==================== script_executor
File: config.mk
export PLATFORM = sky130hd
export DESIGN_NAME = script_executor
export DESIGN_NICKNAME = d
export VERILOG_FILES = /design/src/rtl/script_executor.sv
export SDC_FILE = /design/constraint.sdc
export NUM_CORES = 1
export LEC_CHECK = 0
export CAP_MARGIN = 20
export CORE_MARGIN = 8
export CORE_UTILIZATION = 35
export DETAILED_ROUTE_END_ITERATION = 10
export GPL_ROUTABILITY_DRIVEN = 0
export PLACE_DENSITY_LB_ADDON = 0.2
export SLEW_MARGIN = 20
export SYNTH_ARGS = -nofsm -noshare
export SYNTH_HDL_FRONTEND = slang
export SYNTH_SLANG_ARGS = --single-unit
export TNS_END_PERCENT = 1
File: constraint.sdc
create_clock -name clock -period 4.2 [get_ports clock]
set_input_delay 0.84 -clock clock [delete_from_list [all_inputs] [get_ports clock]]
set_output_delay 0.84 -clock clock [all_outputs]
set_load 0.05 [all_outputs]
File: src/rtl/script_executor.sv
// ============================================================================
//  Module   : script_executor
//  Purpose  : Fetches 16-bit kitchen-script instructions and plays them out as
//             UART command bytes, gated by game feedback status.
//  Revision : 1.0
// ============================================================================
`default_nettype none

module script_executor #(
    parameter logic [15:0] WAIT_TIMEOUT = 16'd65535,
    parameter logic [15:0] DELAY_UNIT   = 16'd1536
) (
    input  logic        clock,
    input  logic        reset,
    input  logic        run,
    input  logic        script_mode,
    input  logic [15:0] script,
    input  logic [7:0]  dataOut_bits,
    input  logic        dataOut_valid,
    input  logic        dataIn_ready,
    output logic [7:0]  pc,
    output logic [7:0]  dataIn_bits,
    output logic        running,
    output logic        done,
    output logic        error,
    output logic [3:0]  state_dbg
);

    typedef enum logic [3:0] {
        S_IDLE      = 4'd0,
        S_FETCH     = 4'd1,
        S_DECODE    = 4'd2,
        S_SEND      = 4'd3,
        S_WAIT_COND = 4'd4,
        S_DELAY     = 4'd5,
        S_HALT      = 4'd6,
        S_ERROR     = 4'd7
    } state_t;

    state_t      state_q, state_d;
    logic [7:0]  pc_q, pc_d;
    logic [7:0]  data_q, data_d;
    logic [5:0]  status_q, status_d;
    logic [15:0] cnt_q, cnt_d;
    logic [7:0]  tick_q, tick_d;
    logic        run_q;

    logic [2:0]  opcode;
    logic [2:0]  func;
    logic [7:0]  imm;
    logic        cond;
    logic        advance;
    logic        run_rise;
    logic        run_fall;
    logic        unused_bits;

    assign opcode      = script[2:0];
    assign func        = script[7:5];
    assign imm         = script[15:8];
    assign unused_bits = ^script[4:3];
    assign run_rise    = run & ~run_q;
    assign run_fall    = ~run & run_q;

    // Feedback is visible to WAIT/JIF in the same cycle it arrives.
    always_comb begin
        status_d = status_q;
        if (dataOut_valid && dataOut_bits[1:0] == 2'b01) begin
            status_d = dataOut_bits[7:2];
        end
    end

    assign cond = status_d[func[1:0]] ^ func[2];

    always_comb begin
        state_d = state_q;
        pc_d    = pc_q;
        data_d  = data_q;
        cnt_d   = cnt_q;
        tick_d  = tick_q;
        advance = 1'b0;

        case (state_q)
            S_IDLE: begin
                if (run_rise) begin
                    pc_d    = 8'd0;
                    state_d = S_FETCH;
                end
            end
            S_FETCH: state_d = S_DECODE;
            S_DECODE: begin
                cnt_d  = 16'd0;
                tick_d = 8'd0;
                case (opcode)
                    3'd0: begin
                        if (func >= 3'd1 && func <= 3'd5) begin
                            data_d  = {3'b000, func, 2'b10};
                            state_d = S_SEND;
                        end else begin
                            state_d = S_ERROR;
                        end
                    end
                    3'd1: begin
                        data_d  = {imm[5:0], 2'b11};
                        state_d = S_SEND;
                    end
                    3'd2: state_d = S_WAIT_COND;
                    3'd3: begin
                        if (cond) begin
                            pc_d    = imm;
                            state_d = S_FETCH;
                        end else begin
                            advance = 1'b1;
                        end
                    end
                    3'd4: begin
                        if (func == 3'd1 || func == 3'd2) begin
                            data_d  = {4'd0, func[1:0], 2'b01};
                            state_d = S_SEND;
                        end else begin
                            state_d = S_ERROR;
                        end
                    end
                    3'd5: state_d = S_HALT;
                    3'd6: begin
                        if (imm == 8'd0) begin
                            advance = 1'b1;
                        end else begin
                            state_d = S_DELAY;
                        end
                    end
                    default: state_d = S_ERROR;
                endcase
            end
            S_SEND: begin
                if (dataIn_ready) begin
                    data_d  = 8'd0;
                    advance = 1'b1;
                end
            end
            S_WAIT_COND: begin
                if (cond) begin
                    advance = 1'b1;
                end else if (cnt_q == WAIT_TIMEOUT - 16'd1) begin
                    state_d = S_ERROR;
                end else begin
                    cnt_d = cnt_q + 16'd1;
                end
            end
            S_DELAY: begin
                // Unit counter times one tick; tick counter counts ticks up to imm.
                if (cnt_q == DELAY_UNIT - 16'd1) begin
                    cnt_d = 16'd0;
                    if ({1'b0, tick_q} + 9'd1 == {1'b0, imm}) begin
                        advance = 1'b1;
                    end else begin
                        tick_d = tick_q + 8'd1;
                    end
                end else begin
                    cnt_d = cnt_q + 16'd1;
                end
            end
            default: ;
        endcase

        if (advance) begin
            if (pc_q == 8'hFF) begin
                state_d = S_ERROR;
            end else begin
                pc_d    = pc_q + 8'd1;
                state_d = S_FETCH;
            end
        end

        if (run_fall) begin
            state_d = S_IDLE;
            data_d  = 8'd0;
            pc_d    = pc_q;
        end

        if (script_mode) begin
            state_d = S_IDLE;
            data_d  = 8'd0;
            pc_d    = 8'd0;
        end
    end

    always_ff @(posedge clock or posedge reset) begin
        if (reset) begin
            state_q  <= S_IDLE;
            pc_q     <= 8'd0;
            data_q   <= 8'd0;
            status_q <= 6'd0;
            cnt_q    <= 16'd0;
            tick_q   <= 8'd0;
            run_q    <= 1'b0;
        end else begin
            state_q  <= state_d;
            pc_q     <= pc_d;
            data_q   <= data_d;
            status_q <= status_d;
            cnt_q    <= cnt_d;
            tick_q   <= tick_d;
            run_q    <= run;
        end
    end

    assign pc          = pc_q;
    assign dataIn_bits = data_q;
    assign running     = (state_q != S_IDLE) && (state_q != S_HALT) && (state_q != S_ERROR);
    assign done        = (state_q == S_HALT);
    assign error       = (state_q == S_ERROR);
    assign state_dbg   = state_q;

endmodule

`default_nettype wire

==================== dice_match_ctrl
File: src/rtl/dice_match_ctrl.sv
// dice_match_ctrl: match controller downstream of the dice FSM.
// Starts rounds, scores RED/BLUE wins and reports the match winner.
//
// Ports:
//   clk        system clock, rising edge
//   rst        asynchronous reset, active low
//   play       level; starts a new match from IDLE or DONE
//   abort      synchronous return to IDLE from any state
//   color      dice colour (00 NONE, 01 RED, 10 BLUE, 11 read as NONE)
//   dice_start one-cycle start pulse to the dice block (KICK only)
//   red_score  RED round wins this match
//   blue_score BLUE round wins this match
//   round_cnt  rounds completed this match
//   winner     00 none/tie, 01 RED, 10 BLUE; valid while done=1
//   done       match result valid
module dice_match_ctrl #(
  parameter int WIN_TARGET = 3,
  parameter int MAX_ROUNDS = 15,
  parameter int ROUND_WIN  = 6
) (
  input  logic       clk,
  input  logic       rst,
  input  logic       play,
  input  logic       abort,
  input  logic [1:0] color,
  output logic       dice_start,
  output logic [3:0] red_score,
  output logic [3:0] blue_score,
  output logic [3:0] round_cnt,
  output logic [1:0] winner,
  output logic       done
);

  typedef enum logic [2:0] {
    S_IDLE,
    S_KICK,
    S_ROLL,
    S_EVAL,
    S_DONE
  } state_t;

  localparam logic [3:0] WT = 4'(WIN_TARGET);
  localparam logic [3:0] MR = 4'(MAX_ROUNDS);
  localparam logic [3:0] RL = 4'(ROUND_WIN - 1);

  localparam logic [1:0] C_NONE = 2'b00;
  localparam logic [1:0] C_RED  = 2'b01;
  localparam logic [1:0] C_BLUE = 2'b10;

  state_t     state;
  logic [1:0] cap;
  logic [3:0] win_cnt;

  logic       red_hit;
  logic       blue_hit;
  logic       col_ok;
  logic [3:0] red_nx;
  logic [3:0] blue_nx;
  logic [3:0] rnd_nx;
  logic [1:0] lead;

  // Values the EVAL cycle commits; the end-of-match
  // decision is made on these, not on the old scores.
  always_comb begin
    red_hit  = (cap == C_RED);
    blue_hit = (cap == C_BLUE);
    col_ok   = (color == C_RED) || (color == C_BLUE);
    red_nx   = red_score + {3'b000, red_hit};
    blue_nx  = blue_score + {3'b000, blue_hit};
    rnd_nx   = round_cnt + 4'd1;
    lead     = C_NONE;
    unique case (1'b1)
      (red_nx > blue_nx): lead = C_RED;
      (blue_nx > red_nx): lead = C_BLUE;
      default:            lead = C_NONE;
    endcase
  end

  always_ff @(posedge clk or negedge rst) begin
    if (!rst) begin
      state      <= S_IDLE;
      dice_start <= 1'b0;
      red_score  <= 4'd0;
      blue_score <= 4'd0;
      round_cnt  <= 4'd0;
      winner     <= C_NONE;
      done       <= 1'b0;
      cap        <= C_NONE;
      win_cnt    <= 4'd0;
    end else if (abort) begin
      state      <= S_IDLE;
      dice_start <= 1'b0;
      red_score  <= 4'd0;
      blue_score <= 4'd0;
      round_cnt  <= 4'd0;
      winner     <= C_NONE;
      done       <= 1'b0;
      cap        <= C_NONE;
      win_cnt    <= 4'd0;
    end else begin
      unique case (state)
        S_IDLE, S_DONE: begin
          if (play) begin
            state      <= S_KICK;
            dice_start <= 1'b1;
            done       <= 1'b0;
            red_score  <= 4'd0;
            blue_score <= 4'd0;
            round_cnt  <= 4'd0;
            winner     <= C_NONE;
          end
        end
        S_KICK: begin
          state      <= S_ROLL;
          dice_start <= 1'b0;
          cap        <= C_NONE;
          win_cnt    <= 4'd0;
        end
        S_ROLL: begin
          // Only the first RED/BLUE of the window counts.
          if (cap == C_NONE && col_ok) begin
            cap <= color;
          end
          if (win_cnt == RL) begin
            state <= S_EVAL;
          end else begin
            win_cnt <= win_cnt + 4'd1;
          end
        end
        S_EVAL: begin
          round_cnt  <= rnd_nx;
          red_score  <= red_nx;
          blue_score <= blue_nx;
          unique case (1'b1)
            (red_nx == WT): begin
              state  <= S_DONE;
              done   <= 1'b1;
              winner <= C_RED;
            end
            (blue_nx == WT): begin
              state  <= S_DONE;
              done   <= 1'b1;
              winner <= C_BLUE;
            end
            (rnd_nx == MR): begin
              state  <= S_DONE;
              done   <= 1'b1;
              winner <= lead;
            end
            default: begin
              state      <= S_KICK;
              dice_start <= 1'b1;
            end
          endcase
        end
        default: begin
          state      <= S_IDLE;
          dice_start <= 1'b0;
          done       <= 1'b0;
        end
      endcase
    end
  end

endmodule

File: config.mk
export PLATFORM = sky130hd
export DESIGN_NAME = dice_match_ctrl
export DESIGN_NICKNAME = d
export VERILOG_FILES = /design/src/rtl/dice_match_ctrl.sv
export SDC_FILE = /design/constraint.sdc
export NUM_CORES = 1
export LEC_CHECK = 0
export CAP_MARGIN = 20
export CORE_MARGIN = 4
export CORE_UTILIZATION = 58
export CTS_CLUSTER_DIAMETER = 200
export DETAILED_ROUTE_END_ITERATION = 10
export GPL_ROUTABILITY_DRIVEN = 0
export PLACE_DENSITY = 0.86
export SETUP_SLACK_MARGIN = 0.5
export SLEW_MARGIN = 20
export SYNTH_ARGS = -nofsm -noshare
export SYNTH_HDL_FRONTEND = slang
export SYNTH_SLANG_ARGS = --single-unit
File: constraint.sdc
create_clock -name clk -period 4.6 [get_ports clk]
set_clock_uncertainty 0.1 [all_clocks]
set_input_delay 0.46 -clock clk [delete_from_list [all_inputs] [get_ports clk]]
set_output_delay 0.46 -clock clk [all_outputs]
set_load 0.01 [all_outputs]
==> dice_match_ctrl/layers.png <==
(4 px per um) Two of the layers only.
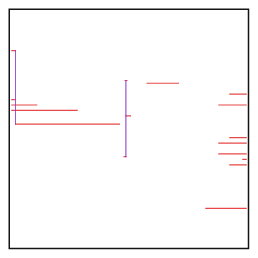
- M4: purple (wire length 37.4 um)
- M3: red (wire length 103 um)
final routed wirelength across all metal layers: 3034 um
average wire per cell in the routed design: 14.59 um
total vias in the final route: 1212
Overall Global Routing Usage: 20.39%

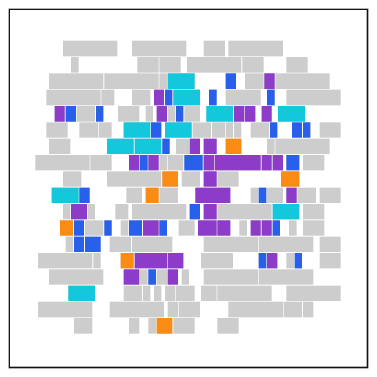
(dice_match_ctrl/gates.png)
(6 px per um)
- nand cells: blue (cells 28; most used nand2_1)
- aoi and oai cells: purple (cells 30; most used o21ai_0)
- fa/ha/maj cells: cyan (cells 11; most used ha_1)
- and/or cells: orange (cells 7)
highest-count logic cell in the final layout: dfrtp_1
combinational share of cell area: 47.30%
non-filler instance count after layout: 208

==> impl_summary.log, dice_match_ctrl <==
[report] extracting results
INFO  metric crit_chain = nor2b_1 > ha_1 > nand3_1 > xor2_1 > inv_1 > ha_1 > o21ai_0 > o21ai_0 > mux2i_1 > o2bb2ai_1
INFO  metric synth.top_cells.by_area = dfrtp_1, ha_1, o21ai_0
INFO  metric grt-busiest-layer = met2
INFO  metric wl_on_met1 = 1329 um
INFO  metric chip_area = 0.003534 sq mm
INFO  metric outcome = finished, final reports clean
INFO  metric post_synth_fa_ha_maj_area_fraction = 8.965%
INFO  metric grt_pass1_vias = 1275
INFO  metric synth-compound-area-share = 16.71%
INFO  metric met2RoutedLength = 1564 um
INFO  metric cts_sinks = 25
INFO  metric initial_utilization = 61.41%
INFO  metric maxCapViolations = 0
INFO  metric cts-root-buf = clkbuf_4
INFO  metric highest_layer = met4
-- dice_match_ctrl: synthesized netlist by cell type (2+ instances only) --
cell / instances
buf_4: 2
inv_1: 9
buf_2: 2
nand2b_1: 2
nor3_1: 4
nand3_1: 8
xnor2_1: 4
dfrtp_1: 25
o211ai_1: 2
a21oi_1: 2
nor2b_1: 4
a22o_1: 3
a31oi_1: 3
ha_1: 11
o21ai_0: 16
xor2_1: 6
nand2_1: 16
nor2_1: 12
-- dice_match_ctrl: report_power, final --
part	internal, mW	switching [mW]
combinational	0.0227	0.0278
sequential	0.225	0.0108
clock	0.0339	0.0645
-- dice_match_ctrl: cell type report --
cell class,count,area [sq um]
clock buffer,4,26.28
fill,190,738.2
inverter,9,33.78
multi-input combinational,119,833.3
sequential,25,625.6
tap,30,37.54
timing repair buffer,21,205.2
-- dice_match_ctrl: worst register-to-register path, cell delays in order, from the launching register on --
cell and delay (ns):
dfrtp_1 0.44, nor2b_1 0.16, ha_1 0.19, nand3_1 0.09
xor2_1 0.35, inv_1 0.09, ha_1 0.32, o21ai_0 0.09
o21ai_0 0.21, mux2i_1 0.13, o2bb2ai_1 0.13
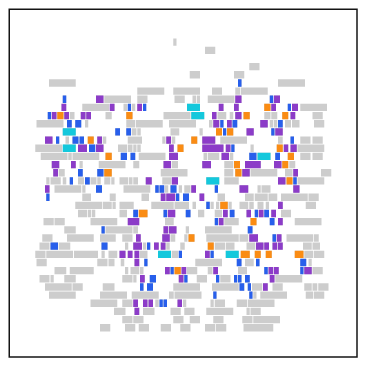
(script_executor/gates.png)
(3 px per um)
- and/or cells: orange (cells 28; most used and3_1)
- fa/ha/maj cells: cyan (cells 8; most used ha_1)
- aoi and oai cells: purple (cells 96; most used o21ai_0)
- nand cells: blue (cells 77; most used nand2_1)
highest-count logic cell in the final layout: dfrtp_1
non-filler instance count after layout: 591

==> impl_summary.log, script_executor <==
[report] extracting results
INFO  metric outcome = finished, final reports clean
INFO  metric fin_skew = 0.01215 ns
INFO  metric reg2regPathDepth = 9
INFO  metric synth_async_sr_flop_share = 100.0%
INFO  metric layout.nets = 495
INFO  metric warnings = 33
INFO  metric globalRouteMet3Util = 2.710%
INFO  metric hp-class = register to register
INFO  metric grt_use_total = 14.67%
INFO  metric synth.top_cells.by_area = dfrtp_1, o21ai_0, nand2_1
INFO  metric regToRegSetupSlack = 1.16 ns
INFO  metric crit_end = pc[0]$_DFFE_PP0P_
INFO  metric top_register = cnt_q
INFO  metric slew_viol_final = 0
INFO  metric synth_largest_type_area_fraction = 34.71%
INFO  metric netlist_top_cells_count = dfrtp_1, nand2_1, o21ai_0
INFO  metric grt_start_max_net_pins = 43
-- script_executor: report_power, final --
| group | leakage [nW] | internal [mW] | switching [mW] |
|---|---|---|---|
| registers | 0.655 | 0.485 | 0.0408 |
| logic | 0.927 | 0.129 | 0.208 |
| clock network | 0.0548 | 0.180 | 0.174 |
| total | 1.64 | 0.793 | 0.422 |
-- script_executor: cells in the final DEF (no fill, tap or decap), types with 3 or more instances in the layout --
cell type,Yosys,final
dfrtp_1,48,48
clkdlybuf4s50_1,0,47
nand2_1,43,43
o21ai_0,39,39
nor2_1,35,35
nand3_1,20,20
inv_1,20,19
a21oi_1,19,19
nor3_1,14,14
and3_1,13,13
xnor2_1,12,12
mux2i_1,9,9
nor4_1,9,9
nor2b_1,8,8
a31oi_1,8,8
ha_1,8,8
mux2_2,7,7
nand4_1,7,7
xor2_1,7,7
a22oi_1,6,6
or3_1,6,6
buf_4,1,6
nand2b_1,5,5
o31ai_1,5,5
clkbuf_8,0,5
or2_2,3,3
a211oi_1,3,3
o211ai_1,3,3

==> gallery <==
Clock routing.
picture 1
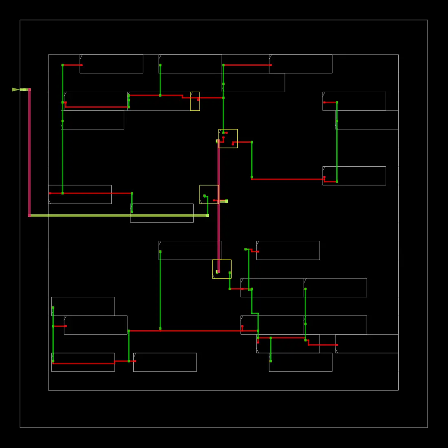
picture 2
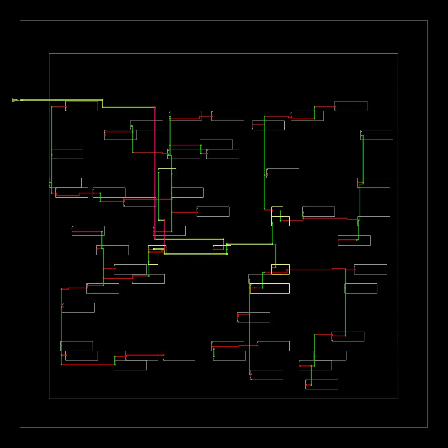
- picture 1 = dice_match_ctrl
- picture 2 = script_executor
- most sequential cells: picture 2


==================== router_sync_flat
==> router_sync_flat/clock_nets.png <==
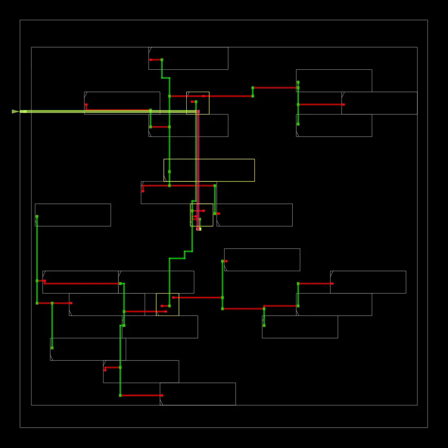

<file path="src/rtl/router_pkg.sv">
// Shared constants and helpers for the 1x3 router output-side controller.
package router_pkg;

  localparam int NUM_PORTS       = 3;
  localparam int DEFAULT_TIMEOUT = 30;

  typedef enum logic [1:0] {
    ADDR_P0   = 2'b00,
    ADDR_P1   = 2'b01,
    ADDR_P2   = 2'b10,
    ADDR_NONE = 2'b11
  } addr_t;

  // One-hot write-enable pattern for a latched destination; no-port gives zero.
  function automatic logic [NUM_PORTS-1:0] addr_onehot(input addr_t a);
    logic [NUM_PORTS-1:0] oh;
    case (a)
      ADDR_P0: oh = 3'b001;
      ADDR_P1: oh = 3'b010;
      ADDR_P2: oh = 3'b100;
      default: oh = 3'b000;
    endcase
    return oh;
  endfunction

endpackage

</file>
<file path="src/rtl/router_sync_if.sv">
// Bundle between router_fsm / FIFOs / destinations and router_sync.
// addr_err exists only when ROUTER_SYNC_ADDR_ERR_EN is defined.
interface router_sync_if;

  logic       detect_add;
  logic [1:0] data_in;
  logic       write_enb_reg;
  logic       empty_0, empty_1, empty_2;
  logic       full_0, full_1, full_2;
  logic       read_enb_0, read_enb_1, read_enb_2;
  logic [2:0] write_enb;
  logic       fifo_full;
  logic       vld_out_0, vld_out_1, vld_out_2;
  logic       soft_reset_0, soft_reset_1, soft_reset_2;
`ifdef ROUTER_SYNC_ADDR_ERR_EN
  logic       addr_err;
`endif

  modport master (
`ifdef ROUTER_SYNC_ADDR_ERR_EN
    input  addr_err,
`endif
    output detect_add, data_in, write_enb_reg,
    output empty_0, empty_1, empty_2,
    output full_0, full_1, full_2,
    output read_enb_0, read_enb_1, read_enb_2,
    input  write_enb, fifo_full,
    input  vld_out_0, vld_out_1, vld_out_2,
    input  soft_reset_0, soft_reset_1, soft_reset_2
  );

  modport slave (
`ifdef ROUTER_SYNC_ADDR_ERR_EN
    output addr_err,
`endif
    input  detect_add, data_in, write_enb_reg,
    input  empty_0, empty_1, empty_2,
    input  full_0, full_1, full_2,
    input  read_enb_0, read_enb_1, read_enb_2,
    output write_enb, fifo_full,
    output vld_out_0, vld_out_1, vld_out_2,
    output soft_reset_0, soft_reset_1, soft_reset_2
  );

endinterface

</file>
<file path="src/rtl/router_sync_timer.sv">
// Per-port read-timeout: counts consecutive stall cycles (valid but unread)
// and emits a one-cycle registered soft_reset pulse every TIMEOUT stalls.
module router_sync_timer #(
  parameter int TIMEOUT = 30,
  parameter int CNT_W   = 5
) (
  input  logic clock,
  input  logic resetn,
  input  logic vld_out,
  input  logic read_enb,
  output logic soft_reset
);

  logic [CNT_W-1:0] cnt_r;
  logic             soft_reset_r;
  logic             stall_s;

  assign stall_s = vld_out & ~read_enb;

  // Stall counter; wraps to zero on the cycle the pulse is issued.
  always_ff @(posedge clock or negedge resetn) begin
    if (!resetn) begin
      cnt_r        <= {CNT_W{1'b0}};
      soft_reset_r <= 1'b0;
    end else if (stall_s) begin
      if (cnt_r == CNT_W'(TIMEOUT - 1)) begin
        cnt_r        <= {CNT_W{1'b0}};
        soft_reset_r <= 1'b1;
      end else begin
        cnt_r        <= cnt_r + CNT_W'(1);
        soft_reset_r <= 1'b0;
      end
    end else begin
      cnt_r        <= {CNT_W{1'b0}};
      soft_reset_r <= 1'b0;
    end
  end

  assign soft_reset = soft_reset_r;

endmodule

</file>
<file path="src/rtl/router_sync.sv">
// router_sync: destination latch, one-hot FIFO write steering, full-flag return,
// per-port valid and read-timeout. Optional addr_err via ROUTER_SYNC_ADDR_ERR_EN.
module router_sync
  import router_pkg::*;
#(
  parameter int TIMEOUT = DEFAULT_TIMEOUT,
  parameter int CNT_W   = 5
) (
  input  logic          clock,
  input  logic          resetn,
  router_sync_if.slave  bus
);

  addr_t                addr_r;
  logic [NUM_PORTS-1:0] write_enb_s;
  logic                 fifo_full_s;
  logic [NUM_PORTS-1:0] vld_out_s;
  logic [NUM_PORTS-1:0] read_enb_s;
  logic [NUM_PORTS-1:0] full_s;
  logic [NUM_PORTS-1:0] soft_reset_s;

  assign vld_out_s  = ~{bus.empty_2, bus.empty_1, bus.empty_0};
  assign read_enb_s = {bus.read_enb_2, bus.read_enb_1, bus.read_enb_0};
  assign full_s     = {bus.full_2, bus.full_1, bus.full_0};

  // Destination latch; the header cycle itself still steers with the old value.
  always_ff @(posedge clock or negedge resetn) begin
    if (!resetn) begin
      addr_r <= ADDR_NONE;
    end else if (bus.detect_add) begin
      addr_r <= addr_t'(bus.data_in);
    end else begin
      addr_r <= addr_r;
    end
  end

  // Write steering to the addressed FIFO.
  always_comb begin
    write_enb_s = 3'b000;
    if (bus.write_enb_reg) begin
      write_enb_s = addr_onehot(addr_r);
    end else begin
      write_enb_s = 3'b000;
    end
  end

  // Full flag of the addressed FIFO back to the FSM.
  always_comb begin
    fifo_full_s = 1'b0;
    case (addr_r)
      ADDR_P0: fifo_full_s = full_s[0];
      ADDR_P1: fifo_full_s = full_s[1];
      ADDR_P2: fifo_full_s = full_s[2];
      default: fifo_full_s = 1'b0;
    endcase
  end

  for (genvar i = 0; i < NUM_PORTS; i++) begin : g_timer
    router_sync_timer #(
      .TIMEOUT (TIMEOUT),
      .CNT_W   (CNT_W)
    ) u_timer (
      .clock      (clock),
      .resetn     (resetn),
      .vld_out    (vld_out_s[i]),
      .read_enb   (read_enb_s[i]),
      .soft_reset (soft_reset_s[i])
    );
  end

`ifdef ROUTER_SYNC_ADDR_ERR_EN
  logic addr_err_r;

  // Sticky flag for a header naming no port; any valid header clears it.
  always_ff @(posedge clock or negedge resetn) begin
    if (!resetn) begin
      addr_err_r <= 1'b0;
    end else if (bus.detect_add) begin
      addr_err_r <= (bus.data_in == ADDR_NONE);
    end else begin
      addr_err_r <= addr_err_r;
    end
  end

  assign bus.addr_err = addr_err_r;
`endif

  assign bus.write_enb    = write_enb_s;
  assign bus.fifo_full    = fifo_full_s;
  assign bus.vld_out_0    = vld_out_s[0];
  assign bus.vld_out_1    = vld_out_s[1];
  assign bus.vld_out_2    = vld_out_s[2];
  assign bus.soft_reset_0 = soft_reset_s[0];
  assign bus.soft_reset_1 = soft_reset_s[1];
  assign bus.soft_reset_2 = soft_reset_s[2];

endmodule

</file>
<file path="src/flat_wrapper.sv">
// flat-port wrapper written by rule: the top's interface ports become plain ports
module router_sync_flat import router_pkg::*;
#(
  parameter int TIMEOUT = DEFAULT_TIMEOUT,
  parameter int CNT_W   = 5
)
  (clock, resetn, bus_detect_add, bus_data_in, bus_write_enb_reg, bus_empty_0, bus_empty_1, bus_empty_2, bus_full_0, bus_full_1, bus_full_2, bus_read_enb_0, bus_read_enb_1, bus_read_enb_2, bus_write_enb, bus_fifo_full, bus_vld_out_0, bus_vld_out_1, bus_vld_out_2, bus_soft_reset_0, bus_soft_reset_1, bus_soft_reset_2);
  router_sync_if bus_i ();
  input  logic clock;
  input  logic resetn;
  input wire logic [$bits(bus_i.detect_add)-1:0] bus_detect_add;
  input wire logic [$bits(bus_i.data_in)-1:0] bus_data_in;
  input wire logic [$bits(bus_i.write_enb_reg)-1:0] bus_write_enb_reg;
  input wire logic [$bits(bus_i.empty_0)-1:0] bus_empty_0;
  input wire logic [$bits(bus_i.empty_1)-1:0] bus_empty_1;
  input wire logic [$bits(bus_i.empty_2)-1:0] bus_empty_2;
  input wire logic [$bits(bus_i.full_0)-1:0] bus_full_0;
  input wire logic [$bits(bus_i.full_1)-1:0] bus_full_1;
  input wire logic [$bits(bus_i.full_2)-1:0] bus_full_2;
  input wire logic [$bits(bus_i.read_enb_0)-1:0] bus_read_enb_0;
  input wire logic [$bits(bus_i.read_enb_1)-1:0] bus_read_enb_1;
  input wire logic [$bits(bus_i.read_enb_2)-1:0] bus_read_enb_2;
  output wire logic [$bits(bus_i.write_enb)-1:0] bus_write_enb;
  output wire logic [$bits(bus_i.fifo_full)-1:0] bus_fifo_full;
  output wire logic [$bits(bus_i.vld_out_0)-1:0] bus_vld_out_0;
  output wire logic [$bits(bus_i.vld_out_1)-1:0] bus_vld_out_1;
  output wire logic [$bits(bus_i.vld_out_2)-1:0] bus_vld_out_2;
  output wire logic [$bits(bus_i.soft_reset_0)-1:0] bus_soft_reset_0;
  output wire logic [$bits(bus_i.soft_reset_1)-1:0] bus_soft_reset_1;
  output wire logic [$bits(bus_i.soft_reset_2)-1:0] bus_soft_reset_2;
  assign bus_i.detect_add = bus_detect_add;
  assign bus_i.data_in = bus_data_in;
  assign bus_i.write_enb_reg = bus_write_enb_reg;
  assign bus_i.empty_0 = bus_empty_0;
  assign bus_i.empty_1 = bus_empty_1;
  assign bus_i.empty_2 = bus_empty_2;
  assign bus_i.full_0 = bus_full_0;
  assign bus_i.full_1 = bus_full_1;
  assign bus_i.full_2 = bus_full_2;
  assign bus_i.read_enb_0 = bus_read_enb_0;
  assign bus_i.read_enb_1 = bus_read_enb_1;
  assign bus_i.read_enb_2 = bus_read_enb_2;
  assign bus_write_enb = bus_i.write_enb;
  assign bus_fifo_full = bus_i.fifo_full;
  assign bus_vld_out_0 = bus_i.vld_out_0;
  assign bus_vld_out_1 = bus_i.vld_out_1;
  assign bus_vld_out_2 = bus_i.vld_out_2;
  assign bus_soft_reset_0 = bus_i.soft_reset_0;
  assign bus_soft_reset_1 = bus_i.soft_reset_1;
  assign bus_soft_reset_2 = bus_i.soft_reset_2;
  router_sync #(.TIMEOUT(TIMEOUT), .CNT_W(CNT_W)) u_core (.clock(clock), .resetn(resetn), .bus(bus_i));
endmodule
</file>
<file path="config.mk">
export PLATFORM = sky130hd
export DESIGN_NAME = router_sync_flat
export DESIGN_NICKNAME = d
export VERILOG_FILES = /design/src/rtl/router_pkg.sv /design/src/rtl/router_sync_if.sv /design/src/rtl/router_sync_timer.sv /design/src/rtl/router_sync.sv /design/src/flat_wrapper.sv
export SDC_FILE = /design/constraint.sdc
export NUM_CORES = 1
export LEC_CHECK = 0
export ABC_AREA = 1
export ABC_CLOCK_PERIOD_IN_PS = 1300
export CORE_UTILIZATION = 44
export DETAILED_ROUTE_END_ITERATION = 8
export PLACE_DENSITY = 0.73
export SLEW_MARGIN = 40
export SYNTH_ARGS = -nofsm -noshare
export SYNTH_HDL_FRONTEND = slang
export SYNTH_SLANG_ARGS = --single-unit
</file>
<file path="constraint.sdc">
create_clock -name clock -period 1.3 [get_ports clock]
set_input_delay 0.26 -clock clock [delete_from_list [all_inputs] [get_ports clock]]
set_output_delay 0.26 -clock clock [all_outputs]
set_load 0.03 [all_outputs]
</file>
==================== fetch_unit
===== config.mk =====
export PLATFORM = sky130hd
export DESIGN_NAME = fetch_unit
export DESIGN_NICKNAME = d
export VERILOG_FILES = /design/src/rtl/fetch_unit.sv
export SDC_FILE = /design/constraint.sdc
export NUM_CORES = 1
export LEC_CHECK = 0
export CAP_MARGIN = 20
export CORE_UTILIZATION = 30
export CTS_BUF_LIST = sky130_fd_sc_hd__clkbuf_8
export CTS_CLUSTER_DIAMETER = 200
export DETAILED_ROUTE_END_ITERATION = 8
export PLACE_DENSITY = 0.61
export SLEW_MARGIN = 0
export SYNTH_ARGS = -nofsm -noshare
export SYNTH_HDL_FRONTEND = slang
export SYNTH_SLANG_ARGS = --single-unit

===== constraint.sdc =====
create_clock -name clk -period 2.45 [get_ports clk]
set_input_delay 0.49 -clock clk [delete_from_list [all_inputs] [get_ports clk]]
set_output_delay 0.49 -clock clk [all_outputs]
set_load 0.02 [all_outputs]

===== src/rtl/fetch_unit.sv =====
// Program-fetch stage of the 4-bit CPU: program counter, phase flip-flop,
// fetch register and a run/single-step controller used for lab debugging.
//
// Ports:
//   clk      rising-edge clock for all state
//   reset    synchronous, active-low reset
//   run      level; 1 = free-running execution
//   step     one-cycle pulse; runs one instruction while stopped
//   incPC    from decoder; increment the program counter
//   loadPC   from decoder; load the program counter with ramAddr
//   romData  program ROM read data for romAddr
//   romAddr  ROM address (equals pc)
//   pc       current program counter
//   phase    0 = fetch, 1 = execute
//   instr    fetch register high nibble (opcode)
//   oprnd    fetch register low nibble (immediate / high address nibble)
//   ramAddr  {oprnd, romData}; RAM address and jump target
//   running  1 whenever state advances this cycle
module fetch_unit #(
    parameter int              PC_W     = 12,
    parameter logic [PC_W-1:0] RESET_PC = '0
) (
    input  logic            clk,
    input  logic            reset,
    input  logic            run,
    input  logic            step,
    input  logic            incPC,
    input  logic            loadPC,
    input  logic [7:0]      romData,
    output logic [PC_W-1:0] romAddr,
    output logic [PC_W-1:0] pc,
    output logic            phase,
    output logic [3:0]      instr,
    output logic [3:0]      oprnd,
    output logic [PC_W-1:0] ramAddr,
    output logic            running
);

    typedef enum logic [1:0] {
        STOP   = 2'd0,
        RUN    = 2'd1,
        STEP_F = 2'd2,
        STEP_E = 2'd3
    } state_t;

    state_t     state;
    logic [7:0] freg;
    logic       advance;

    assign advance = (state != STOP);
    assign running = advance;

    // Control FSM. RUN only drops back to STOP after the execute phase,
    // so a stop request always finishes the instruction in flight.
    always_ff @(posedge clk) begin
        if (!reset) begin
            state <= STOP;
        end else begin
            unique case (state)
                STOP: begin
                    if (run)
                        state <= RUN;
                    else if (step)
                        state <= STEP_F;
                end
                RUN: begin
                    if (!run && phase)
                        state <= STOP;
                end
                STEP_F:  state <= STEP_E;
                STEP_E:  state <= STOP;
                default: state <= STOP;
            endcase
        end
    end

    // Datapath only moves on advance cycles; while stopped the decoder
    // strobes and romData (possibly unknown) cannot touch any register.
    always_ff @(posedge clk) begin
        if (!reset) begin
            pc    <= RESET_PC;
            phase <= 1'b0;
            freg  <= 8'h00;
        end else if (advance) begin
            phase <= ~phase;
            if (!phase)
                freg <= romData;
            if (loadPC)
                pc <= ramAddr;
            else if (incPC)
                pc <= pc + PC_W'(1);
        end
    end

    assign romAddr = pc;
    assign instr   = freg[7:4];
    assign oprnd   = freg[3:0];
    assign ramAddr = PC_W'({freg[3:0], romData});

endmodule


==================== shift_issue_stage64
`src/rtl/shift_pkg.sv`:
```
// Shared types and constants for the shift issue stage and its barrel shifter.
// The request payload is carried as one packed struct from FIFO head to shifter.
package shift_pkg;

  localparam int unsigned DATA_W = 64;
  localparam int unsigned AMT_W  = 6;

  typedef enum logic [1:0] {
    SHIFT_LL = 2'b00,
    SHIFT_RL = 2'b01,
    SHIFT_LA = 2'b10,
    SHIFT_RA = 2'b11
  } shift_type_e;

  typedef struct packed {
    logic [DATA_W-1:0] in;
    shift_type_e       shift_type;
    logic [AMT_W-1:0]  shift_amount;
  } shift_req_t;

  // Mirrors a word so that left shifts can reuse the right-shift datapath.
  function automatic logic [DATA_W-1:0] bit_reverse(input logic [DATA_W-1:0] v);
    logic [DATA_W-1:0] r;
    r = '0;
    for (int i = 0; i < DATA_W; i++) begin
      r[i] = v[DATA_W-1-i];
    end
    return r;
  endfunction

endpackage

```
`src/rtl/barrel_shifter64_if.sv`:
```
// Connection bundle between the issue stage FIFO head and the barrel shifter.
interface barrel_shifter64_if;
  import shift_pkg::*;

  shift_req_t        req;
  logic [DATA_W-1:0] result;

  modport host    (output req, input  result);
  modport shifter (input  req, output result);

endinterface

```
`src/rtl/barrel_shifter64.sv`:
```
// Combinational 64-bit logarithmic shifter; left shifts are done by mirroring
// the operand around a single right-shift ladder with zero or sign fill.
module barrel_shifter64
  import shift_pkg::*;
(
  barrel_shifter64_if.shifter bus
);

  localparam logic [DATA_W-1:0] ONES = {DATA_W{1'b1}};

  logic              w_left;
  logic              w_fill;
  logic [DATA_W-1:0] w_pre;
  logic [DATA_W-1:0] w_shifted;

  assign w_left = (bus.req.shift_type == SHIFT_LL) || (bus.req.shift_type == SHIFT_LA);
  assign w_fill = (bus.req.shift_type == SHIFT_RA) && bus.req.in[DATA_W-1];
  assign w_pre  = w_left ? bit_reverse(bus.req.in) : bus.req.in;

  // One stage per amount bit, each shifting right by a power of two.
  always_comb begin
    w_shifted = w_pre;
    for (int i = 0; i < AMT_W; i++) begin
      if (bus.req.shift_amount[i]) begin
        w_shifted = (w_shifted >> (1 << i)) | (w_fill ? ~(ONES >> (1 << i)) : '0);
      end
    end
  end

  assign bus.result = w_left ? bit_reverse(w_shifted) : w_shifted;

endmodule

```
`src/rtl/shift_issue_stage64.sv`:
```
// Request FIFO feeding a barrel shifter whose result is captured in a
// valid/ready output register, forming a back-pressure-aware shift stage.
module shift_issue_stage64
  import shift_pkg::*;
#(
  parameter int unsigned DEPTH = 4,
  parameter int unsigned TAG_W = 4
) (
  input  logic                    clk,
  input  logic                    rst,
  input  logic                    req_valid,
  output logic                    req_ready,
  input  logic [DATA_W-1:0]       req_in,
  input  logic [1:0]              req_shift_type,
  input  logic [AMT_W-1:0]        req_shift_amount,
  input  logic [TAG_W-1:0]        req_tag,
  output logic                    res_valid,
  input  logic                    res_ready,
  output logic [DATA_W-1:0]       res_data,
  output logic [TAG_W-1:0]        res_tag,
  output logic [$clog2(DEPTH):0]  count
);

  localparam int unsigned PTR_W = $clog2(DEPTH);
  localparam int unsigned CNT_W = PTR_W + 1;

  shift_req_t         r_mem     [DEPTH];
  logic [TAG_W-1:0]   r_tag_mem [DEPTH];
  logic [PTR_W-1:0]   r_wr_ptr;
  logic [PTR_W-1:0]   r_rd_ptr;
  logic [CNT_W-1:0]   r_count;
  logic               r_res_valid;
  logic [DATA_W-1:0]  r_res_data;
  logic [TAG_W-1:0]   r_res_tag;

  logic               w_not_full;
  logic               w_head_valid;
  logic               w_push;
  logic               w_load;
  logic [DATA_W-1:0]  w_bs_result;

  assign w_not_full   = (r_count != CNT_W'(DEPTH));
  assign w_head_valid = (r_count != '0);
  assign w_push       = req_valid && w_not_full;
  assign w_load       = w_head_valid && (!r_res_valid || res_ready);

  barrel_shifter64_if u_bs_if ();

  assign u_bs_if.req = r_mem[r_rd_ptr];
  assign w_bs_result = u_bs_if.result;

  barrel_shifter64 u_shifter (
    .bus (u_bs_if.shifter)
  );

  // Payload storage is intentionally left unreset; occupancy guards every read.
  always_ff @(posedge clk) begin
    if (w_push) begin
      r_mem[r_wr_ptr]     <= '{in:           req_in,
                               shift_type:   shift_type_e'(req_shift_type),
                               shift_amount: req_shift_amount};
      r_tag_mem[r_wr_ptr] <= req_tag;
    end
  end

  always_ff @(posedge clk or posedge rst) begin
    if (rst) begin
      r_wr_ptr <= '0;
      r_rd_ptr <= '0;
      r_count  <= '0;
    end else begin
      if (w_push) begin
        r_wr_ptr <= r_wr_ptr + PTR_W'(1);
      end
      if (w_load) begin
        r_rd_ptr <= r_rd_ptr + PTR_W'(1);
      end
      case ({w_push, w_load})
        2'b10:   r_count <= r_count + CNT_W'(1);
        2'b01:   r_count <= r_count - CNT_W'(1);
        default: r_count <= r_count;
      endcase
    end
  end

  // Output register: refill from the shifter whenever it is empty or being taken.
  always_ff @(posedge clk or posedge rst) begin
    if (rst) begin
      r_res_valid <= 1'b0;
      r_res_data  <= '0;
      r_res_tag   <= '0;
    end else if (w_load) begin
      r_res_valid <= 1'b1;
      r_res_data  <= w_bs_result;
      r_res_tag   <= r_tag_mem[r_rd_ptr];
    end else if (res_ready && r_res_valid) begin
      r_res_valid <= 1'b0;
    end
  end

  assign req_ready = w_not_full;
  assign res_valid = r_res_valid;
  assign res_data  = r_res_data;
  assign res_tag   = r_res_tag;
  assign count     = r_count;

endmodule

```
`config.mk`:
```
export PLATFORM = sky130hd
export DESIGN_NAME = shift_issue_stage64
export DESIGN_NICKNAME = d
export VERILOG_FILES = /design/src/rtl/shift_pkg.sv /design/src/rtl/barrel_shifter64_if.sv /design/src/rtl/barrel_shifter64.sv /design/src/rtl/shift_issue_stage64.sv
export SDC_FILE = /design/constraint.sdc
export NUM_CORES = 1
export LEC_CHECK = 0
export CAP_MARGIN = 10
export CORE_MARGIN = 4
export CORE_UTILIZATION = 30
export CTS_CLUSTER_SIZE = 30
export DETAILED_ROUTE_END_ITERATION = 10
export DONT_BUFFER_PORTS = 1
export HOLD_SLACK_MARGIN = 0.12
export PLACE_DENSITY = 0.44
export SLEW_MARGIN = 10
export SYNTH_ARGS = -nofsm -noshare
export SYNTH_HDL_FRONTEND = slang
export SYNTH_SLANG_ARGS = --single-unit
```
`constraint.sdc`:
```
create_clock -name clk -period 3.8 [get_ports clk]
set_input_delay 0.76 -clock clk [delete_from_list [all_inputs] [get_ports clk]]
set_output_delay 0.76 -clock clk [all_outputs]
set_load 0.05 [all_outputs]
```
==================== regf_wb_arbiter
`src/rtl/regf_wb_arbiter.sv`:
```
// Two-requester writeback arbiter in front of a register file.
// Each requester has a one-entry holding buffer; grants alternate when both are full.
module regf_wb_arbiter (
  input  logic        clk,
  input  logic        rst,
  input  logic        a_valid,
  input  logic [4:0]  a_rd,
  input  logic [31:0] a_data,
  output logic        a_ready,
  input  logic        b_valid,
  input  logic [4:0]  b_rd,
  input  logic [31:0] b_data,
  output logic        b_ready,
  output logic        wr,
  output logic [4:0]  Ad_rd,
  output logic [31:0] rd_data_in,
  output logic        pend,
  output logic [15:0] wb_count
);

  logic        r_a_full;
  logic [4:0]  r_a_rd;
  logic [31:0] r_a_data;
  logic        r_b_full;
  logic [4:0]  r_b_rd;
  logic [31:0] r_b_data;
  logic        r_last_gnt_b;
  logic        r_wr;
  logic [4:0]  r_ad_rd;
  logic [31:0] r_wr_data;
  logic [15:0] r_wb_count;

  logic        w_gnt_a;
  logic        w_gnt_b;
  logic        w_any_gnt;
  logic [4:0]  w_sel_rd;
  logic [31:0] w_sel_data;
  logic        w_commit;
  logic        w_a_take;
  logic        w_b_take;

  // Arbitration looks only at buffered entries, so grant never depends on this cycle's valids.
  assign w_gnt_a    = r_a_full && (!r_b_full || r_last_gnt_b);
  assign w_gnt_b    = r_b_full && (!r_a_full || !r_last_gnt_b);
  assign w_any_gnt  = w_gnt_a || w_gnt_b;
  assign w_sel_rd   = w_gnt_a ? r_a_rd   : r_b_rd;
  assign w_sel_data = w_gnt_a ? r_a_data : r_b_data;
  assign w_commit   = w_any_gnt && (w_sel_rd != 5'd0);

  assign a_ready  = rst && (!r_a_full || w_gnt_a);
  assign b_ready  = rst && (!r_b_full || w_gnt_b);
  assign w_a_take = a_valid && a_ready;
  assign w_b_take = b_valid && b_ready;

  always_ff @(posedge clk) begin
    if (!rst) begin
      r_a_full <= 1'b0;
      r_a_rd   <= 5'd0;
      r_a_data <= 32'd0;
    end else if (w_a_take) begin
      r_a_full <= 1'b1;
      r_a_rd   <= a_rd;
      r_a_data <= a_data;
    end else if (w_gnt_a) begin
      r_a_full <= 1'b0;
    end
  end

  always_ff @(posedge clk) begin
    if (!rst) begin
      r_b_full <= 1'b0;
      r_b_rd   <= 5'd0;
      r_b_data <= 32'd0;
    end else if (w_b_take) begin
      r_b_full <= 1'b1;
      r_b_rd   <= b_rd;
      r_b_data <= b_data;
    end else if (w_gnt_b) begin
      r_b_full <= 1'b0;
    end
  end

  // Resetting last grant to B lets A win the first contention.
  always_ff @(posedge clk) begin
    if (!rst) begin
      r_last_gnt_b <= 1'b1;
      r_wr         <= 1'b0;
      r_ad_rd      <= 5'd0;
      r_wr_data    <= 32'd0;
      r_wb_count   <= 16'd0;
    end else begin
      r_wr <= w_commit;
      if (w_any_gnt) begin
        r_last_gnt_b <= w_gnt_b;
        r_ad_rd      <= w_sel_rd;
        r_wr_data    <= w_sel_data;
      end
      if (w_commit) begin
        r_wb_count <= r_wb_count + 16'd1;
      end
    end
  end

  assign wr         = r_wr;
  assign Ad_rd      = r_ad_rd;
  assign rd_data_in = r_wr_data;
  assign pend       = r_a_full || r_b_full;
  assign wb_count   = r_wb_count;

endmodule

```
`config.mk`:
```
export PLATFORM = sky130hd
export DESIGN_NAME = regf_wb_arbiter
export DESIGN_NICKNAME = d
export VERILOG_FILES = /design/src/rtl/regf_wb_arbiter.sv
export SDC_FILE = /design/constraint.sdc
export NUM_CORES = 1
export LEC_CHECK = 0
export ABC_CLOCK_PERIOD_IN_PS = 1700
export CORE_UTILIZATION = 44
export DETAILED_ROUTE_END_ITERATION = 8
export PLACE_DENSITY_LB_ADDON = 0.2
export SLEW_MARGIN = 20
export SYNTH_ARGS = -nofsm -noshare
export SYNTH_HDL_FRONTEND = slang
export SYNTH_SLANG_ARGS = --single-unit
```
`constraint.sdc`:
```
create_clock -name clk -period 1.7 [get_ports clk]
set_input_delay 0.17 -clock clk [delete_from_list [all_inputs] [get_ports clk]]
set_output_delay 0.17 -clock clk [all_outputs]
set_load 0.02 [all_outputs]
```
==> shift_issue_stage64/layers.png <==
(1 px per um) Two of the layers only.
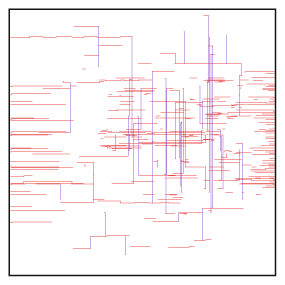
- M4: purple (wire length 2400 um)
- M3: red (wire length 5150 um)
total vias in the final route: 14110
final routed wirelength across all metal layers: 70760 um
Overall Global Routing Usage: 19.48%
average wire per cell in the routed design: 28.46 um

==> impl_summary.log, shift_issue_stage64 <==
[report] extracting results
INFO  metric synth_largest_type_area_fraction = 46.14%
INFO  metric grt-busiest-layer = met2
INFO  metric setup_bufs_post_cts = 0
INFO  metric highest_layer = met4
INFO  metric met2RoutedLength = 33380 um
INFO  metric netlist_top_cells_count = edfxtp_1, o22ai_1, nor2_1
INFO  metric totalNegativeSetupSlack = 0 ns
INFO  metric ant_nets = 0
INFO  metric clock_area_share = 6.049%
INFO  metric timing_hold_violations_final = 0
INFO  metric wl_on_met1 = 29830 um
INFO  metric synth-seq-cells = 380
INFO  metric preCtsSetupSlack = -0.1613 ns
INFO  metric gp_routability_congestion = 0.9487
INFO  metric clk_transition_reported_paths = 0.06 ns
INFO  metric final_common_cell = edfxtp_1
INFO  metric layout-drive-gt1-share = 29.80%
INFO  metric synth.yosys.chip_area = 0.01978 sq mm
INFO  metric biggestCellCategory = registers
INFO  metric detail_route.vias_per_cell = 5.677
INFO  metric outcome = finished, final reports clean
INFO  metric final_layout_top_logic_cells = edfxtp_1, buf_4, mux2_2, nand2_1, nor2_1
INFO  metric cp_data_arrival_time = 4.23 ns
INFO  metric reg2regPathDepth = 11
INFO  metric hold_ws = 0.2791 ns
INFO  metric grt_pass1_vias = 14320
INFO  metric post_synth_fa_ha_maj_area_fraction = 0.4174%
## shift_issue_stage64: worst max path at each step
stage / startpoint / to / slack [ns] / depth (start not counted)
global placement: r_rd_ptr[0]$_DFFE_PP0P_ / res_data[52]$_DFFE_PP0P_ / -0.21 / 11
CTS: r_rd_ptr[0]$_DFFE_PP0P_ / res_data[42]$_DFFE_PP0P_ / -0.04 / 11
detailed placement: r_rd_ptr[0]$_DFFE_PP0P_ / res_data[11]$_DFFE_PP0P_ / -0.16 / 11
finish: r_rd_ptr[0]$_DFFE_PP0P_ / res_data[21]$_DFFE_PP0P_ / 0.05 / 11
floorplan: count[1]$_DFFE_PP0P_ / r_mem[0][0]$_DFFE_PP_ / 0.13 / 3
global route: r_rd_ptr[0]$_DFFE_PP0P_ / res_data[55]$_DFFE_PP0P_ / -0.06 / 10
## shift_issue_stage64: registers in the layout, indices dropped and copies added (netlist names)
register	cells
res_valid	1
res_tag	4
r_tag_mem	16
r_mem	288
res_data	64
count	3
r_wr_ptr	2
r_rd_ptr	2
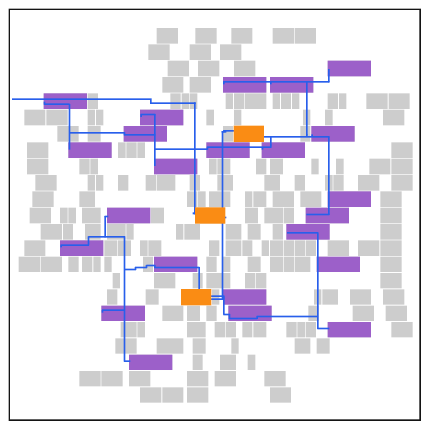
(fetch_unit/clock_wires.png)
(6 px per um)
- flip-flops: purple (count 23)
- clock-net drivers: orange (count 3)
- clock wires: blue (length 313 um)
- routed clock nets: 4

==> impl_summary.log, fetch_unit <==
[report] extracting results
INFO  metric outcome = finished, final reports clean
INFO  metric data_required_time_of_the_critical_path = 1.96 ns
INFO  metric tritoncts_clock_tree = built
INFO  metric detail_route.vias_per_cell = 5.179
INFO  metric topCombFamilyByArea = simple AND/OR/NAND/NOR gates
INFO  metric ff_type = dfxtp_1
INFO  metric dpl-instance-area = 0.001770 sq mm
INFO  metric logic_gate_count = 114
INFO  metric grt_use_met1 = 22.01%
INFO  metric count_of_port_buffers_added_during_placement = 59
INFO  metric worst_slew_margin_rel = 62.28%
INFO  metric hpwlAfterDp = 2609 um
INFO  metric floorplan.core_area = 0.004115 sq mm
==> fetch_unit: registers in the layout, indices dropped and copies added (netlist names) <==
register / cells
pc: 12
freg: 8
state: 2
phase: 1
==> fetch_unit: worst paths after layout <==
check,from,to,slack [ns],depth (start not counted)
max,romData[1],ramAddr[1],0.30,2
min,freg[6]$_SDFFE_PN0P_,freg[6]$_SDFFE_PN0P_,0.46,2
max reg2reg,pc[0]$_SDFFE_PN0P_,pc[10]$_SDFFE_PN0P_,0.70,5
min reg2reg,freg[6]$_SDFFE_PN0P_,freg[6]$_SDFFE_PN0P_,0.46,2
==> fetch_unit: cells in the mapped netlist (4+ instances only) <==
library cell | count | area share, %
dfxtp_1 | 23 | 35
nand3_1 | 9 | 3.4
buf_4 | 24 | 14
o21ai_0 | 7 | 2.7
nor3_1 | 4 | 1.5
nor2_1 | 8 | 2.3
nand2_1 | 28 | 8.0
inv_1 | 4 | 1.1
nor4_1 | 4 | 1.9
a21oi_1 | 19 | 7.2
==> fetch_unit: worst register-to-register path: cells and delay by family (launching register included) <==
family	cells	cell delay (ns)
adder cells (fa/ha/maj)	1	0.27
flip-flops	1	0.49
AND-OR/OR-AND	1	0.07
AND/OR/NAND/NOR	3	0.80
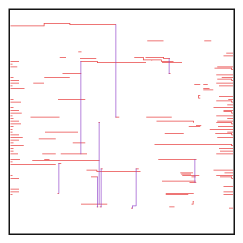
(regf_wb_arbiter/layers.png)
(2 px per um) Two of the layers only.
- M3: red (wire length 882 um)
- M4: purple (wire length 223 um)
Overall Global Routing Usage: 24.28%
final routed wirelength across all metal layers: 15070 um
total vias in the final route: 5278
average wire per cell in the routed design: 15.61 um

==> impl_summary.log, regf_wb_arbiter <==
[report] extracting results
INFO  metric synthesis.area_per_instance = 7.999 sq um
INFO  metric floorplan.core_area = 0.01156 sq mm
INFO  metric fillerInstances = 969
INFO  metric critical_path.reg2reg.startpoint = r_a_rd[0]$_SDFFE_PN0P_
INFO  metric yosys.area_share.xor_xnor = 0%
INFO  metric worst-path-buf-inv = 2
INFO  metric comb_area = 0.002456 sq mm
INFO  metric outcome = complete, but fails checks
INFO  metric violated_checks = design-rule violations, negative setup slack
INFO  metric setup-violations-final = 16
INFO  metric post-route-drc-count = 8
INFO  metric tritoncts_clock_tree = built
INFO  metric num_tap_cells = 143
INFO  metric cts-hold-fix-buffers = 0
INFO  metric detail_route.vias_per_cell = 5.469
INFO  metric final_critical_path_setup_slack = -0.1476 ns
INFO  metric holdPathEnd = wb_count[8]$_SDFFE_PN0P_
==> regf_wb_arbiter: layer usage <==
metal  part of all wire (%)  vias to the layer above
met5                      0                        -
li1                       -                     2592
met3                    5.8                       21
met1                     43                     2487
met4                    1.5                        0
met2                     50                      178
==> regf_wb_arbiter: Yosys cell counts <==
library cell,count
nor3_1,3
a211oi_1,2
buf_4,2
o41ai_4,1
inv_2,1
inv_1,4
a311oi_1,36
o21a_1,1
or2_2,1
or3_2,1
o211a_1,1
nor4_2,1
a211oi_4,1
a211o_1,1
nand2_1,194
and3_1,3
mux2i_1,4
and4_1,2
buf_2,6
clkbuf_1,36
clkbuf_2,1
nand3_1,118
clkbuf_8,1
and2_1,2
nor2_1,42
buf_6,2
o41ai_1,2
nor4_1,3
o311ai_0,2
dfxtp_1,131
o21ai_1,1
nand4_1,4
or4_4,2
or4_2,8
a21boi_0,1
o21ai_0,2
o31ai_1,9
o211ai_1,1
nor2b_1,1
nand2b_1,7
ha_1,1
a21oi_1,12
buf_1,8
==> regf_wb_arbiter: state kept, by name (all words and copies together), names as in the netlist, 5 cells and up <==
signal      cells
r_a_rd          5
Ad_rd           5
r_b_data       32
wb_count       16
r_b_rd          5
r_a_data       32
rd_data_in     32
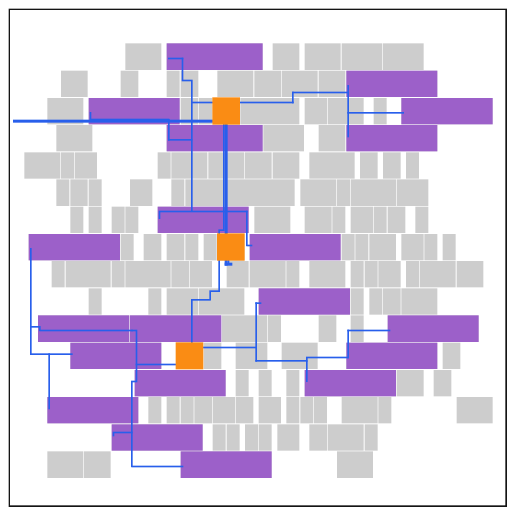
(router_sync_flat/clock_wires.png)
(10 px per um)
- flip-flops: purple (count 20)
- clock-net drivers: orange (count 3)
- clock wires: blue (length 228 um)
- routed clock nets: 4
- flops lie: widely spread

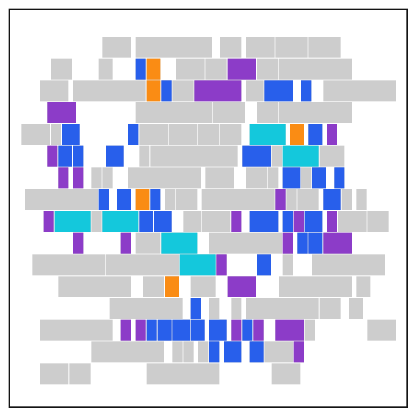
(router_sync_flat/gates.png)
(8 px per um)
- nor cells: purple (cells 24; most used nor2_1)
- nand cells: blue (cells 36; most used nand2_1)
- fa/ha/maj cells: cyan (cells 6; most used ha_1)
- aoi and oai cells: orange (cells 5; most used a21oi_1)

About router_sync_flat/clock_nets.png:
number of CTS-inserted buffers: 3
clk_skew: 0.001240 ns
flip-flop and latch count: 20
Clock buffer cells: 3

==> impl_summary.log, router_sync_flat <==
[report] extracting results
INFO  metric outcome = complete, but fails checks
INFO  metric violated_checks = negative setup slack
INFO  metric yosys_cells = 115
INFO  metric grt_pass1_vias = 840
INFO  metric setup-violations-final = 4
INFO  metric ctsLongestPathBuffers = 2
INFO  metric biggestCellCategory = registers
INFO  metric count_of_port_buffers_added_during_placement = 24
INFO  metric fp_nets = 136
INFO  metric worst_slew_margin_rel = 82.77%
INFO  metric final_critical_path_setup_slack = -0.2682 ns
INFO  metric ant_nets = 0
INFO  metric dp.cells = 167
INFO  metric synth.yosys.warnings = 0
INFO  metric layout.buffer.nonclock.area_share = 19.91%
INFO  metric detailedRoute.firstIterationViolations = 15
INFO  metric globalRouteMet3Util = 4.012%
INFO  metric total_met3_wirelength_after_detailed_routing = 71 um
INFO  metric seqAreaFraction = 35.89%
INFO  metric data_required_time_of_the_critical_path = 1.04 ns
INFO  metric highest_layer = met4
INFO  metric netlist_instances = 115
INFO  metric layout.cells.non_filler = 178
-- router_sync_flat: stage by stage --
step / utilization (%) / TNS, ns
after floorplan: - / -0.5076
after global placement: 61.64 / -0.08897
after detailed placement: 61.64 / -0.2253
after CTS: 67.34 / -0.8756
after global routing: 68.63 / -1.108
final: 68.63 / -1.029
-- router_sync_flat: repair_timing --
item                                    in CTS  in global routing
gates resized                               15                  8
setup buffers                                4                  3
pin swaps                                    3                  2
endpoints found under the setup margin       7                  7
cloned                                       0                  0
hold buffers                                 0                  0
-- router_sync_flat: flip-flops by register name, summed over array words and instances, names as in the netlist --
name / cells
u_core.addr_r: 2
u_core.g_timer.u_timer.soft_reset: 3
u_core.g_timer.u_timer.cnt_r: 15
-- router_sync_flat: kinds of logic after synthesis --
logic type / after synthesis / synth area share, %
AOI/OAI and AO/OA: 5 / 2.515
xor gates and xnor gates: 3 / 2.642
adders and majority gates: 6 / 7.547
buffers and inverters: 21 / 7.925
DFF: 20 / 50.57
and+or+nand+nor: 60 / 28.80

==================== hazard_scoreboard_flat
==> hazard_scoreboard_flat/layers.png <==
(1.5 px per um) Two of the layers only.
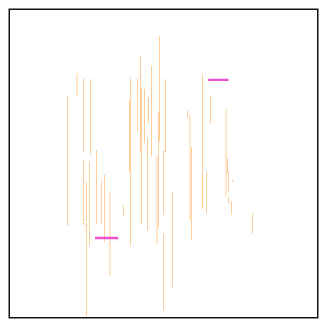

### src/rtl/hazard_scoreboard_if.sv
`default_nettype none
// ============================================================================
// Module      : hazard_scoreboard_if
// Description : Bundle between the ID stage / writeback path and the hazard
//               scoreboard.
//               Ports seen from the scoreboard (slave modport):
//                 ID_issue              in  instruction in ID advances to ID/EX
//                 ID_rs1 / ID_rs2       in  source registers of the ID instruction
//                 ID_useRs1 / ID_useRs2 in  source register actually read
//                 ID_rd                 in  destination register of the ID instruction
//                 ID_regWrite           in  ID instruction writes rd
//                 ID_memRead            in  ID instruction is a load
//                 ID_longOp             in  ID instruction is multi-cycle (div/rem)
//                 flush_ex              in  instruction in ID/EX is squashed
//                 WB_regWrite / WB_rd   in  register write retiring this cycle
//                 stall                 out hold PC/IF_ID, bubble ID/EX
//                 stall_cause           out 00 none, 01 load-use, 10 long-op, 11 saturated
//                 busy_vec              out per-register outstanding-writer flag
//                 sb_err                out sticky writeback-without-writer error
// Revision    : 1.0 - initial release
// ============================================================================
interface hazard_scoreboard_if #(
    parameter int NREG = 32
);
    logic            ID_issue;
    logic [4:0]      ID_rs1;
    logic [4:0]      ID_rs2;
    logic            ID_useRs1;
    logic            ID_useRs2;
    logic [4:0]      ID_rd;
    logic            ID_regWrite;
    logic            ID_memRead;
    logic            ID_longOp;
    logic            flush_ex;
    logic            WB_regWrite;
    logic [4:0]      WB_rd;
    logic            stall;
    logic [1:0]      stall_cause;
    logic [NREG-1:0] busy_vec;
    logic            sb_err;

    // Pipeline side: drives the ID/WB information, consumes the stall.
    modport master (
        output ID_issue, ID_rs1, ID_rs2, ID_useRs1, ID_useRs2, ID_rd,
               ID_regWrite, ID_memRead, ID_longOp, flush_ex, WB_regWrite, WB_rd,
        input  stall, stall_cause, busy_vec, sb_err
    );

    // Scoreboard side.
    modport slave (
        input  ID_issue, ID_rs1, ID_rs2, ID_useRs1, ID_useRs2, ID_rd,
               ID_regWrite, ID_memRead, ID_longOp, flush_ex, WB_regWrite, WB_rd,
        output stall, stall_cause, busy_vec, sb_err
    );
endinterface
`default_nettype wire

### src/rtl/hazard_scoreboard.sv
`default_nettype none
// ============================================================================
// Module      : hazard_scoreboard
// Description : Tracks every in-flight register write from issue to writeback
//               and stalls ID when forwarding cannot supply a source operand
//               (load-use, long-latency RAW/WAW) or when a register's
//               outstanding-writer counter would overflow.
//               Ports: clk, reset_n (synchronous, active-low) and the slave
//               side of hazard_scoreboard_if (see that file for the list).
// Revision    : 1.0 - initial release
// ============================================================================
module hazard_scoreboard #(
    parameter int NREG   = 32,
    parameter int PEND_W = 2
) (
    input  wire logic          clk,
    input  wire logic          reset_n,
    hazard_scoreboard_if.slave sb
);

    // Per-register kind encoding
    localparam logic [1:0] c_FREE = 2'd0;
    localparam logic [1:0] c_FWD  = 2'd1;
    localparam logic [1:0] c_LOAD = 2'd2;
    localparam logic [1:0] c_LONG = 2'd3;

    localparam logic [1:0] c_CAUSE_NONE = 2'b00;
    localparam logic [1:0] c_CAUSE_LOAD = 2'b01;
    localparam logic [1:0] c_CAUSE_LONG = 2'b10;
    localparam logic [1:0] c_CAUSE_SAT  = 2'b11;

    // Two guard bits: one for the +1 overflow, one as sign for the -2 underflow.
    localparam int c_SUM_W = PEND_W + 2;

    logic [PEND_W-1:0] w_cnt  [NREG];
    logic [1:0]        w_kind [NREG];
    logic [NREG-1:0]   w_busy;

    logic              r_ex_valid;
    logic [4:0]        r_ex_rd;
    logic              r_sb_err;

    logic              w_issue_wr;
    logic [1:0]        w_new_kind;
    logic              w_flush_hit;
    logic              w_wb_hit;
    logic              w_long_hit;
    logic              w_load_hit;
    logic              w_sat_hit;
    logic [1:0]        w_cause;

    assign w_issue_wr  = sb.ID_issue & sb.ID_regWrite & (sb.ID_rd != 5'd0);
    assign w_new_kind  = sb.ID_longOp ? c_LONG : (sb.ID_memRead ? c_LOAD : c_FWD);
    assign w_flush_hit = sb.flush_ex & r_ex_valid & (r_ex_rd != 5'd0);
    assign w_wb_hit    = sb.WB_regWrite & (sb.WB_rd != 5'd0);

    // x0 is hardwired zero and never tracked.
    assign w_cnt[0]  = '0;
    assign w_kind[0] = c_FREE;

    generate
        for (genvar r = 1; r < NREG; r++) begin : g_reg
            logic [PEND_W-1:0]  r_cnt;
            logic [1:0]         r_kind;
            logic               w_iss;
            logic               w_wb;
            logic               w_fl;
            logic [c_SUM_W-1:0] w_sum;
            logic [PEND_W-1:0]  w_cnt_nxt;
            logic [1:0]         w_kind_nxt;

            always_comb begin
                w_iss = w_issue_wr  & (sb.ID_rd == 5'(r));
                // A retire or squash against an empty counter is ignored.
                w_wb  = w_wb_hit    & (sb.WB_rd == 5'(r)) & (r_cnt != '0);
                w_fl  = w_flush_hit & (r_ex_rd == 5'(r))  & (r_cnt != '0);

                // Issue, writeback and flush can coincide: sum the deltas.
                w_sum = c_SUM_W'(r_cnt) + c_SUM_W'(w_iss)
                      - c_SUM_W'(w_wb) - c_SUM_W'(w_fl);
                if (w_sum[c_SUM_W-1]) begin
                    w_cnt_nxt = '0;
                end else if (|w_sum[c_SUM_W-2:PEND_W]) begin
                    w_cnt_nxt = '1;
                end else begin
                    w_cnt_nxt = w_sum[PEND_W-1:0];
                end

                w_kind_nxt = r_kind;
                if (w_iss) begin
                    // Youngest writer defines how its consumers must wait.
                    w_kind_nxt = w_new_kind;
                end else if (w_cnt_nxt == '0) begin
                    w_kind_nxt = c_FREE;
                end else if (w_fl && ((r_kind == c_LOAD) || (r_kind == c_LONG))) begin
                    // The squashed producer was the slow one; older writers
                    // are far enough along to be forwarded.
                    w_kind_nxt = c_FWD;
                end else if (r_kind == c_LOAD) begin
                    // Load data reaches the forwarding path one cycle later.
                    w_kind_nxt = c_FWD;
                end
            end

            always_ff @(posedge clk) begin
                if (!reset_n) begin
                    r_cnt  <= '0;
                    r_kind <= c_FREE;
                end else begin
                    r_cnt  <= w_cnt_nxt;
                    r_kind <= w_kind_nxt;
                end
            end

            assign w_cnt[r]  = r_cnt;
            assign w_kind[r] = r_kind;
        end
    endgenerate

    always_comb begin
        for (int i = 0; i < NREG; i++) begin
            w_busy[i] = (w_cnt[i] != '0);
        end
    end

    // EX tracker: remembers the writer issued last cycle so a flush can undo it.
    always_ff @(posedge clk) begin
        if (!reset_n) begin
            r_ex_valid <= 1'b0;
            r_ex_rd    <= 5'd0;
            r_sb_err   <= 1'b0;
        end else begin
            r_ex_valid <= w_issue_wr;
            r_ex_rd    <= sb.ID_rd;
            if (w_wb_hit && (w_cnt[sb.WB_rd] == '0)) begin
                r_sb_err <= 1'b1;
            end
        end
    end

    // Stall decision: purely combinational from ID fields and tracked state.
    always_comb begin
        w_long_hit = (sb.ID_useRs1 && (sb.ID_rs1 != 5'd0) && (w_kind[sb.ID_rs1] == c_LONG))
                  || (sb.ID_useRs2 && (sb.ID_rs2 != 5'd0) && (w_kind[sb.ID_rs2] == c_LONG))
                  || (sb.ID_regWrite && (sb.ID_rd != 5'd0) && (w_kind[sb.ID_rd] == c_LONG));
        w_load_hit = (sb.ID_useRs1 && (sb.ID_rs1 != 5'd0) && (w_kind[sb.ID_rs1] == c_LOAD))
                  || (sb.ID_useRs2 && (sb.ID_rs2 != 5'd0) && (w_kind[sb.ID_rs2] == c_LOAD));
        w_sat_hit  = sb.ID_regWrite && (sb.ID_rd != 5'd0) && (w_cnt[sb.ID_rd] == '1);

        w_cause = c_CAUSE_NONE;
        if (w_long_hit) begin
            w_cause = c_CAUSE_LONG;
        end else if (w_load_hit) begin
            w_cause = c_CAUSE_LOAD;
        end else if (w_sat_hit) begin
            w_cause = c_CAUSE_SAT;
        end
    end

    assign sb.stall_cause = w_cause;
    assign sb.stall       = |w_cause;
    assign sb.busy_vec    = w_busy;
    assign sb.sb_err      = r_sb_err;

endmodule
`default_nettype wire

### src/flat_wrapper.sv
// flat-port wrapper written by rule: the top's interface ports become plain ports
module hazard_scoreboard_flat 
#(
    parameter int NREG   = 32,
    parameter int PEND_W = 2
)
  (clk, reset_n, sb_ID_issue, sb_ID_rs1, sb_ID_rs2, sb_ID_useRs1, sb_ID_useRs2, sb_ID_rd, sb_ID_regWrite, sb_ID_memRead, sb_ID_longOp, sb_flush_ex, sb_WB_regWrite, sb_WB_rd, sb_stall, sb_stall_cause, sb_busy_vec, sb_sb_err);
  hazard_scoreboard_if #(.NREG(NREG)) sb_i ();
  input  wire logic clk;
  input  wire logic reset_n;
  input wire logic [$bits(sb_i.ID_issue)-1:0] sb_ID_issue;
  input wire logic [$bits(sb_i.ID_rs1)-1:0] sb_ID_rs1;
  input wire logic [$bits(sb_i.ID_rs2)-1:0] sb_ID_rs2;
  input wire logic [$bits(sb_i.ID_useRs1)-1:0] sb_ID_useRs1;
  input wire logic [$bits(sb_i.ID_useRs2)-1:0] sb_ID_useRs2;
  input wire logic [$bits(sb_i.ID_rd)-1:0] sb_ID_rd;
  input wire logic [$bits(sb_i.ID_regWrite)-1:0] sb_ID_regWrite;
  input wire logic [$bits(sb_i.ID_memRead)-1:0] sb_ID_memRead;
  input wire logic [$bits(sb_i.ID_longOp)-1:0] sb_ID_longOp;
  input wire logic [$bits(sb_i.flush_ex)-1:0] sb_flush_ex;
  input wire logic [$bits(sb_i.WB_regWrite)-1:0] sb_WB_regWrite;
  input wire logic [$bits(sb_i.WB_rd)-1:0] sb_WB_rd;
  output wire logic [$bits(sb_i.stall)-1:0] sb_stall;
  output wire logic [$bits(sb_i.stall_cause)-1:0] sb_stall_cause;
  output wire logic [$bits(sb_i.busy_vec)-1:0] sb_busy_vec;
  output wire logic [$bits(sb_i.sb_err)-1:0] sb_sb_err;
  assign sb_i.ID_issue = sb_ID_issue;
  assign sb_i.ID_rs1 = sb_ID_rs1;
  assign sb_i.ID_rs2 = sb_ID_rs2;
  assign sb_i.ID_useRs1 = sb_ID_useRs1;
  assign sb_i.ID_useRs2 = sb_ID_useRs2;
  assign sb_i.ID_rd = sb_ID_rd;
  assign sb_i.ID_regWrite = sb_ID_regWrite;
  assign sb_i.ID_memRead = sb_ID_memRead;
  assign sb_i.ID_longOp = sb_ID_longOp;
  assign sb_i.flush_ex = sb_flush_ex;
  assign sb_i.WB_regWrite = sb_WB_regWrite;
  assign sb_i.WB_rd = sb_WB_rd;
  assign sb_stall = sb_i.stall;
  assign sb_stall_cause = sb_i.stall_cause;
  assign sb_busy_vec = sb_i.busy_vec;
  assign sb_sb_err = sb_i.sb_err;
  hazard_scoreboard #(.NREG(NREG), .PEND_W(PEND_W)) u_core (.clk(clk), .reset_n(reset_n), .sb(sb_i));
endmodule
### config.mk
export PLATFORM = sky130hd
export DESIGN_NAME = hazard_scoreboard_flat
export DESIGN_NICKNAME = d
export VERILOG_FILES = /design/src/rtl/hazard_scoreboard_if.sv /design/src/rtl/hazard_scoreboard.sv /design/src/flat_wrapper.sv
export SDC_FILE = /design/constraint.sdc
export NUM_CORES = 1
export LEC_CHECK = 0
export ABC_AREA = 1
export CORE_UTILIZATION = 30
export DETAILED_ROUTE_END_ITERATION = 8
export PLACE_DENSITY = 0.54
export REMOVE_ABC_BUFFERS = 1
export SETUP_SLACK_MARGIN = 0.02
export SYNTH_ARGS = -nofsm -noshare
export SYNTH_HDL_FRONTEND = slang
export SYNTH_SLANG_ARGS = --single-unit
### constraint.sdc
create_clock -name clk -period 6.5 [get_ports clk]
set_input_delay 1.3 -clock clk [delete_from_list [all_inputs] [get_ports clk]]
set_output_delay 1.3 -clock clk [all_outputs]
set_load 0.005 [all_outputs]
==================== enc_framer
<file path="src/rtl/enc_framer_pkg.sv">
`default_nettype none
// ============================================================================
// enc_framer_pkg - shared constants, FSM state and FIFO entry for enc_framer
// Revision 1.0
// ============================================================================
package enc_framer_pkg;

    localparam int ENC_SYM_NUM = 4;
    localparam int EGF_ORDER   = 8;
    localparam int RS_COD_LEN  = 255;

    localparam int DATA_W = ENC_SYM_NUM * EGF_ORDER;
    localparam int LANE_W = (ENC_SYM_NUM > 1) ? $clog2(ENC_SYM_NUM) : 1;
    localparam int POS_W  = $clog2(RS_COD_LEN);

    typedef enum logic [0:0] {
        WARMUP = 1'b0,
        RUN    = 1'b1
    } frm_state_t;

    typedef struct packed {
        logic [DATA_W-1:0] data;
        logic              sof;
        logic [LANE_W-1:0] sof_lane;
        logic              eof;
        logic [LANE_W-1:0] eof_lane;
    } frm_beat_t;

    localparam int BEAT_W = $bits(frm_beat_t);

    // (p + ENC_SYM_NUM) mod RS_COD_LEN; one subtract suffices since ENC_SYM_NUM <= RS_COD_LEN.
    function automatic logic [POS_W-1:0] pos_advance(input logic [POS_W-1:0] p);
        logic [POS_W:0] sum;
        sum = {1'b0, p} + (POS_W+1)'(ENC_SYM_NUM);
        if (sum >= (POS_W+1)'(RS_COD_LEN)) begin
            sum = sum - (POS_W+1)'(RS_COD_LEN);
        end
        return sum[POS_W-1:0];
    endfunction

endpackage
`default_nettype wire

</file>
<file path="src/rtl/enc_framer_fifo.sv">
`default_nettype none
// ============================================================================
// frm_fifo - synchronous FIFO with full/empty flags; head reads as zero when empty
// Revision 1.0
// ============================================================================
module frm_fifo #(
    parameter int WIDTH = 8,
    parameter int DEPTH = 8
) (
    input  logic             clk,
    input  logic             rst_n,
    input  logic             push,
    input  logic [WIDTH-1:0] wdata,
    input  logic             pop,
    output logic [WIDTH-1:0] rdata,
    output logic             full,
    output logic             empty
);

    localparam int AW = $clog2(DEPTH);

    logic [AW:0]      wr_ptr;
    logic [AW:0]      rd_ptr;
    logic [WIDTH-1:0] mem [DEPTH];
    logic             do_push;
    logic             do_pop;

    assign empty   = (wr_ptr == rd_ptr);
    assign full    = (wr_ptr[AW] != rd_ptr[AW]) && (wr_ptr[AW-1:0] == rd_ptr[AW-1:0]);
    assign do_pop  = pop && !empty;
    // A pop in the same cycle frees the slot, so a full FIFO still accepts.
    assign do_push = push && (!full || do_pop);
    assign rdata   = empty ? '0 : mem[rd_ptr[AW-1:0]];

    always_ff @(posedge clk) begin
        if (!rst_n) begin
            wr_ptr <= '0;
            rd_ptr <= '0;
        end else begin
            if (do_push) begin
                wr_ptr <= wr_ptr + 1'b1;
            end
            if (do_pop) begin
                rd_ptr <= rd_ptr + 1'b1;
            end
        end
    end

    always_ff @(posedge clk) begin
        if (do_push) begin
            mem[wr_ptr[AW-1:0]] <= wdata;
        end
    end

endmodule
`default_nettype wire

</file>
<file path="src/rtl/enc_framer.sv">
`default_nettype none
// ============================================================================
// enc_framer - codeword alignment, SOF/EOF tagging and output buffering
// Revision 1.0
// ============================================================================
module enc_framer
    import enc_framer_pkg::*;
#(
    parameter int ENC_LATENCY = 3,
    parameter int FIFO_DEPTH  = 8
) (
    input  logic              clk,
    input  logic              rst_n,
    input  logic [DATA_W-1:0] enc_in,
    output logic [DATA_W-1:0] out_data,
    output logic              out_valid,
    input  logic              out_ready,
    output logic              out_sof,
    output logic [LANE_W-1:0] out_sof_lane,
    output logic              out_eof,
    output logic [LANE_W-1:0] out_eof_lane,
    output logic [15:0]       cw_count,
    output logic              overflow
);

    localparam int WARM_W = (ENC_LATENCY > 1) ? $clog2(ENC_LATENCY) : 1;
    localparam logic [WARM_W-1:0] WARM_LAST = WARM_W'((ENC_LATENCY > 0) ? ENC_LATENCY - 1 : 0);
    localparam frm_state_t RESET_STATE = (ENC_LATENCY == 0) ? RUN : WARMUP;

    localparam logic [POS_W:0] LEN_X = (POS_W+1)'(RS_COD_LEN);
    localparam logic [POS_W:0] SYM_X = (POS_W+1)'(ENC_SYM_NUM);
    localparam logic [POS_W:0] ONE_X = (POS_W+1)'(1);

    frm_state_t        state;
    frm_state_t        state_next;
    logic              run;
    logic [WARM_W-1:0] warm_cnt;
    logic [POS_W-1:0]  pos;
    logic [POS_W:0]    pos_x;
    logic [POS_W:0]    sof_diff;
    logic [POS_W:0]    eof_diff;
    logic              tag_sof;
    logic              tag_eof;
    frm_beat_t         beat_in;
    frm_beat_t         beat_head;
    logic [BEAT_W-1:0] head_bits;
    logic              fifo_full;
    logic              fifo_empty;
    logic              pop;
    logic              drop;

    always_ff @(posedge clk) begin
        if (!rst_n) begin
            state <= RESET_STATE;
        end else begin
            state <= state_next;
        end
    end

    always_comb begin
        state_next = state;
        run        = 1'b0;
        case (state)
            WARMUP: begin
                if (warm_cnt == WARM_LAST) begin
                    state_next = RUN;
                end
            end
            RUN: begin
                run = 1'b1;
            end
            default: state_next = RESET_STATE;
        endcase
    end

    // Tags are derived from the codeword index of the earliest lane.
    assign pos_x    = {1'b0, pos};
    assign sof_diff = pos_x + SYM_X - ONE_X - LEN_X;
    assign eof_diff = pos_x + SYM_X - LEN_X;
    assign tag_sof  = (pos == '0) || (pos_x > (LEN_X - SYM_X));
    assign tag_eof  = (pos_x >= (LEN_X - SYM_X));

    always_comb begin
        beat_in          = '0;
        beat_in.data     = enc_in;
        beat_in.sof      = tag_sof;
        beat_in.eof      = tag_eof;
        if (pos == '0) begin
            beat_in.sof_lane = LANE_W'(ENC_SYM_NUM - 1);
        end else if (tag_sof) begin
            beat_in.sof_lane = sof_diff[LANE_W-1:0];
        end
        if (tag_eof) begin
            beat_in.eof_lane = eof_diff[LANE_W-1:0];
        end
    end

    assign pop  = out_valid && out_ready;
    assign drop = run && fifo_full && !pop;

    always_ff @(posedge clk) begin
        if (!rst_n) begin
            warm_cnt <= '0;
            pos      <= '0;
            cw_count <= '0;
            overflow <= 1'b0;
        end else begin
            if (state == WARMUP) begin
                warm_cnt <= warm_cnt + 1'b1;
            end
            if (run) begin
                pos <= pos_advance(pos);
                if (tag_eof) begin
                    cw_count <= cw_count + 16'd1;
                end
            end
            if (drop) begin
                overflow <= 1'b1;
            end
        end
    end

    frm_fifo #(
        .WIDTH (BEAT_W),
        .DEPTH (FIFO_DEPTH)
    ) u_fifo (
        .clk   (clk),
        .rst_n (rst_n),
        .push  (run),
        .wdata (beat_in),
        .pop   (pop),
        .rdata (head_bits),
        .full  (fifo_full),
        .empty (fifo_empty)
    );

    assign beat_head    = frm_beat_t'(head_bits);
    assign out_valid    = !fifo_empty;
    assign out_data     = beat_head.data;
    assign out_sof      = beat_head.sof;
    assign out_sof_lane = beat_head.sof_lane;
    assign out_eof      = beat_head.eof;
    assign out_eof_lane = beat_head.eof_lane;

endmodule
`default_nettype wire

</file>
<file path="config.mk">
export PLATFORM = sky130hd
export DESIGN_NAME = enc_framer
export DESIGN_NICKNAME = d
export VERILOG_FILES = /design/src/rtl/enc_framer_pkg.sv /design/src/rtl/enc_framer_fifo.sv /design/src/rtl/enc_framer.sv
export SDC_FILE = /design/constraint.sdc
export NUM_CORES = 1
export LEC_CHECK = 0
export CORE_UTILIZATION = 38
export DETAILED_ROUTE_END_ITERATION = 6
export SLEW_MARGIN = 20
export SYNTH_ARGS = -nofsm -noshare
export SYNTH_HDL_FRONTEND = slang
export SYNTH_SLANG_ARGS = --single-unit
</file>
<file path="constraint.sdc">
create_clock -name clk -period 15.19 [get_ports clk]
set_input_delay 3.7975 -clock clk [delete_from_list [all_inputs] [get_ports clk]]
set_output_delay 3.7975 -clock clk [all_outputs]
set_load 0.03 [all_outputs]
</file>
==> enc_framer/layers.png <==
(1.5 px per um) Two of the layers only.
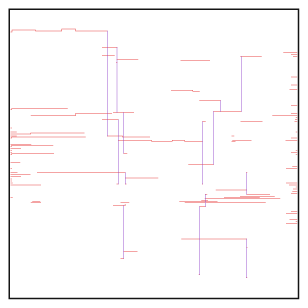
- M4: purple (wire length 441 um)
- M3: red (wire length 1200 um)

==> impl_summary.log, enc_framer <==
[report] extracting results
INFO  metric outcome = finished, final reports clean
INFO  metric slowest_delay = 0.93 ns
INFO  metric antenna_cells_inserted = 0
INFO  metric critical_path.slowest_cell = dfxtp_4
INFO  metric seqAreaFraction = 60.50%
INFO  metric core.rowCount = 69
INFO  metric crit_chain = buf_4 > mux4_2 > mux2i_1 > nor2_1 > clkdlybuf4s50_1
INFO  metric ff_type = edfxtp_1
INFO  metric final_common_cell = edfxtp_1
INFO  metric antenna_found_initial = 0
INFO  metric count_of_port_buffers_added_during_placement = 90
INFO  metric top_level_ports = 91
INFO  metric h-tree-depth = 2
INFO  metric detailroute.via_count = 6832
INFO  metric drt-wirelength-per-cell = 20.29 um
INFO  metric power.ir.vdd_worst = 117.5 uV
INFO  metric total_met3_wirelength_after_detailed_routing = 1202 um
enc_framer: flip-flops by register name, indices dropped and copies added (netlist names), named ones only:
| signal | count |
|---|---|
| state | 1 |
| pos | 8 |
| overflow | 1 |
| warm_cnt | 2 |
| u_fifo.rd_ptr | 4 |
| cw_count | 16 |
| u_fifo.wr_ptr | 4 |
| u_fifo.mem | 304 |
enc_framer: cell families after synthesis:
kind of cell	synth area share, %
flops	72.38
compound gates	2.148
fa+ha+maj	0.9138
mux	15.65
xor+xnor	1.343
buf+inv	1.471
simple gates	6.095
enc_framer: how the worst max path moves through the flow:
stage,end,slack (ns),depth (start not counted)
final,out_data[10],7.77,5
after CTS,out_data[10],7.60,5
after floorplan,u_fifo.mem[0][0]$_DFFE_PP_,7.71,4
after global placement,out_data[10],8.11,5
after global routing,out_data[10],7.45,5
after detailed placement,out_data[10],8.17,5
enc_framer: power by group through the flow:
stage / Sequential, mW / Combinational, mW / Clock [mW]
detailed placement: 1.14 / 0.568 / 0
global route: 1.13 / 0.600 / 0.944
CTS: 1.12 / 0.570 / 0.913
global placement: 1.14 / 0.557 / 0
floorplan: 1.11 / 0.398 / 0
finish: 1.12 / 0.558 / 0.889
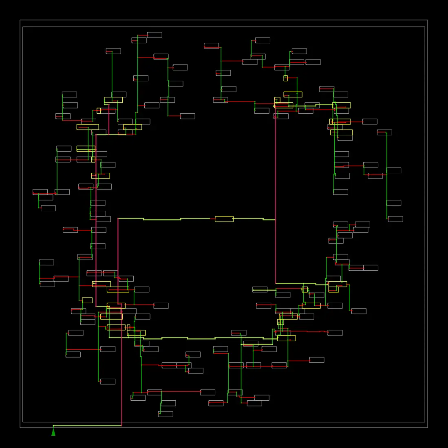
(hazard_scoreboard_flat/clock_nets.png)
power of the clock network: 1.06 mW
clk_skew: 0.02344 ns

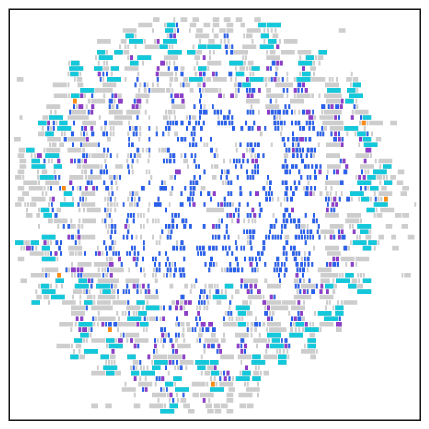
(hazard_scoreboard_flat/gates.png)
(2 px per um)
- aoi and oai cells: purple (cells 182; most used a21oi_1; where widely spread)
- and/or cells: orange (cells 7; most used or2_2)
- fa/ha/maj cells: cyan (cells 155; most used ha_1; where widely spread)
- nand cells: blue (cells 760; most used nand2_1)

Notes on hazard_scoreboard_flat/layers.png above:
- M4: orange (wire length 1890 um)
- M5: magenta (wire length 25.8 um)
Overall Global Routing Usage: 24.71%
average wire per cell in the routed design: 19.82 um
total vias in the final route: 13170

==> impl_summary.log, hazard_scoreboard_flat <==
[report] extracting results
INFO  metric nFlopsAndLatches = 131
INFO  metric tritoncts_clock_tree = built
INFO  metric crit_path_start = sb_ID_rs2[1]
INFO  metric totalNegativeSetupSlack = 0 ns
INFO  metric detailedRoute.firstIterationViolations = 1469
INFO  metric netlist_area_pre_place = 0.01233 sq mm
INFO  metric fillerInstances = 4416
INFO  metric clk_transition_reported_paths = 0.07 ns
INFO  metric max_slew.worst_pin.slew = 0.9681 ns
INFO  metric synth-seq-cells = 131
INFO  metric clock_area_share = 4.377%
INFO  metric antenna_cells_inserted = 0
INFO  metric h-tree-depth = 4
INFO  metric comb_share = 57.65%
INFO  metric holdPathEnd = u_core.sb.sb_err$_SDFFE_PN0P_
INFO  metric grt-ovfl-total = 0
INFO  metric detail_route.vias_per_cell = 5.174
INFO  metric post-route-drc-count = 0
INFO  metric outcome = finished, final reports clean
INFO  metric yosys_cells = 1965
INFO  metric layout.nets = 2192
INFO  metric core.rowCount = 73
INFO  metric grt_pass1_vias = 12600
[hazard_scoreboard_flat: synthesized netlist by cell type]
cell type,number
o31ai_1,2
buf_4,3
buf_6,1
o21a_1,2
a21oi_1,85
nor2_4,1
a22oi_1,8
o21ai_1,2
o211ai_1,6
nand2_2,3
ha_1,93
nand4_1,34
inv_1,325
o2bb2ai_1,2
dfxtp_1,131
inv_2,6
nand2_1,569
buf_1,2
nor2_2,3
nor3b_1,3
clkbuf_1,44
o221ai_1,1
xnor2_1,28
o22ai_1,9
nor3_1,29
nor4_1,19
clkinv_1,1
nand3_1,151
a22o_1,18
conb_1,1
nand2_4,2
nand3b_1,1
fa_1,62
or2_2,7
nor2_1,225
o21ai_0,67
buf_2,19
[hazard_scoreboard_flat: power by group]
part / total [mW] / leakage [nW] / switching (mW) / internal, mW
clock network: 1.06 / 0.300 / 0.398 / 0.659
logic: 0.287 / 5.27 / 0.210 / 0.0772
registers: 0.813 / 1.06 / 0.00445 / 0.808
total: 2.16 / 6.63 / 0.612 / 1.54
[hazard_scoreboard_flat: per-layer routing]
layer / share of wire [%] / track usage [%]
met1: 44 / 33.50
met5: 0.050 / 0
met3: 8.0 / 4.216
met2: 44 / 38.30
met4: 3.7 / 10.71

==> gallery <==
Met4 routing.
(2 px per um)
image #1
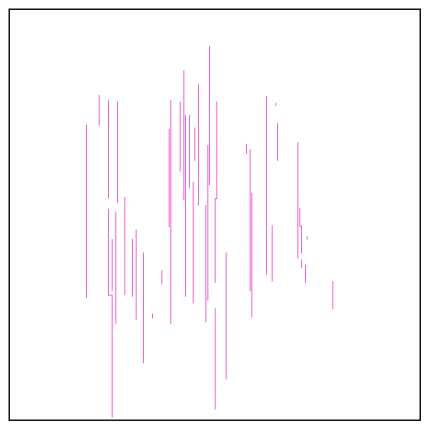
image #2
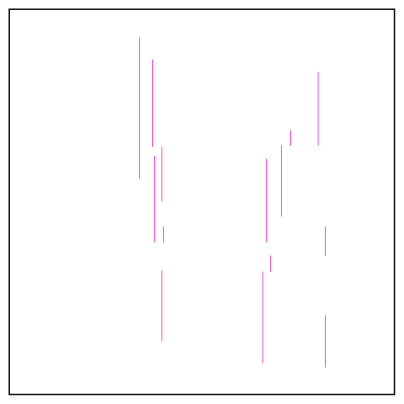
enc_framer -> image #2
hazard_scoreboard_flat -> image #1


==================== uart_cmd_tx
==> uart_cmd_tx/clock_wires.png <==
(6 px per um)
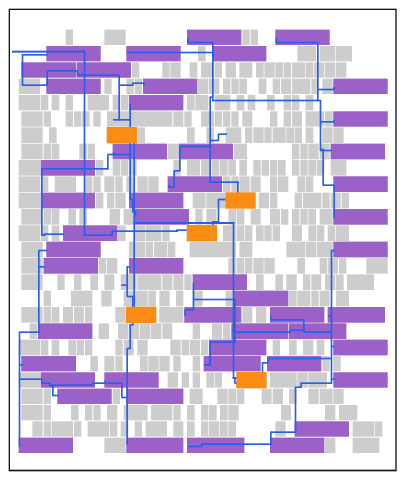

<file path="src/rtl/uart_pkg.sv">
// Shared constants and types for the 8N1 UART command transmitter.
// Frame geometry, default divisor and the transmitter state type live here.
package uart_pkg;

    localparam int unsigned BITS_PER_FRAME   = 10;
    localparam int unsigned BYTES_PER_CMD    = 3;
    localparam int unsigned DEFAULT_BAUD_DIV = 2604;

    typedef enum logic {
        IDLE,
        XMIT
    } tx_state_e;

endpackage

</file>
<file path="src/rtl/uart_byte_ser.sv">
// Single 8N1 frame serializer: baud counter, bit counter and 10-bit shift register.
// TX is bit 0 of the shift register, so the line is always driven straight from a flop.
module uart_byte_ser
    import uart_pkg::*;
#(
    parameter int unsigned BAUD_DIV = DEFAULT_BAUD_DIV
) (
    input  logic       clk,
    input  logic       rst,
    input  logic       load,
    input  logic [7:0] byte_in,
    output logic       TX,
    output logic       frame_done
);

    localparam logic [15:0] BaudLast = 16'(BAUD_DIV - 1);
    localparam logic [3:0]  BitLast  = 4'(BITS_PER_FRAME - 1);

    logic        active_q, active_d;
    logic [15:0] baud_cnt_q, baud_cnt_d;
    logic [3:0]  bit_cnt_q, bit_cnt_d;
    logic [9:0]  shreg_q, shreg_d;
    logic        baud_tick;

    assign baud_tick  = active_q && (baud_cnt_q == BaudLast);
    assign frame_done = baud_tick && (bit_cnt_q == BitLast);
    assign TX         = shreg_q[0];

    always_comb begin
        active_d   = active_q;
        baud_cnt_d = baud_cnt_q;
        bit_cnt_d  = bit_cnt_q;
        shreg_d    = shreg_q;
        if (load) begin
            // Start bit goes out immediately; stop bit rides in at the top.
            active_d   = 1'b1;
            baud_cnt_d = '0;
            bit_cnt_d  = '0;
            shreg_d    = {1'b1, byte_in, 1'b0};
        end else if (active_q) begin
            if (baud_tick) begin
                baud_cnt_d = '0;
                if (bit_cnt_q == BitLast) begin
                    active_d  = 1'b0;
                    bit_cnt_d = '0;
                    shreg_d   = '1;
                end else begin
                    bit_cnt_d = bit_cnt_q + 4'd1;
                    shreg_d   = {1'b1, shreg_q[9:1]};
                end
            end else begin
                baud_cnt_d = baud_cnt_q + 16'd1;
            end
        end
    end

    always_ff @(posedge clk or posedge rst) begin
        if (rst) begin
            active_q   <= 1'b0;
            baud_cnt_q <= '0;
            bit_cnt_q  <= '0;
            shreg_q    <= '1;
        end else begin
            active_q   <= active_d;
            baud_cnt_q <= baud_cnt_d;
            bit_cnt_q  <= bit_cnt_d;
            shreg_q    <= shreg_d;
        end
    end

endmodule

</file>
<file path="src/rtl/uart_cmd_tx.sv">
// Sends a 24-bit command as three back-to-back 8N1 frames, high byte first.
// cmd_sent is a sticky done flag cleared by the next accepted request.
module uart_cmd_tx
    import uart_pkg::*;
#(
    parameter int unsigned BAUD_DIV = DEFAULT_BAUD_DIV
) (
    input  logic        clk,
    input  logic        rst,
    input  logic        snd_cmd,
    input  logic [23:0] cmd,
    output logic        TX,
    output logic        busy,
    output logic        cmd_sent
);

    localparam logic [1:0] ByteLast = 2'(BYTES_PER_CMD - 1);

    tx_state_e   state_q, state_d;
    logic [23:0] shadow_q, shadow_d;
    logic [1:0]  byte_idx_q, byte_idx_d;
    logic        cmd_sent_q, cmd_sent_d;
    logic        accept, last_byte, load, frame_done;
    logic [7:0]  byte_in;

    assign accept    = (state_q == IDLE) && snd_cmd;
    assign last_byte = (byte_idx_q == ByteLast);
    assign cmd_sent  = cmd_sent_q;

    always_ff @(posedge clk or posedge rst) begin
        if (rst) begin
            state_q <= IDLE;
        end else begin
            state_q <= state_d;
        end
    end

    always_comb begin
        state_d = state_q;
        case (state_q)
            IDLE:    if (snd_cmd) state_d = XMIT;
            XMIT:    if (frame_done && last_byte) state_d = IDLE;
            default: state_d = IDLE;
        endcase
    end

    // The first byte bypasses the shadow register since it is loaded on the same edge.
    always_comb begin
        busy    = (state_q == XMIT);
        load    = accept || ((state_q == XMIT) && frame_done && !last_byte);
        byte_in = cmd[23:16];
        if (state_q == XMIT) begin
            byte_in = (byte_idx_q == 2'd0) ? shadow_q[15:8] : shadow_q[7:0];
        end
    end

    always_comb begin
        shadow_d   = shadow_q;
        byte_idx_d = byte_idx_q;
        cmd_sent_d = cmd_sent_q;
        if (accept) begin
            shadow_d   = cmd;
            byte_idx_d = '0;
            cmd_sent_d = 1'b0;
        end else if ((state_q == XMIT) && frame_done) begin
            if (last_byte) begin
                byte_idx_d = '0;
                cmd_sent_d = 1'b1;
            end else begin
                byte_idx_d = byte_idx_q + 2'd1;
            end
        end
    end

    always_ff @(posedge clk or posedge rst) begin
        if (rst) begin
            shadow_q   <= '0;
            byte_idx_q <= '0;
            cmd_sent_q <= 1'b0;
        end else begin
            shadow_q   <= shadow_d;
            byte_idx_q <= byte_idx_d;
            cmd_sent_q <= cmd_sent_d;
        end
    end

    uart_byte_ser #(
        .BAUD_DIV(BAUD_DIV)
    ) u_byte_ser (
        .clk       (clk),
        .rst       (rst),
        .load      (load),
        .byte_in   (byte_in),
        .TX        (TX),
        .frame_done(frame_done)
    );

endmodule
</file>
<file path="config.mk">
export PLATFORM = sky130hd
export DESIGN_NAME = uart_cmd_tx
export DESIGN_NICKNAME = d
export VERILOG_FILES = /design/src/rtl/uart_pkg.sv /design/src/rtl/uart_byte_ser.sv /design/src/rtl/uart_cmd_tx.sv
export SDC_FILE = /design/constraint.sdc
export NUM_CORES = 1
export LEC_CHECK = 0
export ABC_AREA = 1
export CORE_ASPECT_RATIO = 1.2
export CORE_UTILIZATION = 61
export CTS_CLUSTER_DIAMETER = 120
export DETAILED_ROUTE_END_ITERATION = 8
export PLACE_DENSITY_LB_ADDON = 0.2
export SYNTH_ARGS = -nofsm -noshare
export SYNTH_HDL_FRONTEND = slang
export SYNTH_SLANG_ARGS = --single-unit
</file>
<file path="constraint.sdc">
create_clock -name clk -period 4.53 [get_ports clk]
set_input_delay 1.1325 -clock clk [delete_from_list [all_inputs] [get_ports clk]]
set_output_delay 1.1325 -clock clk [all_outputs]
set_load 0.02 [all_outputs]
</file>
==================== blake2s_msg_feeder
--- src/rtl/blake2s_msg_feeder.sv ---
// -----------------------------------------------------------------------------
// blake2s_msg_feeder
//
// Upstream transmitter for a BLAKE2s hash core (unkeyed hashing only).
// The feeder takes a message as a byte stream with a valid/ready handshake and
// collects it into 64-byte blocks. It zero-pads the final block and presents
// each block to the core one byte per cycle. It then waits for the core's
// per-block acknowledge. After the last block it also waits for final
// completion, and only then accepts the next message.
//
// Ports
//   clk, reset      : clock; synchronous active-high reset
//   msg_v_i         : upstream byte valid
//   msg_ready_o     : feeder accepts a byte this cycle
//   msg_i           : message byte
//   msg_last_i      : marks the final byte of the message (with msg_v_i)
//   kk_o            : key length to core (always 0, unkeyed)
//   nn_o            : digest length to core (constant NN)
//   ll_o            : byte count through the end of the current block
//   block_first_o   : current block is the first of the message
//   block_last_o    : current block is the last of the message
//   data_v_o        : byte strobe to core
//   data_idx_o      : byte index within block
//   data_o          : block byte (zero beyond the filled length)
//   blk_ack_i       : core pulse, block consumed
//   finished_i      : core pulse, final hash complete
//   done_o          : one-cycle pulse, message fully hashed
// -----------------------------------------------------------------------------
module blake2s_msg_feeder #(
  parameter int NN = 32
) (
  input  logic        clk,
  input  logic        reset,
  input  logic        msg_v_i,
  output logic        msg_ready_o,
  input  logic [7:0]  msg_i,
  input  logic        msg_last_i,
  output logic [5:0]  kk_o,
  output logic [5:0]  nn_o,
  output logic [63:0] ll_o,
  output logic        block_first_o,
  output logic        block_last_o,
  output logic        data_v_o,
  output logic [5:0]  data_idx_o,
  output logic [7:0]  data_o,
  input  logic        blk_ack_i,
  input  logic        finished_i,
  output logic        done_o
);

  // Block size is fixed by the BLAKE2s algorithm, so it is not a parameter.
  localparam int BB = 64;

  typedef enum logic [2:0] {
    S_FILL,
    S_SEND,
    S_WAIT_ACK,
    S_WAIT_FIN,
    S_DONE
  } state_e;

  state_e      state_q, state_d;
  logic [6:0]  cnt_q, cnt_d;      // bytes held in the buffer, 0..64
  logic [63:0] tot_q, tot_d;      // message bytes accepted so far
  logic        first_q, first_d;
  logic        last_q, last_d;
  logic [5:0]  idx_q, idx_d;      // byte index during SEND

  logic [7:0]  blk_buf_q [BB];
  logic        wr_en;

  assign kk_o = '0;
  assign nn_o = 6'(NN);

  // Next-state logic and control outputs.
  always_comb begin
    // NOTE: every signal gets a default here, so no path through the case can
    // leave it unassigned. An unassigned path would infer a latch.
    state_d     = state_q;
    cnt_d       = cnt_q;
    tot_d       = tot_q;
    first_d     = first_q;
    last_d      = last_q;
    idx_d       = idx_q;
    wr_en       = 1'b0;
    msg_ready_o = 1'b0;
    data_v_o    = 1'b0;
    done_o      = 1'b0;

    unique case (state_q)
      S_FILL: begin
        msg_ready_o = 1'b1;
        if (msg_v_i) begin
          wr_en = 1'b1;
          cnt_d = cnt_q + 7'd1;
          tot_d = tot_q + 64'd1;
          // A last byte ends the block at any fill level, including the 64th byte.
          if (msg_last_i) begin
            last_d  = 1'b1;
            idx_d   = '0;
            state_d = S_SEND;
          end else if (cnt_q == 7'(BB - 1)) begin
            last_d  = 1'b0;
            idx_d   = '0;
            state_d = S_SEND;
          end
        end
      end

      S_SEND: begin
        data_v_o = 1'b1;
        idx_d    = idx_q + 6'd1;
        if (idx_q == 6'(BB - 1)) begin
          state_d = S_WAIT_ACK;
        end
      end

      S_WAIT_ACK: begin
        // If finished_i arrives in the same cycle as the ack, it is dropped;
        // only the ack counts here.
        if (blk_ack_i) begin
          cnt_d   = '0;
          first_d = 1'b0;
          state_d = last_q ? S_WAIT_FIN : S_FILL;
        end
      end

      S_WAIT_FIN: begin
        if (finished_i) begin
          state_d = S_DONE;
        end
      end

      S_DONE: begin
        done_o  = 1'b1;
        cnt_d   = '0;
        tot_d   = '0;
        first_d = 1'b1;
        last_d  = 1'b0;
        state_d = S_FILL;
      end

      default: begin
        state_d = S_FILL;
      end
    endcase
  end

  // Block-side data path. Bytes past the filled length read as zero padding.
  always_comb begin
    data_idx_o    = '0;
    data_o        = '0;
    block_first_o = 1'b0;
    block_last_o  = 1'b0;
    if (state_q == S_SEND) begin
      data_idx_o    = idx_q;
      block_first_o = first_q;
      block_last_o  = last_q;
      if ({1'b0, idx_q} < cnt_q) begin
        data_o = blk_buf_q[idx_q];
      end
    end
  end

  // tot holds still outside FILL, so ll_o is stable through SEND and WAIT_ACK.
  // Reset and DONE clear tot, so ll_o also reads 0 at those points.
  assign ll_o = tot_q;

  // NOTE: sequential state is updated with non-blocking assignments only, so
  // every flop samples values from before the clock edge.
  always_ff @(posedge clk) begin
    if (reset) begin
      state_q <= S_FILL;
      cnt_q   <= '0;
      tot_q   <= '0;
      first_q <= 1'b1;
      last_q  <= 1'b0;
      idx_q   <= '0;
    end else begin
      state_q <= state_d;
      cnt_q   <= cnt_d;
      tot_q   <= tot_d;
      first_q <= first_d;
      last_q  <= last_d;
      idx_q   <= idx_d;
    end
  end

  // NOTE: the byte buffer is deliberately not reset. Only entries below cnt are
  // ever read, and cnt is reset, so stale contents are never visible.
  always_ff @(posedge clk) begin
    if (wr_en && !reset) begin
      blk_buf_q[cnt_q[5:0]] <= msg_i;
    end
  end

endmodule

--- config.mk ---
export PLATFORM = sky130hd
export DESIGN_NAME = blake2s_msg_feeder
export DESIGN_NICKNAME = d
export VERILOG_FILES = /design/src/rtl/blake2s_msg_feeder.sv
export SDC_FILE = /design/constraint.sdc
export NUM_CORES = 1
export LEC_CHECK = 0
export CORE_ASPECT_RATIO = 0.5
export CORE_MARGIN = 4
export CORE_UTILIZATION = 45
export DETAILED_ROUTE_END_ITERATION = 12
export RECOVER_POWER = 100
export SYNTH_ARGS = -nofsm -noshare
export SYNTH_HDL_FRONTEND = slang
export SYNTH_SLANG_ARGS = --single-unit
--- constraint.sdc ---
create_clock -name clk -period 2.8 [get_ports clk]
set_clock_uncertainty 0.2 [all_clocks]
set_input_delay 0.7 -clock clk [delete_from_list [all_inputs] [get_ports clk]]
set_output_delay 0.7 -clock clk [all_outputs]
set_load 0.005 [all_outputs]
==================== seq_mult_acc
**config.mk**
```make
export PLATFORM = sky130hd
export DESIGN_NAME = seq_mult_acc
export DESIGN_NICKNAME = d
export VERILOG_FILES = /design/src/rtl/seq_mult_acc.sv
export SDC_FILE = /design/constraint.sdc
export NUM_CORES = 1
export LEC_CHECK = 0
export CAP_MARGIN = 20
export CORE_AREA = 2 2 116 118
export DETAILED_ROUTE_END_ITERATION = 10
export DIE_AREA = 0 0 118 120
export DONT_BUFFER_PORTS = 1
export HOLD_SLACK_MARGIN = 0.02
export PLACE_DENSITY = 0.75
export SYNTH_ARGS = -nofsm -noshare
export SYNTH_HDL_FRONTEND = slang
export SYNTH_SLANG_ARGS = --single-unit
```
**constraint.sdc**
```tcl
create_clock -name clk -period 9.15 [get_ports clk]
set_input_delay 2.745 -clock clk [delete_from_list [all_inputs] [get_ports clk]]
set_output_delay 2.745 -clock clk [all_outputs]
set_load 0.02 [all_outputs]
```
**src/rtl/seq_mult_acc.sv**
```systemverilog
// seq_mult_acc: shift-and-add multiplier, one multiplier bit per clock,
// with optional signed mode and a sticky-overflow running accumulator.
module seq_mult_acc #(
   parameter int WIDTH = 8,
   parameter int ACC_W = 24
) (
   input  logic                 clk,
   input  logic                 rst_n,
   input  logic                 in_valid,
   output logic                 in_ready,
   input  logic [WIDTH-1:0]     a,
   input  logic [WIDTH-1:0]     b,
   input  logic                 mode_signed,
   input  logic                 accumulate,
   input  logic                 clear_acc,
   output logic                 out_valid,
   input  logic                 out_ready,
   output logic [2*WIDTH-1:0]   product,
   output logic [ACC_W-1:0]     acc,
   output logic                 overflow,
   output logic                 busy
);

   localparam int PW = 2 * WIDTH;
   localparam int CW = (WIDTH > 2) ? $clog2(WIDTH) : 1;
   localparam logic [CW-1:0] LAST = CW'(WIDTH - 1);

   typedef enum logic [1:0] {
      IDLE,
      RUN,
      DONE
   } state_t;

   state_t            state_q, state_d;
   logic [PW-1:0]     mcand_q, mcand_d;
   logic [WIDTH-1:0]  mplier_q, mplier_d;
   logic [CW-1:0]     cnt_q, cnt_d;
   logic [PW-1:0]     partial_q, partial_d;
   logic              neg_q, neg_d;
   logic              sgn_q, sgn_d;
   logic              acc_en_q, acc_en_d;
   logic [PW-1:0]     product_q, product_d;
   logic [ACC_W-1:0]  acc_q, acc_d;
   logic              ovf_q, ovf_d;

   logic [WIDTH-1:0]  mag_a, mag_b;
   logic [PW-1:0]     partial_nx;
   logic [PW-1:0]     prod_nx;
   logic [ACC_W-1:0]  ext;
   logic [ACC_W-1:0]  base;
   logic [ACC_W:0]    sum;
   logic              ovf_add;

   // Operand magnitudes, next partial product and accumulator add path
   always_comb begin
      mag_a = (mode_signed && a[WIDTH-1]) ? -a : a;
      mag_b = (mode_signed && b[WIDTH-1]) ? -b : b;
      partial_nx = partial_q + (mplier_q[0] ? mcand_q : '0);
      prod_nx = neg_q ? -partial_nx : partial_nx;
      if (sgn_q) begin
         ext = ACC_W'($signed(prod_nx));
      end else begin
         ext = ACC_W'(prod_nx);
      end
      // A coincident clear zeroes the addend base, so the add sees 0
      base = clear_acc ? '0 : acc_q;
      sum = {1'b0, base} + {1'b0, ext};
      if (sgn_q) begin
         ovf_add = (base[ACC_W-1] == ext[ACC_W-1])
                && (sum[ACC_W-1] != base[ACC_W-1]);
      end else begin
         ovf_add = sum[ACC_W];
      end
   end

   // Next-state and datapath control for IDLE/RUN/DONE
   always_comb begin
      state_d   = state_q;
      mcand_d   = mcand_q;
      mplier_d  = mplier_q;
      cnt_d     = cnt_q;
      partial_d = partial_q;
      neg_d     = neg_q;
      sgn_d     = sgn_q;
      acc_en_d  = acc_en_q;
      product_d = product_q;
      acc_d     = clear_acc ? '0 : acc_q;
      ovf_d     = clear_acc ? 1'b0 : ovf_q;
      unique case (state_q)
         IDLE: begin
            if (in_valid) begin
               mcand_d   = PW'(mag_a);
               mplier_d  = mag_b;
               neg_d     = mode_signed & (a[WIDTH-1] ^ b[WIDTH-1]);
               sgn_d     = mode_signed;
               acc_en_d  = accumulate;
               partial_d = '0;
               cnt_d     = '0;
               state_d   = RUN;
            end
         end
         RUN: begin
            partial_d = partial_nx;
            mcand_d   = mcand_q << 1;
            mplier_d  = mplier_q >> 1;
            cnt_d     = cnt_q + CW'(1);
            if (cnt_q == LAST) begin
               product_d = prod_nx;
               state_d   = DONE;
               if (acc_en_q) begin
                  acc_d = sum[ACC_W-1:0];
                  ovf_d = (clear_acc ? 1'b0 : ovf_q) | ovf_add;
               end
            end
         end
         DONE: begin
            if (out_ready) begin
               state_d = IDLE;
            end
         end
         default: state_d = IDLE;
      endcase
   end

   // State registers with asynchronous active-low reset
   always_ff @(posedge clk or negedge rst_n) begin
      if (!rst_n) begin
         state_q   <= IDLE;
         mcand_q   <= '0;
         mplier_q  <= '0;
         cnt_q     <= '0;
         partial_q <= '0;
         neg_q     <= 1'b0;
         sgn_q     <= 1'b0;
         acc_en_q  <= 1'b0;
         product_q <= '0;
         acc_q     <= '0;
         ovf_q     <= 1'b0;
      end else begin
         state_q   <= state_d;
         mcand_q   <= mcand_d;
         mplier_q  <= mplier_d;
         cnt_q     <= cnt_d;
         partial_q <= partial_d;
         neg_q     <= neg_d;
         sgn_q     <= sgn_d;
         acc_en_q  <= acc_en_d;
         product_q <= product_d;
         acc_q     <= acc_d;
         ovf_q     <= ovf_d;
      end
   end

   assign in_ready  = (state_q == IDLE);
   assign out_valid = (state_q == DONE);
   assign busy      = (state_q != IDLE);
   assign product   = product_q;
   assign acc       = acc_q;
   assign overflow  = ovf_q;

endmodule

```
==================== sap_out_display
## src/rtl/sap_pkg.sv

```systemverilog
// sap_pkg: shared definitions for the SAP output/display block.
//   sap_state_e : conversion FSM states (IDLE, CONV, LATCH)
//   SEG_0..SEG_F: active-high {a,b,c,d,e,f,g} codes for hex digits
//   SEG_DASH    : overflow indicator (segment g only)
package sap_pkg;

    typedef enum logic [1:0] {
        IDLE  = 2'd0,
        CONV  = 2'd1,
        LATCH = 2'd2
    } sap_state_e;

    localparam logic [6:0] SEG_0    = 7'b1111110;
    localparam logic [6:0] SEG_1    = 7'b0110000;
    localparam logic [6:0] SEG_2    = 7'b1101101;
    localparam logic [6:0] SEG_3    = 7'b1111001;
    localparam logic [6:0] SEG_4    = 7'b0110011;
    localparam logic [6:0] SEG_5    = 7'b1011011;
    localparam logic [6:0] SEG_6    = 7'b1011111;
    localparam logic [6:0] SEG_7    = 7'b1110000;
    localparam logic [6:0] SEG_8    = 7'b1111111;
    localparam logic [6:0] SEG_9    = 7'b1111011;
    localparam logic [6:0] SEG_A    = 7'b1110111;
    localparam logic [6:0] SEG_B    = 7'b0011111;
    localparam logic [6:0] SEG_C    = 7'b1001110;
    localparam logic [6:0] SEG_D    = 7'b0111101;
    localparam logic [6:0] SEG_E    = 7'b1001111;
    localparam logic [6:0] SEG_F    = 7'b1000111;
    localparam logic [6:0] SEG_DASH = 7'b0000001;

endpackage

```

## src/rtl/sap_out_display_seg7_encode.sv

```systemverilog
// seg7_encode: combinational digit-to-segment decoder.
//   code : 4-bit digit value (0..F)
//   dash : when high, overrides code and shows the dash pattern
//   seg  : {a,b,c,d,e,f,g}, active-high
module seg7_encode
    import sap_pkg::*;
(
    input  logic [3:0] code,
    input  logic       dash,
    output logic [6:0] seg
);

    always_comb begin
        seg = SEG_0;
        if (dash) begin
            seg = SEG_DASH;
        end else begin
            case (code)
                4'h0: seg = SEG_0;
                4'h1: seg = SEG_1;
                4'h2: seg = SEG_2;
                4'h3: seg = SEG_3;
                4'h4: seg = SEG_4;
                4'h5: seg = SEG_5;
                4'h6: seg = SEG_6;
                4'h7: seg = SEG_7;
                4'h8: seg = SEG_8;
                4'h9: seg = SEG_9;
                4'hA: seg = SEG_A;
                4'hB: seg = SEG_B;
                4'hC: seg = SEG_C;
                4'hD: seg = SEG_D;
                4'hE: seg = SEG_E;
                default: seg = SEG_F;
            endcase
        end
    end

endmodule

```

## src/rtl/sap_out_display.sv

```systemverilog
// sap_out_display: SAP output register with multiplexed 7-segment display.
//   clk, clr        : clock, asynchronous active-high reset
//   lo, bus_in      : load strobe and value captured into the output register
//   mode_dec        : 0 = hex display, 1 = decimal display (sampled with lo)
//   out             : output register contents
//   seg, dig_en     : segments of the enabled digit, one-hot digit enable
//   busy            : conversion in progress
module sap_out_display
    import sap_pkg::*;
#(
    parameter int DATA_W   = 8,
    parameter int DIGITS   = 3,
    parameter int SCAN_DIV = 4
) (
    input  logic              clk,
    input  logic              clr,
    input  logic              lo,
    input  logic [DATA_W-1:0] bus_in,
    input  logic              mode_dec,
    output logic [DATA_W-1:0] out,
    output logic [6:0]        seg,
    output logic [DIGITS-1:0] dig_en,
    output logic              busy
);

    if (DATA_W < 4) begin : g_chk_data_w
        $error("sap_out_display: DATA_W must be >= 4");
    end
    if (DIGITS < 1) begin : g_chk_digits
        $error("sap_out_display: DIGITS must be >= 1");
    end
    if (SCAN_DIV < 1) begin : g_chk_scan_div
        $error("sap_out_display: SCAN_DIV must be >= 1");
    end

    localparam int NH   = (DATA_W + 3) / 4;          // hex nibbles in out
    localparam int NBCD = (DATA_W + 2) / 3;          // BCD digits able to hold 2^DATA_W-1
    localparam int NB   = (NBCD > DIGITS) ? NBCD : DIGITS;
    localparam int HW   = 4 * ((NH > DIGITS) ? NH : DIGITS);
    localparam int BW   = 4 * NB;
    localparam int CW   = $clog2(DATA_W);
    localparam int PW   = (SCAN_DIV > 1) ? $clog2(SCAN_DIV) : 1;
    localparam int IW   = (DIGITS > 1) ? $clog2(DIGITS) : 1;

    typedef logic [4:0] digit_t;                     // {dash, code}

    sap_state_e          state_q, state_d;
    logic [DATA_W-1:0]   out_q, out_d;
    logic [DATA_W-1:0]   shreg_q, shreg_d;
    logic                mode_q, mode_d;
    logic [BW-1:0]       bcd_q, bcd_d;
    logic [CW-1:0]       cnt_q, cnt_d;
    digit_t [DIGITS-1:0] digits_q, digits_d;
    logic                busy_q, busy_d;
    logic [PW-1:0]       presc_q, presc_d;
    logic [IW-1:0]       idx_q, idx_d;
    logic [DIGITS-1:0]   dig_en_q, dig_en_d;
    logic [6:0]          seg_q, seg_d;

    logic [HW-1:0]       out_pad;
    logic [BW-1:0]       bcd_adj;
    logic                overflow;
    digit_t              sel_digit;

    // Double-dabble helpers; BCD digits beyond DIGITS flag an overflow.
    always_comb begin
        out_pad = '0;
        out_pad[DATA_W-1:0] = out_q;
        bcd_adj = bcd_q;
        for (int unsigned k = 0; k < NB; k++) begin
            if (bcd_q[4*k +: 4] >= 4'd5) begin
                bcd_adj[4*k +: 4] = bcd_q[4*k +: 4] + 4'd3;
            end
        end
        overflow = 1'b0;
        for (int unsigned k = DIGITS; k < NB; k++) begin
            overflow = overflow | (|bcd_q[4*k +: 4]);
        end
    end

    // Conversion FSM. The digit register only changes on the final edge of a
    // conversion, so the display never shows intermediate BCD state.
    always_comb begin
        state_d  = state_q;
        out_d    = out_q;
        mode_d   = mode_q;
        shreg_d  = shreg_q;
        bcd_d    = bcd_q;
        cnt_d    = cnt_q;
        digits_d = digits_q;
        if (lo) begin
            out_d   = bus_in;
            mode_d  = mode_dec;
            shreg_d = bus_in;
            bcd_d   = '0;
            cnt_d   = '0;
            state_d = CONV;
        end else begin
            case (state_q)
                CONV: begin
                    if (!mode_q) begin
                        for (int unsigned k = 0; k < DIGITS; k++) begin
                            digits_d[k] = {1'b0, out_pad[4*k +: 4]};
                        end
                        state_d = IDLE;
                    end else begin
                        bcd_d   = BW'({bcd_adj, shreg_q[DATA_W-1]});
                        shreg_d = shreg_q << 1;
                        cnt_d   = cnt_q + 1'b1;
                        if (cnt_q == CW'(DATA_W - 1)) begin
                            state_d = LATCH;
                        end
                    end
                end
                LATCH: begin
                    for (int unsigned k = 0; k < DIGITS; k++) begin
                        digits_d[k] = overflow ? 5'b1_0000 : {1'b0, bcd_q[4*k +: 4]};
                    end
                    state_d = IDLE;
                end
                default: ;
            endcase
        end
        busy_d = (state_d != IDLE);
    end

    // Scan: seg is encoded from next-cycle digit and index so seg and dig_en
    // move together and a freshly latched digit appears on the latch edge.
    always_comb begin
        presc_d = presc_q + 1'b1;
        idx_d   = idx_q;
        if (presc_q == PW'(SCAN_DIV - 1)) begin
            presc_d = '0;
            idx_d   = (idx_q == IW'(DIGITS - 1)) ? '0 : idx_q + 1'b1;
        end
        sel_digit = '0;
        dig_en_d  = '0;
        for (int unsigned k = 0; k < DIGITS; k++) begin
            if (idx_d == IW'(k)) begin
                sel_digit   = digits_d[k];
                dig_en_d[k] = 1'b1;
            end
        end
    end

    seg7_encode u_seg7_encode (
        .code (sel_digit[3:0]),
        .dash (sel_digit[4]),
        .seg  (seg_d)
    );

    always_ff @(posedge clk or posedge clr) begin
        if (clr) begin
            state_q  <= IDLE;
            out_q    <= '0;
            mode_q   <= 1'b0;
            shreg_q  <= '0;
            bcd_q    <= '0;
            cnt_q    <= '0;
            digits_q <= '0;
            busy_q   <= 1'b0;
            presc_q  <= '0;
            idx_q    <= '0;
            dig_en_q <= DIGITS'(1);
            seg_q    <= SEG_0;
        end else begin
            state_q  <= state_d;
            out_q    <= out_d;
            mode_q   <= mode_d;
            shreg_q  <= shreg_d;
            bcd_q    <= bcd_d;
            cnt_q    <= cnt_d;
            digits_q <= digits_d;
            busy_q   <= busy_d;
            presc_q  <= presc_d;
            idx_q    <= idx_d;
            dig_en_q <= dig_en_d;
            seg_q    <= seg_d;
        end
    end

    assign out    = out_q;
    assign seg    = seg_q;
    assign dig_en = dig_en_q;
    assign busy   = busy_q;

endmodule

```

## config.mk

```make
export PLATFORM = sky130hd
export DESIGN_NAME = sap_out_display
export DESIGN_NICKNAME = d
export VERILOG_FILES = /design/src/rtl/sap_pkg.sv /design/src/rtl/sap_out_display_seg7_encode.sv /design/src/rtl/sap_out_display.sv
export SDC_FILE = /design/constraint.sdc
export NUM_CORES = 1
export LEC_CHECK = 0
export ABC_AREA = 1
export CORE_AREA = 4 4 86 88
export CTS_CLUSTER_SIZE = 16
export DETAILED_ROUTE_END_ITERATION = 12
export DIE_AREA = 0 0 90 92
export GPL_TIMING_DRIVEN = 1
export PLACE_DENSITY = 0.81
export SYNTH_ARGS = -nofsm -noshare
export SYNTH_HDL_FRONTEND = slang
export SYNTH_SLANG_ARGS = --single-unit
```

## constraint.sdc

```tcl
create_clock -name clk -period 2.2 [get_ports clk]
set_clock_uncertainty 0.2 [all_clocks]
set_input_delay 0.66 -clock clk [delete_from_list [all_inputs] [get_ports clk]]
set_output_delay 0.66 -clock clk [all_outputs]
set_load 0.01 [all_outputs]
```


==> screenshots <==
Met4 routing.
(a)
(1.5 px per um)
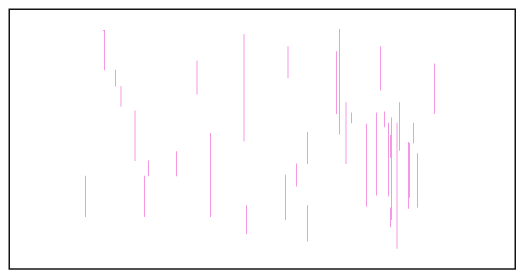
(b)
(3 px per um)
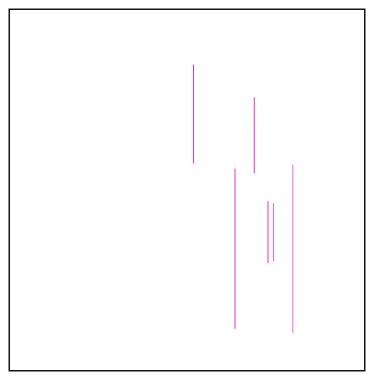
(c)
(4 px per um)
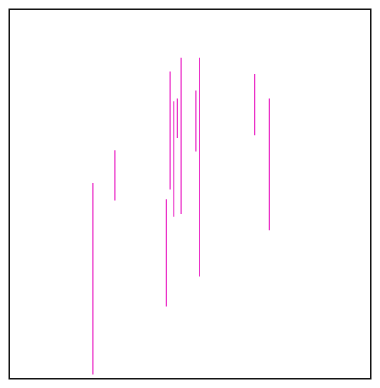
- blake2s_msg_feeder = (a)
- sap_out_display = (c)
- seq_mult_acc = (b)
Of these, smallest die: (c)
Of these, largest die: (a)

==> seq_mult_acc/gates.png <==
(3 px per um)
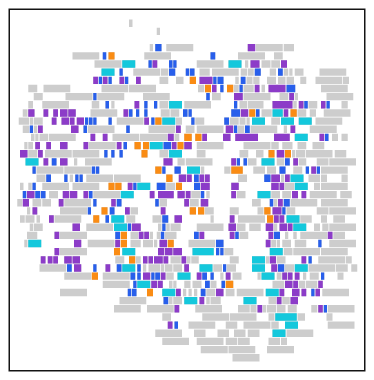
- and/or cells: orange (cells 35; most used and2_1)
- nand cells: blue (cells 126; most used nand2_1)
- fa/ha/maj cells: cyan (cells 43; most used ha_1)
- aoi and oai cells: purple (cells 159; most used o21ai_0)
combinational share of cell area: 57.94%
highest-count logic cell in the final layout: dfrtp_1

==> impl_summary.log, seq_mult_acc <==
[report] extracting results
INFO  metric outcome = finished, final reports clean
INFO  metric hp-class = register to register
INFO  metric layout.nets = 754
INFO  metric synth_area_leader = dfrtp_1
INFO  metric hold_path_start = partial_q[9]$_DFFE_PN0P_
INFO  metric dp.cells = 854
INFO  metric reg2regPathDepth = 24
INFO  metric holdPathEnd = partial_q[9]$_DFFE_PN0P_
INFO  metric total_met3_wirelength_after_detailed_routing = 930 um
INFO  metric final.signal_buffer_count = 3
INFO  metric clock_area_share = 4.066%
INFO  metric fp_nets = 773
INFO  metric ctsLongestPathBuffers = 2
INFO  metric synth.distinct_cells = 66
INFO  metric totalNegativeSetupSlack = 0 ns
INFO  metric grt-ovfl-total = 0
INFO  metric post-route-util = 51.68%
INFO  metric synth.yosys.chip_area = 0.006317 sq mm
INFO  metric enable_flop_cells = 0
INFO  metric fin_skew = 0.009689 ns
INFO  metric antenna_cells_inserted = 0
INFO  metric yosys_cells = 708
INFO  metric crit_chain = and2_1 > ha_1 > inv_1 > fa_1 > nor2b_1 > o31a_1 > a21oi_1 > nor4b_1 > nand3b_1 > or4_4 > o31ai_4 > xnor2_1 > ha_1 > a21o_1 > a21oi_1 > o31ai_1 > a211o_1 > nand3_1 > a211oi_1 > o31a_1 > nor2_1 > mux2i_1 > o21ai_0 > o311ai_0
INFO  metric comb_power = 1.32 mW
INFO  metric critical_path.max_fanout = 17
INFO  metric sort_of_element_at_the_start_of_the_critical_path = register
INFO  metric layout.buffer.nonclock.area_share = 0.3358%
INFO  metric die.size.x = 118 um
[seq_mult_acc: worst max-delay path by stage]
stage                               endpoint  slack, ns               startpoint
final                      acc[22]$_DFF_PN0_       2.66  mplier_q[0]$_DFFE_PN0P_
after CTS                  acc[22]$_DFF_PN0_       2.72  mplier_q[0]$_DFFE_PN0P_
after global placement    overflow$_DFF_PN0_       2.88                clear_acc
after detailed placement  overflow$_DFF_PN0_       2.77                clear_acc
after global routing       acc[22]$_DFF_PN0_       2.06  mplier_q[0]$_DFFE_PN0P_
after floorplan           overflow$_DFF_PN0_       2.67                clear_acc
[seq_mult_acc: registers in the layout (all words and copies together), names as in the netlist]
| name | count |
|---|---|
| acc | 24 |
| acc_en_q | 1 |
| cnt_q | 3 |
| mcand_q | 16 |
| mplier_q | 8 |
| neg_q | 1 |
| overflow | 1 |
| partial_q | 16 |
| product | 16 |
| sgn_q | 1 |
| state_q | 2 |
[seq_mult_acc: per-layer routing]
layer  vias up  track usage, %
li1       2508               -
met1      2475           27.03
met2       166           33.72
met3        15           5.513
met4         0           6.175
met5         -               0
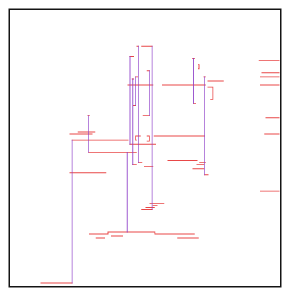
(sap_out_display/layers.png)
(3 px per um) Two of the layers only.
- M3: red (wire length 273 um)
- M4: purple (wire length 309 um)

==> impl_summary.log, sap_out_display <==
[report] extracting results
INFO  metric detailroute.via_count = 2775
INFO  metric setup-violations-final = 7
INFO  metric h-tree-depth = 3
INFO  metric final_critical_path_setup_slack = -0.1857 ns
INFO  metric hold_ws = 0.2414 ns
INFO  metric warnings = 38
INFO  metric worst_slew_margin_rel = 74.77%
INFO  metric synth.distinct_cells = 28
INFO  metric cts_sinks = 64
INFO  metric layout.nets = 479
INFO  metric hold_path_depth = 1
INFO  metric outcome = complete, but fails checks
INFO  metric ctsLongestPathBuffers = 2
INFO  metric holdPathEnd = presc_q[0]$_DFF_PP0_
INFO  metric synth_largest_type_area_fraction = 44.24%
INFO  metric top_cell = nand2_1
INFO  metric gp_routability_congestion = 0.8296
INFO  metric fp_nets = 401
INFO  metric violated_checks = negative setup slack
INFO  metric rsz0062_at_grt = true
==> sap_out_display: what timing repair did <==
item                                   4_1_cts  5_1_grt
pin swaps                                   14        7
buffers inserted                            11        5
gates resized                               36       19
setup endpoints to repair                   14       11
endpoints found under the hold margin        0        0
cloned                                       1        0
==> sap_out_display: through the flow <==
stage / util [%] / setup WS [ns] / TNS (ns)
3_5_place_dp: 58.44 / -0.6206 / -6.638
4_1_cts: 64.26 / -0.02419 / -0.05953
2_1_floorplan: - / -0.01370 / -0.03801
3_3_place_gp: 58.44 / -0.5587 / -5.693
6_report: 65.91 / -0.1857 / -0.9956
5_1_grt: 65.91 / -0.3166 / -1.819
==> sap_out_display: kinds of logic after synthesis <==
group,synth area share [%]
AOI/OAI and AO/OA,8.266
xor gates and xnor gates,0.5434
adders and majority gates,6.597
buffers and inverters,7.334
DFF,49.94
and+or+nand+nor,27.32
==> sap_out_display: layer usage <==
layer / routed length (um) / vias up / part of all wire (%) / GRT usage (%)
met2: 4187 / 74 / 51 / 33.29
met4: 309 / 0 / 3.8 / 11.10
met1: 3429 / 1334 / 42 / 25.59
met5: 0 / - / 0 / 0
li1: - / 1344 / - / -
met3: 273 / 23 / 3.3 / 4.512
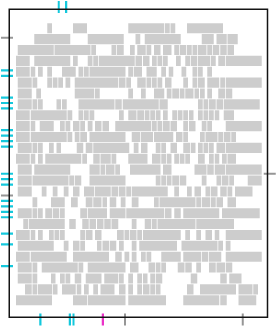
(uart_cmd_tx/pinout.png)
(4 px per um) Pins as bars across the die edge, other pins in grey.
- `snd_cmd`: magenta (pins 1; direction input; edge bottom)
- `cmd`: cyan (pins 24; direction input; edge 19 left, 3 bottom, 2 top)
- all pins by edge: 21 left, 6 bottom, 2 top, 1 right

Notes on uart_cmd_tx/clock_wires.png above:
- clock-net drivers: orange (count 5)
- clock wires: blue (length 608 um)
- flip-flops: purple (count 50)
- flops lie: widely spread
- routed clock nets: 6

==> impl_summary.log, uart_cmd_tx <==
[report] extracting results
INFO  metric critical_path_class = input port to register
INFO  metric seq-power = 458 uW
INFO  metric hpwlAfterDp = 4283 um
INFO  metric grt-ovfl-total = 0
INFO  metric reg2regPathDepth = 6
INFO  metric timing.final.crit_period = 2.922 ns
INFO  metric hold_path_depth = 2
INFO  metric drt-wirelength-per-cell = 13.18 um
INFO  metric seq_power_share = 55.6%
INFO  metric leakage = 1.523 nW
INFO  metric synth_async_sr_flop_share = 100.0%
INFO  metric cts-hold-fix-buffers = 0
INFO  metric clock_area_share = 3.527%
INFO  metric final_critical_path_setup_slack = 1.608 ns
INFO  metric post-route-util = 74.05%
INFO  metric slew_viol_final = 0
INFO  metric crit_path_start = snd_cmd
INFO  metric outcome = finished, final reports clean
INFO  metric layout.cells.non_filler = 463
INFO  metric setup_bufs_post_cts = 0
INFO  metric ff_type = dfrtp_1
INFO  metric worst_slew_margin_rel = 33.45%
INFO  metric data_required_time_of_the_critical_path = 4.73 ns
INFO  metric synth-simple-area-share = 38.22%
INFO  metric regToRegEndpoint = u_byte_ser.baud_cnt_q[11]$_DFFE_PP0P_
INFO  metric fillerInstances = 348
INFO  metric power.ir.vdd_worst = 153.6 uV
uart_cmd_tx: critical path: cells and delay by family:
kind,cells,cell delay [ns]
and+or+nand+nor,4,1.07
buffers and inverters,3,0.80
AOI/OAI and AO/OA,1,0.11
uart_cmd_tx: layout by cell type, fill, tap and decap left out, drive strengths merged, types with 2 or more instances in the layout:
| cell | synthesis | routed |
|---|---|---|
| a22oi | 2 | 2 |
| dfrtp | 41 | 41 |
| clkbuf | 6 | 5 |
| clkdlybuf4s50 | 0 | 29 |
| clkinvlp | 0 | 2 |
| dfstp | 9 | 9 |
| o21ai | 27 | 27 |
| nand3b | 3 | 3 |
| nand2 | 118 | 118 |
| xor2 | 7 | 7 |
| inv | 31 | 31 |
| nand3 | 58 | 58 |
| ha | 3 | 3 |
| a21oi | 2 | 2 |
| nand4 | 12 | 12 |
| nor2 | 51 | 51 |
uart_cmd_tx: registers in the layout (all words and copies together), names as in the netlist:
signal                 cells
cmd_sent                   1
u_byte_ser.bit_cnt_q       4
busy                       1
u_byte_ser.baud_cnt_q     16
u_byte_ser.shreg_q         9
shadow_q                  16
u_byte_ser.active_q        1
byte_idx_q                 2
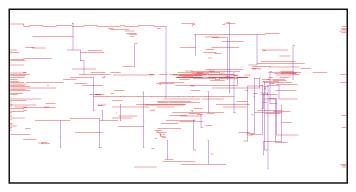
(blake2s_msg_feeder/layers.png)
(1 px per um) Two of the layers only.
- M3: red (wire length 4110 um)
- M4: purple (wire length 1180 um)

==> impl_summary.log, blake2s_msg_feeder <==
[report] extracting results
INFO  metric critical_path.reg2reg.startpoint = state_q[2]$_SDFFE_PP0P_
INFO  metric maxCapViolations = 4
INFO  metric outcome = complete, but fails checks
INFO  metric ant_nets = 0
INFO  metric setup-violations-final = 37
INFO  metric yosys_cells = 1479
INFO  metric detail_route.vias_per_cell = 5.666
INFO  metric slew_viol_final = 231
INFO  metric enable_flop_cells = 512
INFO  metric die_h = 172.2 um
INFO  metric hold_path_start = ll_o[5]$_SDFFE_PP0P_
INFO  metric count_of_port_buffers_added_during_placement = 96
INFO  metric die.size.x = 336.4 um
INFO  metric violated_checks = max-capacitance violations, max-slew violations, negative setup slack
INFO  metric netlist_instances = 1479
INFO  metric critical_path.slowest_cell = dfxtp_4
INFO  metric dominant_power_group = registers
INFO  metric clock_buffers = 58
INFO  metric logic_gate_count = 794
INFO  metric p_total = 18.05 mW
INFO  metric combPwrFrac = 4.4%
INFO  metric final_critical_path_setup_slack = -0.9178 ns
INFO  metric hold_path_depth = 2
==> blake2s_msg_feeder: worst max-delay path: cells and delay by family, from the launching register on <==
kind                   cells  cell delay, ns
buffers and inverters      5            0.68
AOI/OAI and AO/OA          3            0.59
and+or+nand+nor            2            0.54
DFF                        1            0.41
==> blake2s_msg_feeder: timing repair <==
action                                  in CTS  in global routing
pin swaps                                   32                 14
setup buffers                               27                  7
endpoints found under the setup margin      10                 16
cloned                                       3                  0
resized                                    177                 35
==> blake2s_msg_feeder: worst max-delay path by stage <==
stage,to,startpoint,slack (ns),cells past startpoint
floorplan,data_o[6],cnt_q[4]$_SDFFE_PP0P_,0.0008,8
global placement,data_o[0],register,-0.94,8
detailed placement,data_o[0],register,-0.95,8
CTS,data_o[6],register,-1.03,9
global route,data_o[7],register,-1.01,10
finish,data_o[7],register,-0.92,10
==> blake2s_msg_feeder: registers in the layout, indices dropped and copies added (netlist names), named ones only <==
| signal | cells |
|---|---|
| ll_o | 64 |
| cnt_q | 7 |
| idx_q | 6 |
| last_q | 1 |
| state_q | 3 |
| first_q | 1 |
| blk_buf_q | 512 |

==================== classical_room_fuse_sequencer
==> classical_room_fuse_sequencer/layers.png <==
(4 px per um) Two of the layers only.
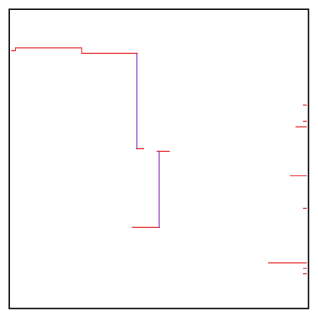

<file path="config.mk">
export PLATFORM = sky130hd
export DESIGN_NAME = classical_room_fuse_sequencer
export DESIGN_NICKNAME = d
export VERILOG_FILES = /design/src/rtl/classical_room_fuse_sequencer.sv
export SDC_FILE = /design/constraint.sdc
export NUM_CORES = 1
export LEC_CHECK = 0
export CELL_PAD_IN_SITES_DETAIL_PLACEMENT = 1
export CELL_PAD_IN_SITES_GLOBAL_PLACEMENT = 1
export CORE_MARGIN = 2
export CORE_UTILIZATION = 30
export CTS_BUF_LIST = sky130_fd_sc_hd__clkbuf_4
export CTS_CLUSTER_SIZE = 8
export DETAILED_ROUTE_END_ITERATION = 7
export MAX_ROUTING_LAYER = met4
export PLACE_DENSITY_LB_ADDON = 0.1
export RECOVER_POWER = 100
export SYNTH_ARGS = -nofsm -noshare
export SYNTH_HDL_FRONTEND = slang
export SYNTH_SLANG_ARGS = --single-unit
</file>
<file path="constraint.sdc">
create_clock -name clk -period 5.7 [get_ports clk]
set_input_delay 0.57 -clock clk [delete_from_list [all_inputs] [get_ports clk]]
set_output_delay 0.57 -clock clk [all_outputs]
set_load 0.05 [all_outputs]
</file>
<file path="src/rtl/classical_room_fuse_sequencer.sv">
// OTP/antifuse program sequencer: waits for macro ready, drives a timed program pulse,
// settles, sense-verifies, retries a bounded number of times and latches blown/fail status.
`timescale 1ns/1ps
module classical_room_fuse_sequencer #(
  parameter int PROG_CYCLES   = 16,
  parameter int SETTLE_CYCLES = 4,
  parameter int MAX_RETRY     = 3,
  parameter int READY_TIMEOUT = 256
) (
  input  logic                           clk,
  input  logic                           reset_n,
  input  logic                           fuse_blow,
  input  logic                           otp_ready,
  input  logic                           otp_sense,
  output logic                           otp_prog,
  output logic                           otp_sense_en,
  output logic                           busy,
  output logic                           blown,
  output logic                           fail,
  output logic [$clog2(MAX_RETRY+2)-1:0] attempts
);

  localparam int AW        = $clog2(MAX_RETRY + 2);
  localparam int PHASE_MAX = (PROG_CYCLES > SETTLE_CYCLES) ? PROG_CYCLES : SETTLE_CYCLES;
  localparam int PW        = $clog2(PHASE_MAX + 1);
  localparam int TW        = $clog2(READY_TIMEOUT + 1);

  localparam logic [PW-1:0] PROG_LAST    = PW'(PROG_CYCLES - 1);
  localparam logic [PW-1:0] SETTLE_LAST  = PW'(SETTLE_CYCLES - 1);
  localparam logic [TW-1:0] TIMEOUT_LAST = TW'(READY_TIMEOUT - 1);
  localparam logic [AW-1:0] ATT_LIMIT    = AW'(MAX_RETRY + 1);
  localparam logic [AW-1:0] ATT_SAT      = {AW{1'b1}};

  typedef enum logic [2:0] {
    ST_IDLE     = 3'd0,
    ST_WAIT_RDY = 3'd1,
    ST_PROG     = 3'd2,
    ST_SETTLE   = 3'd3,
    ST_SENSE    = 3'd4,
    ST_DONE     = 3'd5,
    ST_FAIL     = 3'd6
  } state_t;

  state_t        state_r, state_nxt_s;
  logic [PW-1:0] phase_r, phase_nxt_s;
  logic [TW-1:0] timeout_r, timeout_nxt_s;
  logic [AW-1:0] attempts_r, attempts_nxt_s, attempts_inc_s;
  logic          prog_r, sense_en_r, busy_r, blown_r, fail_r;
  logic          prog_nxt_s, sense_en_nxt_s, busy_nxt_s, blown_nxt_s, fail_nxt_s;

  // State and sequencing counters
  always_ff @(posedge clk or negedge reset_n) begin
    if (!reset_n) begin
      state_r    <= ST_IDLE;
      phase_r    <= {PW{1'b0}};
      timeout_r  <= {TW{1'b0}};
      attempts_r <= {AW{1'b0}};
    end else begin
      state_r    <= state_nxt_s;
      phase_r    <= phase_nxt_s;
      timeout_r  <= timeout_nxt_s;
      attempts_r <= attempts_nxt_s;
    end
  end

  // Next-state and counter update logic
  always_comb begin
    state_nxt_s    = state_r;
    phase_nxt_s    = phase_r;
    timeout_nxt_s  = timeout_r;
    attempts_nxt_s = attempts_r;
    attempts_inc_s = (attempts_r == ATT_SAT) ? attempts_r : attempts_r + AW'(1);
    case (state_r)
      ST_IDLE: begin
        if (fuse_blow) begin
          state_nxt_s   = ST_WAIT_RDY;
          timeout_nxt_s = {TW{1'b0}};
        end else begin
          state_nxt_s   = ST_IDLE;
        end
      end
      ST_WAIT_RDY: begin
        if (otp_ready) begin
          state_nxt_s = ST_PROG;
          phase_nxt_s = {PW{1'b0}};
        end else if (timeout_r == TIMEOUT_LAST) begin
          state_nxt_s = ST_FAIL;
        end else begin
          timeout_nxt_s = timeout_r + TW'(1);
        end
      end
      ST_PROG: begin
        if (phase_r == PROG_LAST) begin
          state_nxt_s = ST_SETTLE;
          phase_nxt_s = {PW{1'b0}};
        end else begin
          phase_nxt_s = phase_r + PW'(1);
        end
      end
      ST_SETTLE: begin
        if (phase_r == SETTLE_LAST) begin
          state_nxt_s = ST_SENSE;
          phase_nxt_s = {PW{1'b0}};
        end else begin
          phase_nxt_s = phase_r + PW'(1);
        end
      end
      ST_SENSE: begin
        // The attempt is counted at the same edge that samples the sense result
        attempts_nxt_s = attempts_inc_s;
        if (otp_sense) begin
          state_nxt_s = ST_DONE;
        end else if (attempts_inc_s >= ATT_LIMIT) begin
          state_nxt_s = ST_FAIL;
        end else begin
          state_nxt_s   = ST_WAIT_RDY;
          timeout_nxt_s = {TW{1'b0}};
        end
      end
      ST_DONE: state_nxt_s = ST_DONE;
      ST_FAIL: state_nxt_s = ST_FAIL;
      default: state_nxt_s = ST_IDLE;
    endcase
  end

  // Output decode from the upcoming state so registered outputs track the state register
  always_comb begin
    prog_nxt_s     = 1'b0;
    sense_en_nxt_s = 1'b0;
    busy_nxt_s     = 1'b0;
    blown_nxt_s    = 1'b0;
    fail_nxt_s     = 1'b0;
    case (state_nxt_s)
      ST_IDLE:     busy_nxt_s = 1'b0;
      ST_WAIT_RDY: busy_nxt_s = 1'b1;
      ST_PROG: begin
        busy_nxt_s = 1'b1;
        prog_nxt_s = 1'b1;
      end
      ST_SETTLE:   busy_nxt_s = 1'b1;
      ST_SENSE: begin
        busy_nxt_s     = 1'b1;
        sense_en_nxt_s = 1'b1;
      end
      ST_DONE:     blown_nxt_s = 1'b1;
      ST_FAIL:     fail_nxt_s  = 1'b1;
      default:     busy_nxt_s  = 1'b0;
    endcase
  end

  // Output registers; reset drops the program strobe immediately
  always_ff @(posedge clk or negedge reset_n) begin
    if (!reset_n) begin
      prog_r     <= 1'b0;
      sense_en_r <= 1'b0;
      busy_r     <= 1'b0;
      blown_r    <= 1'b0;
      fail_r     <= 1'b0;
    end else begin
      prog_r     <= prog_nxt_s;
      sense_en_r <= sense_en_nxt_s;
      busy_r     <= busy_nxt_s;
      blown_r    <= blown_nxt_s;
      fail_r     <= fail_nxt_s;
    end
  end

  assign otp_prog     = prog_r;
  assign otp_sense_en = sense_en_r;
  assign busy         = busy_r;
  assign blown        = blown_r;
  assign fail         = fail_r;
  assign attempts     = attempts_r;

endmodule

</file>
==================== banked_array_regfile
**src/rtl/banked_array_regfile.sv**
```systemverilog
// Banked register file: one dynamically indexed read port per bank, a handshaked
// masked write port and a bulk-clear sweep that zeroes one entry per cycle.
module banked_array_regfile #(
    parameter int unsigned NBANKS       = 2,
    parameter int unsigned DEPTH        = 4,
    parameter int unsigned ELEMS        = 3,
    parameter int unsigned EWIDTH       = 2,
    parameter int unsigned READ_LATENCY = 0,
    localparam int unsigned AW = (DEPTH > 2) ? $clog2(DEPTH) : 1,
    localparam int unsigned BW = (NBANKS > 2) ? $clog2(NBANKS) : 1,
    localparam int unsigned EW = ELEMS * EWIDTH
) (
    input  logic                 CLK,
    input  logic                 ASYNCRESET,
    input  logic                 wvalid,
    output logic                 wready,
    input  logic [BW-1:0]        wbank,
    input  logic [AW-1:0]        waddr,
    input  logic [EW-1:0]        wdata,
    input  logic [ELEMS-1:0]     wmask,
    input  logic [NBANKS*AW-1:0] raddr,
    output logic [NBANKS*EW-1:0] rdata,
    input  logic                 clear_req,
    output logic                 busy
);

    localparam logic [0:0] IDLE  = 1'b0;
    localparam logic [0:0] CLEAR = 1'b1;

    logic [0:0]           state;
    logic [0:0]           state_nxt;
    logic [AW-1:0]        cnt;
    logic [AW-1:0]        cnt_nxt;
    logic                 wr_fire;
    logic                 sweep_last;
    logic [EW-1:0]        mem [NBANKS][DEPTH];
    logic [NBANKS*EW-1:0] rd_c;

    assign wr_fire    = wvalid && wready;
    assign sweep_last = (32'(cnt) == DEPTH - 1);

    // Next-state and sweep counter
    always_comb begin
        state_nxt = state;
        cnt_nxt   = cnt;
        case (state)
            IDLE: begin
                if (clear_req) begin
                    state_nxt = CLEAR;
                    cnt_nxt   = '0;
                end
            end
            CLEAR: begin
                if (sweep_last) begin
                    state_nxt = IDLE;
                    cnt_nxt   = '0;
                end else begin
                    cnt_nxt = cnt + AW'(1);
                end
            end
            default: begin
                state_nxt = IDLE;
                cnt_nxt   = '0;
            end
        endcase
    end

    // State register; handshake outputs follow the next state so they are flops
    always_ff @(posedge CLK or posedge ASYNCRESET) begin
        if (ASYNCRESET) begin
            state  <= IDLE;
            cnt    <= '0;
            wready <= 1'b1;
            busy   <= 1'b0;
        end else begin
            state  <= state_nxt;
            cnt    <= cnt_nxt;
            wready <= (state_nxt == IDLE);
            busy   <= (state_nxt == CLEAR);
        end
    end

    // Storage: full-width index matches make out-of-range writes fall through untouched
    always_ff @(posedge CLK or posedge ASYNCRESET) begin
        if (ASYNCRESET) begin
            for (int unsigned b = 0; b < NBANKS; b++) begin
                for (int unsigned a = 0; a < DEPTH; a++) begin
                    mem[b][a] <= '0;
                end
            end
        end else begin
            for (int unsigned b = 0; b < NBANKS; b++) begin
                for (int unsigned a = 0; a < DEPTH; a++) begin
                    if (state == CLEAR && 32'(cnt) == a) begin
                        mem[b][a] <= '0;
                    end else if (wr_fire && 32'(wbank) == b && 32'(waddr) == a) begin
                        for (int unsigned e = 0; e < ELEMS; e++) begin
                            if (wmask[e]) begin
                                mem[b][a][e*EWIDTH +: EWIDTH] <= wdata[e*EWIDTH +: EWIDTH];
                            end
                        end
                    end
                end
            end
        end
    end

    // Per-bank read mux; an address beyond DEPTH matches nothing and reads 0
    always_comb begin
        rd_c = '0;
        for (int unsigned b = 0; b < NBANKS; b++) begin
            for (int unsigned a = 0; a < DEPTH; a++) begin
                if (32'(raddr[b*AW +: AW]) == a) begin
                    rd_c[b*EW +: EW] = mem[b][a];
                end
            end
        end
    end

    generate
        if (READ_LATENCY == 0) begin : g_comb_read
            assign rdata = rd_c;
        end else begin : g_reg_read
            // Samples pre-write storage, so a same-edge write is not bypassed
            always_ff @(posedge CLK or posedge ASYNCRESET) begin
                if (ASYNCRESET) begin
                    rdata <= '0;
                end else begin
                    rdata <= rd_c;
                end
            end
        end
    endgenerate

endmodule

```
**config.mk**
```make
export PLATFORM = sky130hd
export DESIGN_NAME = banked_array_regfile
export DESIGN_NICKNAME = d
export VERILOG_FILES = /design/src/rtl/banked_array_regfile.sv
export SDC_FILE = /design/constraint.sdc
export NUM_CORES = 1
export LEC_CHECK = 0
export CAP_MARGIN = 40
export CORE_AREA = 2 2 100 54
export CTS_CLUSTER_SIZE = 40
export DETAILED_ROUTE_END_ITERATION = 8
export DIE_AREA = 0 0 102 56
export HOLD_SLACK_MARGIN = 0.03
export PLACE_DENSITY = 0.92
export SETUP_SLACK_MARGIN = 0.1
export SLEW_MARGIN = 20
export SYNTH_ARGS = -nofsm -noshare
export SYNTH_HDL_FRONTEND = slang
export SYNTH_SLANG_ARGS = --single-unit
export TNS_END_PERCENT = 100
```
**constraint.sdc**
```tcl
create_clock -name CLK -period 2.58 [get_ports CLK]
set_input_delay 0.258 -clock CLK [delete_from_list [all_inputs] [get_ports CLK]]
set_output_delay 0.258 -clock CLK [all_outputs]
set_load 0.1 [all_outputs]
```
==> banked_array_regfile/pinout.png <==
(4 px per um) Pins as bars across the die edge, other pins in grey.
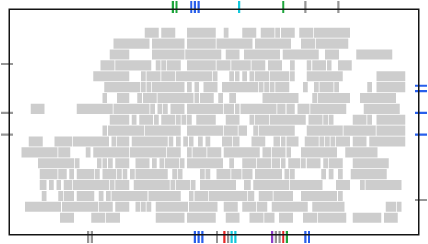
- `waddr`: red (pins 2; direction input; edge bottom)
- `rdata`: blue (pins 12; direction output; edge 5 bottom, 4 right, 3 top)
- `raddr`: green (pins 4; direction input; edge 3 top, 1 bottom)
- `wmask`: cyan (pins 3; direction input; edge 2 bottom, 1 top)
- `wbank`: purple (pins 1; direction input; edge bottom)
- all pins by edge: 17 bottom, 9 top, 5 right, 3 left

==> impl_summary.log, banked_array_regfile <==
[report] extracting results
INFO  metric outcome = finished, final reports clean
INFO  metric grt_use_total = 25.88%
INFO  metric comb_area = 0.001341 sq mm
INFO  metric synth.distinct_cells = 24
INFO  metric die_h = 56 um
INFO  metric cts_inserted_buffers = 5
INFO  metric seqAreaFraction = 39.54%
INFO  metric post_synth_fa_ha_maj_area_fraction = 1.839%
INFO  metric grt_pass1_vias = 2069
INFO  metric inv_count = 5
INFO  metric totalNegativeSetupSlack = 0 ns
INFO  metric final.signal_buffer_count = 34
INFO  metric critical_path.reg2reg.startpoint = cnt[1]$_DFFE_PP0P_
INFO  metric layout.cells.non_filler = 352
INFO  metric data_required_time_of_the_critical_path = 2.32 ns
INFO  metric cts-hold-fix-buffers = 0
INFO  metric insertion_delay_to_the_later_sink_of_the_worst_skew_pair = 0.32 ns
INFO  metric critical-path-top-delay-family = buffers and inverters
INFO  metric grt_start_max_net_pins = 53
INFO  metric worst-path-buf-inv = 2
INFO  metric yosys.area_share.xor_xnor = 0%
INFO  metric chip_area = 0.005712 sq mm
INFO  metric grt_use_met1 = 38.46%
INFO  metric highest_layer = met4
INFO  metric slew_viol_final = 0
INFO  metric final_design_area_no_fill = 0.003294 sq mm
[banked_array_regfile: stage by stage]
stage / hold slack, ns / total power [mW]
floorplan: 0.4144 / 1.914
global placement: 0.5115 / 2.224
detailed placement: 0.5176 / 2.269
CTS: 0.4437 / 2.746
global route: 0.5095 / 2.877
finish: 0.4232 / 2.751
[banked_array_regfile: synth_stat cells (all sizes together)]
| cell | n | area, sq um |
|---|---|---|
| nand3b | 4 | 30.03 |
| a22o | 1 | 8.760 |
| nand2b | 4 | 32.53 |
| dfstp | 1 | 26.28 |
| o21a | 1 | 7.510 |
| nand3 | 4 | 20.02 |
| mux4 | 12 | 270.3 |
| nor2 | 13 | 48.80 |
| mux2i | 48 | 480.5 |
| nor3b | 1 | 18.77 |
| nand2 | 83 | 314.1 |
| nand4 | 3 | 18.77 |
| o21ai | 1 | 5.000 |
| buf | 8 | 53.80 |
| ha | 4 | 50.05 |
| inv | 5 | 18.77 |
| clkbuf | 1 | 5.000 |
| and3b | 4 | 36.29 |
| dfrtp | 51 | 1276 |
[banked_array_regfile: where the power goes]
part	internal (mW)	switching [mW]
logic	0.362	0.803
clock network	0.195	0.293
registers	0.972	0.126
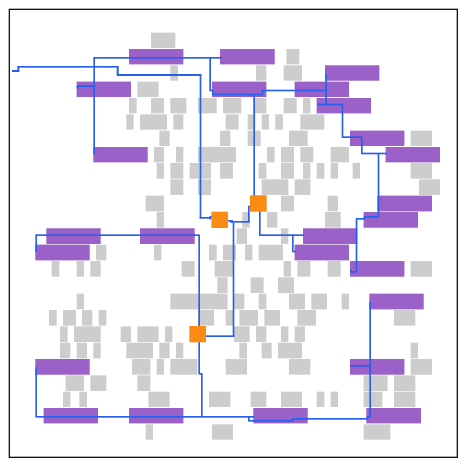
(classical_room_fuse_sequencer/clock_wires.png)
(6 px per um)
- flip-flops: purple (count 25)
- clock-net drivers: orange (count 3)
- clock wires: blue (length 394 um)
- flops lie: widely spread
- routed clock nets: 4

About classical_room_fuse_sequencer/layers.png:
- M4: purple (wire length 42.8 um)
- M3: red (wire length 63.7 um)
total vias in the final route: 1146
Overall Global Routing Usage: 14.36%
average wire per cell in the routed design: 14.63 um

==> impl_summary.log, classical_room_fuse_sequencer <==
[report] extracting results
INFO  metric gp_routability_congestion = 0.8109
INFO  metric maxCapViolations = 1
INFO  metric cts_sinks = 25
INFO  metric rsz0062_at_grt = false
INFO  metric initial_utilization = 31.29%
INFO  metric ff_type = dfrtp_1
INFO  metric slew_viol_final = 13
INFO  metric largest_registers = timeout_r (9), phase_r (5)
INFO  metric final_design_area_no_fill = 0.001658 sq mm
INFO  metric chip_area = 0.005538 sq mm
INFO  metric violated_checks = max-capacitance violations, max-slew violations
INFO  metric post-route-util = 34.87%
INFO  metric seq_area_frac_synth = 42.05%
INFO  metric grt_pass1_wl = 5816 um
INFO  metric synth_async_sr_flop_share = 100.0%
INFO  metric yosys_cells = 154
INFO  metric crit_path_start = phase_r[0]$_DFFE_PN0P_
INFO  metric synth.distinct_cells = 43
INFO  metric synthesis.area_per_instance = 9.660 sq um
INFO  metric reg2regPathDepth = 8
INFO  metric grt_start_max_net_pins = 26
INFO  metric outcome = complete, but fails checks
INFO  metric grt_pass1_vias = 1183
## classical_room_fuse_sequencer: placed cells by master (no fill, tap or decap), drive strengths merged, types with 2 or more instances in the layout
master	netlist	final
o21ai	6	6
dlygate4sd3	0	9
nand3	6	6
nand2	19	19
o22ai	3	3
dfrtp	25	25
nor3	4	4
inv	9	9
clkbuf	1	4
clkdlybuf4s50	0	3
ha	6	6
nor2	14	14
nand3b	3	3
nand4	6	6
o21bai	2	2
and2	2	2
or3	5	5
mux2	3	3
a21oi	5	5
o2bb2ai	6	6
mux2i	3	3
nor2b	2	2
a2bb2oi	3	3
nor3b	2	2
## classical_room_fuse_sequencer: report_power, final
part,internal [mW],total (mW),leakage (nW),switching [mW]
sequential,0.236,0.309,0.315,0.0726
clock,0.0269,0.0858,0.0139,0.0589
combinational,0.114,0.282,0.364,0.168
## classical_room_fuse_sequencer: layout make-up
type	count	area share [%]
tap	67	5.057
timing repair buffer	13	7.472
clock buffer	3	1.358
inverter	9	2.038
multi-input combinational	114	45.89
sequential	25	37.74
clock inverter	1	0.4528

==================== tt_um_jimktrains_vslc_sequencer_flat
==> tt_um_jimktrains_vslc_sequencer_flat/m4.png <==
(3 px per um)
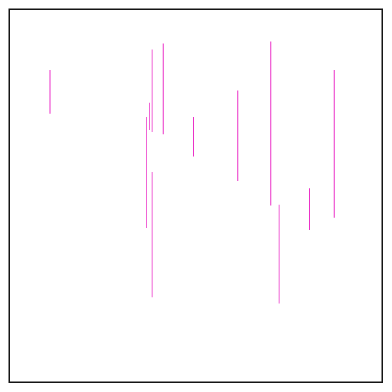

==> src/rtl/tt_um_jimktrains_vslc_sequencer_if.sv <==
// Host/executor bundle for the VSLC scan sequencer: load port, run control,
// raw inputs, and the registered instruction stream. Macro: VSLC_SEQ_STEP_EN adds step.
`default_nettype none

interface tt_um_jimktrains_vslc_sequencer_if #(
  parameter int PROG_DEPTH = 16
);
  localparam int PW = $clog2(PROG_DEPTH);

  logic          run;
  logic          load_en;
  logic          load_valid;
  logic [7:0]    load_data;
  logic [7:0]    ui_in;
`ifdef VSLC_SEQ_STEP_EN
  logic          step;
`endif
  logic [7:0]    instr;
  logic          instr_ready;
  logic [7:0]    ui_in_sampled;
  logic [7:0]    ui_in_prev;
  logic [PW-1:0] pc;
  logic          scan_done;
  logic          busy;
  logic          load_err;

  modport master (
`ifdef VSLC_SEQ_STEP_EN
    output step,
`endif
    output run, load_en, load_valid, load_data, ui_in,
    input  instr, instr_ready, ui_in_sampled, ui_in_prev, pc, scan_done, busy, load_err
  );

  modport slave (
`ifdef VSLC_SEQ_STEP_EN
    input  step,
`endif
    input  run, load_en, load_valid, load_data, ui_in,
    output instr, instr_ready, ui_in_sampled, ui_in_prev, pc, scan_done, busy, load_err
  );
endinterface

`default_nettype wire

==> src/rtl/tt_um_jimktrains_vslc_sequencer.sv <==
// +--------------------------------------------------------------------------+
// | tt_um_jimktrains_vslc_sequencer                                          |
// | Loads a byte program, then per scan freezes ui_in and streams the        |
// | program to the executor. Macro VSLC_SEQ_STEP_EN: step-gated issue.       |
// | Revision: 1.0                                                            |
// +--------------------------------------------------------------------------+
`default_nettype none

module tt_um_jimktrains_vslc_sequencer #(
  parameter int PROG_DEPTH = 16
) (
  input  logic clk,
  input  logic rst_n,
  tt_um_jimktrains_vslc_sequencer_if.slave bus
);
  localparam int PW = $clog2(PROG_DEPTH);
  localparam logic [PW:0] C_DEPTH = (PW+1)'(PROG_DEPTH);
  localparam logic [PW:0] C_ONE   = (PW+1)'(1);

  typedef enum logic [2:0] {
    S_IDLE   = 3'd0,
    S_LOAD   = 3'd1,
    S_SAMPLE = 3'd2,
    S_ISSUE  = 3'd3,
    S_END    = 3'd4
  } state_t;

  state_t        r_state;
  logic [7:0]    r_mem [PROG_DEPTH];
  logic [PW:0]   r_wr_ptr;
  logic [PW:0]   r_prog_len;
  logic [PW:0]   r_idx;
  logic [PW-1:0] r_pc;
  logic [7:0]    r_instr;
  logic          r_instr_ready;
  logic [7:0]    r_ui_sampled;
  logic [7:0]    r_ui_prev;
  logic          r_scan_done;
  logic          r_busy;
  logic          r_load_err;
  logic          w_issue_ok;
  logic          w_mem_we;
  logic          w_last;

`ifdef VSLC_SEQ_STEP_EN
  logic r_step_d;
  logic r_step_rise;

  // Issue lands on the cycle after the registered rising edge of step.
  always_ff @(posedge clk or negedge rst_n) begin
    if (!rst_n) begin
      r_step_d    <= 1'b0;
      r_step_rise <= 1'b0;
    end else begin
      r_step_d    <= bus.step;
      r_step_rise <= bus.step & ~r_step_d;
    end
  end

  assign w_issue_ok = r_step_rise;
`else
  assign w_issue_ok = 1'b1;
`endif

  // wr_ptr saturates at PROG_DEPTH, so it doubles as the program length.
  assign w_mem_we = (r_state == S_LOAD) && bus.load_en && bus.load_valid
                    && (r_wr_ptr != C_DEPTH);
  assign w_last   = ((r_idx + C_ONE) == r_prog_len);

  always_ff @(posedge clk) begin
    if (w_mem_we) begin
      r_mem[r_wr_ptr[PW-1:0]] <= bus.load_data;
    end
  end

  always_ff @(posedge clk or negedge rst_n) begin
    if (!rst_n) begin
      r_state       <= S_IDLE;
      r_wr_ptr      <= '0;
      r_prog_len    <= '0;
      r_idx         <= '0;
      r_pc          <= '0;
      r_instr       <= 8'h00;
      r_instr_ready <= 1'b0;
      r_ui_sampled  <= 8'h00;
      r_ui_prev     <= 8'h00;
      r_scan_done   <= 1'b0;
      r_busy        <= 1'b0;
      r_load_err    <= 1'b0;
    end else begin
      r_instr_ready <= 1'b0;
      r_scan_done   <= 1'b0;
      case (r_state)
        S_IDLE: begin
          if (bus.load_en) begin
            r_state    <= S_LOAD;
            r_wr_ptr   <= '0;
            r_load_err <= 1'b0;
            r_busy     <= 1'b1;
          end else if (bus.run && (r_prog_len != '0)) begin
            r_state <= S_SAMPLE;
            r_busy  <= 1'b1;
          end
        end
        S_LOAD: begin
          if (!bus.load_en) begin
            r_prog_len <= r_wr_ptr;
            r_state    <= S_IDLE;
            r_busy     <= 1'b0;
          end else if (bus.load_valid) begin
            if (r_wr_ptr != C_DEPTH) begin
              r_wr_ptr <= r_wr_ptr + C_ONE;
            end else begin
              r_load_err <= 1'b1;
            end
          end
        end
        S_SAMPLE: begin
          r_ui_prev    <= r_ui_sampled;
          r_ui_sampled <= bus.ui_in;
          r_pc         <= '0;
          r_idx        <= '0;
          r_state      <= S_ISSUE;
        end
        S_ISSUE: begin
          if (w_issue_ok) begin
            r_instr       <= r_mem[r_idx[PW-1:0]];
            r_instr_ready <= 1'b1;
            r_pc          <= r_idx[PW-1:0];
            r_idx         <= r_idx + C_ONE;
            if (w_last) begin
              r_state <= S_END;
            end
          end
        end
        S_END: begin
          r_scan_done <= 1'b1;
          if (bus.run) begin
            r_state <= S_SAMPLE;
          end else begin
            r_state <= S_IDLE;
            r_busy  <= 1'b0;
          end
        end
        default: begin
          r_state <= S_IDLE;
          r_busy  <= 1'b0;
        end
      endcase
    end
  end

  assign bus.instr         = r_instr;
  assign bus.instr_ready   = r_instr_ready;
  assign bus.ui_in_sampled = r_ui_sampled;
  assign bus.ui_in_prev    = r_ui_prev;
  assign bus.pc            = r_pc;
  assign bus.scan_done     = r_scan_done;
  assign bus.busy          = r_busy;
  assign bus.load_err      = r_load_err;

endmodule

`default_nettype wire

==> src/flat_wrapper.sv <==
// flat-port wrapper written by rule: the top's interface ports become plain ports
module tt_um_jimktrains_vslc_sequencer_flat 
#(
  parameter int PROG_DEPTH = 16
)
  (clk, rst_n, bus_run, bus_load_en, bus_load_valid, bus_load_data, bus_ui_in, bus_instr, bus_instr_ready, bus_ui_in_sampled, bus_ui_in_prev, bus_pc, bus_scan_done, bus_busy, bus_load_err);
  tt_um_jimktrains_vslc_sequencer_if #(.PROG_DEPTH(PROG_DEPTH)) bus_i ();
  input  logic clk;
  input  logic rst_n;
  input wire logic [$bits(bus_i.run)-1:0] bus_run;
  input wire logic [$bits(bus_i.load_en)-1:0] bus_load_en;
  input wire logic [$bits(bus_i.load_valid)-1:0] bus_load_valid;
  input wire logic [$bits(bus_i.load_data)-1:0] bus_load_data;
  input wire logic [$bits(bus_i.ui_in)-1:0] bus_ui_in;
  output wire logic [$bits(bus_i.instr)-1:0] bus_instr;
  output wire logic [$bits(bus_i.instr_ready)-1:0] bus_instr_ready;
  output wire logic [$bits(bus_i.ui_in_sampled)-1:0] bus_ui_in_sampled;
  output wire logic [$bits(bus_i.ui_in_prev)-1:0] bus_ui_in_prev;
  output wire logic [$bits(bus_i.pc)-1:0] bus_pc;
  output wire logic [$bits(bus_i.scan_done)-1:0] bus_scan_done;
  output wire logic [$bits(bus_i.busy)-1:0] bus_busy;
  output wire logic [$bits(bus_i.load_err)-1:0] bus_load_err;
  assign bus_i.run = bus_run;
  assign bus_i.load_en = bus_load_en;
  assign bus_i.load_valid = bus_load_valid;
  assign bus_i.load_data = bus_load_data;
  assign bus_i.ui_in = bus_ui_in;
  assign bus_instr = bus_i.instr;
  assign bus_instr_ready = bus_i.instr_ready;
  assign bus_ui_in_sampled = bus_i.ui_in_sampled;
  assign bus_ui_in_prev = bus_i.ui_in_prev;
  assign bus_pc = bus_i.pc;
  assign bus_scan_done = bus_i.scan_done;
  assign bus_busy = bus_i.busy;
  assign bus_load_err = bus_i.load_err;
  tt_um_jimktrains_vslc_sequencer #(.PROG_DEPTH(PROG_DEPTH)) u_core (.clk(clk), .rst_n(rst_n), .bus(bus_i));
endmodule
==> config.mk <==
export PLATFORM = sky130hd
export DESIGN_NAME = tt_um_jimktrains_vslc_sequencer_flat
export DESIGN_NICKNAME = d
export VERILOG_FILES = /design/src/rtl/tt_um_jimktrains_vslc_sequencer_if.sv /design/src/rtl/tt_um_jimktrains_vslc_sequencer.sv /design/src/flat_wrapper.sv
export SDC_FILE = /design/constraint.sdc
export NUM_CORES = 1
export LEC_CHECK = 0
export CAP_MARGIN = 20
export CORE_MARGIN = 3
export CORE_UTILIZATION = 52
export DETAILED_ROUTE_END_ITERATION = 6
export PLACE_DENSITY_LB_ADDON = 0.25
export SYNTH_ARGS = -nofsm -noshare
export SYNTH_HDL_FRONTEND = slang
export SYNTH_SLANG_ARGS = --single-unit
==> constraint.sdc <==
create_clock -name clk -period 1.96 [get_ports clk]
set_clock_uncertainty 0.2 [all_clocks]
set_input_delay 0.294 -clock clk [delete_from_list [all_inputs] [get_ports clk]]
set_output_delay 0.294 -clock clk [all_outputs]
set_load 0.02 [all_outputs]
==================== mem_sequencer
File: src/rtl/mem_sequencer.sv
// mem_sequencer: byte-serial load/store engine for an 8-bit RAM port.
// Big-endian 1/2/4/8 byte accesses with pipelined, latency-aware reads.
module mem_sequencer #(
  parameter int addr_width   = 9,
  parameter int data_width   = 32,
  parameter int read_latency = 2
) (
  input  logic                  clk,
  input  logic                  reset,
  input  logic                  i_req,
  input  logic                  i_we,
  input  logic [1:0]            i_size,
  input  logic                  i_sign,
  input  logic [addr_width-1:0] i_addr,
  input  logic [data_width-1:0] i_wdata,
  output logic [data_width-1:0] o_rdata,
  output logic                  o_busy,
  output logic                  o_done,
  output logic                  o_err,
  output logic [addr_width-1:0] o_mem_raddr,
  input  logic [7:0]            i_mem_data_out,
  output logic [addr_width-1:0] o_mem_waddr,
  output logic [7:0]            o_mem_data_in,
  output logic                  o_mem_write
);

  localparam int DW = data_width;
  localparam int AW = addr_width;
  localparam int L  = read_latency;

  typedef enum logic [2:0] {
    IDLE, STORE, LOAD_ISSUE, LOAD_DRAIN, DONE
  } state_t;

  state_t r_state, w_state_n;

  logic [3:0]    r_cnt;
  logic [3:0]    r_cap;
  logic [1:0]    r_size;
  logic          r_sign;
  logic          r_err;
  logic [L-1:0]  r_vld;
  logic [DW-1:0] r_wshift;
  logic [DW-1:0] r_shift;
  logic [DW-1:0] r_rdata;
  logic [AW-1:0] r_mem_raddr;
  logic [AW-1:0] r_mem_waddr;
  logic [7:0]    r_mem_data_in;
  logic          r_mem_write;

  logic [7:0]    w_nbits;
  logic [7:0]    w_rnbits;
  logic          w_illegal;
  logic          w_accept;
  logic          w_issue;
  logic          w_capture;
  logic          w_last_cap;
  logic          w_msb;
  logic [DW-1:0] w_wjust;
  logic [DW-1:0] w_full;
  logic [DW-1:0] w_mask;
  logic [DW-1:0] w_ext;

  assign w_nbits    = 8'd8 << i_size;
  assign w_illegal  = w_nbits > 8'(DW);
  assign w_accept   = i_req & ~o_busy;
  assign w_issue    = r_state == LOAD_ISSUE;
  assign w_capture  = r_vld[L-1];
  assign w_last_cap = w_capture && (r_cap == 4'd1);

  // left-justify store data so byte i is always the top byte
  assign w_wjust  = i_wdata << (8'(DW) - w_nbits);
  assign w_rnbits = 8'd8 << r_size;
  assign w_full   = {r_shift[DW-9:0], i_mem_data_out};
  assign w_mask   = ~({DW{1'b1}} << w_rnbits);
  assign w_msb    = r_sign & |(w_full & (w_mask ^ (w_mask >> 1)));
  assign w_ext    = (w_full & w_mask) | ({DW{w_msb}} & ~w_mask);

  always_ff @(posedge clk) begin
    if (reset) r_state <= IDLE;
    else       r_state <= w_state_n;
  end

  always_comb begin
    w_state_n = r_state;
    unique case (r_state)
      IDLE, DONE: begin
        w_state_n = IDLE;
        if (i_req) begin
          if (w_illegal) w_state_n = DONE;
          else if (i_we) w_state_n = STORE;
          else           w_state_n = LOAD_ISSUE;
        end
      end
      STORE:
        if (r_cnt == 4'd0) w_state_n = DONE;
      LOAD_ISSUE:
        if (r_cnt == 4'd0) w_state_n = LOAD_DRAIN;
      LOAD_DRAIN:
        if (w_last_cap) w_state_n = DONE;
      default: w_state_n = IDLE;
    endcase
  end

  always_ff @(posedge clk) begin
    if (reset) begin
      r_cnt         <= '0;
      r_cap         <= '0;
      r_size        <= '0;
      r_sign        <= 1'b0;
      r_err         <= 1'b0;
      r_vld         <= '0;
      r_wshift      <= '0;
      r_shift       <= '0;
      r_rdata       <= '0;
      r_mem_raddr   <= '0;
      r_mem_waddr   <= '0;
      r_mem_data_in <= '0;
      r_mem_write   <= 1'b0;
    end else begin
      r_mem_write <= 1'b0;
      r_err       <= w_accept & w_illegal;
      r_vld       <= L'({r_vld, w_issue});
      if (w_capture) begin
        r_shift <= w_full;
        r_cap   <= r_cap - 4'd1;
      end
      if (w_last_cap) r_rdata <= w_ext;
      if (w_accept && !w_illegal) begin
        r_size  <= i_size;
        r_sign  <= i_sign;
        r_cnt   <= w_nbits[6:3] - 4'd1;
        r_cap   <= w_nbits[6:3];
        r_shift <= '0;
        if (i_we) begin
          r_mem_write   <= 1'b1;
          r_mem_waddr   <= i_addr;
          r_mem_data_in <= w_wjust[DW-1 -: 8];
          r_wshift      <= w_wjust << 8;
        end else begin
          r_mem_raddr <= i_addr;
        end
      end else if (r_state == STORE && r_cnt != 4'd0) begin
        r_mem_write   <= 1'b1;
        r_mem_waddr   <= r_mem_waddr + AW'(1);
        r_mem_data_in <= r_wshift[DW-1 -: 8];
        r_wshift      <= r_wshift << 8;
        r_cnt         <= r_cnt - 4'd1;
      end else if (w_issue && r_cnt != 4'd0) begin
        r_mem_raddr <= r_mem_raddr + AW'(1);
        r_cnt       <= r_cnt - 4'd1;
      end
    end
  end

  assign o_busy        = (r_state != IDLE) && (r_state != DONE);
  assign o_done        = r_state == DONE;
  assign o_err         = r_err;
  assign o_rdata       = r_rdata;
  assign o_mem_raddr   = r_mem_raddr;
  assign o_mem_waddr   = r_mem_waddr;
  assign o_mem_data_in = r_mem_data_in;
  assign o_mem_write   = r_mem_write;

endmodule
File: config.mk
export PLATFORM = sky130hd
export DESIGN_NAME = mem_sequencer
export DESIGN_NICKNAME = d
export VERILOG_FILES = /design/src/rtl/mem_sequencer.sv
export SDC_FILE = /design/constraint.sdc
export NUM_CORES = 1
export LEC_CHECK = 0
export ABC_AREA = 1
export CORE_AREA = 2 2 114 116
export DETAILED_ROUTE_END_ITERATION = 8
export DIE_AREA = 0 0 116 118
export PLACE_DENSITY = 0.82
export REMOVE_ABC_BUFFERS = 1
export SLEW_MARGIN = 15
export SYNTH_ARGS = -nofsm -noshare
export SYNTH_HDL_FRONTEND = slang
export SYNTH_SLANG_ARGS = --single-unit
File: constraint.sdc
create_clock -name clk -period 2 [get_ports clk]
set_input_delay 0.6 -clock clk [delete_from_list [all_inputs] [get_ports clk]]
set_output_delay 0.6 -clock clk [all_outputs]
set_load 0.01 [all_outputs]
==================== load_store_unit
`src/rtl/load_store_unit.sv`:
```
// RV64I load/store unit: converts byte-addressed LB..LD / SB..SD requests into
// doubleword-aligned data_mem reads and writes, with lane extraction and RMW merge.
module load_store_unit (
    input  logic        clk,
    input  logic        rst,
    input  logic        req_valid,
    output logic        req_ready,
    input  logic        req_is_store,
    input  logic [2:0]  req_funct3,
    input  logic [63:0] req_addr,
    input  logic [63:0] req_wdata,
    output logic        resp_valid,
    output logic [63:0] resp_rdata,
    output logic        resp_err,
    output logic        mem_read,
    output logic        mem_write,
    output logic [63:0] mem_addr,
    output logic [63:0] mem_wdata,
    input  logic [63:0] mem_rdata
);

    typedef enum logic [2:0] {
        IDLE = 3'd0,
        RD   = 3'd1,
        WR   = 3'd2,
        RESP = 3'd3,
        ERR  = 3'd4
    } state_t;

    state_t      state_r;
    state_t      state_s;
    logic        is_store_r;
    logic [2:0]  funct3_r;
    logic [63:0] addr_r;
    logic [63:0] wdata_r;
    logic [63:0] rbuf_r;
    logic        accept_s;
    logic        err_s;
    logic        store_d_s;

    // Size is funct3[1:0]; 111 and any unsigned-size store have no meaning.
    function automatic logic access_error(input logic st, input logic [2:0] f3,
                                          input logic [2:0] o);
        logic misaligned;
        case (f3[1:0])
            2'b01:   misaligned = o[0];
            2'b10:   misaligned = (o[1:0] != 2'b00);
            2'b11:   misaligned = (o != 3'b000);
            default: misaligned = 1'b0;
        endcase
        return misaligned | (f3 == 3'b111) | (st & f3[2]);
    endfunction

    function automatic logic [63:0] load_extract(input logic [63:0] buf_d,
                                                 input logic [2:0] f3,
                                                 input logic [2:0] o);
        logic [63:0] s;
        s = buf_d >> {o, 3'b000};
        case (f3)
            3'b000:  return {{56{s[7]}}, s[7:0]};
            3'b001:  return {{48{s[15]}}, s[15:0]};
            3'b010:  return {{32{s[31]}}, s[31:0]};
            3'b011:  return s;
            3'b100:  return {56'd0, s[7:0]};
            3'b101:  return {48'd0, s[15:0]};
            3'b110:  return {32'd0, s[31:0]};
            default: return 64'd0;
        endcase
    endfunction

    // Replace lanes o..o+n-1 of the old dword with the low n bytes of the store data.
    function automatic logic [63:0] store_merge(input logic [63:0] buf_d,
                                                input logic [63:0] wd,
                                                input logic [1:0] sz,
                                                input logic [2:0] o);
        logic [63:0] mask;
        case (sz)
            2'b00:   mask = 64'h0000_0000_0000_00FF;
            2'b01:   mask = 64'h0000_0000_0000_FFFF;
            2'b10:   mask = 64'h0000_0000_FFFF_FFFF;
            default: mask = 64'hFFFF_FFFF_FFFF_FFFF;
        endcase
        return (buf_d & ~(mask << {o, 3'b000})) | ((wd & mask) << {o, 3'b000});
    endfunction

    // Next-state decode.
    always_comb begin
        state_s   = state_r;
        accept_s  = req_valid && (state_r == IDLE);
        err_s     = access_error(req_is_store, req_funct3, req_addr[2:0]);
        store_d_s = (funct3_r[1:0] == 2'b11);
        case (state_r)
            IDLE: begin
                if (accept_s) begin
                    if (err_s) begin
                        state_s = ERR;
                    end else if (req_is_store && (req_funct3[1:0] == 2'b11)) begin
                        state_s = WR;
                    end else begin
                        state_s = RD;
                    end
                end else begin
                    state_s = IDLE;
                end
            end
            RD:      state_s = is_store_r ? WR : RESP;
            WR:      state_s = RESP;
            RESP:    state_s = IDLE;
            ERR:     state_s = IDLE;
            default: state_s = IDLE;
        endcase
    end

    // State register, request capture and read buffer.
    always_ff @(posedge clk) begin
        if (rst) begin
            state_r    <= IDLE;
            is_store_r <= 1'b0;
            funct3_r   <= 3'd0;
            addr_r     <= 64'd0;
            wdata_r    <= 64'd0;
            rbuf_r     <= 64'd0;
        end else begin
            state_r <= state_s;
            if (accept_s) begin
                is_store_r <= req_is_store;
                funct3_r   <= req_funct3;
                addr_r     <= req_addr;
                wdata_r    <= req_wdata;
            end else begin
                is_store_r <= is_store_r;
                funct3_r   <= funct3_r;
                addr_r     <= addr_r;
                wdata_r    <= wdata_r;
            end
            rbuf_r <= (state_r == RD) ? mem_rdata : rbuf_r;
        end
    end

    // Outputs decoded from registered state; a WR cycle still strobes under reset.
    always_comb begin
        req_ready  = (state_r == IDLE) && !rst;
        mem_read   = (state_r == RD);
        mem_write  = (state_r == WR);
        mem_addr   = {addr_r[63:3], 3'b000};
        mem_wdata  = 64'd0;
        if (state_r == WR) begin
            mem_wdata = store_d_s ? wdata_r
                                  : store_merge(rbuf_r, wdata_r, funct3_r[1:0], addr_r[2:0]);
        end else begin
            mem_wdata = 64'd0;
        end
        resp_valid = ((state_r == RESP) || (state_r == ERR)) && !rst;
        resp_err   = (state_r == ERR) && !rst;
        resp_rdata = ((state_r == RESP) && !is_store_r && !rst)
                   ? load_extract(rbuf_r, funct3_r, addr_r[2:0]) : 64'd0;
    end

endmodule

```
`config.mk`:
```
export PLATFORM = sky130hd
export DESIGN_NAME = load_store_unit
export DESIGN_NICKNAME = d
export VERILOG_FILES = /design/src/rtl/load_store_unit.sv
export SDC_FILE = /design/constraint.sdc
export NUM_CORES = 1
export LEC_CHECK = 0
export CORE_MARGIN = 3
export CORE_UTILIZATION = 48
export DETAILED_ROUTE_END_ITERATION = 12
export HOLD_SLACK_MARGIN = 0.02
export PLACE_DENSITY = 0.83
export SYNTH_ARGS = -nofsm -noshare
export SYNTH_HDL_FRONTEND = slang
export SYNTH_SLANG_ARGS = --single-unit
```
`constraint.sdc`:
```
create_clock -name clk -period 2.14 [get_ports clk]
set_input_delay 0.321 -clock clk [delete_from_list [all_inputs] [get_ports clk]]
set_output_delay 0.321 -clock clk [all_outputs]
set_load 0.01 [all_outputs]
```
==> mem_sequencer/layers.png <==
(2 px per um) Two of the layers only.
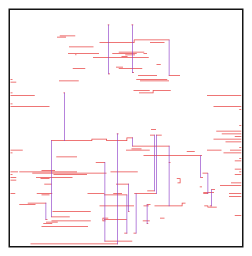
- M3: red (wire length 994 um)
- M4: purple (wire length 413 um)
total vias in the final route: 6103
average wire per cell in the routed design: 13.60 um
Overall Global Routing Usage: 23.60%
final routed wirelength across all metal layers: 16170 um

==> impl_summary.log, mem_sequencer <==
[report] extracting results
INFO  metric fin_skew = 0.009150 ns
INFO  metric ctsResizeCount = 8
INFO  metric rsz0062_at_grt = false
INFO  metric cts_sinks = 124
INFO  metric synth_largest_type_area_fraction = 43.08%
INFO  metric synth.yosys.warnings = 0
INFO  metric cp_data_arrival_time = 1.36 ns
INFO  metric clock_buffers = 20
INFO  metric area_growth = 37.85%
INFO  metric reg2regPathDepth = 8
INFO  metric critical_path.reg2reg.startpoint = r_cap[1]$_SDFFE_PP0P_
INFO  metric seqAreaFraction = 31.35%
INFO  metric outcome = finished, final reports clean
INFO  metric timing_hold_violations_final = 0
INFO  metric layout.buffer.nonclock.area_share = 19.83%
INFO  metric critical_path.slowest_cell = clkdlybuf4s50_1
INFO  metric initial_utilization = 46.41%
INFO  metric setup_bufs_post_cts = 0
INFO  metric timing.final.crit_share = 97.96%
INFO  metric critical_path.max_fanout = 7
INFO  metric logic_gate_count = 632
INFO  metric enable_flop_cells = 0
INFO  metric warnings = 26
INFO  metric p_per_area = 1023 mW/mm^2
mem_sequencer: routing by layer:
layer,vias up,global-route usage [%],wire length (um)
li1,3070,-,-
met1,2790,31.18,7076
met2,203,36.70,7683
met3,40,5.046,994
met4,0,10.71,412
met5,-,0,0
mem_sequencer: through the flow:
| stage | setup TNS, ns | util (%) |
|---|---|---|
| 3_5_place_dp | -8.223 | 58.85 |
| 2_1_floorplan | -40.63 | - |
| 6_report | 0 | 63.98 |
| 5_1_grt | 0 | 63.98 |
| 4_1_cts | 0 | 63.76 |
| 3_3_place_gp | -5.717 | 58.85 |
mem_sequencer: report_power, final:
part           leakage (nW)  internal, mW  switching [mW]  total, mW
Combinational          2.21         0.865            1.12       1.99
Sequential             1.01          2.74           0.202       2.94
Clock                 0.298          2.08            1.12       3.19
Total                  3.52          5.68            2.44       8.12
mem_sequencer: cells by family after synthesis:
family                     count (synthesis)  synth area share [%]
and+or+nand+nor                          424                 29.66
DFF                                      124                 43.08
buffers and inverters                    112                 8.317
AOI/OAI and AO/OA                        201                 17.55
xor gates and xnor gates                   2                0.3041
adders and majority gates                  5                 1.086
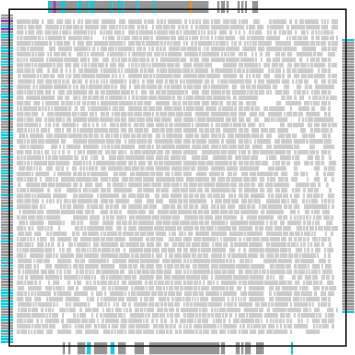
(load_store_unit/pinout.png)
(2 px per um) Pins as bars across the die edge, other pins in grey.
- `mem_addr`: cyan (pins 64; direction output; edge 44 left, 13 top, 5 bottom, 2 right)
- `mem_write`: orange (pins 1; direction output; edge top)
- `req_funct3`: purple (pins 3; direction input; edge 2 left, 1 top)

==> impl_summary.log, load_store_unit <==
[report] extracting results
INFO  metric synth_area_leader = dfxtp_1
INFO  metric p_per_area = 599.1 mW/mm^2
INFO  metric crit_path_start = funct3_r[1]$_SDFFE_PP0P_
INFO  metric final_critical_path_setup_slack = -0.8950 ns
INFO  metric outcome = complete, but fails checks
INFO  metric synth_largest_type_area_fraction = 31.76%
INFO  metric data_required_time_of_the_critical_path = 1.82 ns
INFO  metric synthesis.area_per_instance = 7.268 sq um
INFO  metric synth-seq-cells = 199
INFO  metric timing_hold_violations_final = 0
INFO  metric fillerInstances = 1170
INFO  metric largest_registers = addr_r (64), rbuf_r (64), wdata_r (64)
INFO  metric detailroute.via_count = 18130
INFO  metric layout-drive-gt1-share = 41.89%
INFO  metric tritoncts_clock_tree = built
INFO  metric setup-violations-final = 128
INFO  metric holdPathEnd = rbuf_r[42]$_SDFFE_PP0P_
INFO  metric critical_path.reg2reg.startpoint = state_r[2]$_SDFF_PP0_
INFO  metric violated_checks = negative setup slack
## load_store_unit: through the flow
stage               power [mW]  instance area (sq um)  setup TNS [ns]
global placement         8.115                  18260          -44.00
floorplan                6.307                  12550               0
CTS                      12.47                  20920          -54.54
detailed placement       8.196                  18260          -46.21
finish                   13.52                  22570          -73.14
global route             13.79                  22570          -73.88
## load_store_unit: worst max-delay path: stages (launching register included)
cell and delay [ns]:
dfxtp_4 0.39, buf_12 0.13, buf_16 0.14, buf_12 0.13
o21ai_4 0.20, o21ai_2 0.13, buf_4 0.17, a32oi_2 0.58
a21oi_1 0.18, buf_2 0.19
## load_store_unit: routing by layer
layer	vias up	GRT usage, %	part of all wire, %
met5	-	0	0.085
met4	4	28.74	12
met3	715	10.25	15
met2	1835	73.93	42
met1	8281	51.02	31
li1	7295	-	-
## load_store_unit: cell type report
class / count / area [sq um] / share of cell area [%]
clock inverters: 14 / 171.4 / 0.7593
inverters: 5 / 21.27 / 0.09422
flip-flops and latches: 199 / 4001 / 17.73
repair buffers: 864 / 8295 / 36.75
well taps: 330 / 412.9 / 1.829
clock buffers: 18 / 439.2 / 1.945
multi-input cells: 1304 / 9233 / 40.90
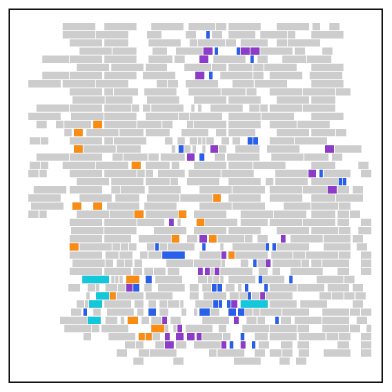
(tt_um_jimktrains_vslc_sequencer_flat/gates.png)
(3 px per um)
- fa/ha/maj cells: cyan (cells 5; most used ha_1; where lower left)
- aoi and oai cells: purple (cells 31; most used o21ai_0)
- nand cells: blue (cells 39; most used nand2_1)
- and/or cells: orange (cells 20; most used and2_4)
non-filler instance count after layout: 718
highest-count logic cell in the final layout: edfxtp_1
combinational share of cell area: 22.89%

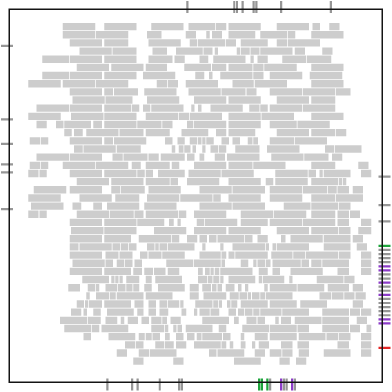
(tt_um_jimktrains_vslc_sequencer_flat/pinout.png)
(3 px per um) Pins as bars across the die edge, other pins in grey.
- `bus_pc`: green (pins 4; direction output; edge 3 bottom, 1 right)
- `bus_ui_in`: purple (pins 8; direction input; edge 6 right, 2 bottom)
- `rst_n`: red (pins 1; direction input; edge right)
- all pins by edge: 24 right, 15 bottom, 8 top, 6 left

Notes on tt_um_jimktrains_vslc_sequencer_flat/m4.png above:
- nets with wire on the layer: 8
- longest straight run: 54.4 um
- share of all routed wire: 2.2%
- wire length on this layer: 351 um

==> impl_summary.log, tt_um_jimktrains_vslc_sequencer_flat <==
[report] extracting results
INFO  metric outcome = finished, final reports clean
INFO  metric chip_area = 0.01534 sq mm
INFO  metric die_h = 123.9 um
INFO  metric netlist_instances = 419
INFO  metric combPwrFrac = 34.2%
INFO  metric total_met3_wirelength_after_detailed_routing = 1145 um
INFO  metric crit_chain = buf_12 > buf_12 > mux4_2 > mux2i_2 > o221ai_1
INFO  metric detailedRoute.firstIterationViolations = 437
INFO  metric globalRouteMet3Util = 4.178%
INFO  metric power.ir.vdd_worst = 634.1 uV
INFO  metric synth_largest_type_area_fraction = 53.22%
INFO  metric critical_path.slowest_cell = mux4_2
INFO  metric grt-ovfl-total = 0
INFO  metric highest_layer = met4
INFO  metric clkPwrFrac = 28.1%
INFO  metric warnings = 31
INFO  metric timing.final.crit_share = 99.15%
INFO  metric h-tree-depth = 4
INFO  metric critical-path-top-delay-family = multiplexers
[tt_um_jimktrains_vslc_sequencer_flat: power groups by stage]
stage / clock network (mW) / registers (mW) / logic [mW]
2_1_floorplan: 0 / 5.16 / 2.07
3_3_place_gp: 0 / 4.86 / 4.04
3_5_place_dp: 0 / 4.88 / 4.12
4_1_cts: 3.62 / 4.81 / 4.16
5_1_grt: 3.77 / 4.88 / 4.67
6_report: 3.58 / 4.82 / 4.36
[tt_um_jimktrains_vslc_sequencer_flat: per-stage QoR]
step	total power [mW]	utilization [%]	hold slack (ns)
floorplan	7.238	-	-0.2016
global placement	8.896	62.27	0.02598
detailed placement	8.997	62.27	0.03673
CTS	12.59	67.24	0.1133
global route	13.32	68.34	0.1439
finish	12.77	68.34	0.1084
[tt_um_jimktrains_vslc_sequencer_flat: final cells by class]
cell class	count	area, sq um	share of cell area, %
clock buffer	19	464.2	5.069
timing repair buffer	113	1072	11.71
clock inverter	13	171.4	1.872
multi-input combinational	209	2096	22.89
sequential	178	5096	55.65
tap	176	220.2	2.405
inverter	10	37.54	0.4099

==================== tag_resolver_flat
### config.mk
export PLATFORM = sky130hd
export DESIGN_NAME = tag_resolver_flat
export DESIGN_NICKNAME = d
export VERILOG_FILES = /design/src/rtl/tag_resolver_if.sv /design/src/rtl/tag_resolver.sv /design/src/flat_wrapper.sv
export SDC_FILE = /design/constraint.sdc
export NUM_CORES = 1
export LEC_CHECK = 0
export ABC_CLOCK_PERIOD_IN_PS = 6300
export CORE_UTILIZATION = 51
export DETAILED_ROUTE_END_ITERATION = 10
export PLACE_DENSITY_LB_ADDON = 0.3
export SLEW_MARGIN = 10
export SYNTH_ARGS = -nofsm -noshare
export SYNTH_HDL_FRONTEND = slang
export SYNTH_SLANG_ARGS = --single-unit
### constraint.sdc
create_clock -name clk -period 6.3 [get_ports clk]
set_input_delay 1.26 -clock clk [delete_from_list [all_inputs] [get_ports clk]]
set_output_delay 1.26 -clock clk [all_outputs]
set_load 0.005 [all_outputs]
### src/rtl/tag_resolver_if.sv
// Bundle between the compare-pass controller and tag_resolver.
// The acc_op field exists only when TAG_ACCUM_EN is defined.
interface tag_resolver_if #(
  parameter int DATA_DEPTH     = 16,
  parameter int ADDR_WIDTH_CAM = 8
);
  logic [DATA_DEPTH-1:0]     tag_row;
  logic                      cmp_valid;
`ifdef TAG_ACCUM_EN
  logic [1:0]                acc_op;
`endif
  logic                      clr_tag;
  logic [DATA_DEPTH-1:0]     tag;
  logic                      any_match;
  logic [ADDR_WIDTH_CAM:0]   match_count;
  logic                      enum_start;
  logic                      enum_valid;
  logic                      enum_ready;
  logic [ADDR_WIDTH_CAM-1:0] enum_addr;
  logic                      enum_last;
  logic                      busy;

  modport master (
    output tag_row, cmp_valid,
`ifdef TAG_ACCUM_EN
    output acc_op,
`endif
    output clr_tag, enum_start, enum_ready,
    input  tag, any_match, match_count, enum_valid, enum_addr, enum_last, busy
  );

  modport slave (
    input  tag_row, cmp_valid,
`ifdef TAG_ACCUM_EN
    input  acc_op,
`endif
    input  clr_tag, enum_start, enum_ready,
    output tag, any_match, match_count, enum_valid, enum_addr, enum_last, busy
  );
endinterface

### src/rtl/tag_resolver.sv
// Captures the cell-array match vector into a tag register and enumerates its set bits
// lowest-first over a valid/ready handshake. TAG_ACCUM_EN adds OR/AND/AND-NOT capture modes.
module tag_resolver #(
  parameter int DATA_DEPTH     = 16,
  parameter int ADDR_WIDTH_CAM = 8
) (
  input logic           clk,
  input logic           rstIn,
  tag_resolver_if.slave bus
);

  typedef enum logic {IDLE, ENUM} state_t;

  state_t                    state_reg, state_next;
  logic [DATA_DEPTH-1:0]     tag_reg, tag_next;
  logic [DATA_DEPTH-1:0]     pending_reg, pending_next;
  logic [ADDR_WIDTH_CAM-1:0] enum_addr_reg, enum_addr_next;
  logic                      enum_last_reg, enum_last_next;

  logic [DATA_DEPTH-1:0]     offered_mask;
  logic [DATA_DEPTH-1:0]     scan_vec;
  logic [ADDR_WIDTH_CAM-1:0] scan_addr;
  logic                      scan_single;
  logic [ADDR_WIDTH_CAM:0]   pop_count;

  genvar gi;
  generate
    for (gi = 0; gi < DATA_DEPTH; gi++) begin : g_offered
      assign offered_mask[gi] = (enum_addr_reg == ADDR_WIDTH_CAM'(gi));
    end
  endgenerate

  // One shared priority encoder: scans the tag when starting, or the pending
  // vector with the currently offered bit already removed when advancing.
  assign scan_vec    = (state_reg == IDLE) ? tag_reg : (pending_reg & ~offered_mask);
  assign scan_single = (scan_vec != '0) && ((scan_vec & (scan_vec - DATA_DEPTH'(1))) == '0);

  always_comb begin
    scan_addr = '0;
    for (int i = DATA_DEPTH - 1; i >= 0; i--) begin
      if (scan_vec[i]) scan_addr = ADDR_WIDTH_CAM'(i);
    end
  end

  always_comb begin
    pop_count = '0;
    for (int i = 0; i < DATA_DEPTH; i++) begin
      pop_count = pop_count + (ADDR_WIDTH_CAM + 1)'(tag_reg[i]);
    end
  end

  always_comb begin
    state_next     = state_reg;
    tag_next       = tag_reg;
    pending_next   = pending_reg;
    enum_addr_next = enum_addr_reg;
    enum_last_next = enum_last_reg;
    case (state_reg)
      IDLE: begin
        if (bus.clr_tag) begin
          tag_next = '0;
        end else if (bus.cmp_valid) begin
`ifdef TAG_ACCUM_EN
          case (bus.acc_op)
            2'b00:   tag_next = bus.tag_row;
            2'b01:   tag_next = tag_reg | bus.tag_row;
            2'b10:   tag_next = tag_reg & bus.tag_row;
            default: tag_next = tag_reg & ~bus.tag_row;
          endcase
`else
          tag_next = bus.tag_row;
`endif
        end else if (bus.enum_start && (tag_reg != '0)) begin
          pending_next   = tag_reg;
          enum_addr_next = scan_addr;
          enum_last_next = scan_single;
          state_next     = ENUM;
        end
      end
      ENUM: begin
        if (bus.enum_ready) begin
          pending_next = scan_vec;
          if (enum_last_reg) begin
            enum_addr_next = '0;
            enum_last_next = 1'b0;
            state_next     = IDLE;
          end else begin
            enum_addr_next = scan_addr;
            enum_last_next = scan_single;
          end
        end
      end
      default: state_next = IDLE;
    endcase
  end

  always_ff @(posedge clk or negedge rstIn) begin
    if (!rstIn) begin
      state_reg     <= IDLE;
      tag_reg       <= '0;
      pending_reg   <= '0;
      enum_addr_reg <= '0;
      enum_last_reg <= 1'b0;
    end else begin
      state_reg     <= state_next;
      tag_reg       <= tag_next;
      pending_reg   <= pending_next;
      enum_addr_reg <= enum_addr_next;
      enum_last_reg <= enum_last_next;
    end
  end

  assign bus.tag         = tag_reg;
  assign bus.any_match   = |tag_reg;
  assign bus.match_count = pop_count;
  assign bus.enum_valid  = (state_reg == ENUM);
  assign bus.busy        = (state_reg == ENUM);
  assign bus.enum_addr   = enum_addr_reg;
  assign bus.enum_last   = enum_last_reg;

endmodule
### src/flat_wrapper.sv
// flat-port wrapper written by rule: the top's interface ports become plain ports
module tag_resolver_flat 
#(
  parameter int DATA_DEPTH     = 16,
  parameter int ADDR_WIDTH_CAM = 8
)
  (clk, rstIn, bus_tag_row, bus_cmp_valid, bus_clr_tag, bus_enum_start, bus_enum_ready, bus_tag, bus_any_match, bus_match_count, bus_enum_valid, bus_enum_addr, bus_enum_last, bus_busy);
  tag_resolver_if #(.DATA_DEPTH(DATA_DEPTH), .ADDR_WIDTH_CAM(ADDR_WIDTH_CAM)) bus_i ();
  input logic clk;
  input logic rstIn;
  input wire logic [$bits(bus_i.tag_row)-1:0] bus_tag_row;
  input wire logic [$bits(bus_i.cmp_valid)-1:0] bus_cmp_valid;
  input wire logic [$bits(bus_i.clr_tag)-1:0] bus_clr_tag;
  input wire logic [$bits(bus_i.enum_start)-1:0] bus_enum_start;
  input wire logic [$bits(bus_i.enum_ready)-1:0] bus_enum_ready;
  output wire logic [$bits(bus_i.tag)-1:0] bus_tag;
  output wire logic [$bits(bus_i.any_match)-1:0] bus_any_match;
  output wire logic [$bits(bus_i.match_count)-1:0] bus_match_count;
  output wire logic [$bits(bus_i.enum_valid)-1:0] bus_enum_valid;
  output wire logic [$bits(bus_i.enum_addr)-1:0] bus_enum_addr;
  output wire logic [$bits(bus_i.enum_last)-1:0] bus_enum_last;
  output wire logic [$bits(bus_i.busy)-1:0] bus_busy;
  assign bus_i.tag_row = bus_tag_row;
  assign bus_i.cmp_valid = bus_cmp_valid;
  assign bus_i.clr_tag = bus_clr_tag;
  assign bus_i.enum_start = bus_enum_start;
  assign bus_i.enum_ready = bus_enum_ready;
  assign bus_tag = bus_i.tag;
  assign bus_any_match = bus_i.any_match;
  assign bus_match_count = bus_i.match_count;
  assign bus_enum_valid = bus_i.enum_valid;
  assign bus_enum_addr = bus_i.enum_addr;
  assign bus_enum_last = bus_i.enum_last;
  assign bus_busy = bus_i.busy;
  tag_resolver #(.DATA_DEPTH(DATA_DEPTH), .ADDR_WIDTH_CAM(ADDR_WIDTH_CAM)) u_core (.clk(clk), .rstIn(rstIn), .bus(bus_i));
endmodule
==================== tx_lane_scheduler
===== src/rtl/tx_lane_scheduler_pkg.sv =====
// Shared types, encodings and symbol defaults for the 4-lane TX scheduler.
// Lane n always maps to byte n of a slot, so lane masks and buffer masks share one helper.
package tx_lane_scheduler_pkg;

    typedef enum logic [1:0] {
        ST_OFF   = 2'd0,
        ST_ALIGN = 2'd1,
        ST_RUN   = 2'd2
    } sched_state_e;

    typedef enum logic [1:0] {
        CFG_X1     = 2'd0,
        CFG_X2     = 2'd1,
        CFG_X4     = 2'd2,
        CFG_X4_ALT = 2'd3
    } lane_cfg_e;

    localparam int unsigned NUM_LANES       = 4;
    localparam logic [7:0]  PAD_SYM_DEFAULT = 8'h7C;
    localparam logic [7:0]  SKP_SYM_DEFAULT = 8'h1C;

    function automatic logic [2:0] cfg_width(input logic [1:0] cfg);
        case (lane_cfg_e'(cfg))
            CFG_X1:  return 3'd1;
            CFG_X2:  return 3'd2;
            default: return 3'd4;
        endcase
    endfunction

    // Thermometer mask with the low n bits set (n = 0..4).
    function automatic logic [NUM_LANES-1:0] count_mask(input logic [2:0] n);
        case (n)
            3'd0:    return 4'b0000;
            3'd1:    return 4'b0001;
            3'd2:    return 4'b0011;
            3'd3:    return 4'b0111;
            default: return 4'b1111;
        endcase
    endfunction

endpackage


===== src/rtl/tx_lane_scheduler_timer.sv =====
// Slot timer: cycle counter within a symbol slot, boundary flag, and the SKP slot index.
module tx_slot_timer #(
    parameter int unsigned SLOT_CYCLES  = 8,
    parameter int unsigned SKP_INTERVAL = 16
) (
    input  logic clk_i,
    input  logic reset_i,
    input  logic active_i,
    input  logic enb_i,
    input  logic in_run_i,
    output logic boundary_o,
    output logic skp_slot_o
);

    localparam int unsigned CW = $clog2(SLOT_CYCLES);
    localparam int unsigned IW = $clog2(SKP_INTERVAL);
    localparam logic [CW-1:0] CNT_LAST = CW'(SLOT_CYCLES - 1);
    localparam logic [IW-1:0] IDX_LAST = IW'(SKP_INTERVAL - 1);

    logic [CW-1:0] cnt_q, cnt_d;
    logic [IW-1:0] idx_q, idx_d;

    always_comb begin
        boundary_o = active_i && (cnt_q == CNT_LAST);
        // The ALIGN boundary is always a SKP slot and restarts the index.
        skp_slot_o = boundary_o && (!in_run_i || (idx_q == IDX_LAST));
        cnt_d      = cnt_q + CW'(1);
        idx_d      = idx_q;
        if (!active_i || !enb_i) begin
            cnt_d = '0;
            idx_d = '0;
        end else if (boundary_o) begin
            cnt_d = '0;
            idx_d = skp_slot_o ? '0 : idx_q + IW'(1);
        end
    end

    always_ff @(posedge clk_i or negedge reset_i) begin
        if (!reset_i) begin
            cnt_q <= '0;
            idx_q <= '0;
        end else begin
            cnt_q <= cnt_d;
            idx_q <= idx_d;
        end
    end

endmodule


===== src/rtl/tx_lane_scheduler.sv =====
// Byte-stream scheduler for the 4-lane TX path: packs accepted bytes into x1/x2/x4
// symbol slots, pads partial slots, inserts periodic SKP slots and strobes the serializers.
module tx_lane_scheduler
    import tx_lane_scheduler_pkg::*;
#(
    parameter int unsigned SLOT_CYCLES  = 8,
    parameter int unsigned SKP_INTERVAL = 16,
    parameter logic [7:0]  PAD_SYM      = PAD_SYM_DEFAULT,
    parameter logic [7:0]  SKP_SYM      = SKP_SYM_DEFAULT
) (
    input  logic        clk,
    input  logic        reset,
    input  logic        enb,
    input  logic [1:0]  lane_cfg,
    input  logic [7:0]  in_data,
    input  logic        in_valid,
    output logic        in_ready,
    output logic [31:0] lane_data,
    output logic [3:0]  lane_k,
    output logic        lane_load,
    output logic [3:0]  lane_active,
    output logic        skp_sent
);

    sched_state_e state_q, state_d;

    logic [2:0]                w_q, w_d;
    logic [2:0]                fill_q, fill_d;
    logic [NUM_LANES-1:0][7:0] buf_q, buf_d;
    logic [31:0]               lane_data_q, lane_data_d;
    logic [3:0]                lane_k_q, lane_k_d;
    logic                      lane_load_q, lane_load_d;
    logic                      skp_sent_q, skp_sent_d;

    logic                      active, in_run, boundary, skp_slot;
    logic [NUM_LANES-1:0]      act_mask, fill_mask;

    assign active = (state_q != ST_OFF);
    assign in_run = (state_q == ST_RUN);

    tx_slot_timer #(
        .SLOT_CYCLES  (SLOT_CYCLES),
        .SKP_INTERVAL (SKP_INTERVAL)
    ) u_timer (
        .clk_i      (clk),
        .reset_i    (reset),
        .active_i   (active),
        .enb_i      (enb),
        .in_run_i   (in_run),
        .boundary_o (boundary),
        .skp_slot_o (skp_slot)
    );

    always_ff @(posedge clk or negedge reset) begin
        if (!reset) state_q <= ST_OFF;
        else        state_q <= state_d;
    end

    always_comb begin
        state_d = state_q;
        case (state_q)
            ST_OFF:   if (enb) state_d = ST_ALIGN;
            ST_ALIGN: begin
                if (!enb)          state_d = ST_OFF;
                else if (boundary) state_d = ST_RUN;
            end
            ST_RUN:   if (!enb) state_d = ST_OFF;
            default:  state_d = ST_OFF;
        endcase
    end

    always_comb begin
        in_ready    = in_run && (fill_q < w_q) && !boundary;
        lane_active = active ? count_mask(w_q) : '0;
    end

    always_comb begin
        fill_d      = fill_q;
        buf_d       = buf_q;
        w_d         = w_q;
        lane_data_d = lane_data_q;
        lane_k_d    = lane_k_q;
        lane_load_d = 1'b0;
        skp_sent_d  = 1'b0;
        act_mask    = count_mask(w_q);
        fill_mask   = count_mask(fill_q);
        if (!active || !enb) begin
            fill_d = '0;
            if (!active && enb) w_d = cfg_width(lane_cfg);
        end else if (boundary) begin
            lane_load_d = 1'b1;
            skp_sent_d  = skp_slot;
            lane_data_d = '0;
            lane_k_d    = '0;
            for (int unsigned i = 0; i < NUM_LANES; i++) begin
                if (act_mask[i]) begin
                    if (skp_slot) begin
                        lane_data_d[8*i +: 8] = SKP_SYM;
                        lane_k_d[i]           = 1'b1;
                    end else if (fill_mask[i]) begin
                        lane_data_d[8*i +: 8] = buf_q[i];
                    end else begin
                        lane_data_d[8*i +: 8] = PAD_SYM;
                        lane_k_d[i]           = 1'b1;
                    end
                end
            end
            if (!skp_slot) fill_d = '0;
            // Width follows lane_cfg only once the buffer is empty after this slot.
            if (fill_d == '0) w_d = cfg_width(lane_cfg);
        end else if (in_valid && in_ready) begin
            buf_d[fill_q[1:0]] = in_data;
            fill_d             = fill_q + 3'd1;
        end
    end

    always_ff @(posedge clk or negedge reset) begin
        if (!reset) begin
            w_q         <= 3'd1;
            fill_q      <= '0;
            buf_q       <= '0;
            lane_data_q <= '0;
            lane_k_q    <= '0;
            lane_load_q <= 1'b0;
            skp_sent_q  <= 1'b0;
        end else begin
            w_q         <= w_d;
            fill_q      <= fill_d;
            buf_q       <= buf_d;
            lane_data_q <= lane_data_d;
            lane_k_q    <= lane_k_d;
            lane_load_q <= lane_load_d;
            skp_sent_q  <= skp_sent_d;
        end
    end

    assign lane_data = lane_data_q;
    assign lane_k    = lane_k_q;
    assign lane_load = lane_load_q;
    assign skp_sent  = skp_sent_q;

endmodule


===== config.mk =====
export PLATFORM = sky130hd
export DESIGN_NAME = tx_lane_scheduler
export DESIGN_NICKNAME = d
export VERILOG_FILES = /design/src/rtl/tx_lane_scheduler_pkg.sv /design/src/rtl/tx_lane_scheduler_timer.sv /design/src/rtl/tx_lane_scheduler.sv
export SDC_FILE = /design/constraint.sdc
export NUM_CORES = 1
export LEC_CHECK = 0
export CAP_MARGIN = 10
export CORE_MARGIN = 2
export CORE_UTILIZATION = 49
export DETAILED_ROUTE_END_ITERATION = 16
export PLACE_DENSITY = 0.72
export SKIP_CTS_REPAIR_TIMING = 1
export SLEW_MARGIN = 15
export SYNTH_ARGS = -nofsm -noshare
export SYNTH_HDL_FRONTEND = slang
export SYNTH_SLANG_ARGS = --single-unit

===== constraint.sdc =====
create_clock -name clk -period 2.2 [get_ports clk]
set_clock_uncertainty 0.15 [all_clocks]
set_input_delay 0.33 -clock clk [delete_from_list [all_inputs] [get_ports clk]]
set_output_delay 0.33 -clock clk [all_outputs]
set_load 0.05 [all_outputs]

==> tag_resolver_flat/clock_nets.png <==
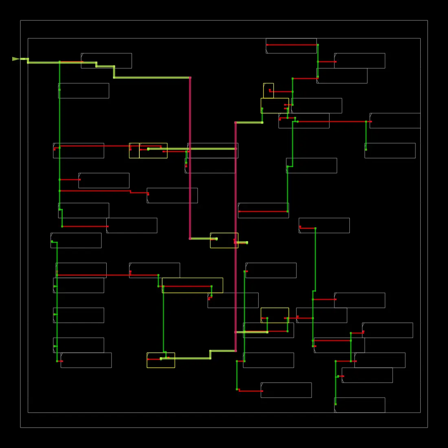
power of the clock network: 207 uW
insertion delay to the later sink of the worst-skew pair: 0.30 ns
number of CTS-inserted buffers: 5
count of clock tree sinks: 38

==> impl_summary.log, tag_resolver_flat <==
[report] extracting results
INFO  metric timing.final.crit_share = 97.03%
INFO  metric synth.top_cells.by_area = dfrtp_1, fa_1, a22o_1
INFO  metric seq_area_frac_synth = 35.98%
INFO  metric detail_route.vias_per_cell = 6.024
INFO  metric critical_path.reg2reg.startpoint = u_core.bus.enum_addr[0]$_DFFE_PN0P_
INFO  metric netlist_instances = 266
INFO  metric post-route-drc-count = 0
INFO  metric critical-path-top-delay-family = adder cells
INFO  metric cts-root-buf = clkbuf_8
INFO  metric outcome = finished, final reports clean
INFO  metric critical_path_class = register to output pin
INFO  metric synth.distinct_cells = 58
INFO  metric grt_start_max_net_pins = 39
INFO  metric netlist_top_cells_count = dfrtp_1, inv_1, nand2_1
INFO  metric grt-ovfl-total = 0
INFO  metric gp_routability_congestion = 0.8469
INFO  metric layout.buffer.nonclock.area_share = 15.62%
INFO  metric max_slew.worst_pin.slew = 1.153 ns
INFO  metric sort_of_element_at_the_start_of_the_critical_path = register
INFO  metric timing.final.crit_period = 6.113 ns
INFO  metric die.size.x = 73.98 um
INFO  metric num_tap_cells = 67
INFO  metric initial_utilization = 54.50%
INFO  metric p_per_area = 570.6 mW/mm^2
INFO  metric clk_transition_reported_paths = 0.08 ns
INFO  metric grt_use_total = 26.59%
INFO  metric detailedRoute.firstIterationViolations = 172
INFO  metric biggestCellCategory = logic gates
tag_resolver_flat: cells by family after synthesis:
logic type	count (synthesis)	share of synthesized area (%)
AND-OR/OR-AND	80	22.06
AND/OR/NAND/NOR	71	16.95
buffers and inverters	43	7.386
flip-flops	38	35.98
adder cells (fa/ha/maj)	17	10.89
multiplexers	14	5.919
XOR/XNOR	2	0.6630
other	1	0.1419
tag_resolver_flat: layer usage:
metal	routed length [um]	track usage, %
met1	2851	34.88
met2	3178	43.13
met3	374	4.878
met4	163	11.75
met5	0	0
tag_resolver_flat: report_power, final:
group / switching [mW] / internal [mW] / total (mW)
combinational: 0.588 / 0.631 / 1.22
sequential: 0.121 / 0.318 / 0.439
clock: 0.0904 / 0.117 / 0.207
tag_resolver_flat: stage by stage:
step | std cells | hold WS [ns] | setup WS [ns] | power (mW) | util (%)
global route | 379 | 0.5250 | 0.01835 | 2.027 | 67.41
finish | 379 | 0.5089 | 0.1872 | 1.865 | 67.41
detailed placement | 371 | 0.4928 | 0.5114 | 1.657 | 65.16
global placement | 371 | 0.4686 | 0.6453 | 1.596 | 65.16
CTS | 379 | 0.5103 | 0.1607 | 1.877 | 67.41
floorplan | 273 | 0.4502 | 1.207 | 1.179 | -
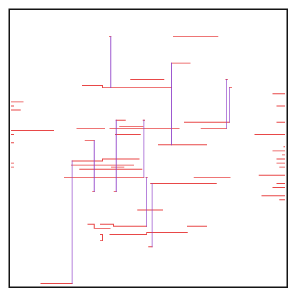
(tx_lane_scheduler/layers.png)
(3 px per um) Two of the layers only.
- M3: red (wire length 447 um)
- M4: purple (wire length 210 um)

==> impl_summary.log, tx_lane_scheduler <==
[report] extracting results
INFO  metric outcome = complete, but fails checks
INFO  metric violated_checks = negative setup slack
INFO  metric leakage = 2.462 nW
INFO  metric final_critical_path_setup_slack = -0.09469 ns
INFO  metric inv_count = 7
INFO  metric yosys.area_share.xor_xnor = 0%
INFO  metric critical_path.slowest_cell = dfrtp_1
INFO  metric synth.yosys.warnings = 0
INFO  metric critical_path.max_fanout = 2
INFO  metric grt-ovfl-total = 0
INFO  metric rsz0062_at_grt = true
INFO  metric synth.top_cells.by_area = dfrtp_1, mux2_4, ha_1
INFO  metric reg2regPathDepth = 8
INFO  metric seq_area_frac_synth = 55.88%
INFO  metric regToRegSetupSlack = 0 ns
INFO  metric timing.final.crit_share = 104.3%
INFO  metric ctsLongestPathBuffers = 2
INFO  metric cts_sinks = 85
INFO  metric comb_area = 0.001644 sq mm
INFO  metric cp_data_arrival_time = 1.81 ns
INFO  metric maxCapViolations = 0
INFO  metric synthesis.area_per_instance = 13.36 sq um
INFO  metric slew_viol_final = 0
INFO  metric setup-violations-final = 1
INFO  metric enable_flop_cells = 0
## tx_lane_scheduler: stage by stage
step                      hold slack, ns  worst slack [ns]  std cells
after floorplan                  -0.1156          0.003241        285
after global placement           0.07496           0.05187        463
after detailed placement         0.07664         -0.004931        463
after CTS                        -0.3191           -0.2063        479
after global routing              0.2566           -0.1464        485
final                             0.2368          -0.09469        485
## tx_lane_scheduler: metal layers
layer  GRT usage, %  vias up  routed length (um)
li1               -     1228                   -
met1          30.44     1350                3926
met2          35.91       78                4388
met3          5.177       21                 447
met4          8.831        0                 210
met5              0        -                   0
## tx_lane_scheduler: report_power, final
part / total [mW] / switching [mW] / leakage (nW) / internal [mW]
sequential: 1.58 / 0.00755 / 1.18 / 1.57
clock: 1.15 / 0.607 / 0.106 / 0.540
combinational: 0.227 / 0.135 / 1.18 / 0.0922
## tx_lane_scheduler: cell families (layout without fill, tap and decap cells)
family                     Yosys count  in the layout
buffers and inverters               16            114
muxes                               36             36
and+or+nand+nor                     76             76
AOI/OAI and AO/OA                   62             62
DFF                                 85             85
adders and majority gates           10             10

==> gallery <==
Selected gate families.
(4 px per um)
panel A
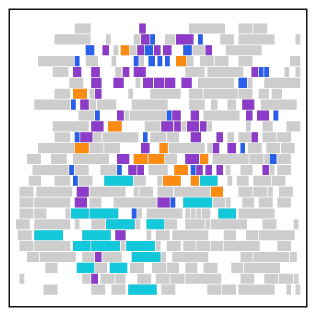
panel B
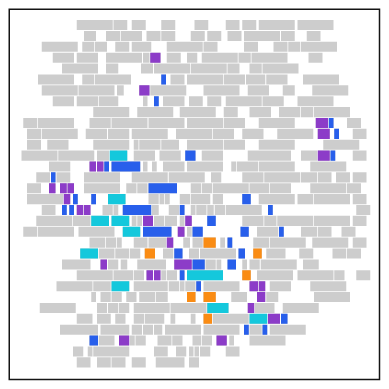
Panel A comes from tag_resolver_flat.
Panel B comes from tx_lane_scheduler.
Of these, most cells: panel B
Of these, largest die: panel B


==================== retire_ctrl
$ cat src/rtl/retire_ctrl.sv
// retire_ctrl -- retirement sequencer between the ROB head and arch_table.
//
// Each cycle it retires an in-order, prefix-contiguous group of up to
// RETIRE_WIDTH completed head entries. For that group it drives the
// arch_table write ports and returns the displaced physical tags to the
// freelist. When a mispredicted branch retires, a FLUSH pulse follows,
// then RECOVER_CYCLES busy cycles, during which nothing retires.
//
// Ports:
//   clk, reset               clock, synchronous active-high reset
//   rob_head_*_i             per-slot ROB head info (slot 0 = oldest)
//   at_tag_i                 arch_table combinational read at retire_arch_reg_o
//   retire_en_o              arch_table write enables (youngest same-reg write only)
//   retire_arch_reg_o        arch_table write index
//   new_tag_o                arch_table write data
//   rob_retire_cnt_o         number of entries popped from the ROB this cycle
//   free_en_o / free_tag_o   freelist returns (forwarded within the group)
//   flush_o                  one-cycle flush / map-table restore pulse
//   recover_busy_o           high while in FLUSH or RECOVER
//   retired_total_o          running count of retired instructions (wraps)
module retire_ctrl #(
  parameter int RETIRE_WIDTH   = 2,
  parameter int ARCH_REGS      = 32,
  parameter int PREG_NUM       = 64,
  parameter int RECOVER_CYCLES = 2,
  localparam int AW   = $clog2(ARCH_REGS),
  localparam int PW   = $clog2(PREG_NUM),
  localparam int CNTW = $clog2(RETIRE_WIDTH + 1)
) (
  input  logic                             clk,
  input  logic                             reset,
  input  logic [RETIRE_WIDTH-1:0]          rob_head_valid_i,
  input  logic [RETIRE_WIDTH-1:0]          rob_head_complete_i,
  input  logic [RETIRE_WIDTH-1:0]          rob_head_has_dest_i,
  input  logic [RETIRE_WIDTH-1:0][AW-1:0]  rob_head_arch_reg_i,
  input  logic [RETIRE_WIDTH-1:0][PW-1:0]  rob_head_tag_i,
  input  logic [RETIRE_WIDTH-1:0]          rob_head_mispredict_i,
  input  logic [RETIRE_WIDTH-1:0][PW-1:0]  at_tag_i,
  output logic [RETIRE_WIDTH-1:0]          retire_en_o,
  output logic [RETIRE_WIDTH-1:0][AW-1:0]  retire_arch_reg_o,
  output logic [RETIRE_WIDTH-1:0][PW-1:0]  new_tag_o,
  output logic [CNTW-1:0]                  rob_retire_cnt_o,
  output logic [RETIRE_WIDTH-1:0]          free_en_o,
  output logic [RETIRE_WIDTH-1:0][PW-1:0]  free_tag_o,
  output logic                             flush_o,
  output logic                             recover_busy_o,
  output logic [31:0]                      retired_total_o
);

  typedef enum logic [1:0] {
    RUN     = 2'd0,
    FLUSH   = 2'd1,
    RECOVER = 2'd2
  } state_t;

  // Down-counter width; it holds values 0 .. RECOVER_CYCLES-1.
  localparam int CW = (RECOVER_CYCLES > 1) ? $clog2(RECOVER_CYCLES) : 1;
  localparam logic [CW-1:0] RCNT_INIT =
      (RECOVER_CYCLES > 0) ? CW'(RECOVER_CYCLES - 1) : '0;

  state_t                  state_q, state_d;
  logic [CW-1:0]           rcnt_q, rcnt_d;
  logic                    flush_q;
  logic                    busy_q;
  logic [31:0]             total_q;

  logic [RETIRE_WIDTH-1:0] retires;
  logic [RETIRE_WIDTH-1:0] writes;
  logic                    prefix_ok;
  logic                    mispredict_fire;
  logic [CNTW-1:0]         cnt;

  // Retire selection. The run flag falls as soon as a slot is not ready. It
  // also falls after a mispredicted slot, so that the branch itself retires
  // but younger slots do not. Because the flag is already low at an invalid
  // slot, that slot's other fields never matter.
  always_comb begin
    retires   = '0;
    prefix_ok = (state_q == RUN) && !reset;
    for (int i = 0; i < RETIRE_WIDTH; i++) begin
      prefix_ok  = prefix_ok & rob_head_valid_i[i] & rob_head_complete_i[i];
      retires[i] = prefix_ok;
      prefix_ok  = prefix_ok & ~rob_head_mispredict_i[i];
    end
  end

  // x0 is hardwired, so it is never written and its tag is never freed.
  always_comb begin
    writes = '0;
    for (int i = 0; i < RETIRE_WIDTH; i++) begin
      writes[i] = retires[i] & rob_head_has_dest_i[i] &
                  (rob_head_arch_reg_i[i] != '0);
    end
  end

  always_comb begin
    cnt = '0;
    for (int i = 0; i < RETIRE_WIDTH; i++) begin
      cnt = cnt + CNTW'(retires[i]);
    end
  end

  assign mispredict_fire = |(retires & rob_head_mispredict_i);

  genvar gi;
  generate
    for (gi = 0; gi < RETIRE_WIDTH; gi++) begin : g_slot
      logic          en_c;
      logic [PW-1:0] ftag_c;

      // Only the youngest write to a register in the group reaches
      // arch_table. The tag it displaces is the one written by the next
      // older same-reg write in the group. If there is none, it is the
      // committed mapping read from arch_table.
      always_comb begin
        en_c   = writes[gi];
        ftag_c = at_tag_i[gi];
        for (int k = gi + 1; k < RETIRE_WIDTH; k++) begin
          if (writes[k] && (rob_head_arch_reg_i[k] == rob_head_arch_reg_i[gi])) begin
            en_c = 1'b0;
          end
        end
        for (int j = 0; j < gi; j++) begin
          if (writes[j] && (rob_head_arch_reg_i[j] == rob_head_arch_reg_i[gi])) begin
            ftag_c = rob_head_tag_i[j];
          end
        end
      end

      assign retire_en_o[gi]       = en_c;
      assign free_en_o[gi]         = writes[gi];
      assign free_tag_o[gi]        = writes[gi] ? ftag_c : '0;
      // Gate by valid so that empty head slots leave the outputs quiet.
      assign retire_arch_reg_o[gi] = (rob_head_valid_i[gi] && !reset) ?
                                     rob_head_arch_reg_i[gi] : '0;
      assign new_tag_o[gi]         = (rob_head_valid_i[gi] && !reset) ?
                                     rob_head_tag_i[gi] : '0;
    end
  endgenerate

  assign rob_retire_cnt_o = cnt;

  // Recovery FSM: next-state logic.
  always_comb begin
    state_d = state_q;
    rcnt_d  = rcnt_q;
    case (state_q)
      RUN: begin
        if (mispredict_fire) begin
          state_d = FLUSH;
        end
      end
      FLUSH: begin
        if (RECOVER_CYCLES == 0) begin
          state_d = RUN;
        end else begin
          state_d = RECOVER;
          rcnt_d  = RCNT_INIT;
        end
      end
      RECOVER: begin
        if (rcnt_q == '0) begin
          state_d = RUN;
        end else begin
          rcnt_d = rcnt_q - 1'b1;
        end
      end
      default: begin
        state_d = RUN;
      end
    endcase
  end

  always_ff @(posedge clk) begin
    if (reset) begin
      state_q <= RUN;
      rcnt_q  <= '0;
      flush_q <= 1'b0;
      busy_q  <= 1'b0;
      total_q <= '0;
    end else begin
      state_q <= state_d;
      rcnt_q  <= rcnt_d;
      flush_q <= (state_d == FLUSH);
      busy_q  <= (state_d != RUN);
      if (state_q == RUN) begin
        total_q <= total_q + 32'(cnt);
      end
    end
  end

  assign flush_o         = flush_q;
  assign recover_busy_o  = busy_q;
  assign retired_total_o = total_q;

endmodule

$ cat config.mk
export PLATFORM = sky130hd
export DESIGN_NAME = retire_ctrl
export DESIGN_NICKNAME = d
export VERILOG_FILES = /design/src/rtl/retire_ctrl.sv
export SDC_FILE = /design/constraint.sdc
export NUM_CORES = 1
export LEC_CHECK = 0
export ABC_CLOCK_PERIOD_IN_PS = 8600
export CORE_ASPECT_RATIO = 0.9
export CORE_MARGIN = 3
export CORE_UTILIZATION = 30
export CTS_BUF_LIST = sky130_fd_sc_hd__clkbuf_4 sky130_fd_sc_hd__clkbuf_8
export DETAILED_ROUTE_END_ITERATION = 16
export GPL_ROUTABILITY_DRIVEN = 1
export HOLD_SLACK_MARGIN = 0.08
export SYNTH_ARGS = -nofsm -noshare
export SYNTH_HDL_FRONTEND = slang
export SYNTH_SLANG_ARGS = --single-unit
$ cat constraint.sdc
create_clock -name clk -period 8.6 [get_ports clk]
set_input_delay 1.72 -clock clk [delete_from_list [all_inputs] [get_ports clk]]
set_output_delay 1.72 -clock clk [all_outputs]
set_load 0.03 [all_outputs]
==================== shift_sequencer
[config.mk]
export PLATFORM = sky130hd
export DESIGN_NAME = shift_sequencer
export DESIGN_NICKNAME = d
export VERILOG_FILES = /design/src/rtl/shift_sequencer.sv
export SDC_FILE = /design/constraint.sdc
export NUM_CORES = 1
export LEC_CHECK = 0
export CAP_MARGIN = 40
export CORE_UTILIZATION = 35
export DETAILED_ROUTE_END_ITERATION = 10
export PLACE_DENSITY = 0.56
export SLEW_MARGIN = 25
export SYNTH_ARGS = -nofsm -noshare
export SYNTH_HDL_FRONTEND = slang
export SYNTH_SLANG_ARGS = --single-unit
[constraint.sdc]
create_clock -name clk -period 3.4 [get_ports clk]
set_input_delay 0.51 -clock clk [delete_from_list [all_inputs] [get_ports clk]]
set_output_delay 0.51 -clock clk [all_outputs]
set_load 0.05 [all_outputs]
[src/rtl/shift_sequencer.sv]
// Multi-cycle shifter/rotator sequenced by a three-state FSM.
// Accepts one 8-bit operand and a shift count, then applies one 1-bit operation per cycle.
//
// Ports:
//   clk      system clock, rising-edge active
//   rst      asynchronous, active-high reset
//   start    request an operation; sampled only in IDLE
//   data_in  operand, latched on acceptance
//   amount   requested shift count 0..15, latched on acceptance
//   mode     00 logical right, 01 logical left, 10 arithmetic right, 11 rotate right
//   busy     high while shifting (SHIFT state)
//   done     one-cycle pulse marking result valid (DONE state)
//   result   working register; holds the final value from DONE until the next accepted start
//   carry    last bit shifted or rotated out; 0 when the effective count is 0
module shift_sequencer (
    input  logic       clk,
    input  logic       rst,
    input  logic       start,
    input  logic [7:0] data_in,
    input  logic [3:0] amount,
    input  logic [1:0] mode,
    output logic       busy,
    output logic       done,
    output logic [7:0] result,
    output logic       carry
);

    localparam int unsigned DATA_W = 8;
    localparam int unsigned CNT_W  = 4;
    localparam int unsigned MODE_W = 2;

    localparam logic [MODE_W-1:0] MODE_LSR = 2'b00;
    localparam logic [MODE_W-1:0] MODE_LSL = 2'b01;
    localparam logic [MODE_W-1:0] MODE_ASR = 2'b10;
    localparam logic [MODE_W-1:0] MODE_ROR = 2'b11;

    typedef enum logic [1:0] {
        ST_IDLE  = 2'd0,
        ST_SHIFT = 2'd1,
        ST_DONE  = 2'd2
    } state_t;

    state_t            state;
    state_t            next_state;
    logic              busy_d;
    logic              done_d;
    logic              accept;
    logic [CNT_W-1:0]  eff_n;
    logic [CNT_W-1:0]  cnt;
    logic [MODE_W-1:0] mode_q;

    assign accept = (state == ST_IDLE) && start;

    // Effective count: shifts saturate at the register width, rotates wrap modulo 8.
    always_comb begin
        eff_n = amount;
        if (mode == MODE_ROR) begin
            eff_n = {1'b0, amount[2:0]};
        end else if (amount > CNT_W'(DATA_W)) begin
            eff_n = CNT_W'(DATA_W);
        end
    end

    // State register; busy/done are registered from the next-state decode.
    always_ff @(posedge clk or posedge rst) begin
        if (rst) begin
            state <= ST_IDLE;
            busy  <= 1'b0;
            done  <= 1'b0;
        end else begin
            state <= next_state;
            busy  <= busy_d;
            done  <= done_d;
        end
    end

    // Next-state logic.
    always_comb begin
        next_state = state;
        unique case (state)
            ST_IDLE: begin
                if (start) begin
                    next_state = (eff_n != '0) ? ST_SHIFT : ST_DONE;
                end
            end
            ST_SHIFT: begin
                // The edge that performs the last shift also leaves SHIFT.
                if (cnt == CNT_W'(1)) begin
                    next_state = ST_DONE;
                end
            end
            ST_DONE: next_state = ST_IDLE;
            default: next_state = ST_IDLE;
        endcase
    end

    // Output decode of the state being entered.
    always_comb begin
        busy_d = 1'b0;
        done_d = 1'b0;
        if (next_state == ST_SHIFT) busy_d = 1'b1;
        if (next_state == ST_DONE)  done_d = 1'b1;
    end

    // Datapath: load on acceptance, one 1-bit operation per SHIFT cycle.
    always_ff @(posedge clk or posedge rst) begin
        if (rst) begin
            result <= '0;
            carry  <= 1'b0;
            cnt    <= '0;
            mode_q <= '0;
        end else if (accept) begin
            result <= data_in;
            carry  <= 1'b0;
            cnt    <= eff_n;
            mode_q <= mode;
        end else if (state == ST_SHIFT) begin
            cnt <= cnt - CNT_W'(1);
            unique case (mode_q)
                MODE_LSR: begin
                    result <= {1'b0, result[DATA_W-1:1]};
                    carry  <= result[0];
                end
                MODE_LSL: begin
                    result <= {result[DATA_W-2:0], 1'b0};
                    carry  <= result[DATA_W-1];
                end
                MODE_ASR: begin
                    result <= {result[DATA_W-1], result[DATA_W-1:1]};
                    carry  <= result[0];
                end
                MODE_ROR: begin
                    result <= {result[0], result[DATA_W-1:1]};
                    carry  <= result[0];
                end
                default: begin
                    result <= result;
                    carry  <= carry;
                end
            endcase
        end
    end

endmodule

==================== uart_rx_deserializer_flat
<file path="src/rtl/uart_rx_deserializer_pkg.sv">
// Shared types and helpers for the UART receive path.
// State encoding, parity config bit positions, parity function.
package item_pack;

  localparam int CLKS_PER_BIT_DEF = 16;
  localparam int DATA_BITS_DEF = 8;

  localparam int PARITY_EN_BIT = 1;
  localparam int PARITY_ODD_BIT = 0;

  typedef enum logic [2:0] {
    IDLE,
    START,
    DATA,
    PARITY,
    STOP1,
    STOP2
  } uart_rx_state_e;

  // Expected parity bit: even -> ^data, odd -> ~^data.
  // Callers zero-extend narrower words, which leaves the xor unchanged.
  function automatic logic calc_parity(
    input logic [31:0] data,
    input logic odd
  );
    return (^data) ^ odd;
  endfunction

endpackage

</file>
<file path="src/rtl/uart_rx_deserializer_if.sv">
// Received-byte holding register handshake (valid/ready + flags).
// master = receiver side, slave = downstream consumer.
interface uart_rx_deserializer_if #(
  parameter int DATA_BITS = 8
);

  logic [DATA_BITS-1:0] rx_data;
  logic rx_valid;
  logic rx_ready;
  logic parity_err;
  logic frame_err;
  logic overrun_err;

  modport master (
    output rx_data,
    output rx_valid,
    output parity_err,
    output frame_err,
    output overrun_err,
    input rx_ready
  );

  modport slave (
    input rx_data,
    input rx_valid,
    input parity_err,
    input frame_err,
    input overrun_err,
    output rx_ready
  );

endinterface

</file>
<file path="src/rtl/uart_rx_bit_timer.sv">
// Per-bit cycle counter with sample and bit-end strobes.
// UART_RX_MAJORITY_EN: 3-sample vote, decision one cycle later.
module uart_rx_bit_timer
  import item_pack::*;
#(
  parameter int CLKS_PER_BIT = CLKS_PER_BIT_DEF
) (
  input  logic clk,
  input  logic rst,
  input  logic restart,
  input  logic rx_in,
  output logic sample_stb,
  output logic bit_end_stb,
  output logic bit_val
);

  localparam int CW = $clog2(CLKS_PER_BIT);
  localparam int SAMP = CLKS_PER_BIT / 2 - 1;
  localparam logic [CW-1:0] LAST = CW'(CLKS_PER_BIT - 1);

  logic [CW-1:0] cnt;

  // Start detect is cycle 0, so the counter resumes at 1.
  always_ff @(posedge clk) begin
    if (rst) begin
      cnt <= '0;
    end else if (restart) begin
      cnt <= CW'(1);
    end else if (cnt == LAST) begin
      cnt <= '0;
    end else begin
      cnt <= cnt + 1'b1;
    end
  end

  assign bit_end_stb = (cnt == LAST);

`ifdef UART_RX_MAJORITY_EN
  logic s_lo;
  logic s_mid;

  // Hold the two earlier votes; the third is the live line.
  always_ff @(posedge clk) begin
    if (rst) begin
      s_lo <= 1'b0;
      s_mid <= 1'b0;
    end else begin
      if (cnt == CW'(SAMP - 1)) s_lo <= rx_in;
      if (cnt == CW'(SAMP)) s_mid <= rx_in;
    end
  end

  assign sample_stb = (cnt == CW'(SAMP + 1));
  assign bit_val = (s_lo & s_mid) |
                   (s_lo & rx_in) |
                   (s_mid & rx_in);
`else
  assign sample_stb = (cnt == CW'(SAMP));
  assign bit_val = rx_in;
`endif

endmodule

</file>
<file path="src/rtl/uart_rx_deserializer.sv">
// UART receiver: 8N/8P + 2 stop, byte into valid/ready register.
// Optional majority voting via UART_RX_MAJORITY_EN.
module uart_rx_deserializer
  import item_pack::*;
#(
  parameter int CLKS_PER_BIT = CLKS_PER_BIT_DEF,
  parameter int DATA_BITS = DATA_BITS_DEF
) (
  input  logic clk,
  input  logic rst,
  input  logic rx_in,
  input  logic [1:0] parity_config,
  output logic busy,
  uart_rx_deserializer_if.master rx
);

  localparam int IW = (DATA_BITS > 1) ? $clog2(DATA_BITS) : 1;
  localparam logic [IW-1:0] LAST_IDX = IW'(DATA_BITS - 1);

  uart_rx_state_e state;
  uart_rx_state_e nxt;

  logic sample_stb;
  logic bit_end_stb;
  logic bit_val;

  logic prev_in;
  logic [1:0] cfg;
  logic [DATA_BITS-1:0] shift;
  logic [IW-1:0] bit_idx;
  logic parity_bad;
  logic stop_bad;

  logic start_det;
  logic take_data;
  logic step_idx;
  logic take_par;
  logic take_stop;
  logic done;

  uart_rx_bit_timer #(
    .CLKS_PER_BIT(CLKS_PER_BIT)
  ) u_timer (
    .clk(clk),
    .rst(rst),
    .restart(start_det),
    .rx_in(rx_in),
    .sample_stb(sample_stb),
    .bit_end_stb(bit_end_stb),
    .bit_val(bit_val)
  );

  // FSM state register.
  always_ff @(posedge clk) begin
    if (rst) state <= IDLE;
    else state <= nxt;
  end

  // Next state; STOP2 leaves at its sample for back-to-back frames.
  always_comb begin
    nxt = state;
    unique case (state)
      IDLE: begin
        if (start_det) nxt = START;
      end
      START: begin
        if (sample_stb && bit_val) nxt = IDLE;
        else if (bit_end_stb) nxt = DATA;
      end
      DATA: begin
        if (bit_end_stb && bit_idx == LAST_IDX) begin
          if (cfg[PARITY_EN_BIT]) nxt = PARITY;
          else nxt = STOP1;
        end
      end
      PARITY: begin
        if (bit_end_stb) nxt = STOP1;
      end
      STOP1: begin
        if (bit_end_stb) nxt = STOP2;
      end
      STOP2: begin
        if (sample_stb) nxt = IDLE;
      end
      default: nxt = IDLE;
    endcase
  end

  // Per-state strobes for the datapath.
  always_comb begin
    start_det = 1'b0;
    take_data = 1'b0;
    step_idx = 1'b0;
    take_par = 1'b0;
    take_stop = 1'b0;
    done = 1'b0;
    unique case (state)
      IDLE: start_det = prev_in & ~rx_in;
      DATA: begin
        take_data = sample_stb;
        step_idx = bit_end_stb;
      end
      PARITY: take_par = sample_stb;
      STOP1: take_stop = sample_stb;
      STOP2: begin
        take_stop = sample_stb;
        done = sample_stb;
      end
      default: ;
    endcase
  end

  assign busy = (state != IDLE);

  // Frame datapath: edge history, config latch, shift, error flags.
  always_ff @(posedge clk) begin
    if (rst) begin
      prev_in <= 1'b0;
      cfg <= '0;
      shift <= '0;
      bit_idx <= '0;
      parity_bad <= 1'b0;
      stop_bad <= 1'b0;
    end else begin
      prev_in <= rx_in;
      if (start_det) begin
        cfg <= parity_config;
        bit_idx <= '0;
        parity_bad <= 1'b0;
        stop_bad <= 1'b0;
      end
      if (take_data) shift[bit_idx] <= bit_val;
      if (step_idx) bit_idx <= bit_idx + 1'b1;
      if (take_par) begin
        parity_bad <= bit_val !=
          calc_parity(32'(shift), cfg[PARITY_ODD_BIT]);
      end
      if (take_stop && !bit_val) stop_bad <= 1'b1;
    end
  end

  // Holding register; a new frame overwrites an unaccepted one.
  always_ff @(posedge clk) begin
    if (rst) begin
      rx.rx_data <= '0;
      rx.rx_valid <= 1'b0;
      rx.parity_err <= 1'b0;
      rx.frame_err <= 1'b0;
      rx.overrun_err <= 1'b0;
    end else if (done) begin
      rx.rx_data <= shift;
      rx.rx_valid <= 1'b1;
      rx.parity_err <= parity_bad;
      rx.frame_err <= stop_bad | ~bit_val;
      if (rx.rx_valid && !rx.rx_ready) begin
        rx.overrun_err <= 1'b1;
      end
    end else if (rx.rx_valid && rx.rx_ready) begin
      rx.rx_valid <= 1'b0;
    end
  end

endmodule
</file>
<file path="src/flat_wrapper.sv">
// flat-port wrapper written by rule: the top's interface ports become plain ports
module uart_rx_deserializer_flat import item_pack::*;
#(
  parameter int CLKS_PER_BIT = CLKS_PER_BIT_DEF,
  parameter int DATA_BITS = DATA_BITS_DEF
)
  (clk, rst, rx_in, parity_config, busy, rx_rx_data, rx_rx_valid, rx_parity_err, rx_frame_err, rx_overrun_err, rx_rx_ready);
  uart_rx_deserializer_if #(.DATA_BITS(DATA_BITS)) rx_i ();
  input  logic clk;
  input  logic rst;
  input  logic rx_in;
  input  logic [1:0] parity_config;
  output logic busy;
  output wire logic [$bits(rx_i.rx_data)-1:0] rx_rx_data;
  output wire logic [$bits(rx_i.rx_valid)-1:0] rx_rx_valid;
  output wire logic [$bits(rx_i.parity_err)-1:0] rx_parity_err;
  output wire logic [$bits(rx_i.frame_err)-1:0] rx_frame_err;
  output wire logic [$bits(rx_i.overrun_err)-1:0] rx_overrun_err;
  input wire logic [$bits(rx_i.rx_ready)-1:0] rx_rx_ready;
  assign rx_rx_data = rx_i.rx_data;
  assign rx_rx_valid = rx_i.rx_valid;
  assign rx_parity_err = rx_i.parity_err;
  assign rx_frame_err = rx_i.frame_err;
  assign rx_overrun_err = rx_i.overrun_err;
  assign rx_i.rx_ready = rx_rx_ready;
  uart_rx_deserializer #(.CLKS_PER_BIT(CLKS_PER_BIT), .DATA_BITS(DATA_BITS)) u_core (.clk(clk), .rst(rst), .rx_in(rx_in), .parity_config(parity_config), .busy(busy), .rx(rx_i));
endmodule
</file>
<file path="config.mk">
export PLATFORM = sky130hd
export DESIGN_NAME = uart_rx_deserializer_flat
export DESIGN_NICKNAME = d
export VERILOG_FILES = /design/src/rtl/uart_rx_deserializer_pkg.sv /design/src/rtl/uart_rx_deserializer_if.sv /design/src/rtl/uart_rx_bit_timer.sv /design/src/rtl/uart_rx_deserializer.sv /design/src/flat_wrapper.sv
export SDC_FILE = /design/constraint.sdc
export NUM_CORES = 1
export LEC_CHECK = 0
export ABC_AREA = 1
export CORE_MARGIN = 2
export CORE_UTILIZATION = 50
export CTS_CLUSTER_SIZE = 12
export DETAILED_ROUTE_END_ITERATION = 10
export PLACE_DENSITY = 0.72
export SYNTH_ARGS = -nofsm -noshare
export SYNTH_HDL_FRONTEND = slang
export SYNTH_SLANG_ARGS = --single-unit
</file>
<file path="constraint.sdc">
create_clock -name clk -period 2.5 [get_ports clk]
set_clock_uncertainty 0.05 [all_clocks]
set_input_delay 0.5 -clock clk [delete_from_list [all_inputs] [get_ports clk]]
set_output_delay 0.5 -clock clk [all_outputs]
set_load 0.03 [all_outputs]
</file>
==================== ps2_scan_sequencer
`src/rtl/ps2_scan_sequencer.sv`:
```
// PS/2 keyboard front end: synchronises kbclk/in, deframes 11-bit frames and folds E0/F0 prefixes
// into make/break events behind a one-entry valid/ready buffer. Define PS2_TIMEOUT_EN for the frame watchdog.
module ps2_scan_sequencer #(
  parameter int SYNC_STAGES    = 2,
  parameter int TIMEOUT_CYCLES = 50000
) (
  input  logic       clk,
  input  logic       rst_n,
  input  logic       kbclk,
  input  logic       in,
  input  logic       evt_ready,
  input  logic       ovf_clr,
  output logic       evt_valid,
  output logic [7:0] evt_code,
  output logic       evt_ext,
  output logic       evt_brk,
  output logic       err_parity,
  output logic       err_frame,
  output logic       overflow,
  output logic       busy
);

  typedef enum logic [1:0] {F_IDLE, F_DATA, F_PAR, F_STOP} frame_state_t;
  typedef enum logic [1:0] {P_IDLE, P_E0, P_F0, P_E0F0} prefix_state_t;

  frame_state_t           frame_state;
  prefix_state_t          prefix_state;
  logic [SYNC_STAGES-1:0] kb_sync;
  logic [SYNC_STAGES-1:0] in_sync;
  logic                   kb_prev;
  logic                   kb_s;
  logic                   in_s;
  logic                   fall;
  logic [7:0]             shift_reg;
  logic [7:0]             byte_data;
  logic [2:0]             bit_cnt;
  logic                   par_bit;
  logic                   par_ok;
  logic                   byte_stb;
  logic                   is_prefix;
  logic                   emit;
  logic                   load;

  // Both lines idle high, so the chains reset to 1 to avoid a false edge after reset.
  always_ff @(posedge clk or negedge rst_n) begin
    if (!rst_n) begin
      kb_sync <= '1;
      in_sync <= '1;
      kb_prev <= 1'b1;
    end else begin
      kb_sync <= {kb_sync[SYNC_STAGES-2:0], kbclk};
      in_sync <= {in_sync[SYNC_STAGES-2:0], in};
      kb_prev <= kb_sync[SYNC_STAGES-1];
    end
  end

  assign kb_s   = kb_sync[SYNC_STAGES-1];
  assign in_s   = in_sync[SYNC_STAGES-1];
  assign fall   = kb_prev & ~kb_s;
  assign par_ok = ^{shift_reg, par_bit};

`ifdef PS2_TIMEOUT_EN
  localparam int TW = $clog2(TIMEOUT_CYCLES + 1);

  logic [TW-1:0] to_cnt;
  logic          timeout_hit;

  assign timeout_hit = (frame_state != F_IDLE) && !fall && (to_cnt == TW'(TIMEOUT_CYCLES - 1));

  always_ff @(posedge clk or negedge rst_n) begin
    if (!rst_n) begin
      to_cnt <= '0;
    end else if (fall || (frame_state == F_IDLE) || timeout_hit) begin
      to_cnt <= '0;
    end else begin
      to_cnt <= to_cnt + 1'b1;
    end
  end
`endif

  always_ff @(posedge clk or negedge rst_n) begin
    if (!rst_n) begin
      frame_state <= F_IDLE;
      shift_reg   <= '0;
      byte_data   <= '0;
      bit_cnt     <= '0;
      par_bit     <= 1'b0;
      byte_stb    <= 1'b0;
      err_parity  <= 1'b0;
      err_frame   <= 1'b0;
    end else begin
      byte_stb   <= 1'b0;
      err_parity <= 1'b0;
      err_frame  <= 1'b0;
`ifdef PS2_TIMEOUT_EN
      if (timeout_hit) begin
        frame_state <= F_IDLE;
        shift_reg   <= '0;
        bit_cnt     <= '0;
        err_frame   <= 1'b1;
      end else
`endif
      if (fall) begin
        case (frame_state)
          F_IDLE: begin
            if (!in_s) begin
              frame_state <= F_DATA;
              bit_cnt     <= '0;
            end
          end
          F_DATA: begin
            shift_reg <= {in_s, shift_reg[7:1]};
            bit_cnt   <= bit_cnt + 3'd1;
            if (bit_cnt == 3'd7) begin
              frame_state <= F_PAR;
            end
          end
          F_PAR: begin
            par_bit     <= in_s;
            frame_state <= F_STOP;
          end
          F_STOP: begin
            frame_state <= F_IDLE;
            // A parity error masks a simultaneous stop error.
            if (!par_ok) begin
              err_parity <= 1'b1;
            end else if (!in_s) begin
              err_frame <= 1'b1;
            end else begin
              byte_stb  <= 1'b1;
              byte_data <= shift_reg;
            end
          end
          default: frame_state <= F_IDLE;
        endcase
      end
    end
  end

  assign is_prefix = (byte_data == 8'hE0) || (byte_data == 8'hF0);
  assign emit      = byte_stb && !is_prefix;
  assign load      = emit && (!evt_valid || evt_ready);

  always_ff @(posedge clk or negedge rst_n) begin
    if (!rst_n) begin
      prefix_state <= P_IDLE;
    end else if (err_parity || err_frame) begin
      prefix_state <= P_IDLE;
    end else if (byte_stb) begin
      case (prefix_state)
        P_IDLE: begin
          if (byte_data == 8'hE0) begin
            prefix_state <= P_E0;
          end else if (byte_data == 8'hF0) begin
            prefix_state <= P_F0;
          end
        end
        P_E0: begin
          if (byte_data == 8'hF0) begin
            prefix_state <= P_E0F0;
          end else if (byte_data != 8'hE0) begin
            prefix_state <= P_IDLE;
          end
        end
        P_F0, P_E0F0: begin
          if (!is_prefix) begin
            prefix_state <= P_IDLE;
          end
        end
        default: prefix_state <= P_IDLE;
      endcase
    end
  end

  // Event buffer: a drain and a reload in the same cycle keep evt_valid high.
  always_ff @(posedge clk or negedge rst_n) begin
    if (!rst_n) begin
      evt_valid <= 1'b0;
      evt_code  <= '0;
      evt_ext   <= 1'b0;
      evt_brk   <= 1'b0;
      overflow  <= 1'b0;
    end else begin
      if (load) begin
        evt_valid <= 1'b1;
        evt_code  <= byte_data;
        evt_ext   <= (prefix_state == P_E0) || (prefix_state == P_E0F0);
        evt_brk   <= (prefix_state == P_F0) || (prefix_state == P_E0F0);
      end else if (evt_valid && evt_ready) begin
        evt_valid <= 1'b0;
      end
      if (emit && !load) begin
        overflow <= 1'b1;
      end else if (ovf_clr) begin
        overflow <= 1'b0;
      end
    end
  end

  assign busy = (frame_state != F_IDLE) || (prefix_state != P_IDLE);

endmodule

```
`config.mk`:
```
export PLATFORM = sky130hd
export DESIGN_NAME = ps2_scan_sequencer
export DESIGN_NICKNAME = d
export VERILOG_FILES = /design/src/rtl/ps2_scan_sequencer.sv
export SDC_FILE = /design/constraint.sdc
export NUM_CORES = 1
export LEC_CHECK = 0
export CAP_MARGIN = 40
export CELL_PAD_IN_SITES_DETAIL_PLACEMENT = 1
export CELL_PAD_IN_SITES_GLOBAL_PLACEMENT = 2
export CORE_AREA = 10 10 89 91
export DETAILED_ROUTE_END_ITERATION = 7
export DIE_AREA = 0 0 99 101
export PLACE_DENSITY = 0.62
export SYNTH_ARGS = -nofsm -noshare
export SYNTH_HDL_FRONTEND = slang
export SYNTH_SLANG_ARGS = --single-unit
export TNS_END_PERCENT = 100
```
`constraint.sdc`:
```
create_clock -name clk -period 1.95 [get_ports clk]
set_input_delay 0.39 -clock clk [delete_from_list [all_inputs] [get_ports clk]]
set_output_delay 0.39 -clock clk [all_outputs]
set_load 0.005 [all_outputs]
```
==> retire_ctrl/gates.png <==
(4 px per um)
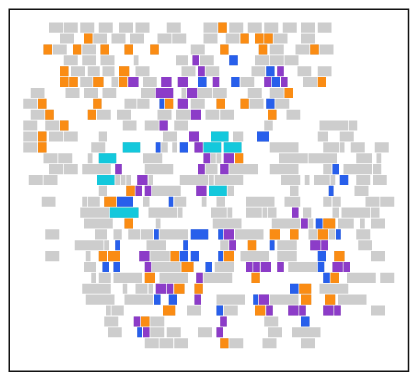
- nand cells: blue (cells 39)
- aoi and oai cells: purple (cells 53; most used a21oi_1)
- and/or cells: orange (cells 59; most used and2_1; where widely spread)
- fa/ha/maj cells: cyan (cells 8; most used ha_1)

==> impl_summary.log, retire_ctrl <==
[report] extracting results
INFO  metric outcome = finished, final reports clean
INFO  metric area_growth = 55.04%
INFO  metric grt_start_max_net_pins = 46
INFO  metric hold_ws = 0.4951 ns
INFO  metric core.rowCount = 30
INFO  metric hp-class = register to register
INFO  metric grt-ovfl-total = 0
INFO  metric floorplan.core_area = 0.007582 sq mm
INFO  metric post-route-drc-count = 0
INFO  metric synthesis.area_per_instance = 8.128 sq um
INFO  metric clock_area_share = 2.773%
INFO  metric switchingPower = 101.2 uW
INFO  metric insertion_delay_to_the_later_sink_of_the_worst_skew_pair = 0.29 ns
INFO  metric p_total = 385.0 uW
INFO  metric count_of_port_buffers_added_during_placement = 117
INFO  metric netSwitchingFraction = 26.29%
INFO  metric power.ir.vdd_worst = 56.48 uV
INFO  metric detailroute.via_count = 2471
INFO  metric critical_path.reg2reg.startpoint = state_q[0]$_SDFF_PP0_
INFO  metric tritoncts_clock_tree = built
INFO  metric clk_transition_reported_paths = 0.07 ns
INFO  metric netlist_instances = 290
INFO  metric reg2regPathDepth = 12
INFO  metric cts_inserted_buffers = 5
INFO  metric layout.nets = 448
INFO  metric synth-simple-area-share = 34.98%
INFO  metric yosys_cells = 290
INFO  metric slew_viol_final = 0
==> retire_ctrl: power by group through the flow <==
| stage | registers [mW] | clock network, mW | logic [mW] |
|---|---|---|---|
| detailed placement | 0.179 | 0 | 0.0762 |
| global placement | 0.179 | 0 | 0.0759 |
| floorplan | 0.182 | 0 | 0.0350 |
| global route | 0.176 | 0.145 | 0.0824 |
| CTS | 0.175 | 0.137 | 0.0767 |
| finish | 0.175 | 0.133 | 0.0762 |
==> retire_ctrl: critical path, delay by kind of cell <==
kind | cells | cell delay (ns)
buffers and inverters | 2 | 1.13
AOI/OAI and AO/OA | 2 | 0.76
and+or+nand+nor | 1 | 0.54
==> retire_ctrl: routing by layer <==
metal  global-route usage [%]  wire length [um]  vias up
met1                    22.52              3367     1147
li1                         -                 -     1262
met5                        0                 0        -
met3                    3.336               301        8
met4                    3.982                75        0
met2                    24.78              3413       54
==> retire_ctrl: flip-flops by register name, indices dropped and copies added (netlist names) <==
signal           count
rcnt_q               1
flush_o              1
retired_total_o     32
state_q              2
recover_busy_o       1
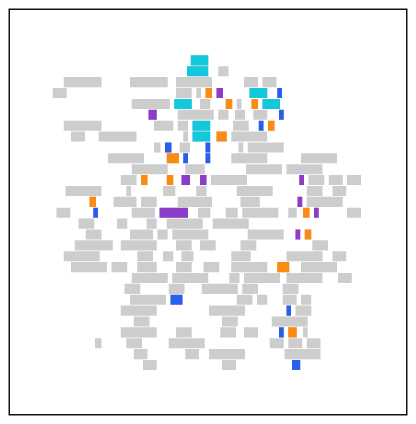
(ps2_scan_sequencer/gates.png)
(4 px per um)
- fa/ha/maj cells: cyan (cells 7; most used ha_1; where top centre)
- nor cells: purple (cells 9; most used nor2_1; where centre)
- nand cells: blue (cells 12; most used nand2_1)
- aoi and oai cells: orange (cells 13; most used o21ai_0)

==> impl_summary.log, ps2_scan_sequencer <==
[report] extracting results
INFO  metric grt_pass1_vias = 1308
INFO  metric met2RoutedLength = 1975 um
INFO  metric gp_routability_congestion = 0.7096
INFO  metric core.rowCount = 29
INFO  metric highest_layer = met4
INFO  metric netlist_instances = 128
INFO  metric ant_nets = 0
INFO  metric antenna_cells_inserted = 0
INFO  metric die.size.x = 99 um
INFO  metric final_critical_path_setup_slack = 0.03825 ns
INFO  metric data_required_time_of_the_critical_path = 2.12 ns
INFO  metric netlist_area_pre_place = 0.001817 sq mm
INFO  metric grt.met2_usage = 13.18%
INFO  metric dr.pass1.iters = 3
INFO  metric setup-violations-final = 0
INFO  metric clkPwrFrac = 15.1%
INFO  metric cell_internal_pwr = 2.330 mW
INFO  metric antenna_found_initial = 0
INFO  metric outcome = finished, final reports clean
INFO  metric final_common_cell = dfrtp_1
INFO  metric top_level_ports = 21
INFO  metric layout.cells.non_filler = 246
INFO  metric enable_flop_cells = 0
INFO  metric area_growth = 27.55%
INFO  metric synth-seq-cells = 44
INFO  metric switchingPower = 1.160 mW
INFO  metric tritoncts_clock_tree = built
-- ps2_scan_sequencer: final cells by class --
cell class	count	area [sq um]
fill	671	3887
sequential	44	1109
multi-input combinational	79	715.7
timing repair buffer	34	300.3
tap	77	96.34
clock buffer	6	72.57
inverter	5	18.77
clock inverter	1	5.005
-- ps2_scan_sequencer: cell families (layout without fill, tap and decap cells) --
| logic type | count (synthesis) | after routing | synth area share [%] |
|---|---|---|---|
| AND-OR/OR-AND | 16 | 16 | 5.923 |
| XOR/XNOR | 8 | 8 | 4.683 |
| adder cells (fa/ha/maj) | 7 | 7 | 4.821 |
| buffers and inverters | 5 | 46 | 1.033 |
| flip-flops | 44 | 44 | 60.95 |
| multiplexers | 26 | 26 | 16.12 |
| AND/OR/NAND/NOR | 22 | 22 | 6.474 |
-- ps2_scan_sequencer: stage by stage --
step | hold WS (ns) | instance area [sq um] | utilization, % | setup TNS [ns]
final | 0.003925 | 2317 | 37.35 | 0
after global routing | 0.01483 | 2317 | 37.35 | -0.1515
after CTS | 0.007570 | 2263 | 36.48 | 0
after detailed placement | 0.3282 | 2168 | 34.95 | 0
after global placement | 0.3229 | 2168 | 34.95 | 0
after floorplan | 0.09441 | 1817 | - | 0
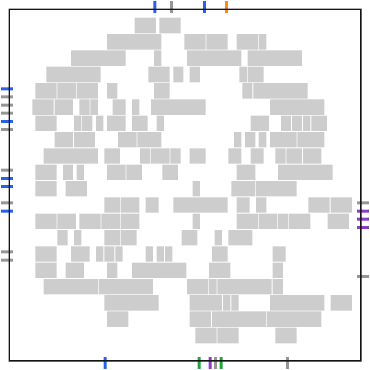
(shift_sequencer/pinout.png)
(6 px per um) Pins as bars across the die edge, other pins in grey.
- `carry`: orange (pins 1; direction output; edge top)
- `result`: blue (pins 8; direction output; edge 5 left, 2 top, 1 bottom)
- `amount`: purple (pins 4; direction input; edge 3 right, 1 bottom)
- `mode`: green (pins 2; direction input; edge bottom)
- all pins by edge: 13 left, 6 bottom, 5 right, 4 top

==> impl_summary.log, shift_sequencer <==
[report] extracting results
INFO  metric timing.final.crit_share = 60.54%
INFO  metric setup_bufs_post_cts = 0
INFO  metric grt_start_max_net_pins = 20
INFO  metric post_synth_fa_ha_maj_area_fraction = 2.252%
INFO  metric outcome = finished, final reports clean
INFO  metric synth_async_sr_flop_share = 100.0%
INFO  metric dr.pass1.iters = 4
INFO  metric yosys_cells = 113
INFO  metric layout.nets = 158
INFO  metric synth_area_leader = dfrtp_1
INFO  metric synth-seq-cells = 19
INFO  metric insertion_delay_to_the_later_sink_of_the_worst_skew_pair = 0.29 ns
INFO  metric totalNegativeSetupSlack = 0 ns
INFO  metric fillerInstances = 302
INFO  metric seq_area_frac_synth = 42.79%
INFO  metric globalRouteMet3Util = 4.176%
INFO  metric grt_use_total = 16.57%
INFO  metric cts-root-buf = clkbuf_4
shift_sequencer: through the flow:
stage	hold slack (ns)	power, mW	cells
finish	0.4502	1.403	182
global route	0.4611	1.504	182
CTS	0.5274	1.414	181
detailed placement	0.5031	1.294	177
global placement	0.4926	1.281	177
floorplan	0.4611	1.084	113
shift_sequencer: worst paths after layout:
kind	from	to	slack, ns	cells after the start
worst max-delay path	result[2]$_DFFE_PP0P_	result[2]	1.34	1
max in group asynchronous	rst	cnt[1]$_DFFE_PP0P_	2.56	3
worst max register to register	state[0]$_DFF_PP0_	cnt[3]$_DFFE_PP0P_	1.82	3
worst min register to register	carry$_DFFE_PP0P_	carry$_DFFE_PP0P_	0.52	2
worst min-delay path	rst	result[2]$_DFFE_PP0P_	0.45	2
min in group clk	carry$_DFFE_PP0P_	carry$_DFFE_PP0P_	0.52	2
shift_sequencer: cell families (layout without fill, tap and decap cells):
logic type                 count (synthesis)  count (layout)
AOI/OAI and AO/OA                         36              36
and+or+nand+nor                           43              43
xor gates and xnor gates                   1               1
muxes                                      2               2
DFF                                       19              19
adders and majority gates                  2               2
buffers and inverters                     10              35
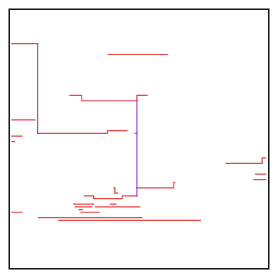
(uart_rx_deserializer_flat/layers.png)
(4 px per um) Two of the layers only.
- M4: purple (wire length 46.2 um)
- M3: red (wire length 211 um)

==> impl_summary.log, uart_rx_deserializer_flat <==
[report] extracting results
INFO  metric synth.yosys.chip_area = 0.001831 sq mm
INFO  metric area_growth = 17.16%
INFO  metric ctsLongestPathBuffers = 2
INFO  metric layout.cells.non_filler = 337
INFO  metric critical_path.max_fanout = 7
INFO  metric worst-path-buf-inv = 3
INFO  metric seq_area_frac_synth = 38.28%
INFO  metric power.ir.vdd_worst = 431.1 uV
INFO  metric combPwrFrac = 22.8%
INFO  metric timing.final.crit_share = 94.49%
INFO  metric drt-wirelength-per-cell = 11.33 um
INFO  metric count_of_port_buffers_added_during_placement = 18
INFO  metric synthesis.area_per_instance = 6.856 sq um
INFO  metric core.rowCount = 21
INFO  metric outcome = finished, final reports clean
INFO  metric setup-violations-final = 0
INFO  metric rsz0062_at_grt = false
INFO  metric detailroute.via_count = 1713
INFO  metric total_met3_wirelength_after_detailed_routing = 210 um
INFO  metric crit_chain = inv_2 > nand2_2 > nor2_2 > inv_1 > clkdlybuf4s50_1
INFO  metric top_level_ports = 19
INFO  metric detailedRoute.firstIterationViolations = 73
## uart_rx_deserializer_flat: kinds of logic after synthesis
family | count (synthesis) | share of synthesized area (%)
simple gates | 142 | 36.02
compound gates | 47 | 14.08
buf+inv | 39 | 9.090
flops | 35 | 38.28
fa+ha+maj | 3 | 2.051
xor+xnor | 1 | 0.4786
## uart_rx_deserializer_flat: worst reg2reg max path, cell delays in order (launching register included)
cell and delay [ns]:
dfxtp_1 0.36, ha_1 0.21, nand2_1 0.08, nor2_1 0.25
inv_2 0.11, nor2_2 0.17, a31oi_2 0.07, nor2_1 0.12
nor2_1 0.05
## uart_rx_deserializer_flat: layout make-up
class / instances / area [sq um] / share of cell area [%]
clock buffers: 6 / 51.30 / 2.392
clock inverters: 2 / 35.03 / 1.634
inverters: 34 / 133.9 / 6.243
multi-input cells: 193 / 963.4 / 44.92
flip-flops and latches: 35 / 700.7 / 32.67
well taps: 46 / 57.56 / 2.684
repair buffers: 21 / 202.7 / 9.452

==> notes/layouts.md <==
Pictures saved along the way, in no particular order.

Routed clock nets over the placement.
Plate I
(8 px per um)
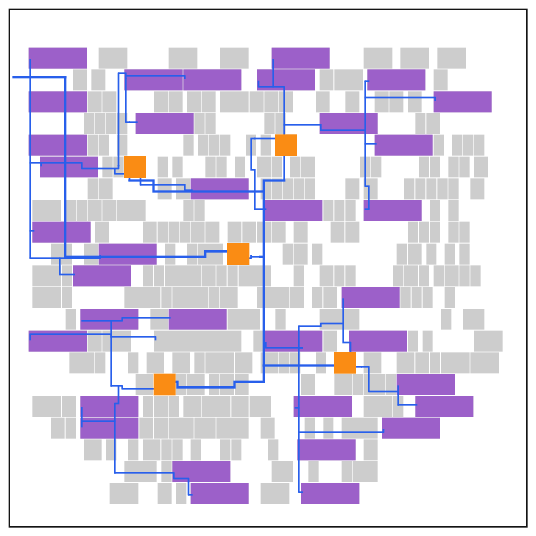
Plate II
(4 px per um)
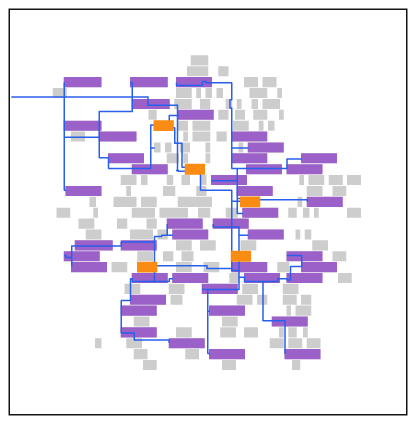
Plate III
(4 px per um)
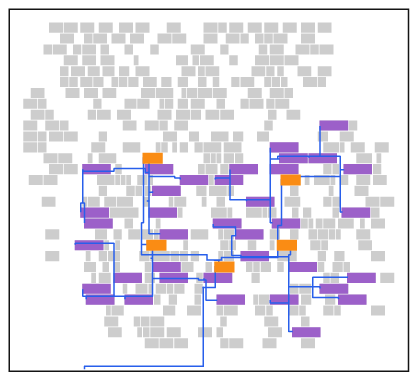
Plate IV
(8 px per um)
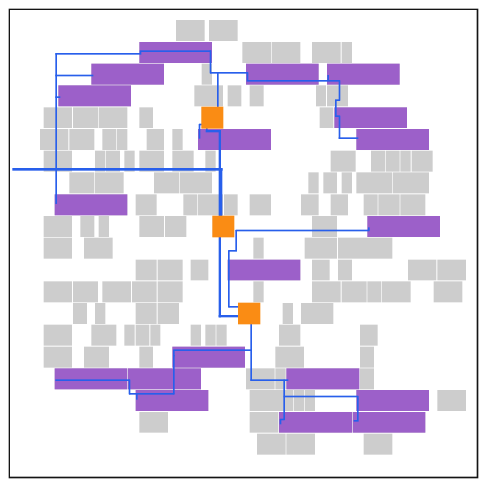
The one with the smallest die is Plate IV.
- retire_ctrl = Plate III
- shift_sequencer = Plate IV
- uart_rx_deserializer_flat = Plate I
- ps2_scan_sequencer = Plate II

Key to Plate III:
- flip-flops: purple (count 37)
- clock-net drivers: orange (count 5)
- clock wires: blue (length 476 um)
- routed clock nets: 6


==================== wbm_flat
==> wbm_flat/layers.png <==
(1.5 px per um) Two of the layers only.
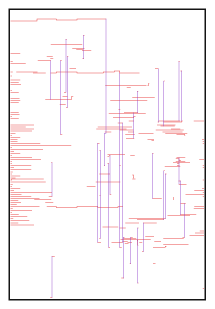
File: config.mk
export PLATFORM = sky130hd
export DESIGN_NAME = wbm_flat
export DESIGN_NICKNAME = d
export VERILOG_FILES = /design/src/rtl/wbm_if.sv /design/src/rtl/wbm.sv /design/src/flat_wrapper.sv
export SDC_FILE = /design/constraint.sdc
export NUM_CORES = 1
export LEC_CHECK = 0
export ABC_AREA = 1
export CAP_MARGIN = 0
export CORE_ASPECT_RATIO = 1.5
export CORE_MARGIN = 2
export CORE_UTILIZATION = 42
export DETAILED_ROUTE_END_ITERATION = 10
export PLACE_DENSITY = 0.65
export RECOVER_POWER = 25
export SLEW_MARGIN = 20
export SYNTH_ARGS = -nofsm -noshare
export SYNTH_HDL_FRONTEND = slang
export SYNTH_SLANG_ARGS = --single-unit
export TNS_END_PERCENT = 1
File: constraint.sdc
create_clock -name clk_i -period 3.13 [get_ports clk_i]
set_clock_uncertainty 0.2 [all_clocks]
set_input_delay 0.626 -clock clk_i [delete_from_list [all_inputs] [get_ports clk_i]]
set_output_delay 0.626 -clock clk_i [all_outputs]
set_load 0.05 [all_outputs]
File: src/rtl/wbm_if.sv
// Write-back stage bus: lsm result in, decode issue/operand handshake, register-file write out.
// Forwarding ports exist only when WBM_FORWARD_EN is defined.
interface wbm_if;
  logic        input_valid_i;
  logic        reg_write_i;
  logic [4:0]  reg_addr_i;
  logic [31:0] reg_data_i;
  logic        issue_valid_i;
  logic        issue_write_i;
  logic [4:0]  issue_addr_i;
  logic        issue_ready_o;
  logic [4:0]  rs1_addr_i;
  logic [4:0]  rs2_addr_i;
  logic        hazard_o;
  logic        rf_write_o;
  logic [4:0]  rf_addr_o;
  logic [31:0] rf_data_o;
`ifdef WBM_FORWARD_EN
  logic        fwd_rs1_valid_o;
  logic        fwd_rs2_valid_o;
  logic [31:0] fwd_rs1_data_o;
  logic [31:0] fwd_rs2_data_o;
`endif

  modport slave (
    input  input_valid_i, reg_write_i, reg_addr_i, reg_data_i,
    input  issue_valid_i, issue_write_i, issue_addr_i, rs1_addr_i, rs2_addr_i,
    output issue_ready_o, hazard_o, rf_write_o, rf_addr_o, rf_data_o
`ifdef WBM_FORWARD_EN
    , output fwd_rs1_valid_o, fwd_rs2_valid_o, fwd_rs1_data_o, fwd_rs2_data_o
`endif
  );

  modport master (
    output input_valid_i, reg_write_i, reg_addr_i, reg_data_i,
    output issue_valid_i, issue_write_i, issue_addr_i, rs1_addr_i, rs2_addr_i,
    input  issue_ready_o, hazard_o, rf_write_o, rf_addr_o, rf_data_o
`ifdef WBM_FORWARD_EN
    , input fwd_rs1_valid_o, fwd_rs2_valid_o, fwd_rs1_data_o, fwd_rs2_data_o
`endif
  );
endinterface

File: src/rtl/wbm.sv
// Write-back stage: registered RF write port, retired counter and per-register in-flight scoreboard.
// Define WBM_FORWARD_EN to add operand forwarding from the RF write port.
module wbm #(
  parameter int INSTRET_W = 64,
  parameter int CNT_W     = 2
) (
  input  logic                 clk_i,
  input  logic                 rst_i,
  wbm_if.slave                 bus,
  output logic [INSTRET_W-1:0] instret_o
);
  localparam logic [CNT_W-1:0] CNT_MAX = '1;

  logic                 rf_write_q, rf_write_d;
  logic [4:0]           rf_addr_q,  rf_addr_d;
  logic [31:0]          rf_data_q,  rf_data_d;
  logic [INSTRET_W-1:0] instret_q,  instret_d;
  logic [31:0][CNT_W-1:0] cnt_q, cnt_d;

  logic [CNT_W-1:0] iss_cnt, rs1_cnt, rs2_cnt;
  logic             issue_ready, issue_inc;
  logic [31:0]      inc_vec, dec_vec;

  // cnt_q[0] is held at zero, so x0 lookups need no special case
  assign iss_cnt = cnt_q[bus.issue_addr_i];
  assign rs1_cnt = cnt_q[bus.rs1_addr_i];
  assign rs2_cnt = cnt_q[bus.rs2_addr_i];

  assign issue_ready = !(bus.issue_write_i && (bus.issue_addr_i != 5'd0) && (iss_cnt == CNT_MAX));
  assign issue_inc   = bus.issue_valid_i && issue_ready && bus.issue_write_i &&
                       (bus.issue_addr_i != 5'd0);

  always_comb begin
    inc_vec = '0;
    dec_vec = '0;
    if (issue_inc)  inc_vec[bus.issue_addr_i] = 1'b1;
    if (rf_write_q) dec_vec[rf_addr_q]        = 1'b1;
  end

  // inc and dec on one register cancel; a stray dec on zero is absorbed
  always_comb begin
    cnt_d = cnt_q;
    for (int r = 1; r < 32; r++) begin
      if (inc_vec[r] && !dec_vec[r])
        cnt_d[r] = cnt_q[r] + CNT_W'(1);
      else if (dec_vec[r] && !inc_vec[r] && (cnt_q[r] != '0))
        cnt_d[r] = cnt_q[r] - CNT_W'(1);
    end
    cnt_d[0] = '0;
  end

  always_comb begin
    rf_write_d = bus.input_valid_i && bus.reg_write_i && (bus.reg_addr_i != 5'd0);
    rf_addr_d  = rf_addr_q;
    rf_data_d  = rf_data_q;
    if (bus.input_valid_i) begin
      rf_addr_d = bus.reg_addr_i;
      rf_data_d = bus.reg_data_i;
    end
    instret_d = instret_q + INSTRET_W'(bus.input_valid_i);
  end

  always_ff @(posedge clk_i or negedge rst_i) begin
    if (!rst_i) begin
      rf_write_q <= 1'b0;
      rf_addr_q  <= '0;
      rf_data_q  <= '0;
      instret_q  <= '0;
      cnt_q      <= '0;
    end else begin
      rf_write_q <= rf_write_d;
      rf_addr_q  <= rf_addr_d;
      rf_data_q  <= rf_data_d;
      instret_q  <= instret_d;
      cnt_q      <= cnt_d;
    end
  end

`ifdef WBM_FORWARD_EN
  logic fwd1, fwd2;
  // only the last outstanding write may be forwarded; older ones would be stale
  assign fwd1 = rf_write_q && (bus.rs1_addr_i == rf_addr_q) && (bus.rs1_addr_i != 5'd0) &&
                (rs1_cnt == CNT_W'(1));
  assign fwd2 = rf_write_q && (bus.rs2_addr_i == rf_addr_q) && (bus.rs2_addr_i != 5'd0) &&
                (rs2_cnt == CNT_W'(1));
  assign bus.fwd_rs1_valid_o = fwd1;
  assign bus.fwd_rs2_valid_o = fwd2;
  assign bus.fwd_rs1_data_o  = rf_data_q;
  assign bus.fwd_rs2_data_o  = rf_data_q;
  assign bus.hazard_o = ((bus.rs1_addr_i != 5'd0) && (rs1_cnt != '0) && !fwd1) ||
                        ((bus.rs2_addr_i != 5'd0) && (rs2_cnt != '0) && !fwd2);
`else
  assign bus.hazard_o = ((bus.rs1_addr_i != 5'd0) && (rs1_cnt != '0)) ||
                        ((bus.rs2_addr_i != 5'd0) && (rs2_cnt != '0));
`endif

  assign bus.issue_ready_o = issue_ready;
  assign bus.rf_write_o    = rf_write_q;
  assign bus.rf_addr_o     = rf_addr_q;
  assign bus.rf_data_o     = rf_data_q;
  assign instret_o         = instret_q;
endmodule
File: src/flat_wrapper.sv
// flat-port wrapper written by rule: the top's interface ports become plain ports
module wbm_flat 
#(
  parameter int INSTRET_W = 64,
  parameter int CNT_W     = 2
)
  (clk_i, rst_i, instret_o, bus_input_valid_i, bus_reg_write_i, bus_reg_addr_i, bus_reg_data_i, bus_issue_valid_i, bus_issue_write_i, bus_issue_addr_i, bus_rs1_addr_i, bus_rs2_addr_i, bus_issue_ready_o, bus_hazard_o, bus_rf_write_o, bus_rf_addr_o, bus_rf_data_o);
  wbm_if bus_i ();
  input  logic clk_i;
  input  logic rst_i;
  output logic [INSTRET_W-1:0] instret_o;
  input wire logic [$bits(bus_i.input_valid_i)-1:0] bus_input_valid_i;
  input wire logic [$bits(bus_i.reg_write_i)-1:0] bus_reg_write_i;
  input wire logic [$bits(bus_i.reg_addr_i)-1:0] bus_reg_addr_i;
  input wire logic [$bits(bus_i.reg_data_i)-1:0] bus_reg_data_i;
  input wire logic [$bits(bus_i.issue_valid_i)-1:0] bus_issue_valid_i;
  input wire logic [$bits(bus_i.issue_write_i)-1:0] bus_issue_write_i;
  input wire logic [$bits(bus_i.issue_addr_i)-1:0] bus_issue_addr_i;
  input wire logic [$bits(bus_i.rs1_addr_i)-1:0] bus_rs1_addr_i;
  input wire logic [$bits(bus_i.rs2_addr_i)-1:0] bus_rs2_addr_i;
  output wire logic [$bits(bus_i.issue_ready_o)-1:0] bus_issue_ready_o;
  output wire logic [$bits(bus_i.hazard_o)-1:0] bus_hazard_o;
  output wire logic [$bits(bus_i.rf_write_o)-1:0] bus_rf_write_o;
  output wire logic [$bits(bus_i.rf_addr_o)-1:0] bus_rf_addr_o;
  output wire logic [$bits(bus_i.rf_data_o)-1:0] bus_rf_data_o;
  assign bus_i.input_valid_i = bus_input_valid_i;
  assign bus_i.reg_write_i = bus_reg_write_i;
  assign bus_i.reg_addr_i = bus_reg_addr_i;
  assign bus_i.reg_data_i = bus_reg_data_i;
  assign bus_i.issue_valid_i = bus_issue_valid_i;
  assign bus_i.issue_write_i = bus_issue_write_i;
  assign bus_i.issue_addr_i = bus_issue_addr_i;
  assign bus_i.rs1_addr_i = bus_rs1_addr_i;
  assign bus_i.rs2_addr_i = bus_rs2_addr_i;
  assign bus_issue_ready_o = bus_i.issue_ready_o;
  assign bus_hazard_o = bus_i.hazard_o;
  assign bus_rf_write_o = bus_i.rf_write_o;
  assign bus_rf_addr_o = bus_i.rf_addr_o;
  assign bus_rf_data_o = bus_i.rf_data_o;
  wbm #(.INSTRET_W(INSTRET_W), .CNT_W(CNT_W)) u_core (.clk_i(clk_i), .rst_i(rst_i), .bus(bus_i), .instret_o(instret_o));
endmodule
==> impl_summary.log <==
[report] extracting results
INFO  metric outcome = complete, but fails checks
INFO  metric violated_checks = max-capacitance violations, max-slew violations
INFO  metric synth_area_leader = dfrtp_1
INFO  metric dr.pass1.iters = 6
INFO  metric warnings = 28
INFO  metric yosys_cells = 1406
INFO  metric tritoncts_clock_tree = built
INFO  metric comb_power = 1.93 mW
INFO  metric final_common_cell = nand2_1
INFO  metric setup-violations-final = 0
INFO  metric crit_chain = dlygate4sd2_1 > inv_1 > nor3_2 > buf_4 > nand2_1 > nand2_1 > nor2_1 > nand2_1 > nand2_2 > or2_2 > buf_6
INFO  metric count_of_port_buffers_added_during_placement = 161
INFO  metric clk_transition_reported_paths = 0.07 ns
INFO  metric slew_viol_final = 44
INFO  metric maxCapViolations = 1
INFO  metric clock_power = 2.02 mW
INFO  metric rsz0062_at_grt = true
INFO  metric grt_pass1_vias = 9855
INFO  metric insertion_delay_to_the_later_sink_of_the_worst_skew_pair = 0.44 ns
## Picture notes: wbm_flat/layers.png
- M3: red (wire length 1560 um)
- M4: purple (wire length 1140 um)
final routed wirelength across all metal layers: 29840 um
Overall Global Routing Usage: 24.87%
total vias in the final route: 9855
average wire per cell in the routed design: 15.37 um

[layout make-up]
type                            count  area, sq um
Multi-Input combinational cell   1021         5005
Clock inverter                     12        96.34
Inverter                          192        720.7
Clock buffer                       20        466.7
Fill cell                        2295        10610
Sequential cell                   164         4104
Tap cell                          319        399.1
Timing Repair Buffer              213         2079
[stage by stage]
stage,total power [mW],area [sq um],setup WS [ns],cells
after floorplan,4.040,9958,0.3177,1406
after global placement,4.781,12250,-0.2116,1907
after detailed placement,4.821,12250,-0.2654,1907
after CTS,6.869,12870,-0.02079,1941
after global routing,7.211,12870,-0.01298,1941
final,6.830,12870,0.07630,1941
[routing by layer]
| layer | share of wire (%) | up-vias | global-route usage (%) |
|---|---|---|---|
| met5 | 0 | - | 0 |
| met4 | 3.8 | 0 | 10.38 |
| met3 | 5.2 | 68 | 4.741 |
| met2 | 51 | 304 | 44.66 |
| met1 | 40 | 4601 | 28.62 |
| li1 | - | 4882 | - |
[kinds of logic after synthesis]
family / synth area share, %
muxes: 3.619
adders and majority gates: 0.2512
and+or+nand+nor: 34.85
AOI/OAI and AO/OA: 5.817
DFF: 41.21
buffers and inverters: 8.883
xor gates and xnor gates: 5.365


## Gallery

Signal wires by layer.
shot_01.png
(6 px per um) Two of the layers only.
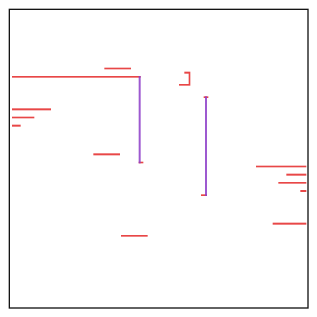
shot_02.png
(3 px per um) Two of the layers only.
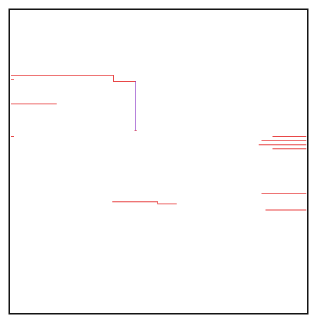
shot_03.png
(2 px per um) Two of the layers only.
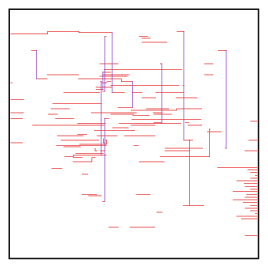
shot_04.png
(4 px per um) Two of the layers only.
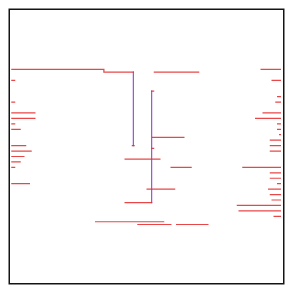
shot_05.png
(4 px per um) Two of the layers only.
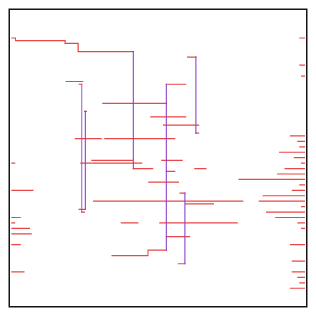
shot_06.png
(1.5 px per um) Two of the layers only.
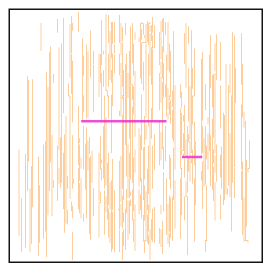
The one with the most wire is shot_06.png.
The one with the largest die is shot_06.png.
ps2_scan_sequencer: shot_02.png
tt_um_jimktrains_vslc_sequencer_flat: shot_03.png
load_store_unit: shot_06.png
fetch_unit: shot_04.png
router_sync_flat: shot_01.png
tag_resolver_flat: shot_05.png

Key to shot_01.png:
- M4: purple (wire length 30.6 um)
- M3: red (wire length 71.3 um)


==> gallery <==
Signal wires by layer.
Plate I
(3 px per um) Two of the layers only.
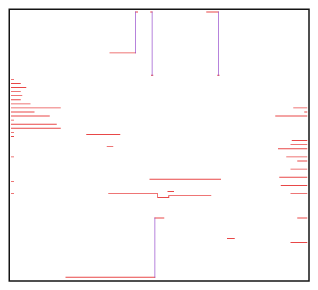
Plate II
(4 px per um) Two of the layers only.
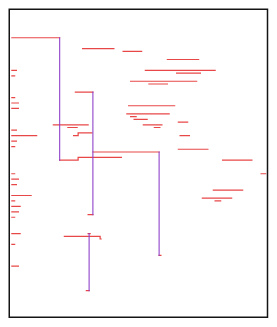
Plate III
(2 px per um) Two of the layers only.
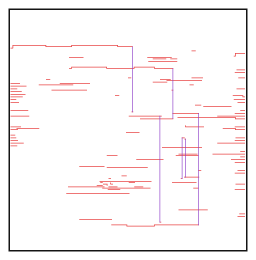
Plate IV
(2 px per um) Two of the layers only.
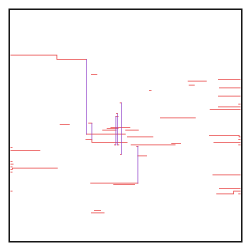
Plate V
(4 px per um) Two of the layers only.
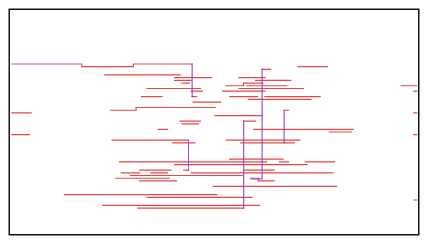
Plate VI
(4 px per um) Two of the layers only.
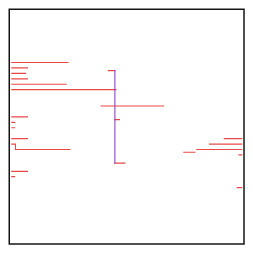
| picture | from |
|---|---|
| Plate V | banked_array_regfile |
| Plate IV | script_executor |
| Plate I | retire_ctrl |
| Plate III | seq_mult_acc |
| Plate VI | shift_sequencer |
| Plate II | uart_cmd_tx |
Of these, smallest die: Plate VI
Of these, least wire: Plate VI

Key to Plate V:
- M3: red (wire length 745 um)
- M4: purple (wire length 75.8 um)

Power figures rest on the tool's default switching activity, not on a simulated workload.
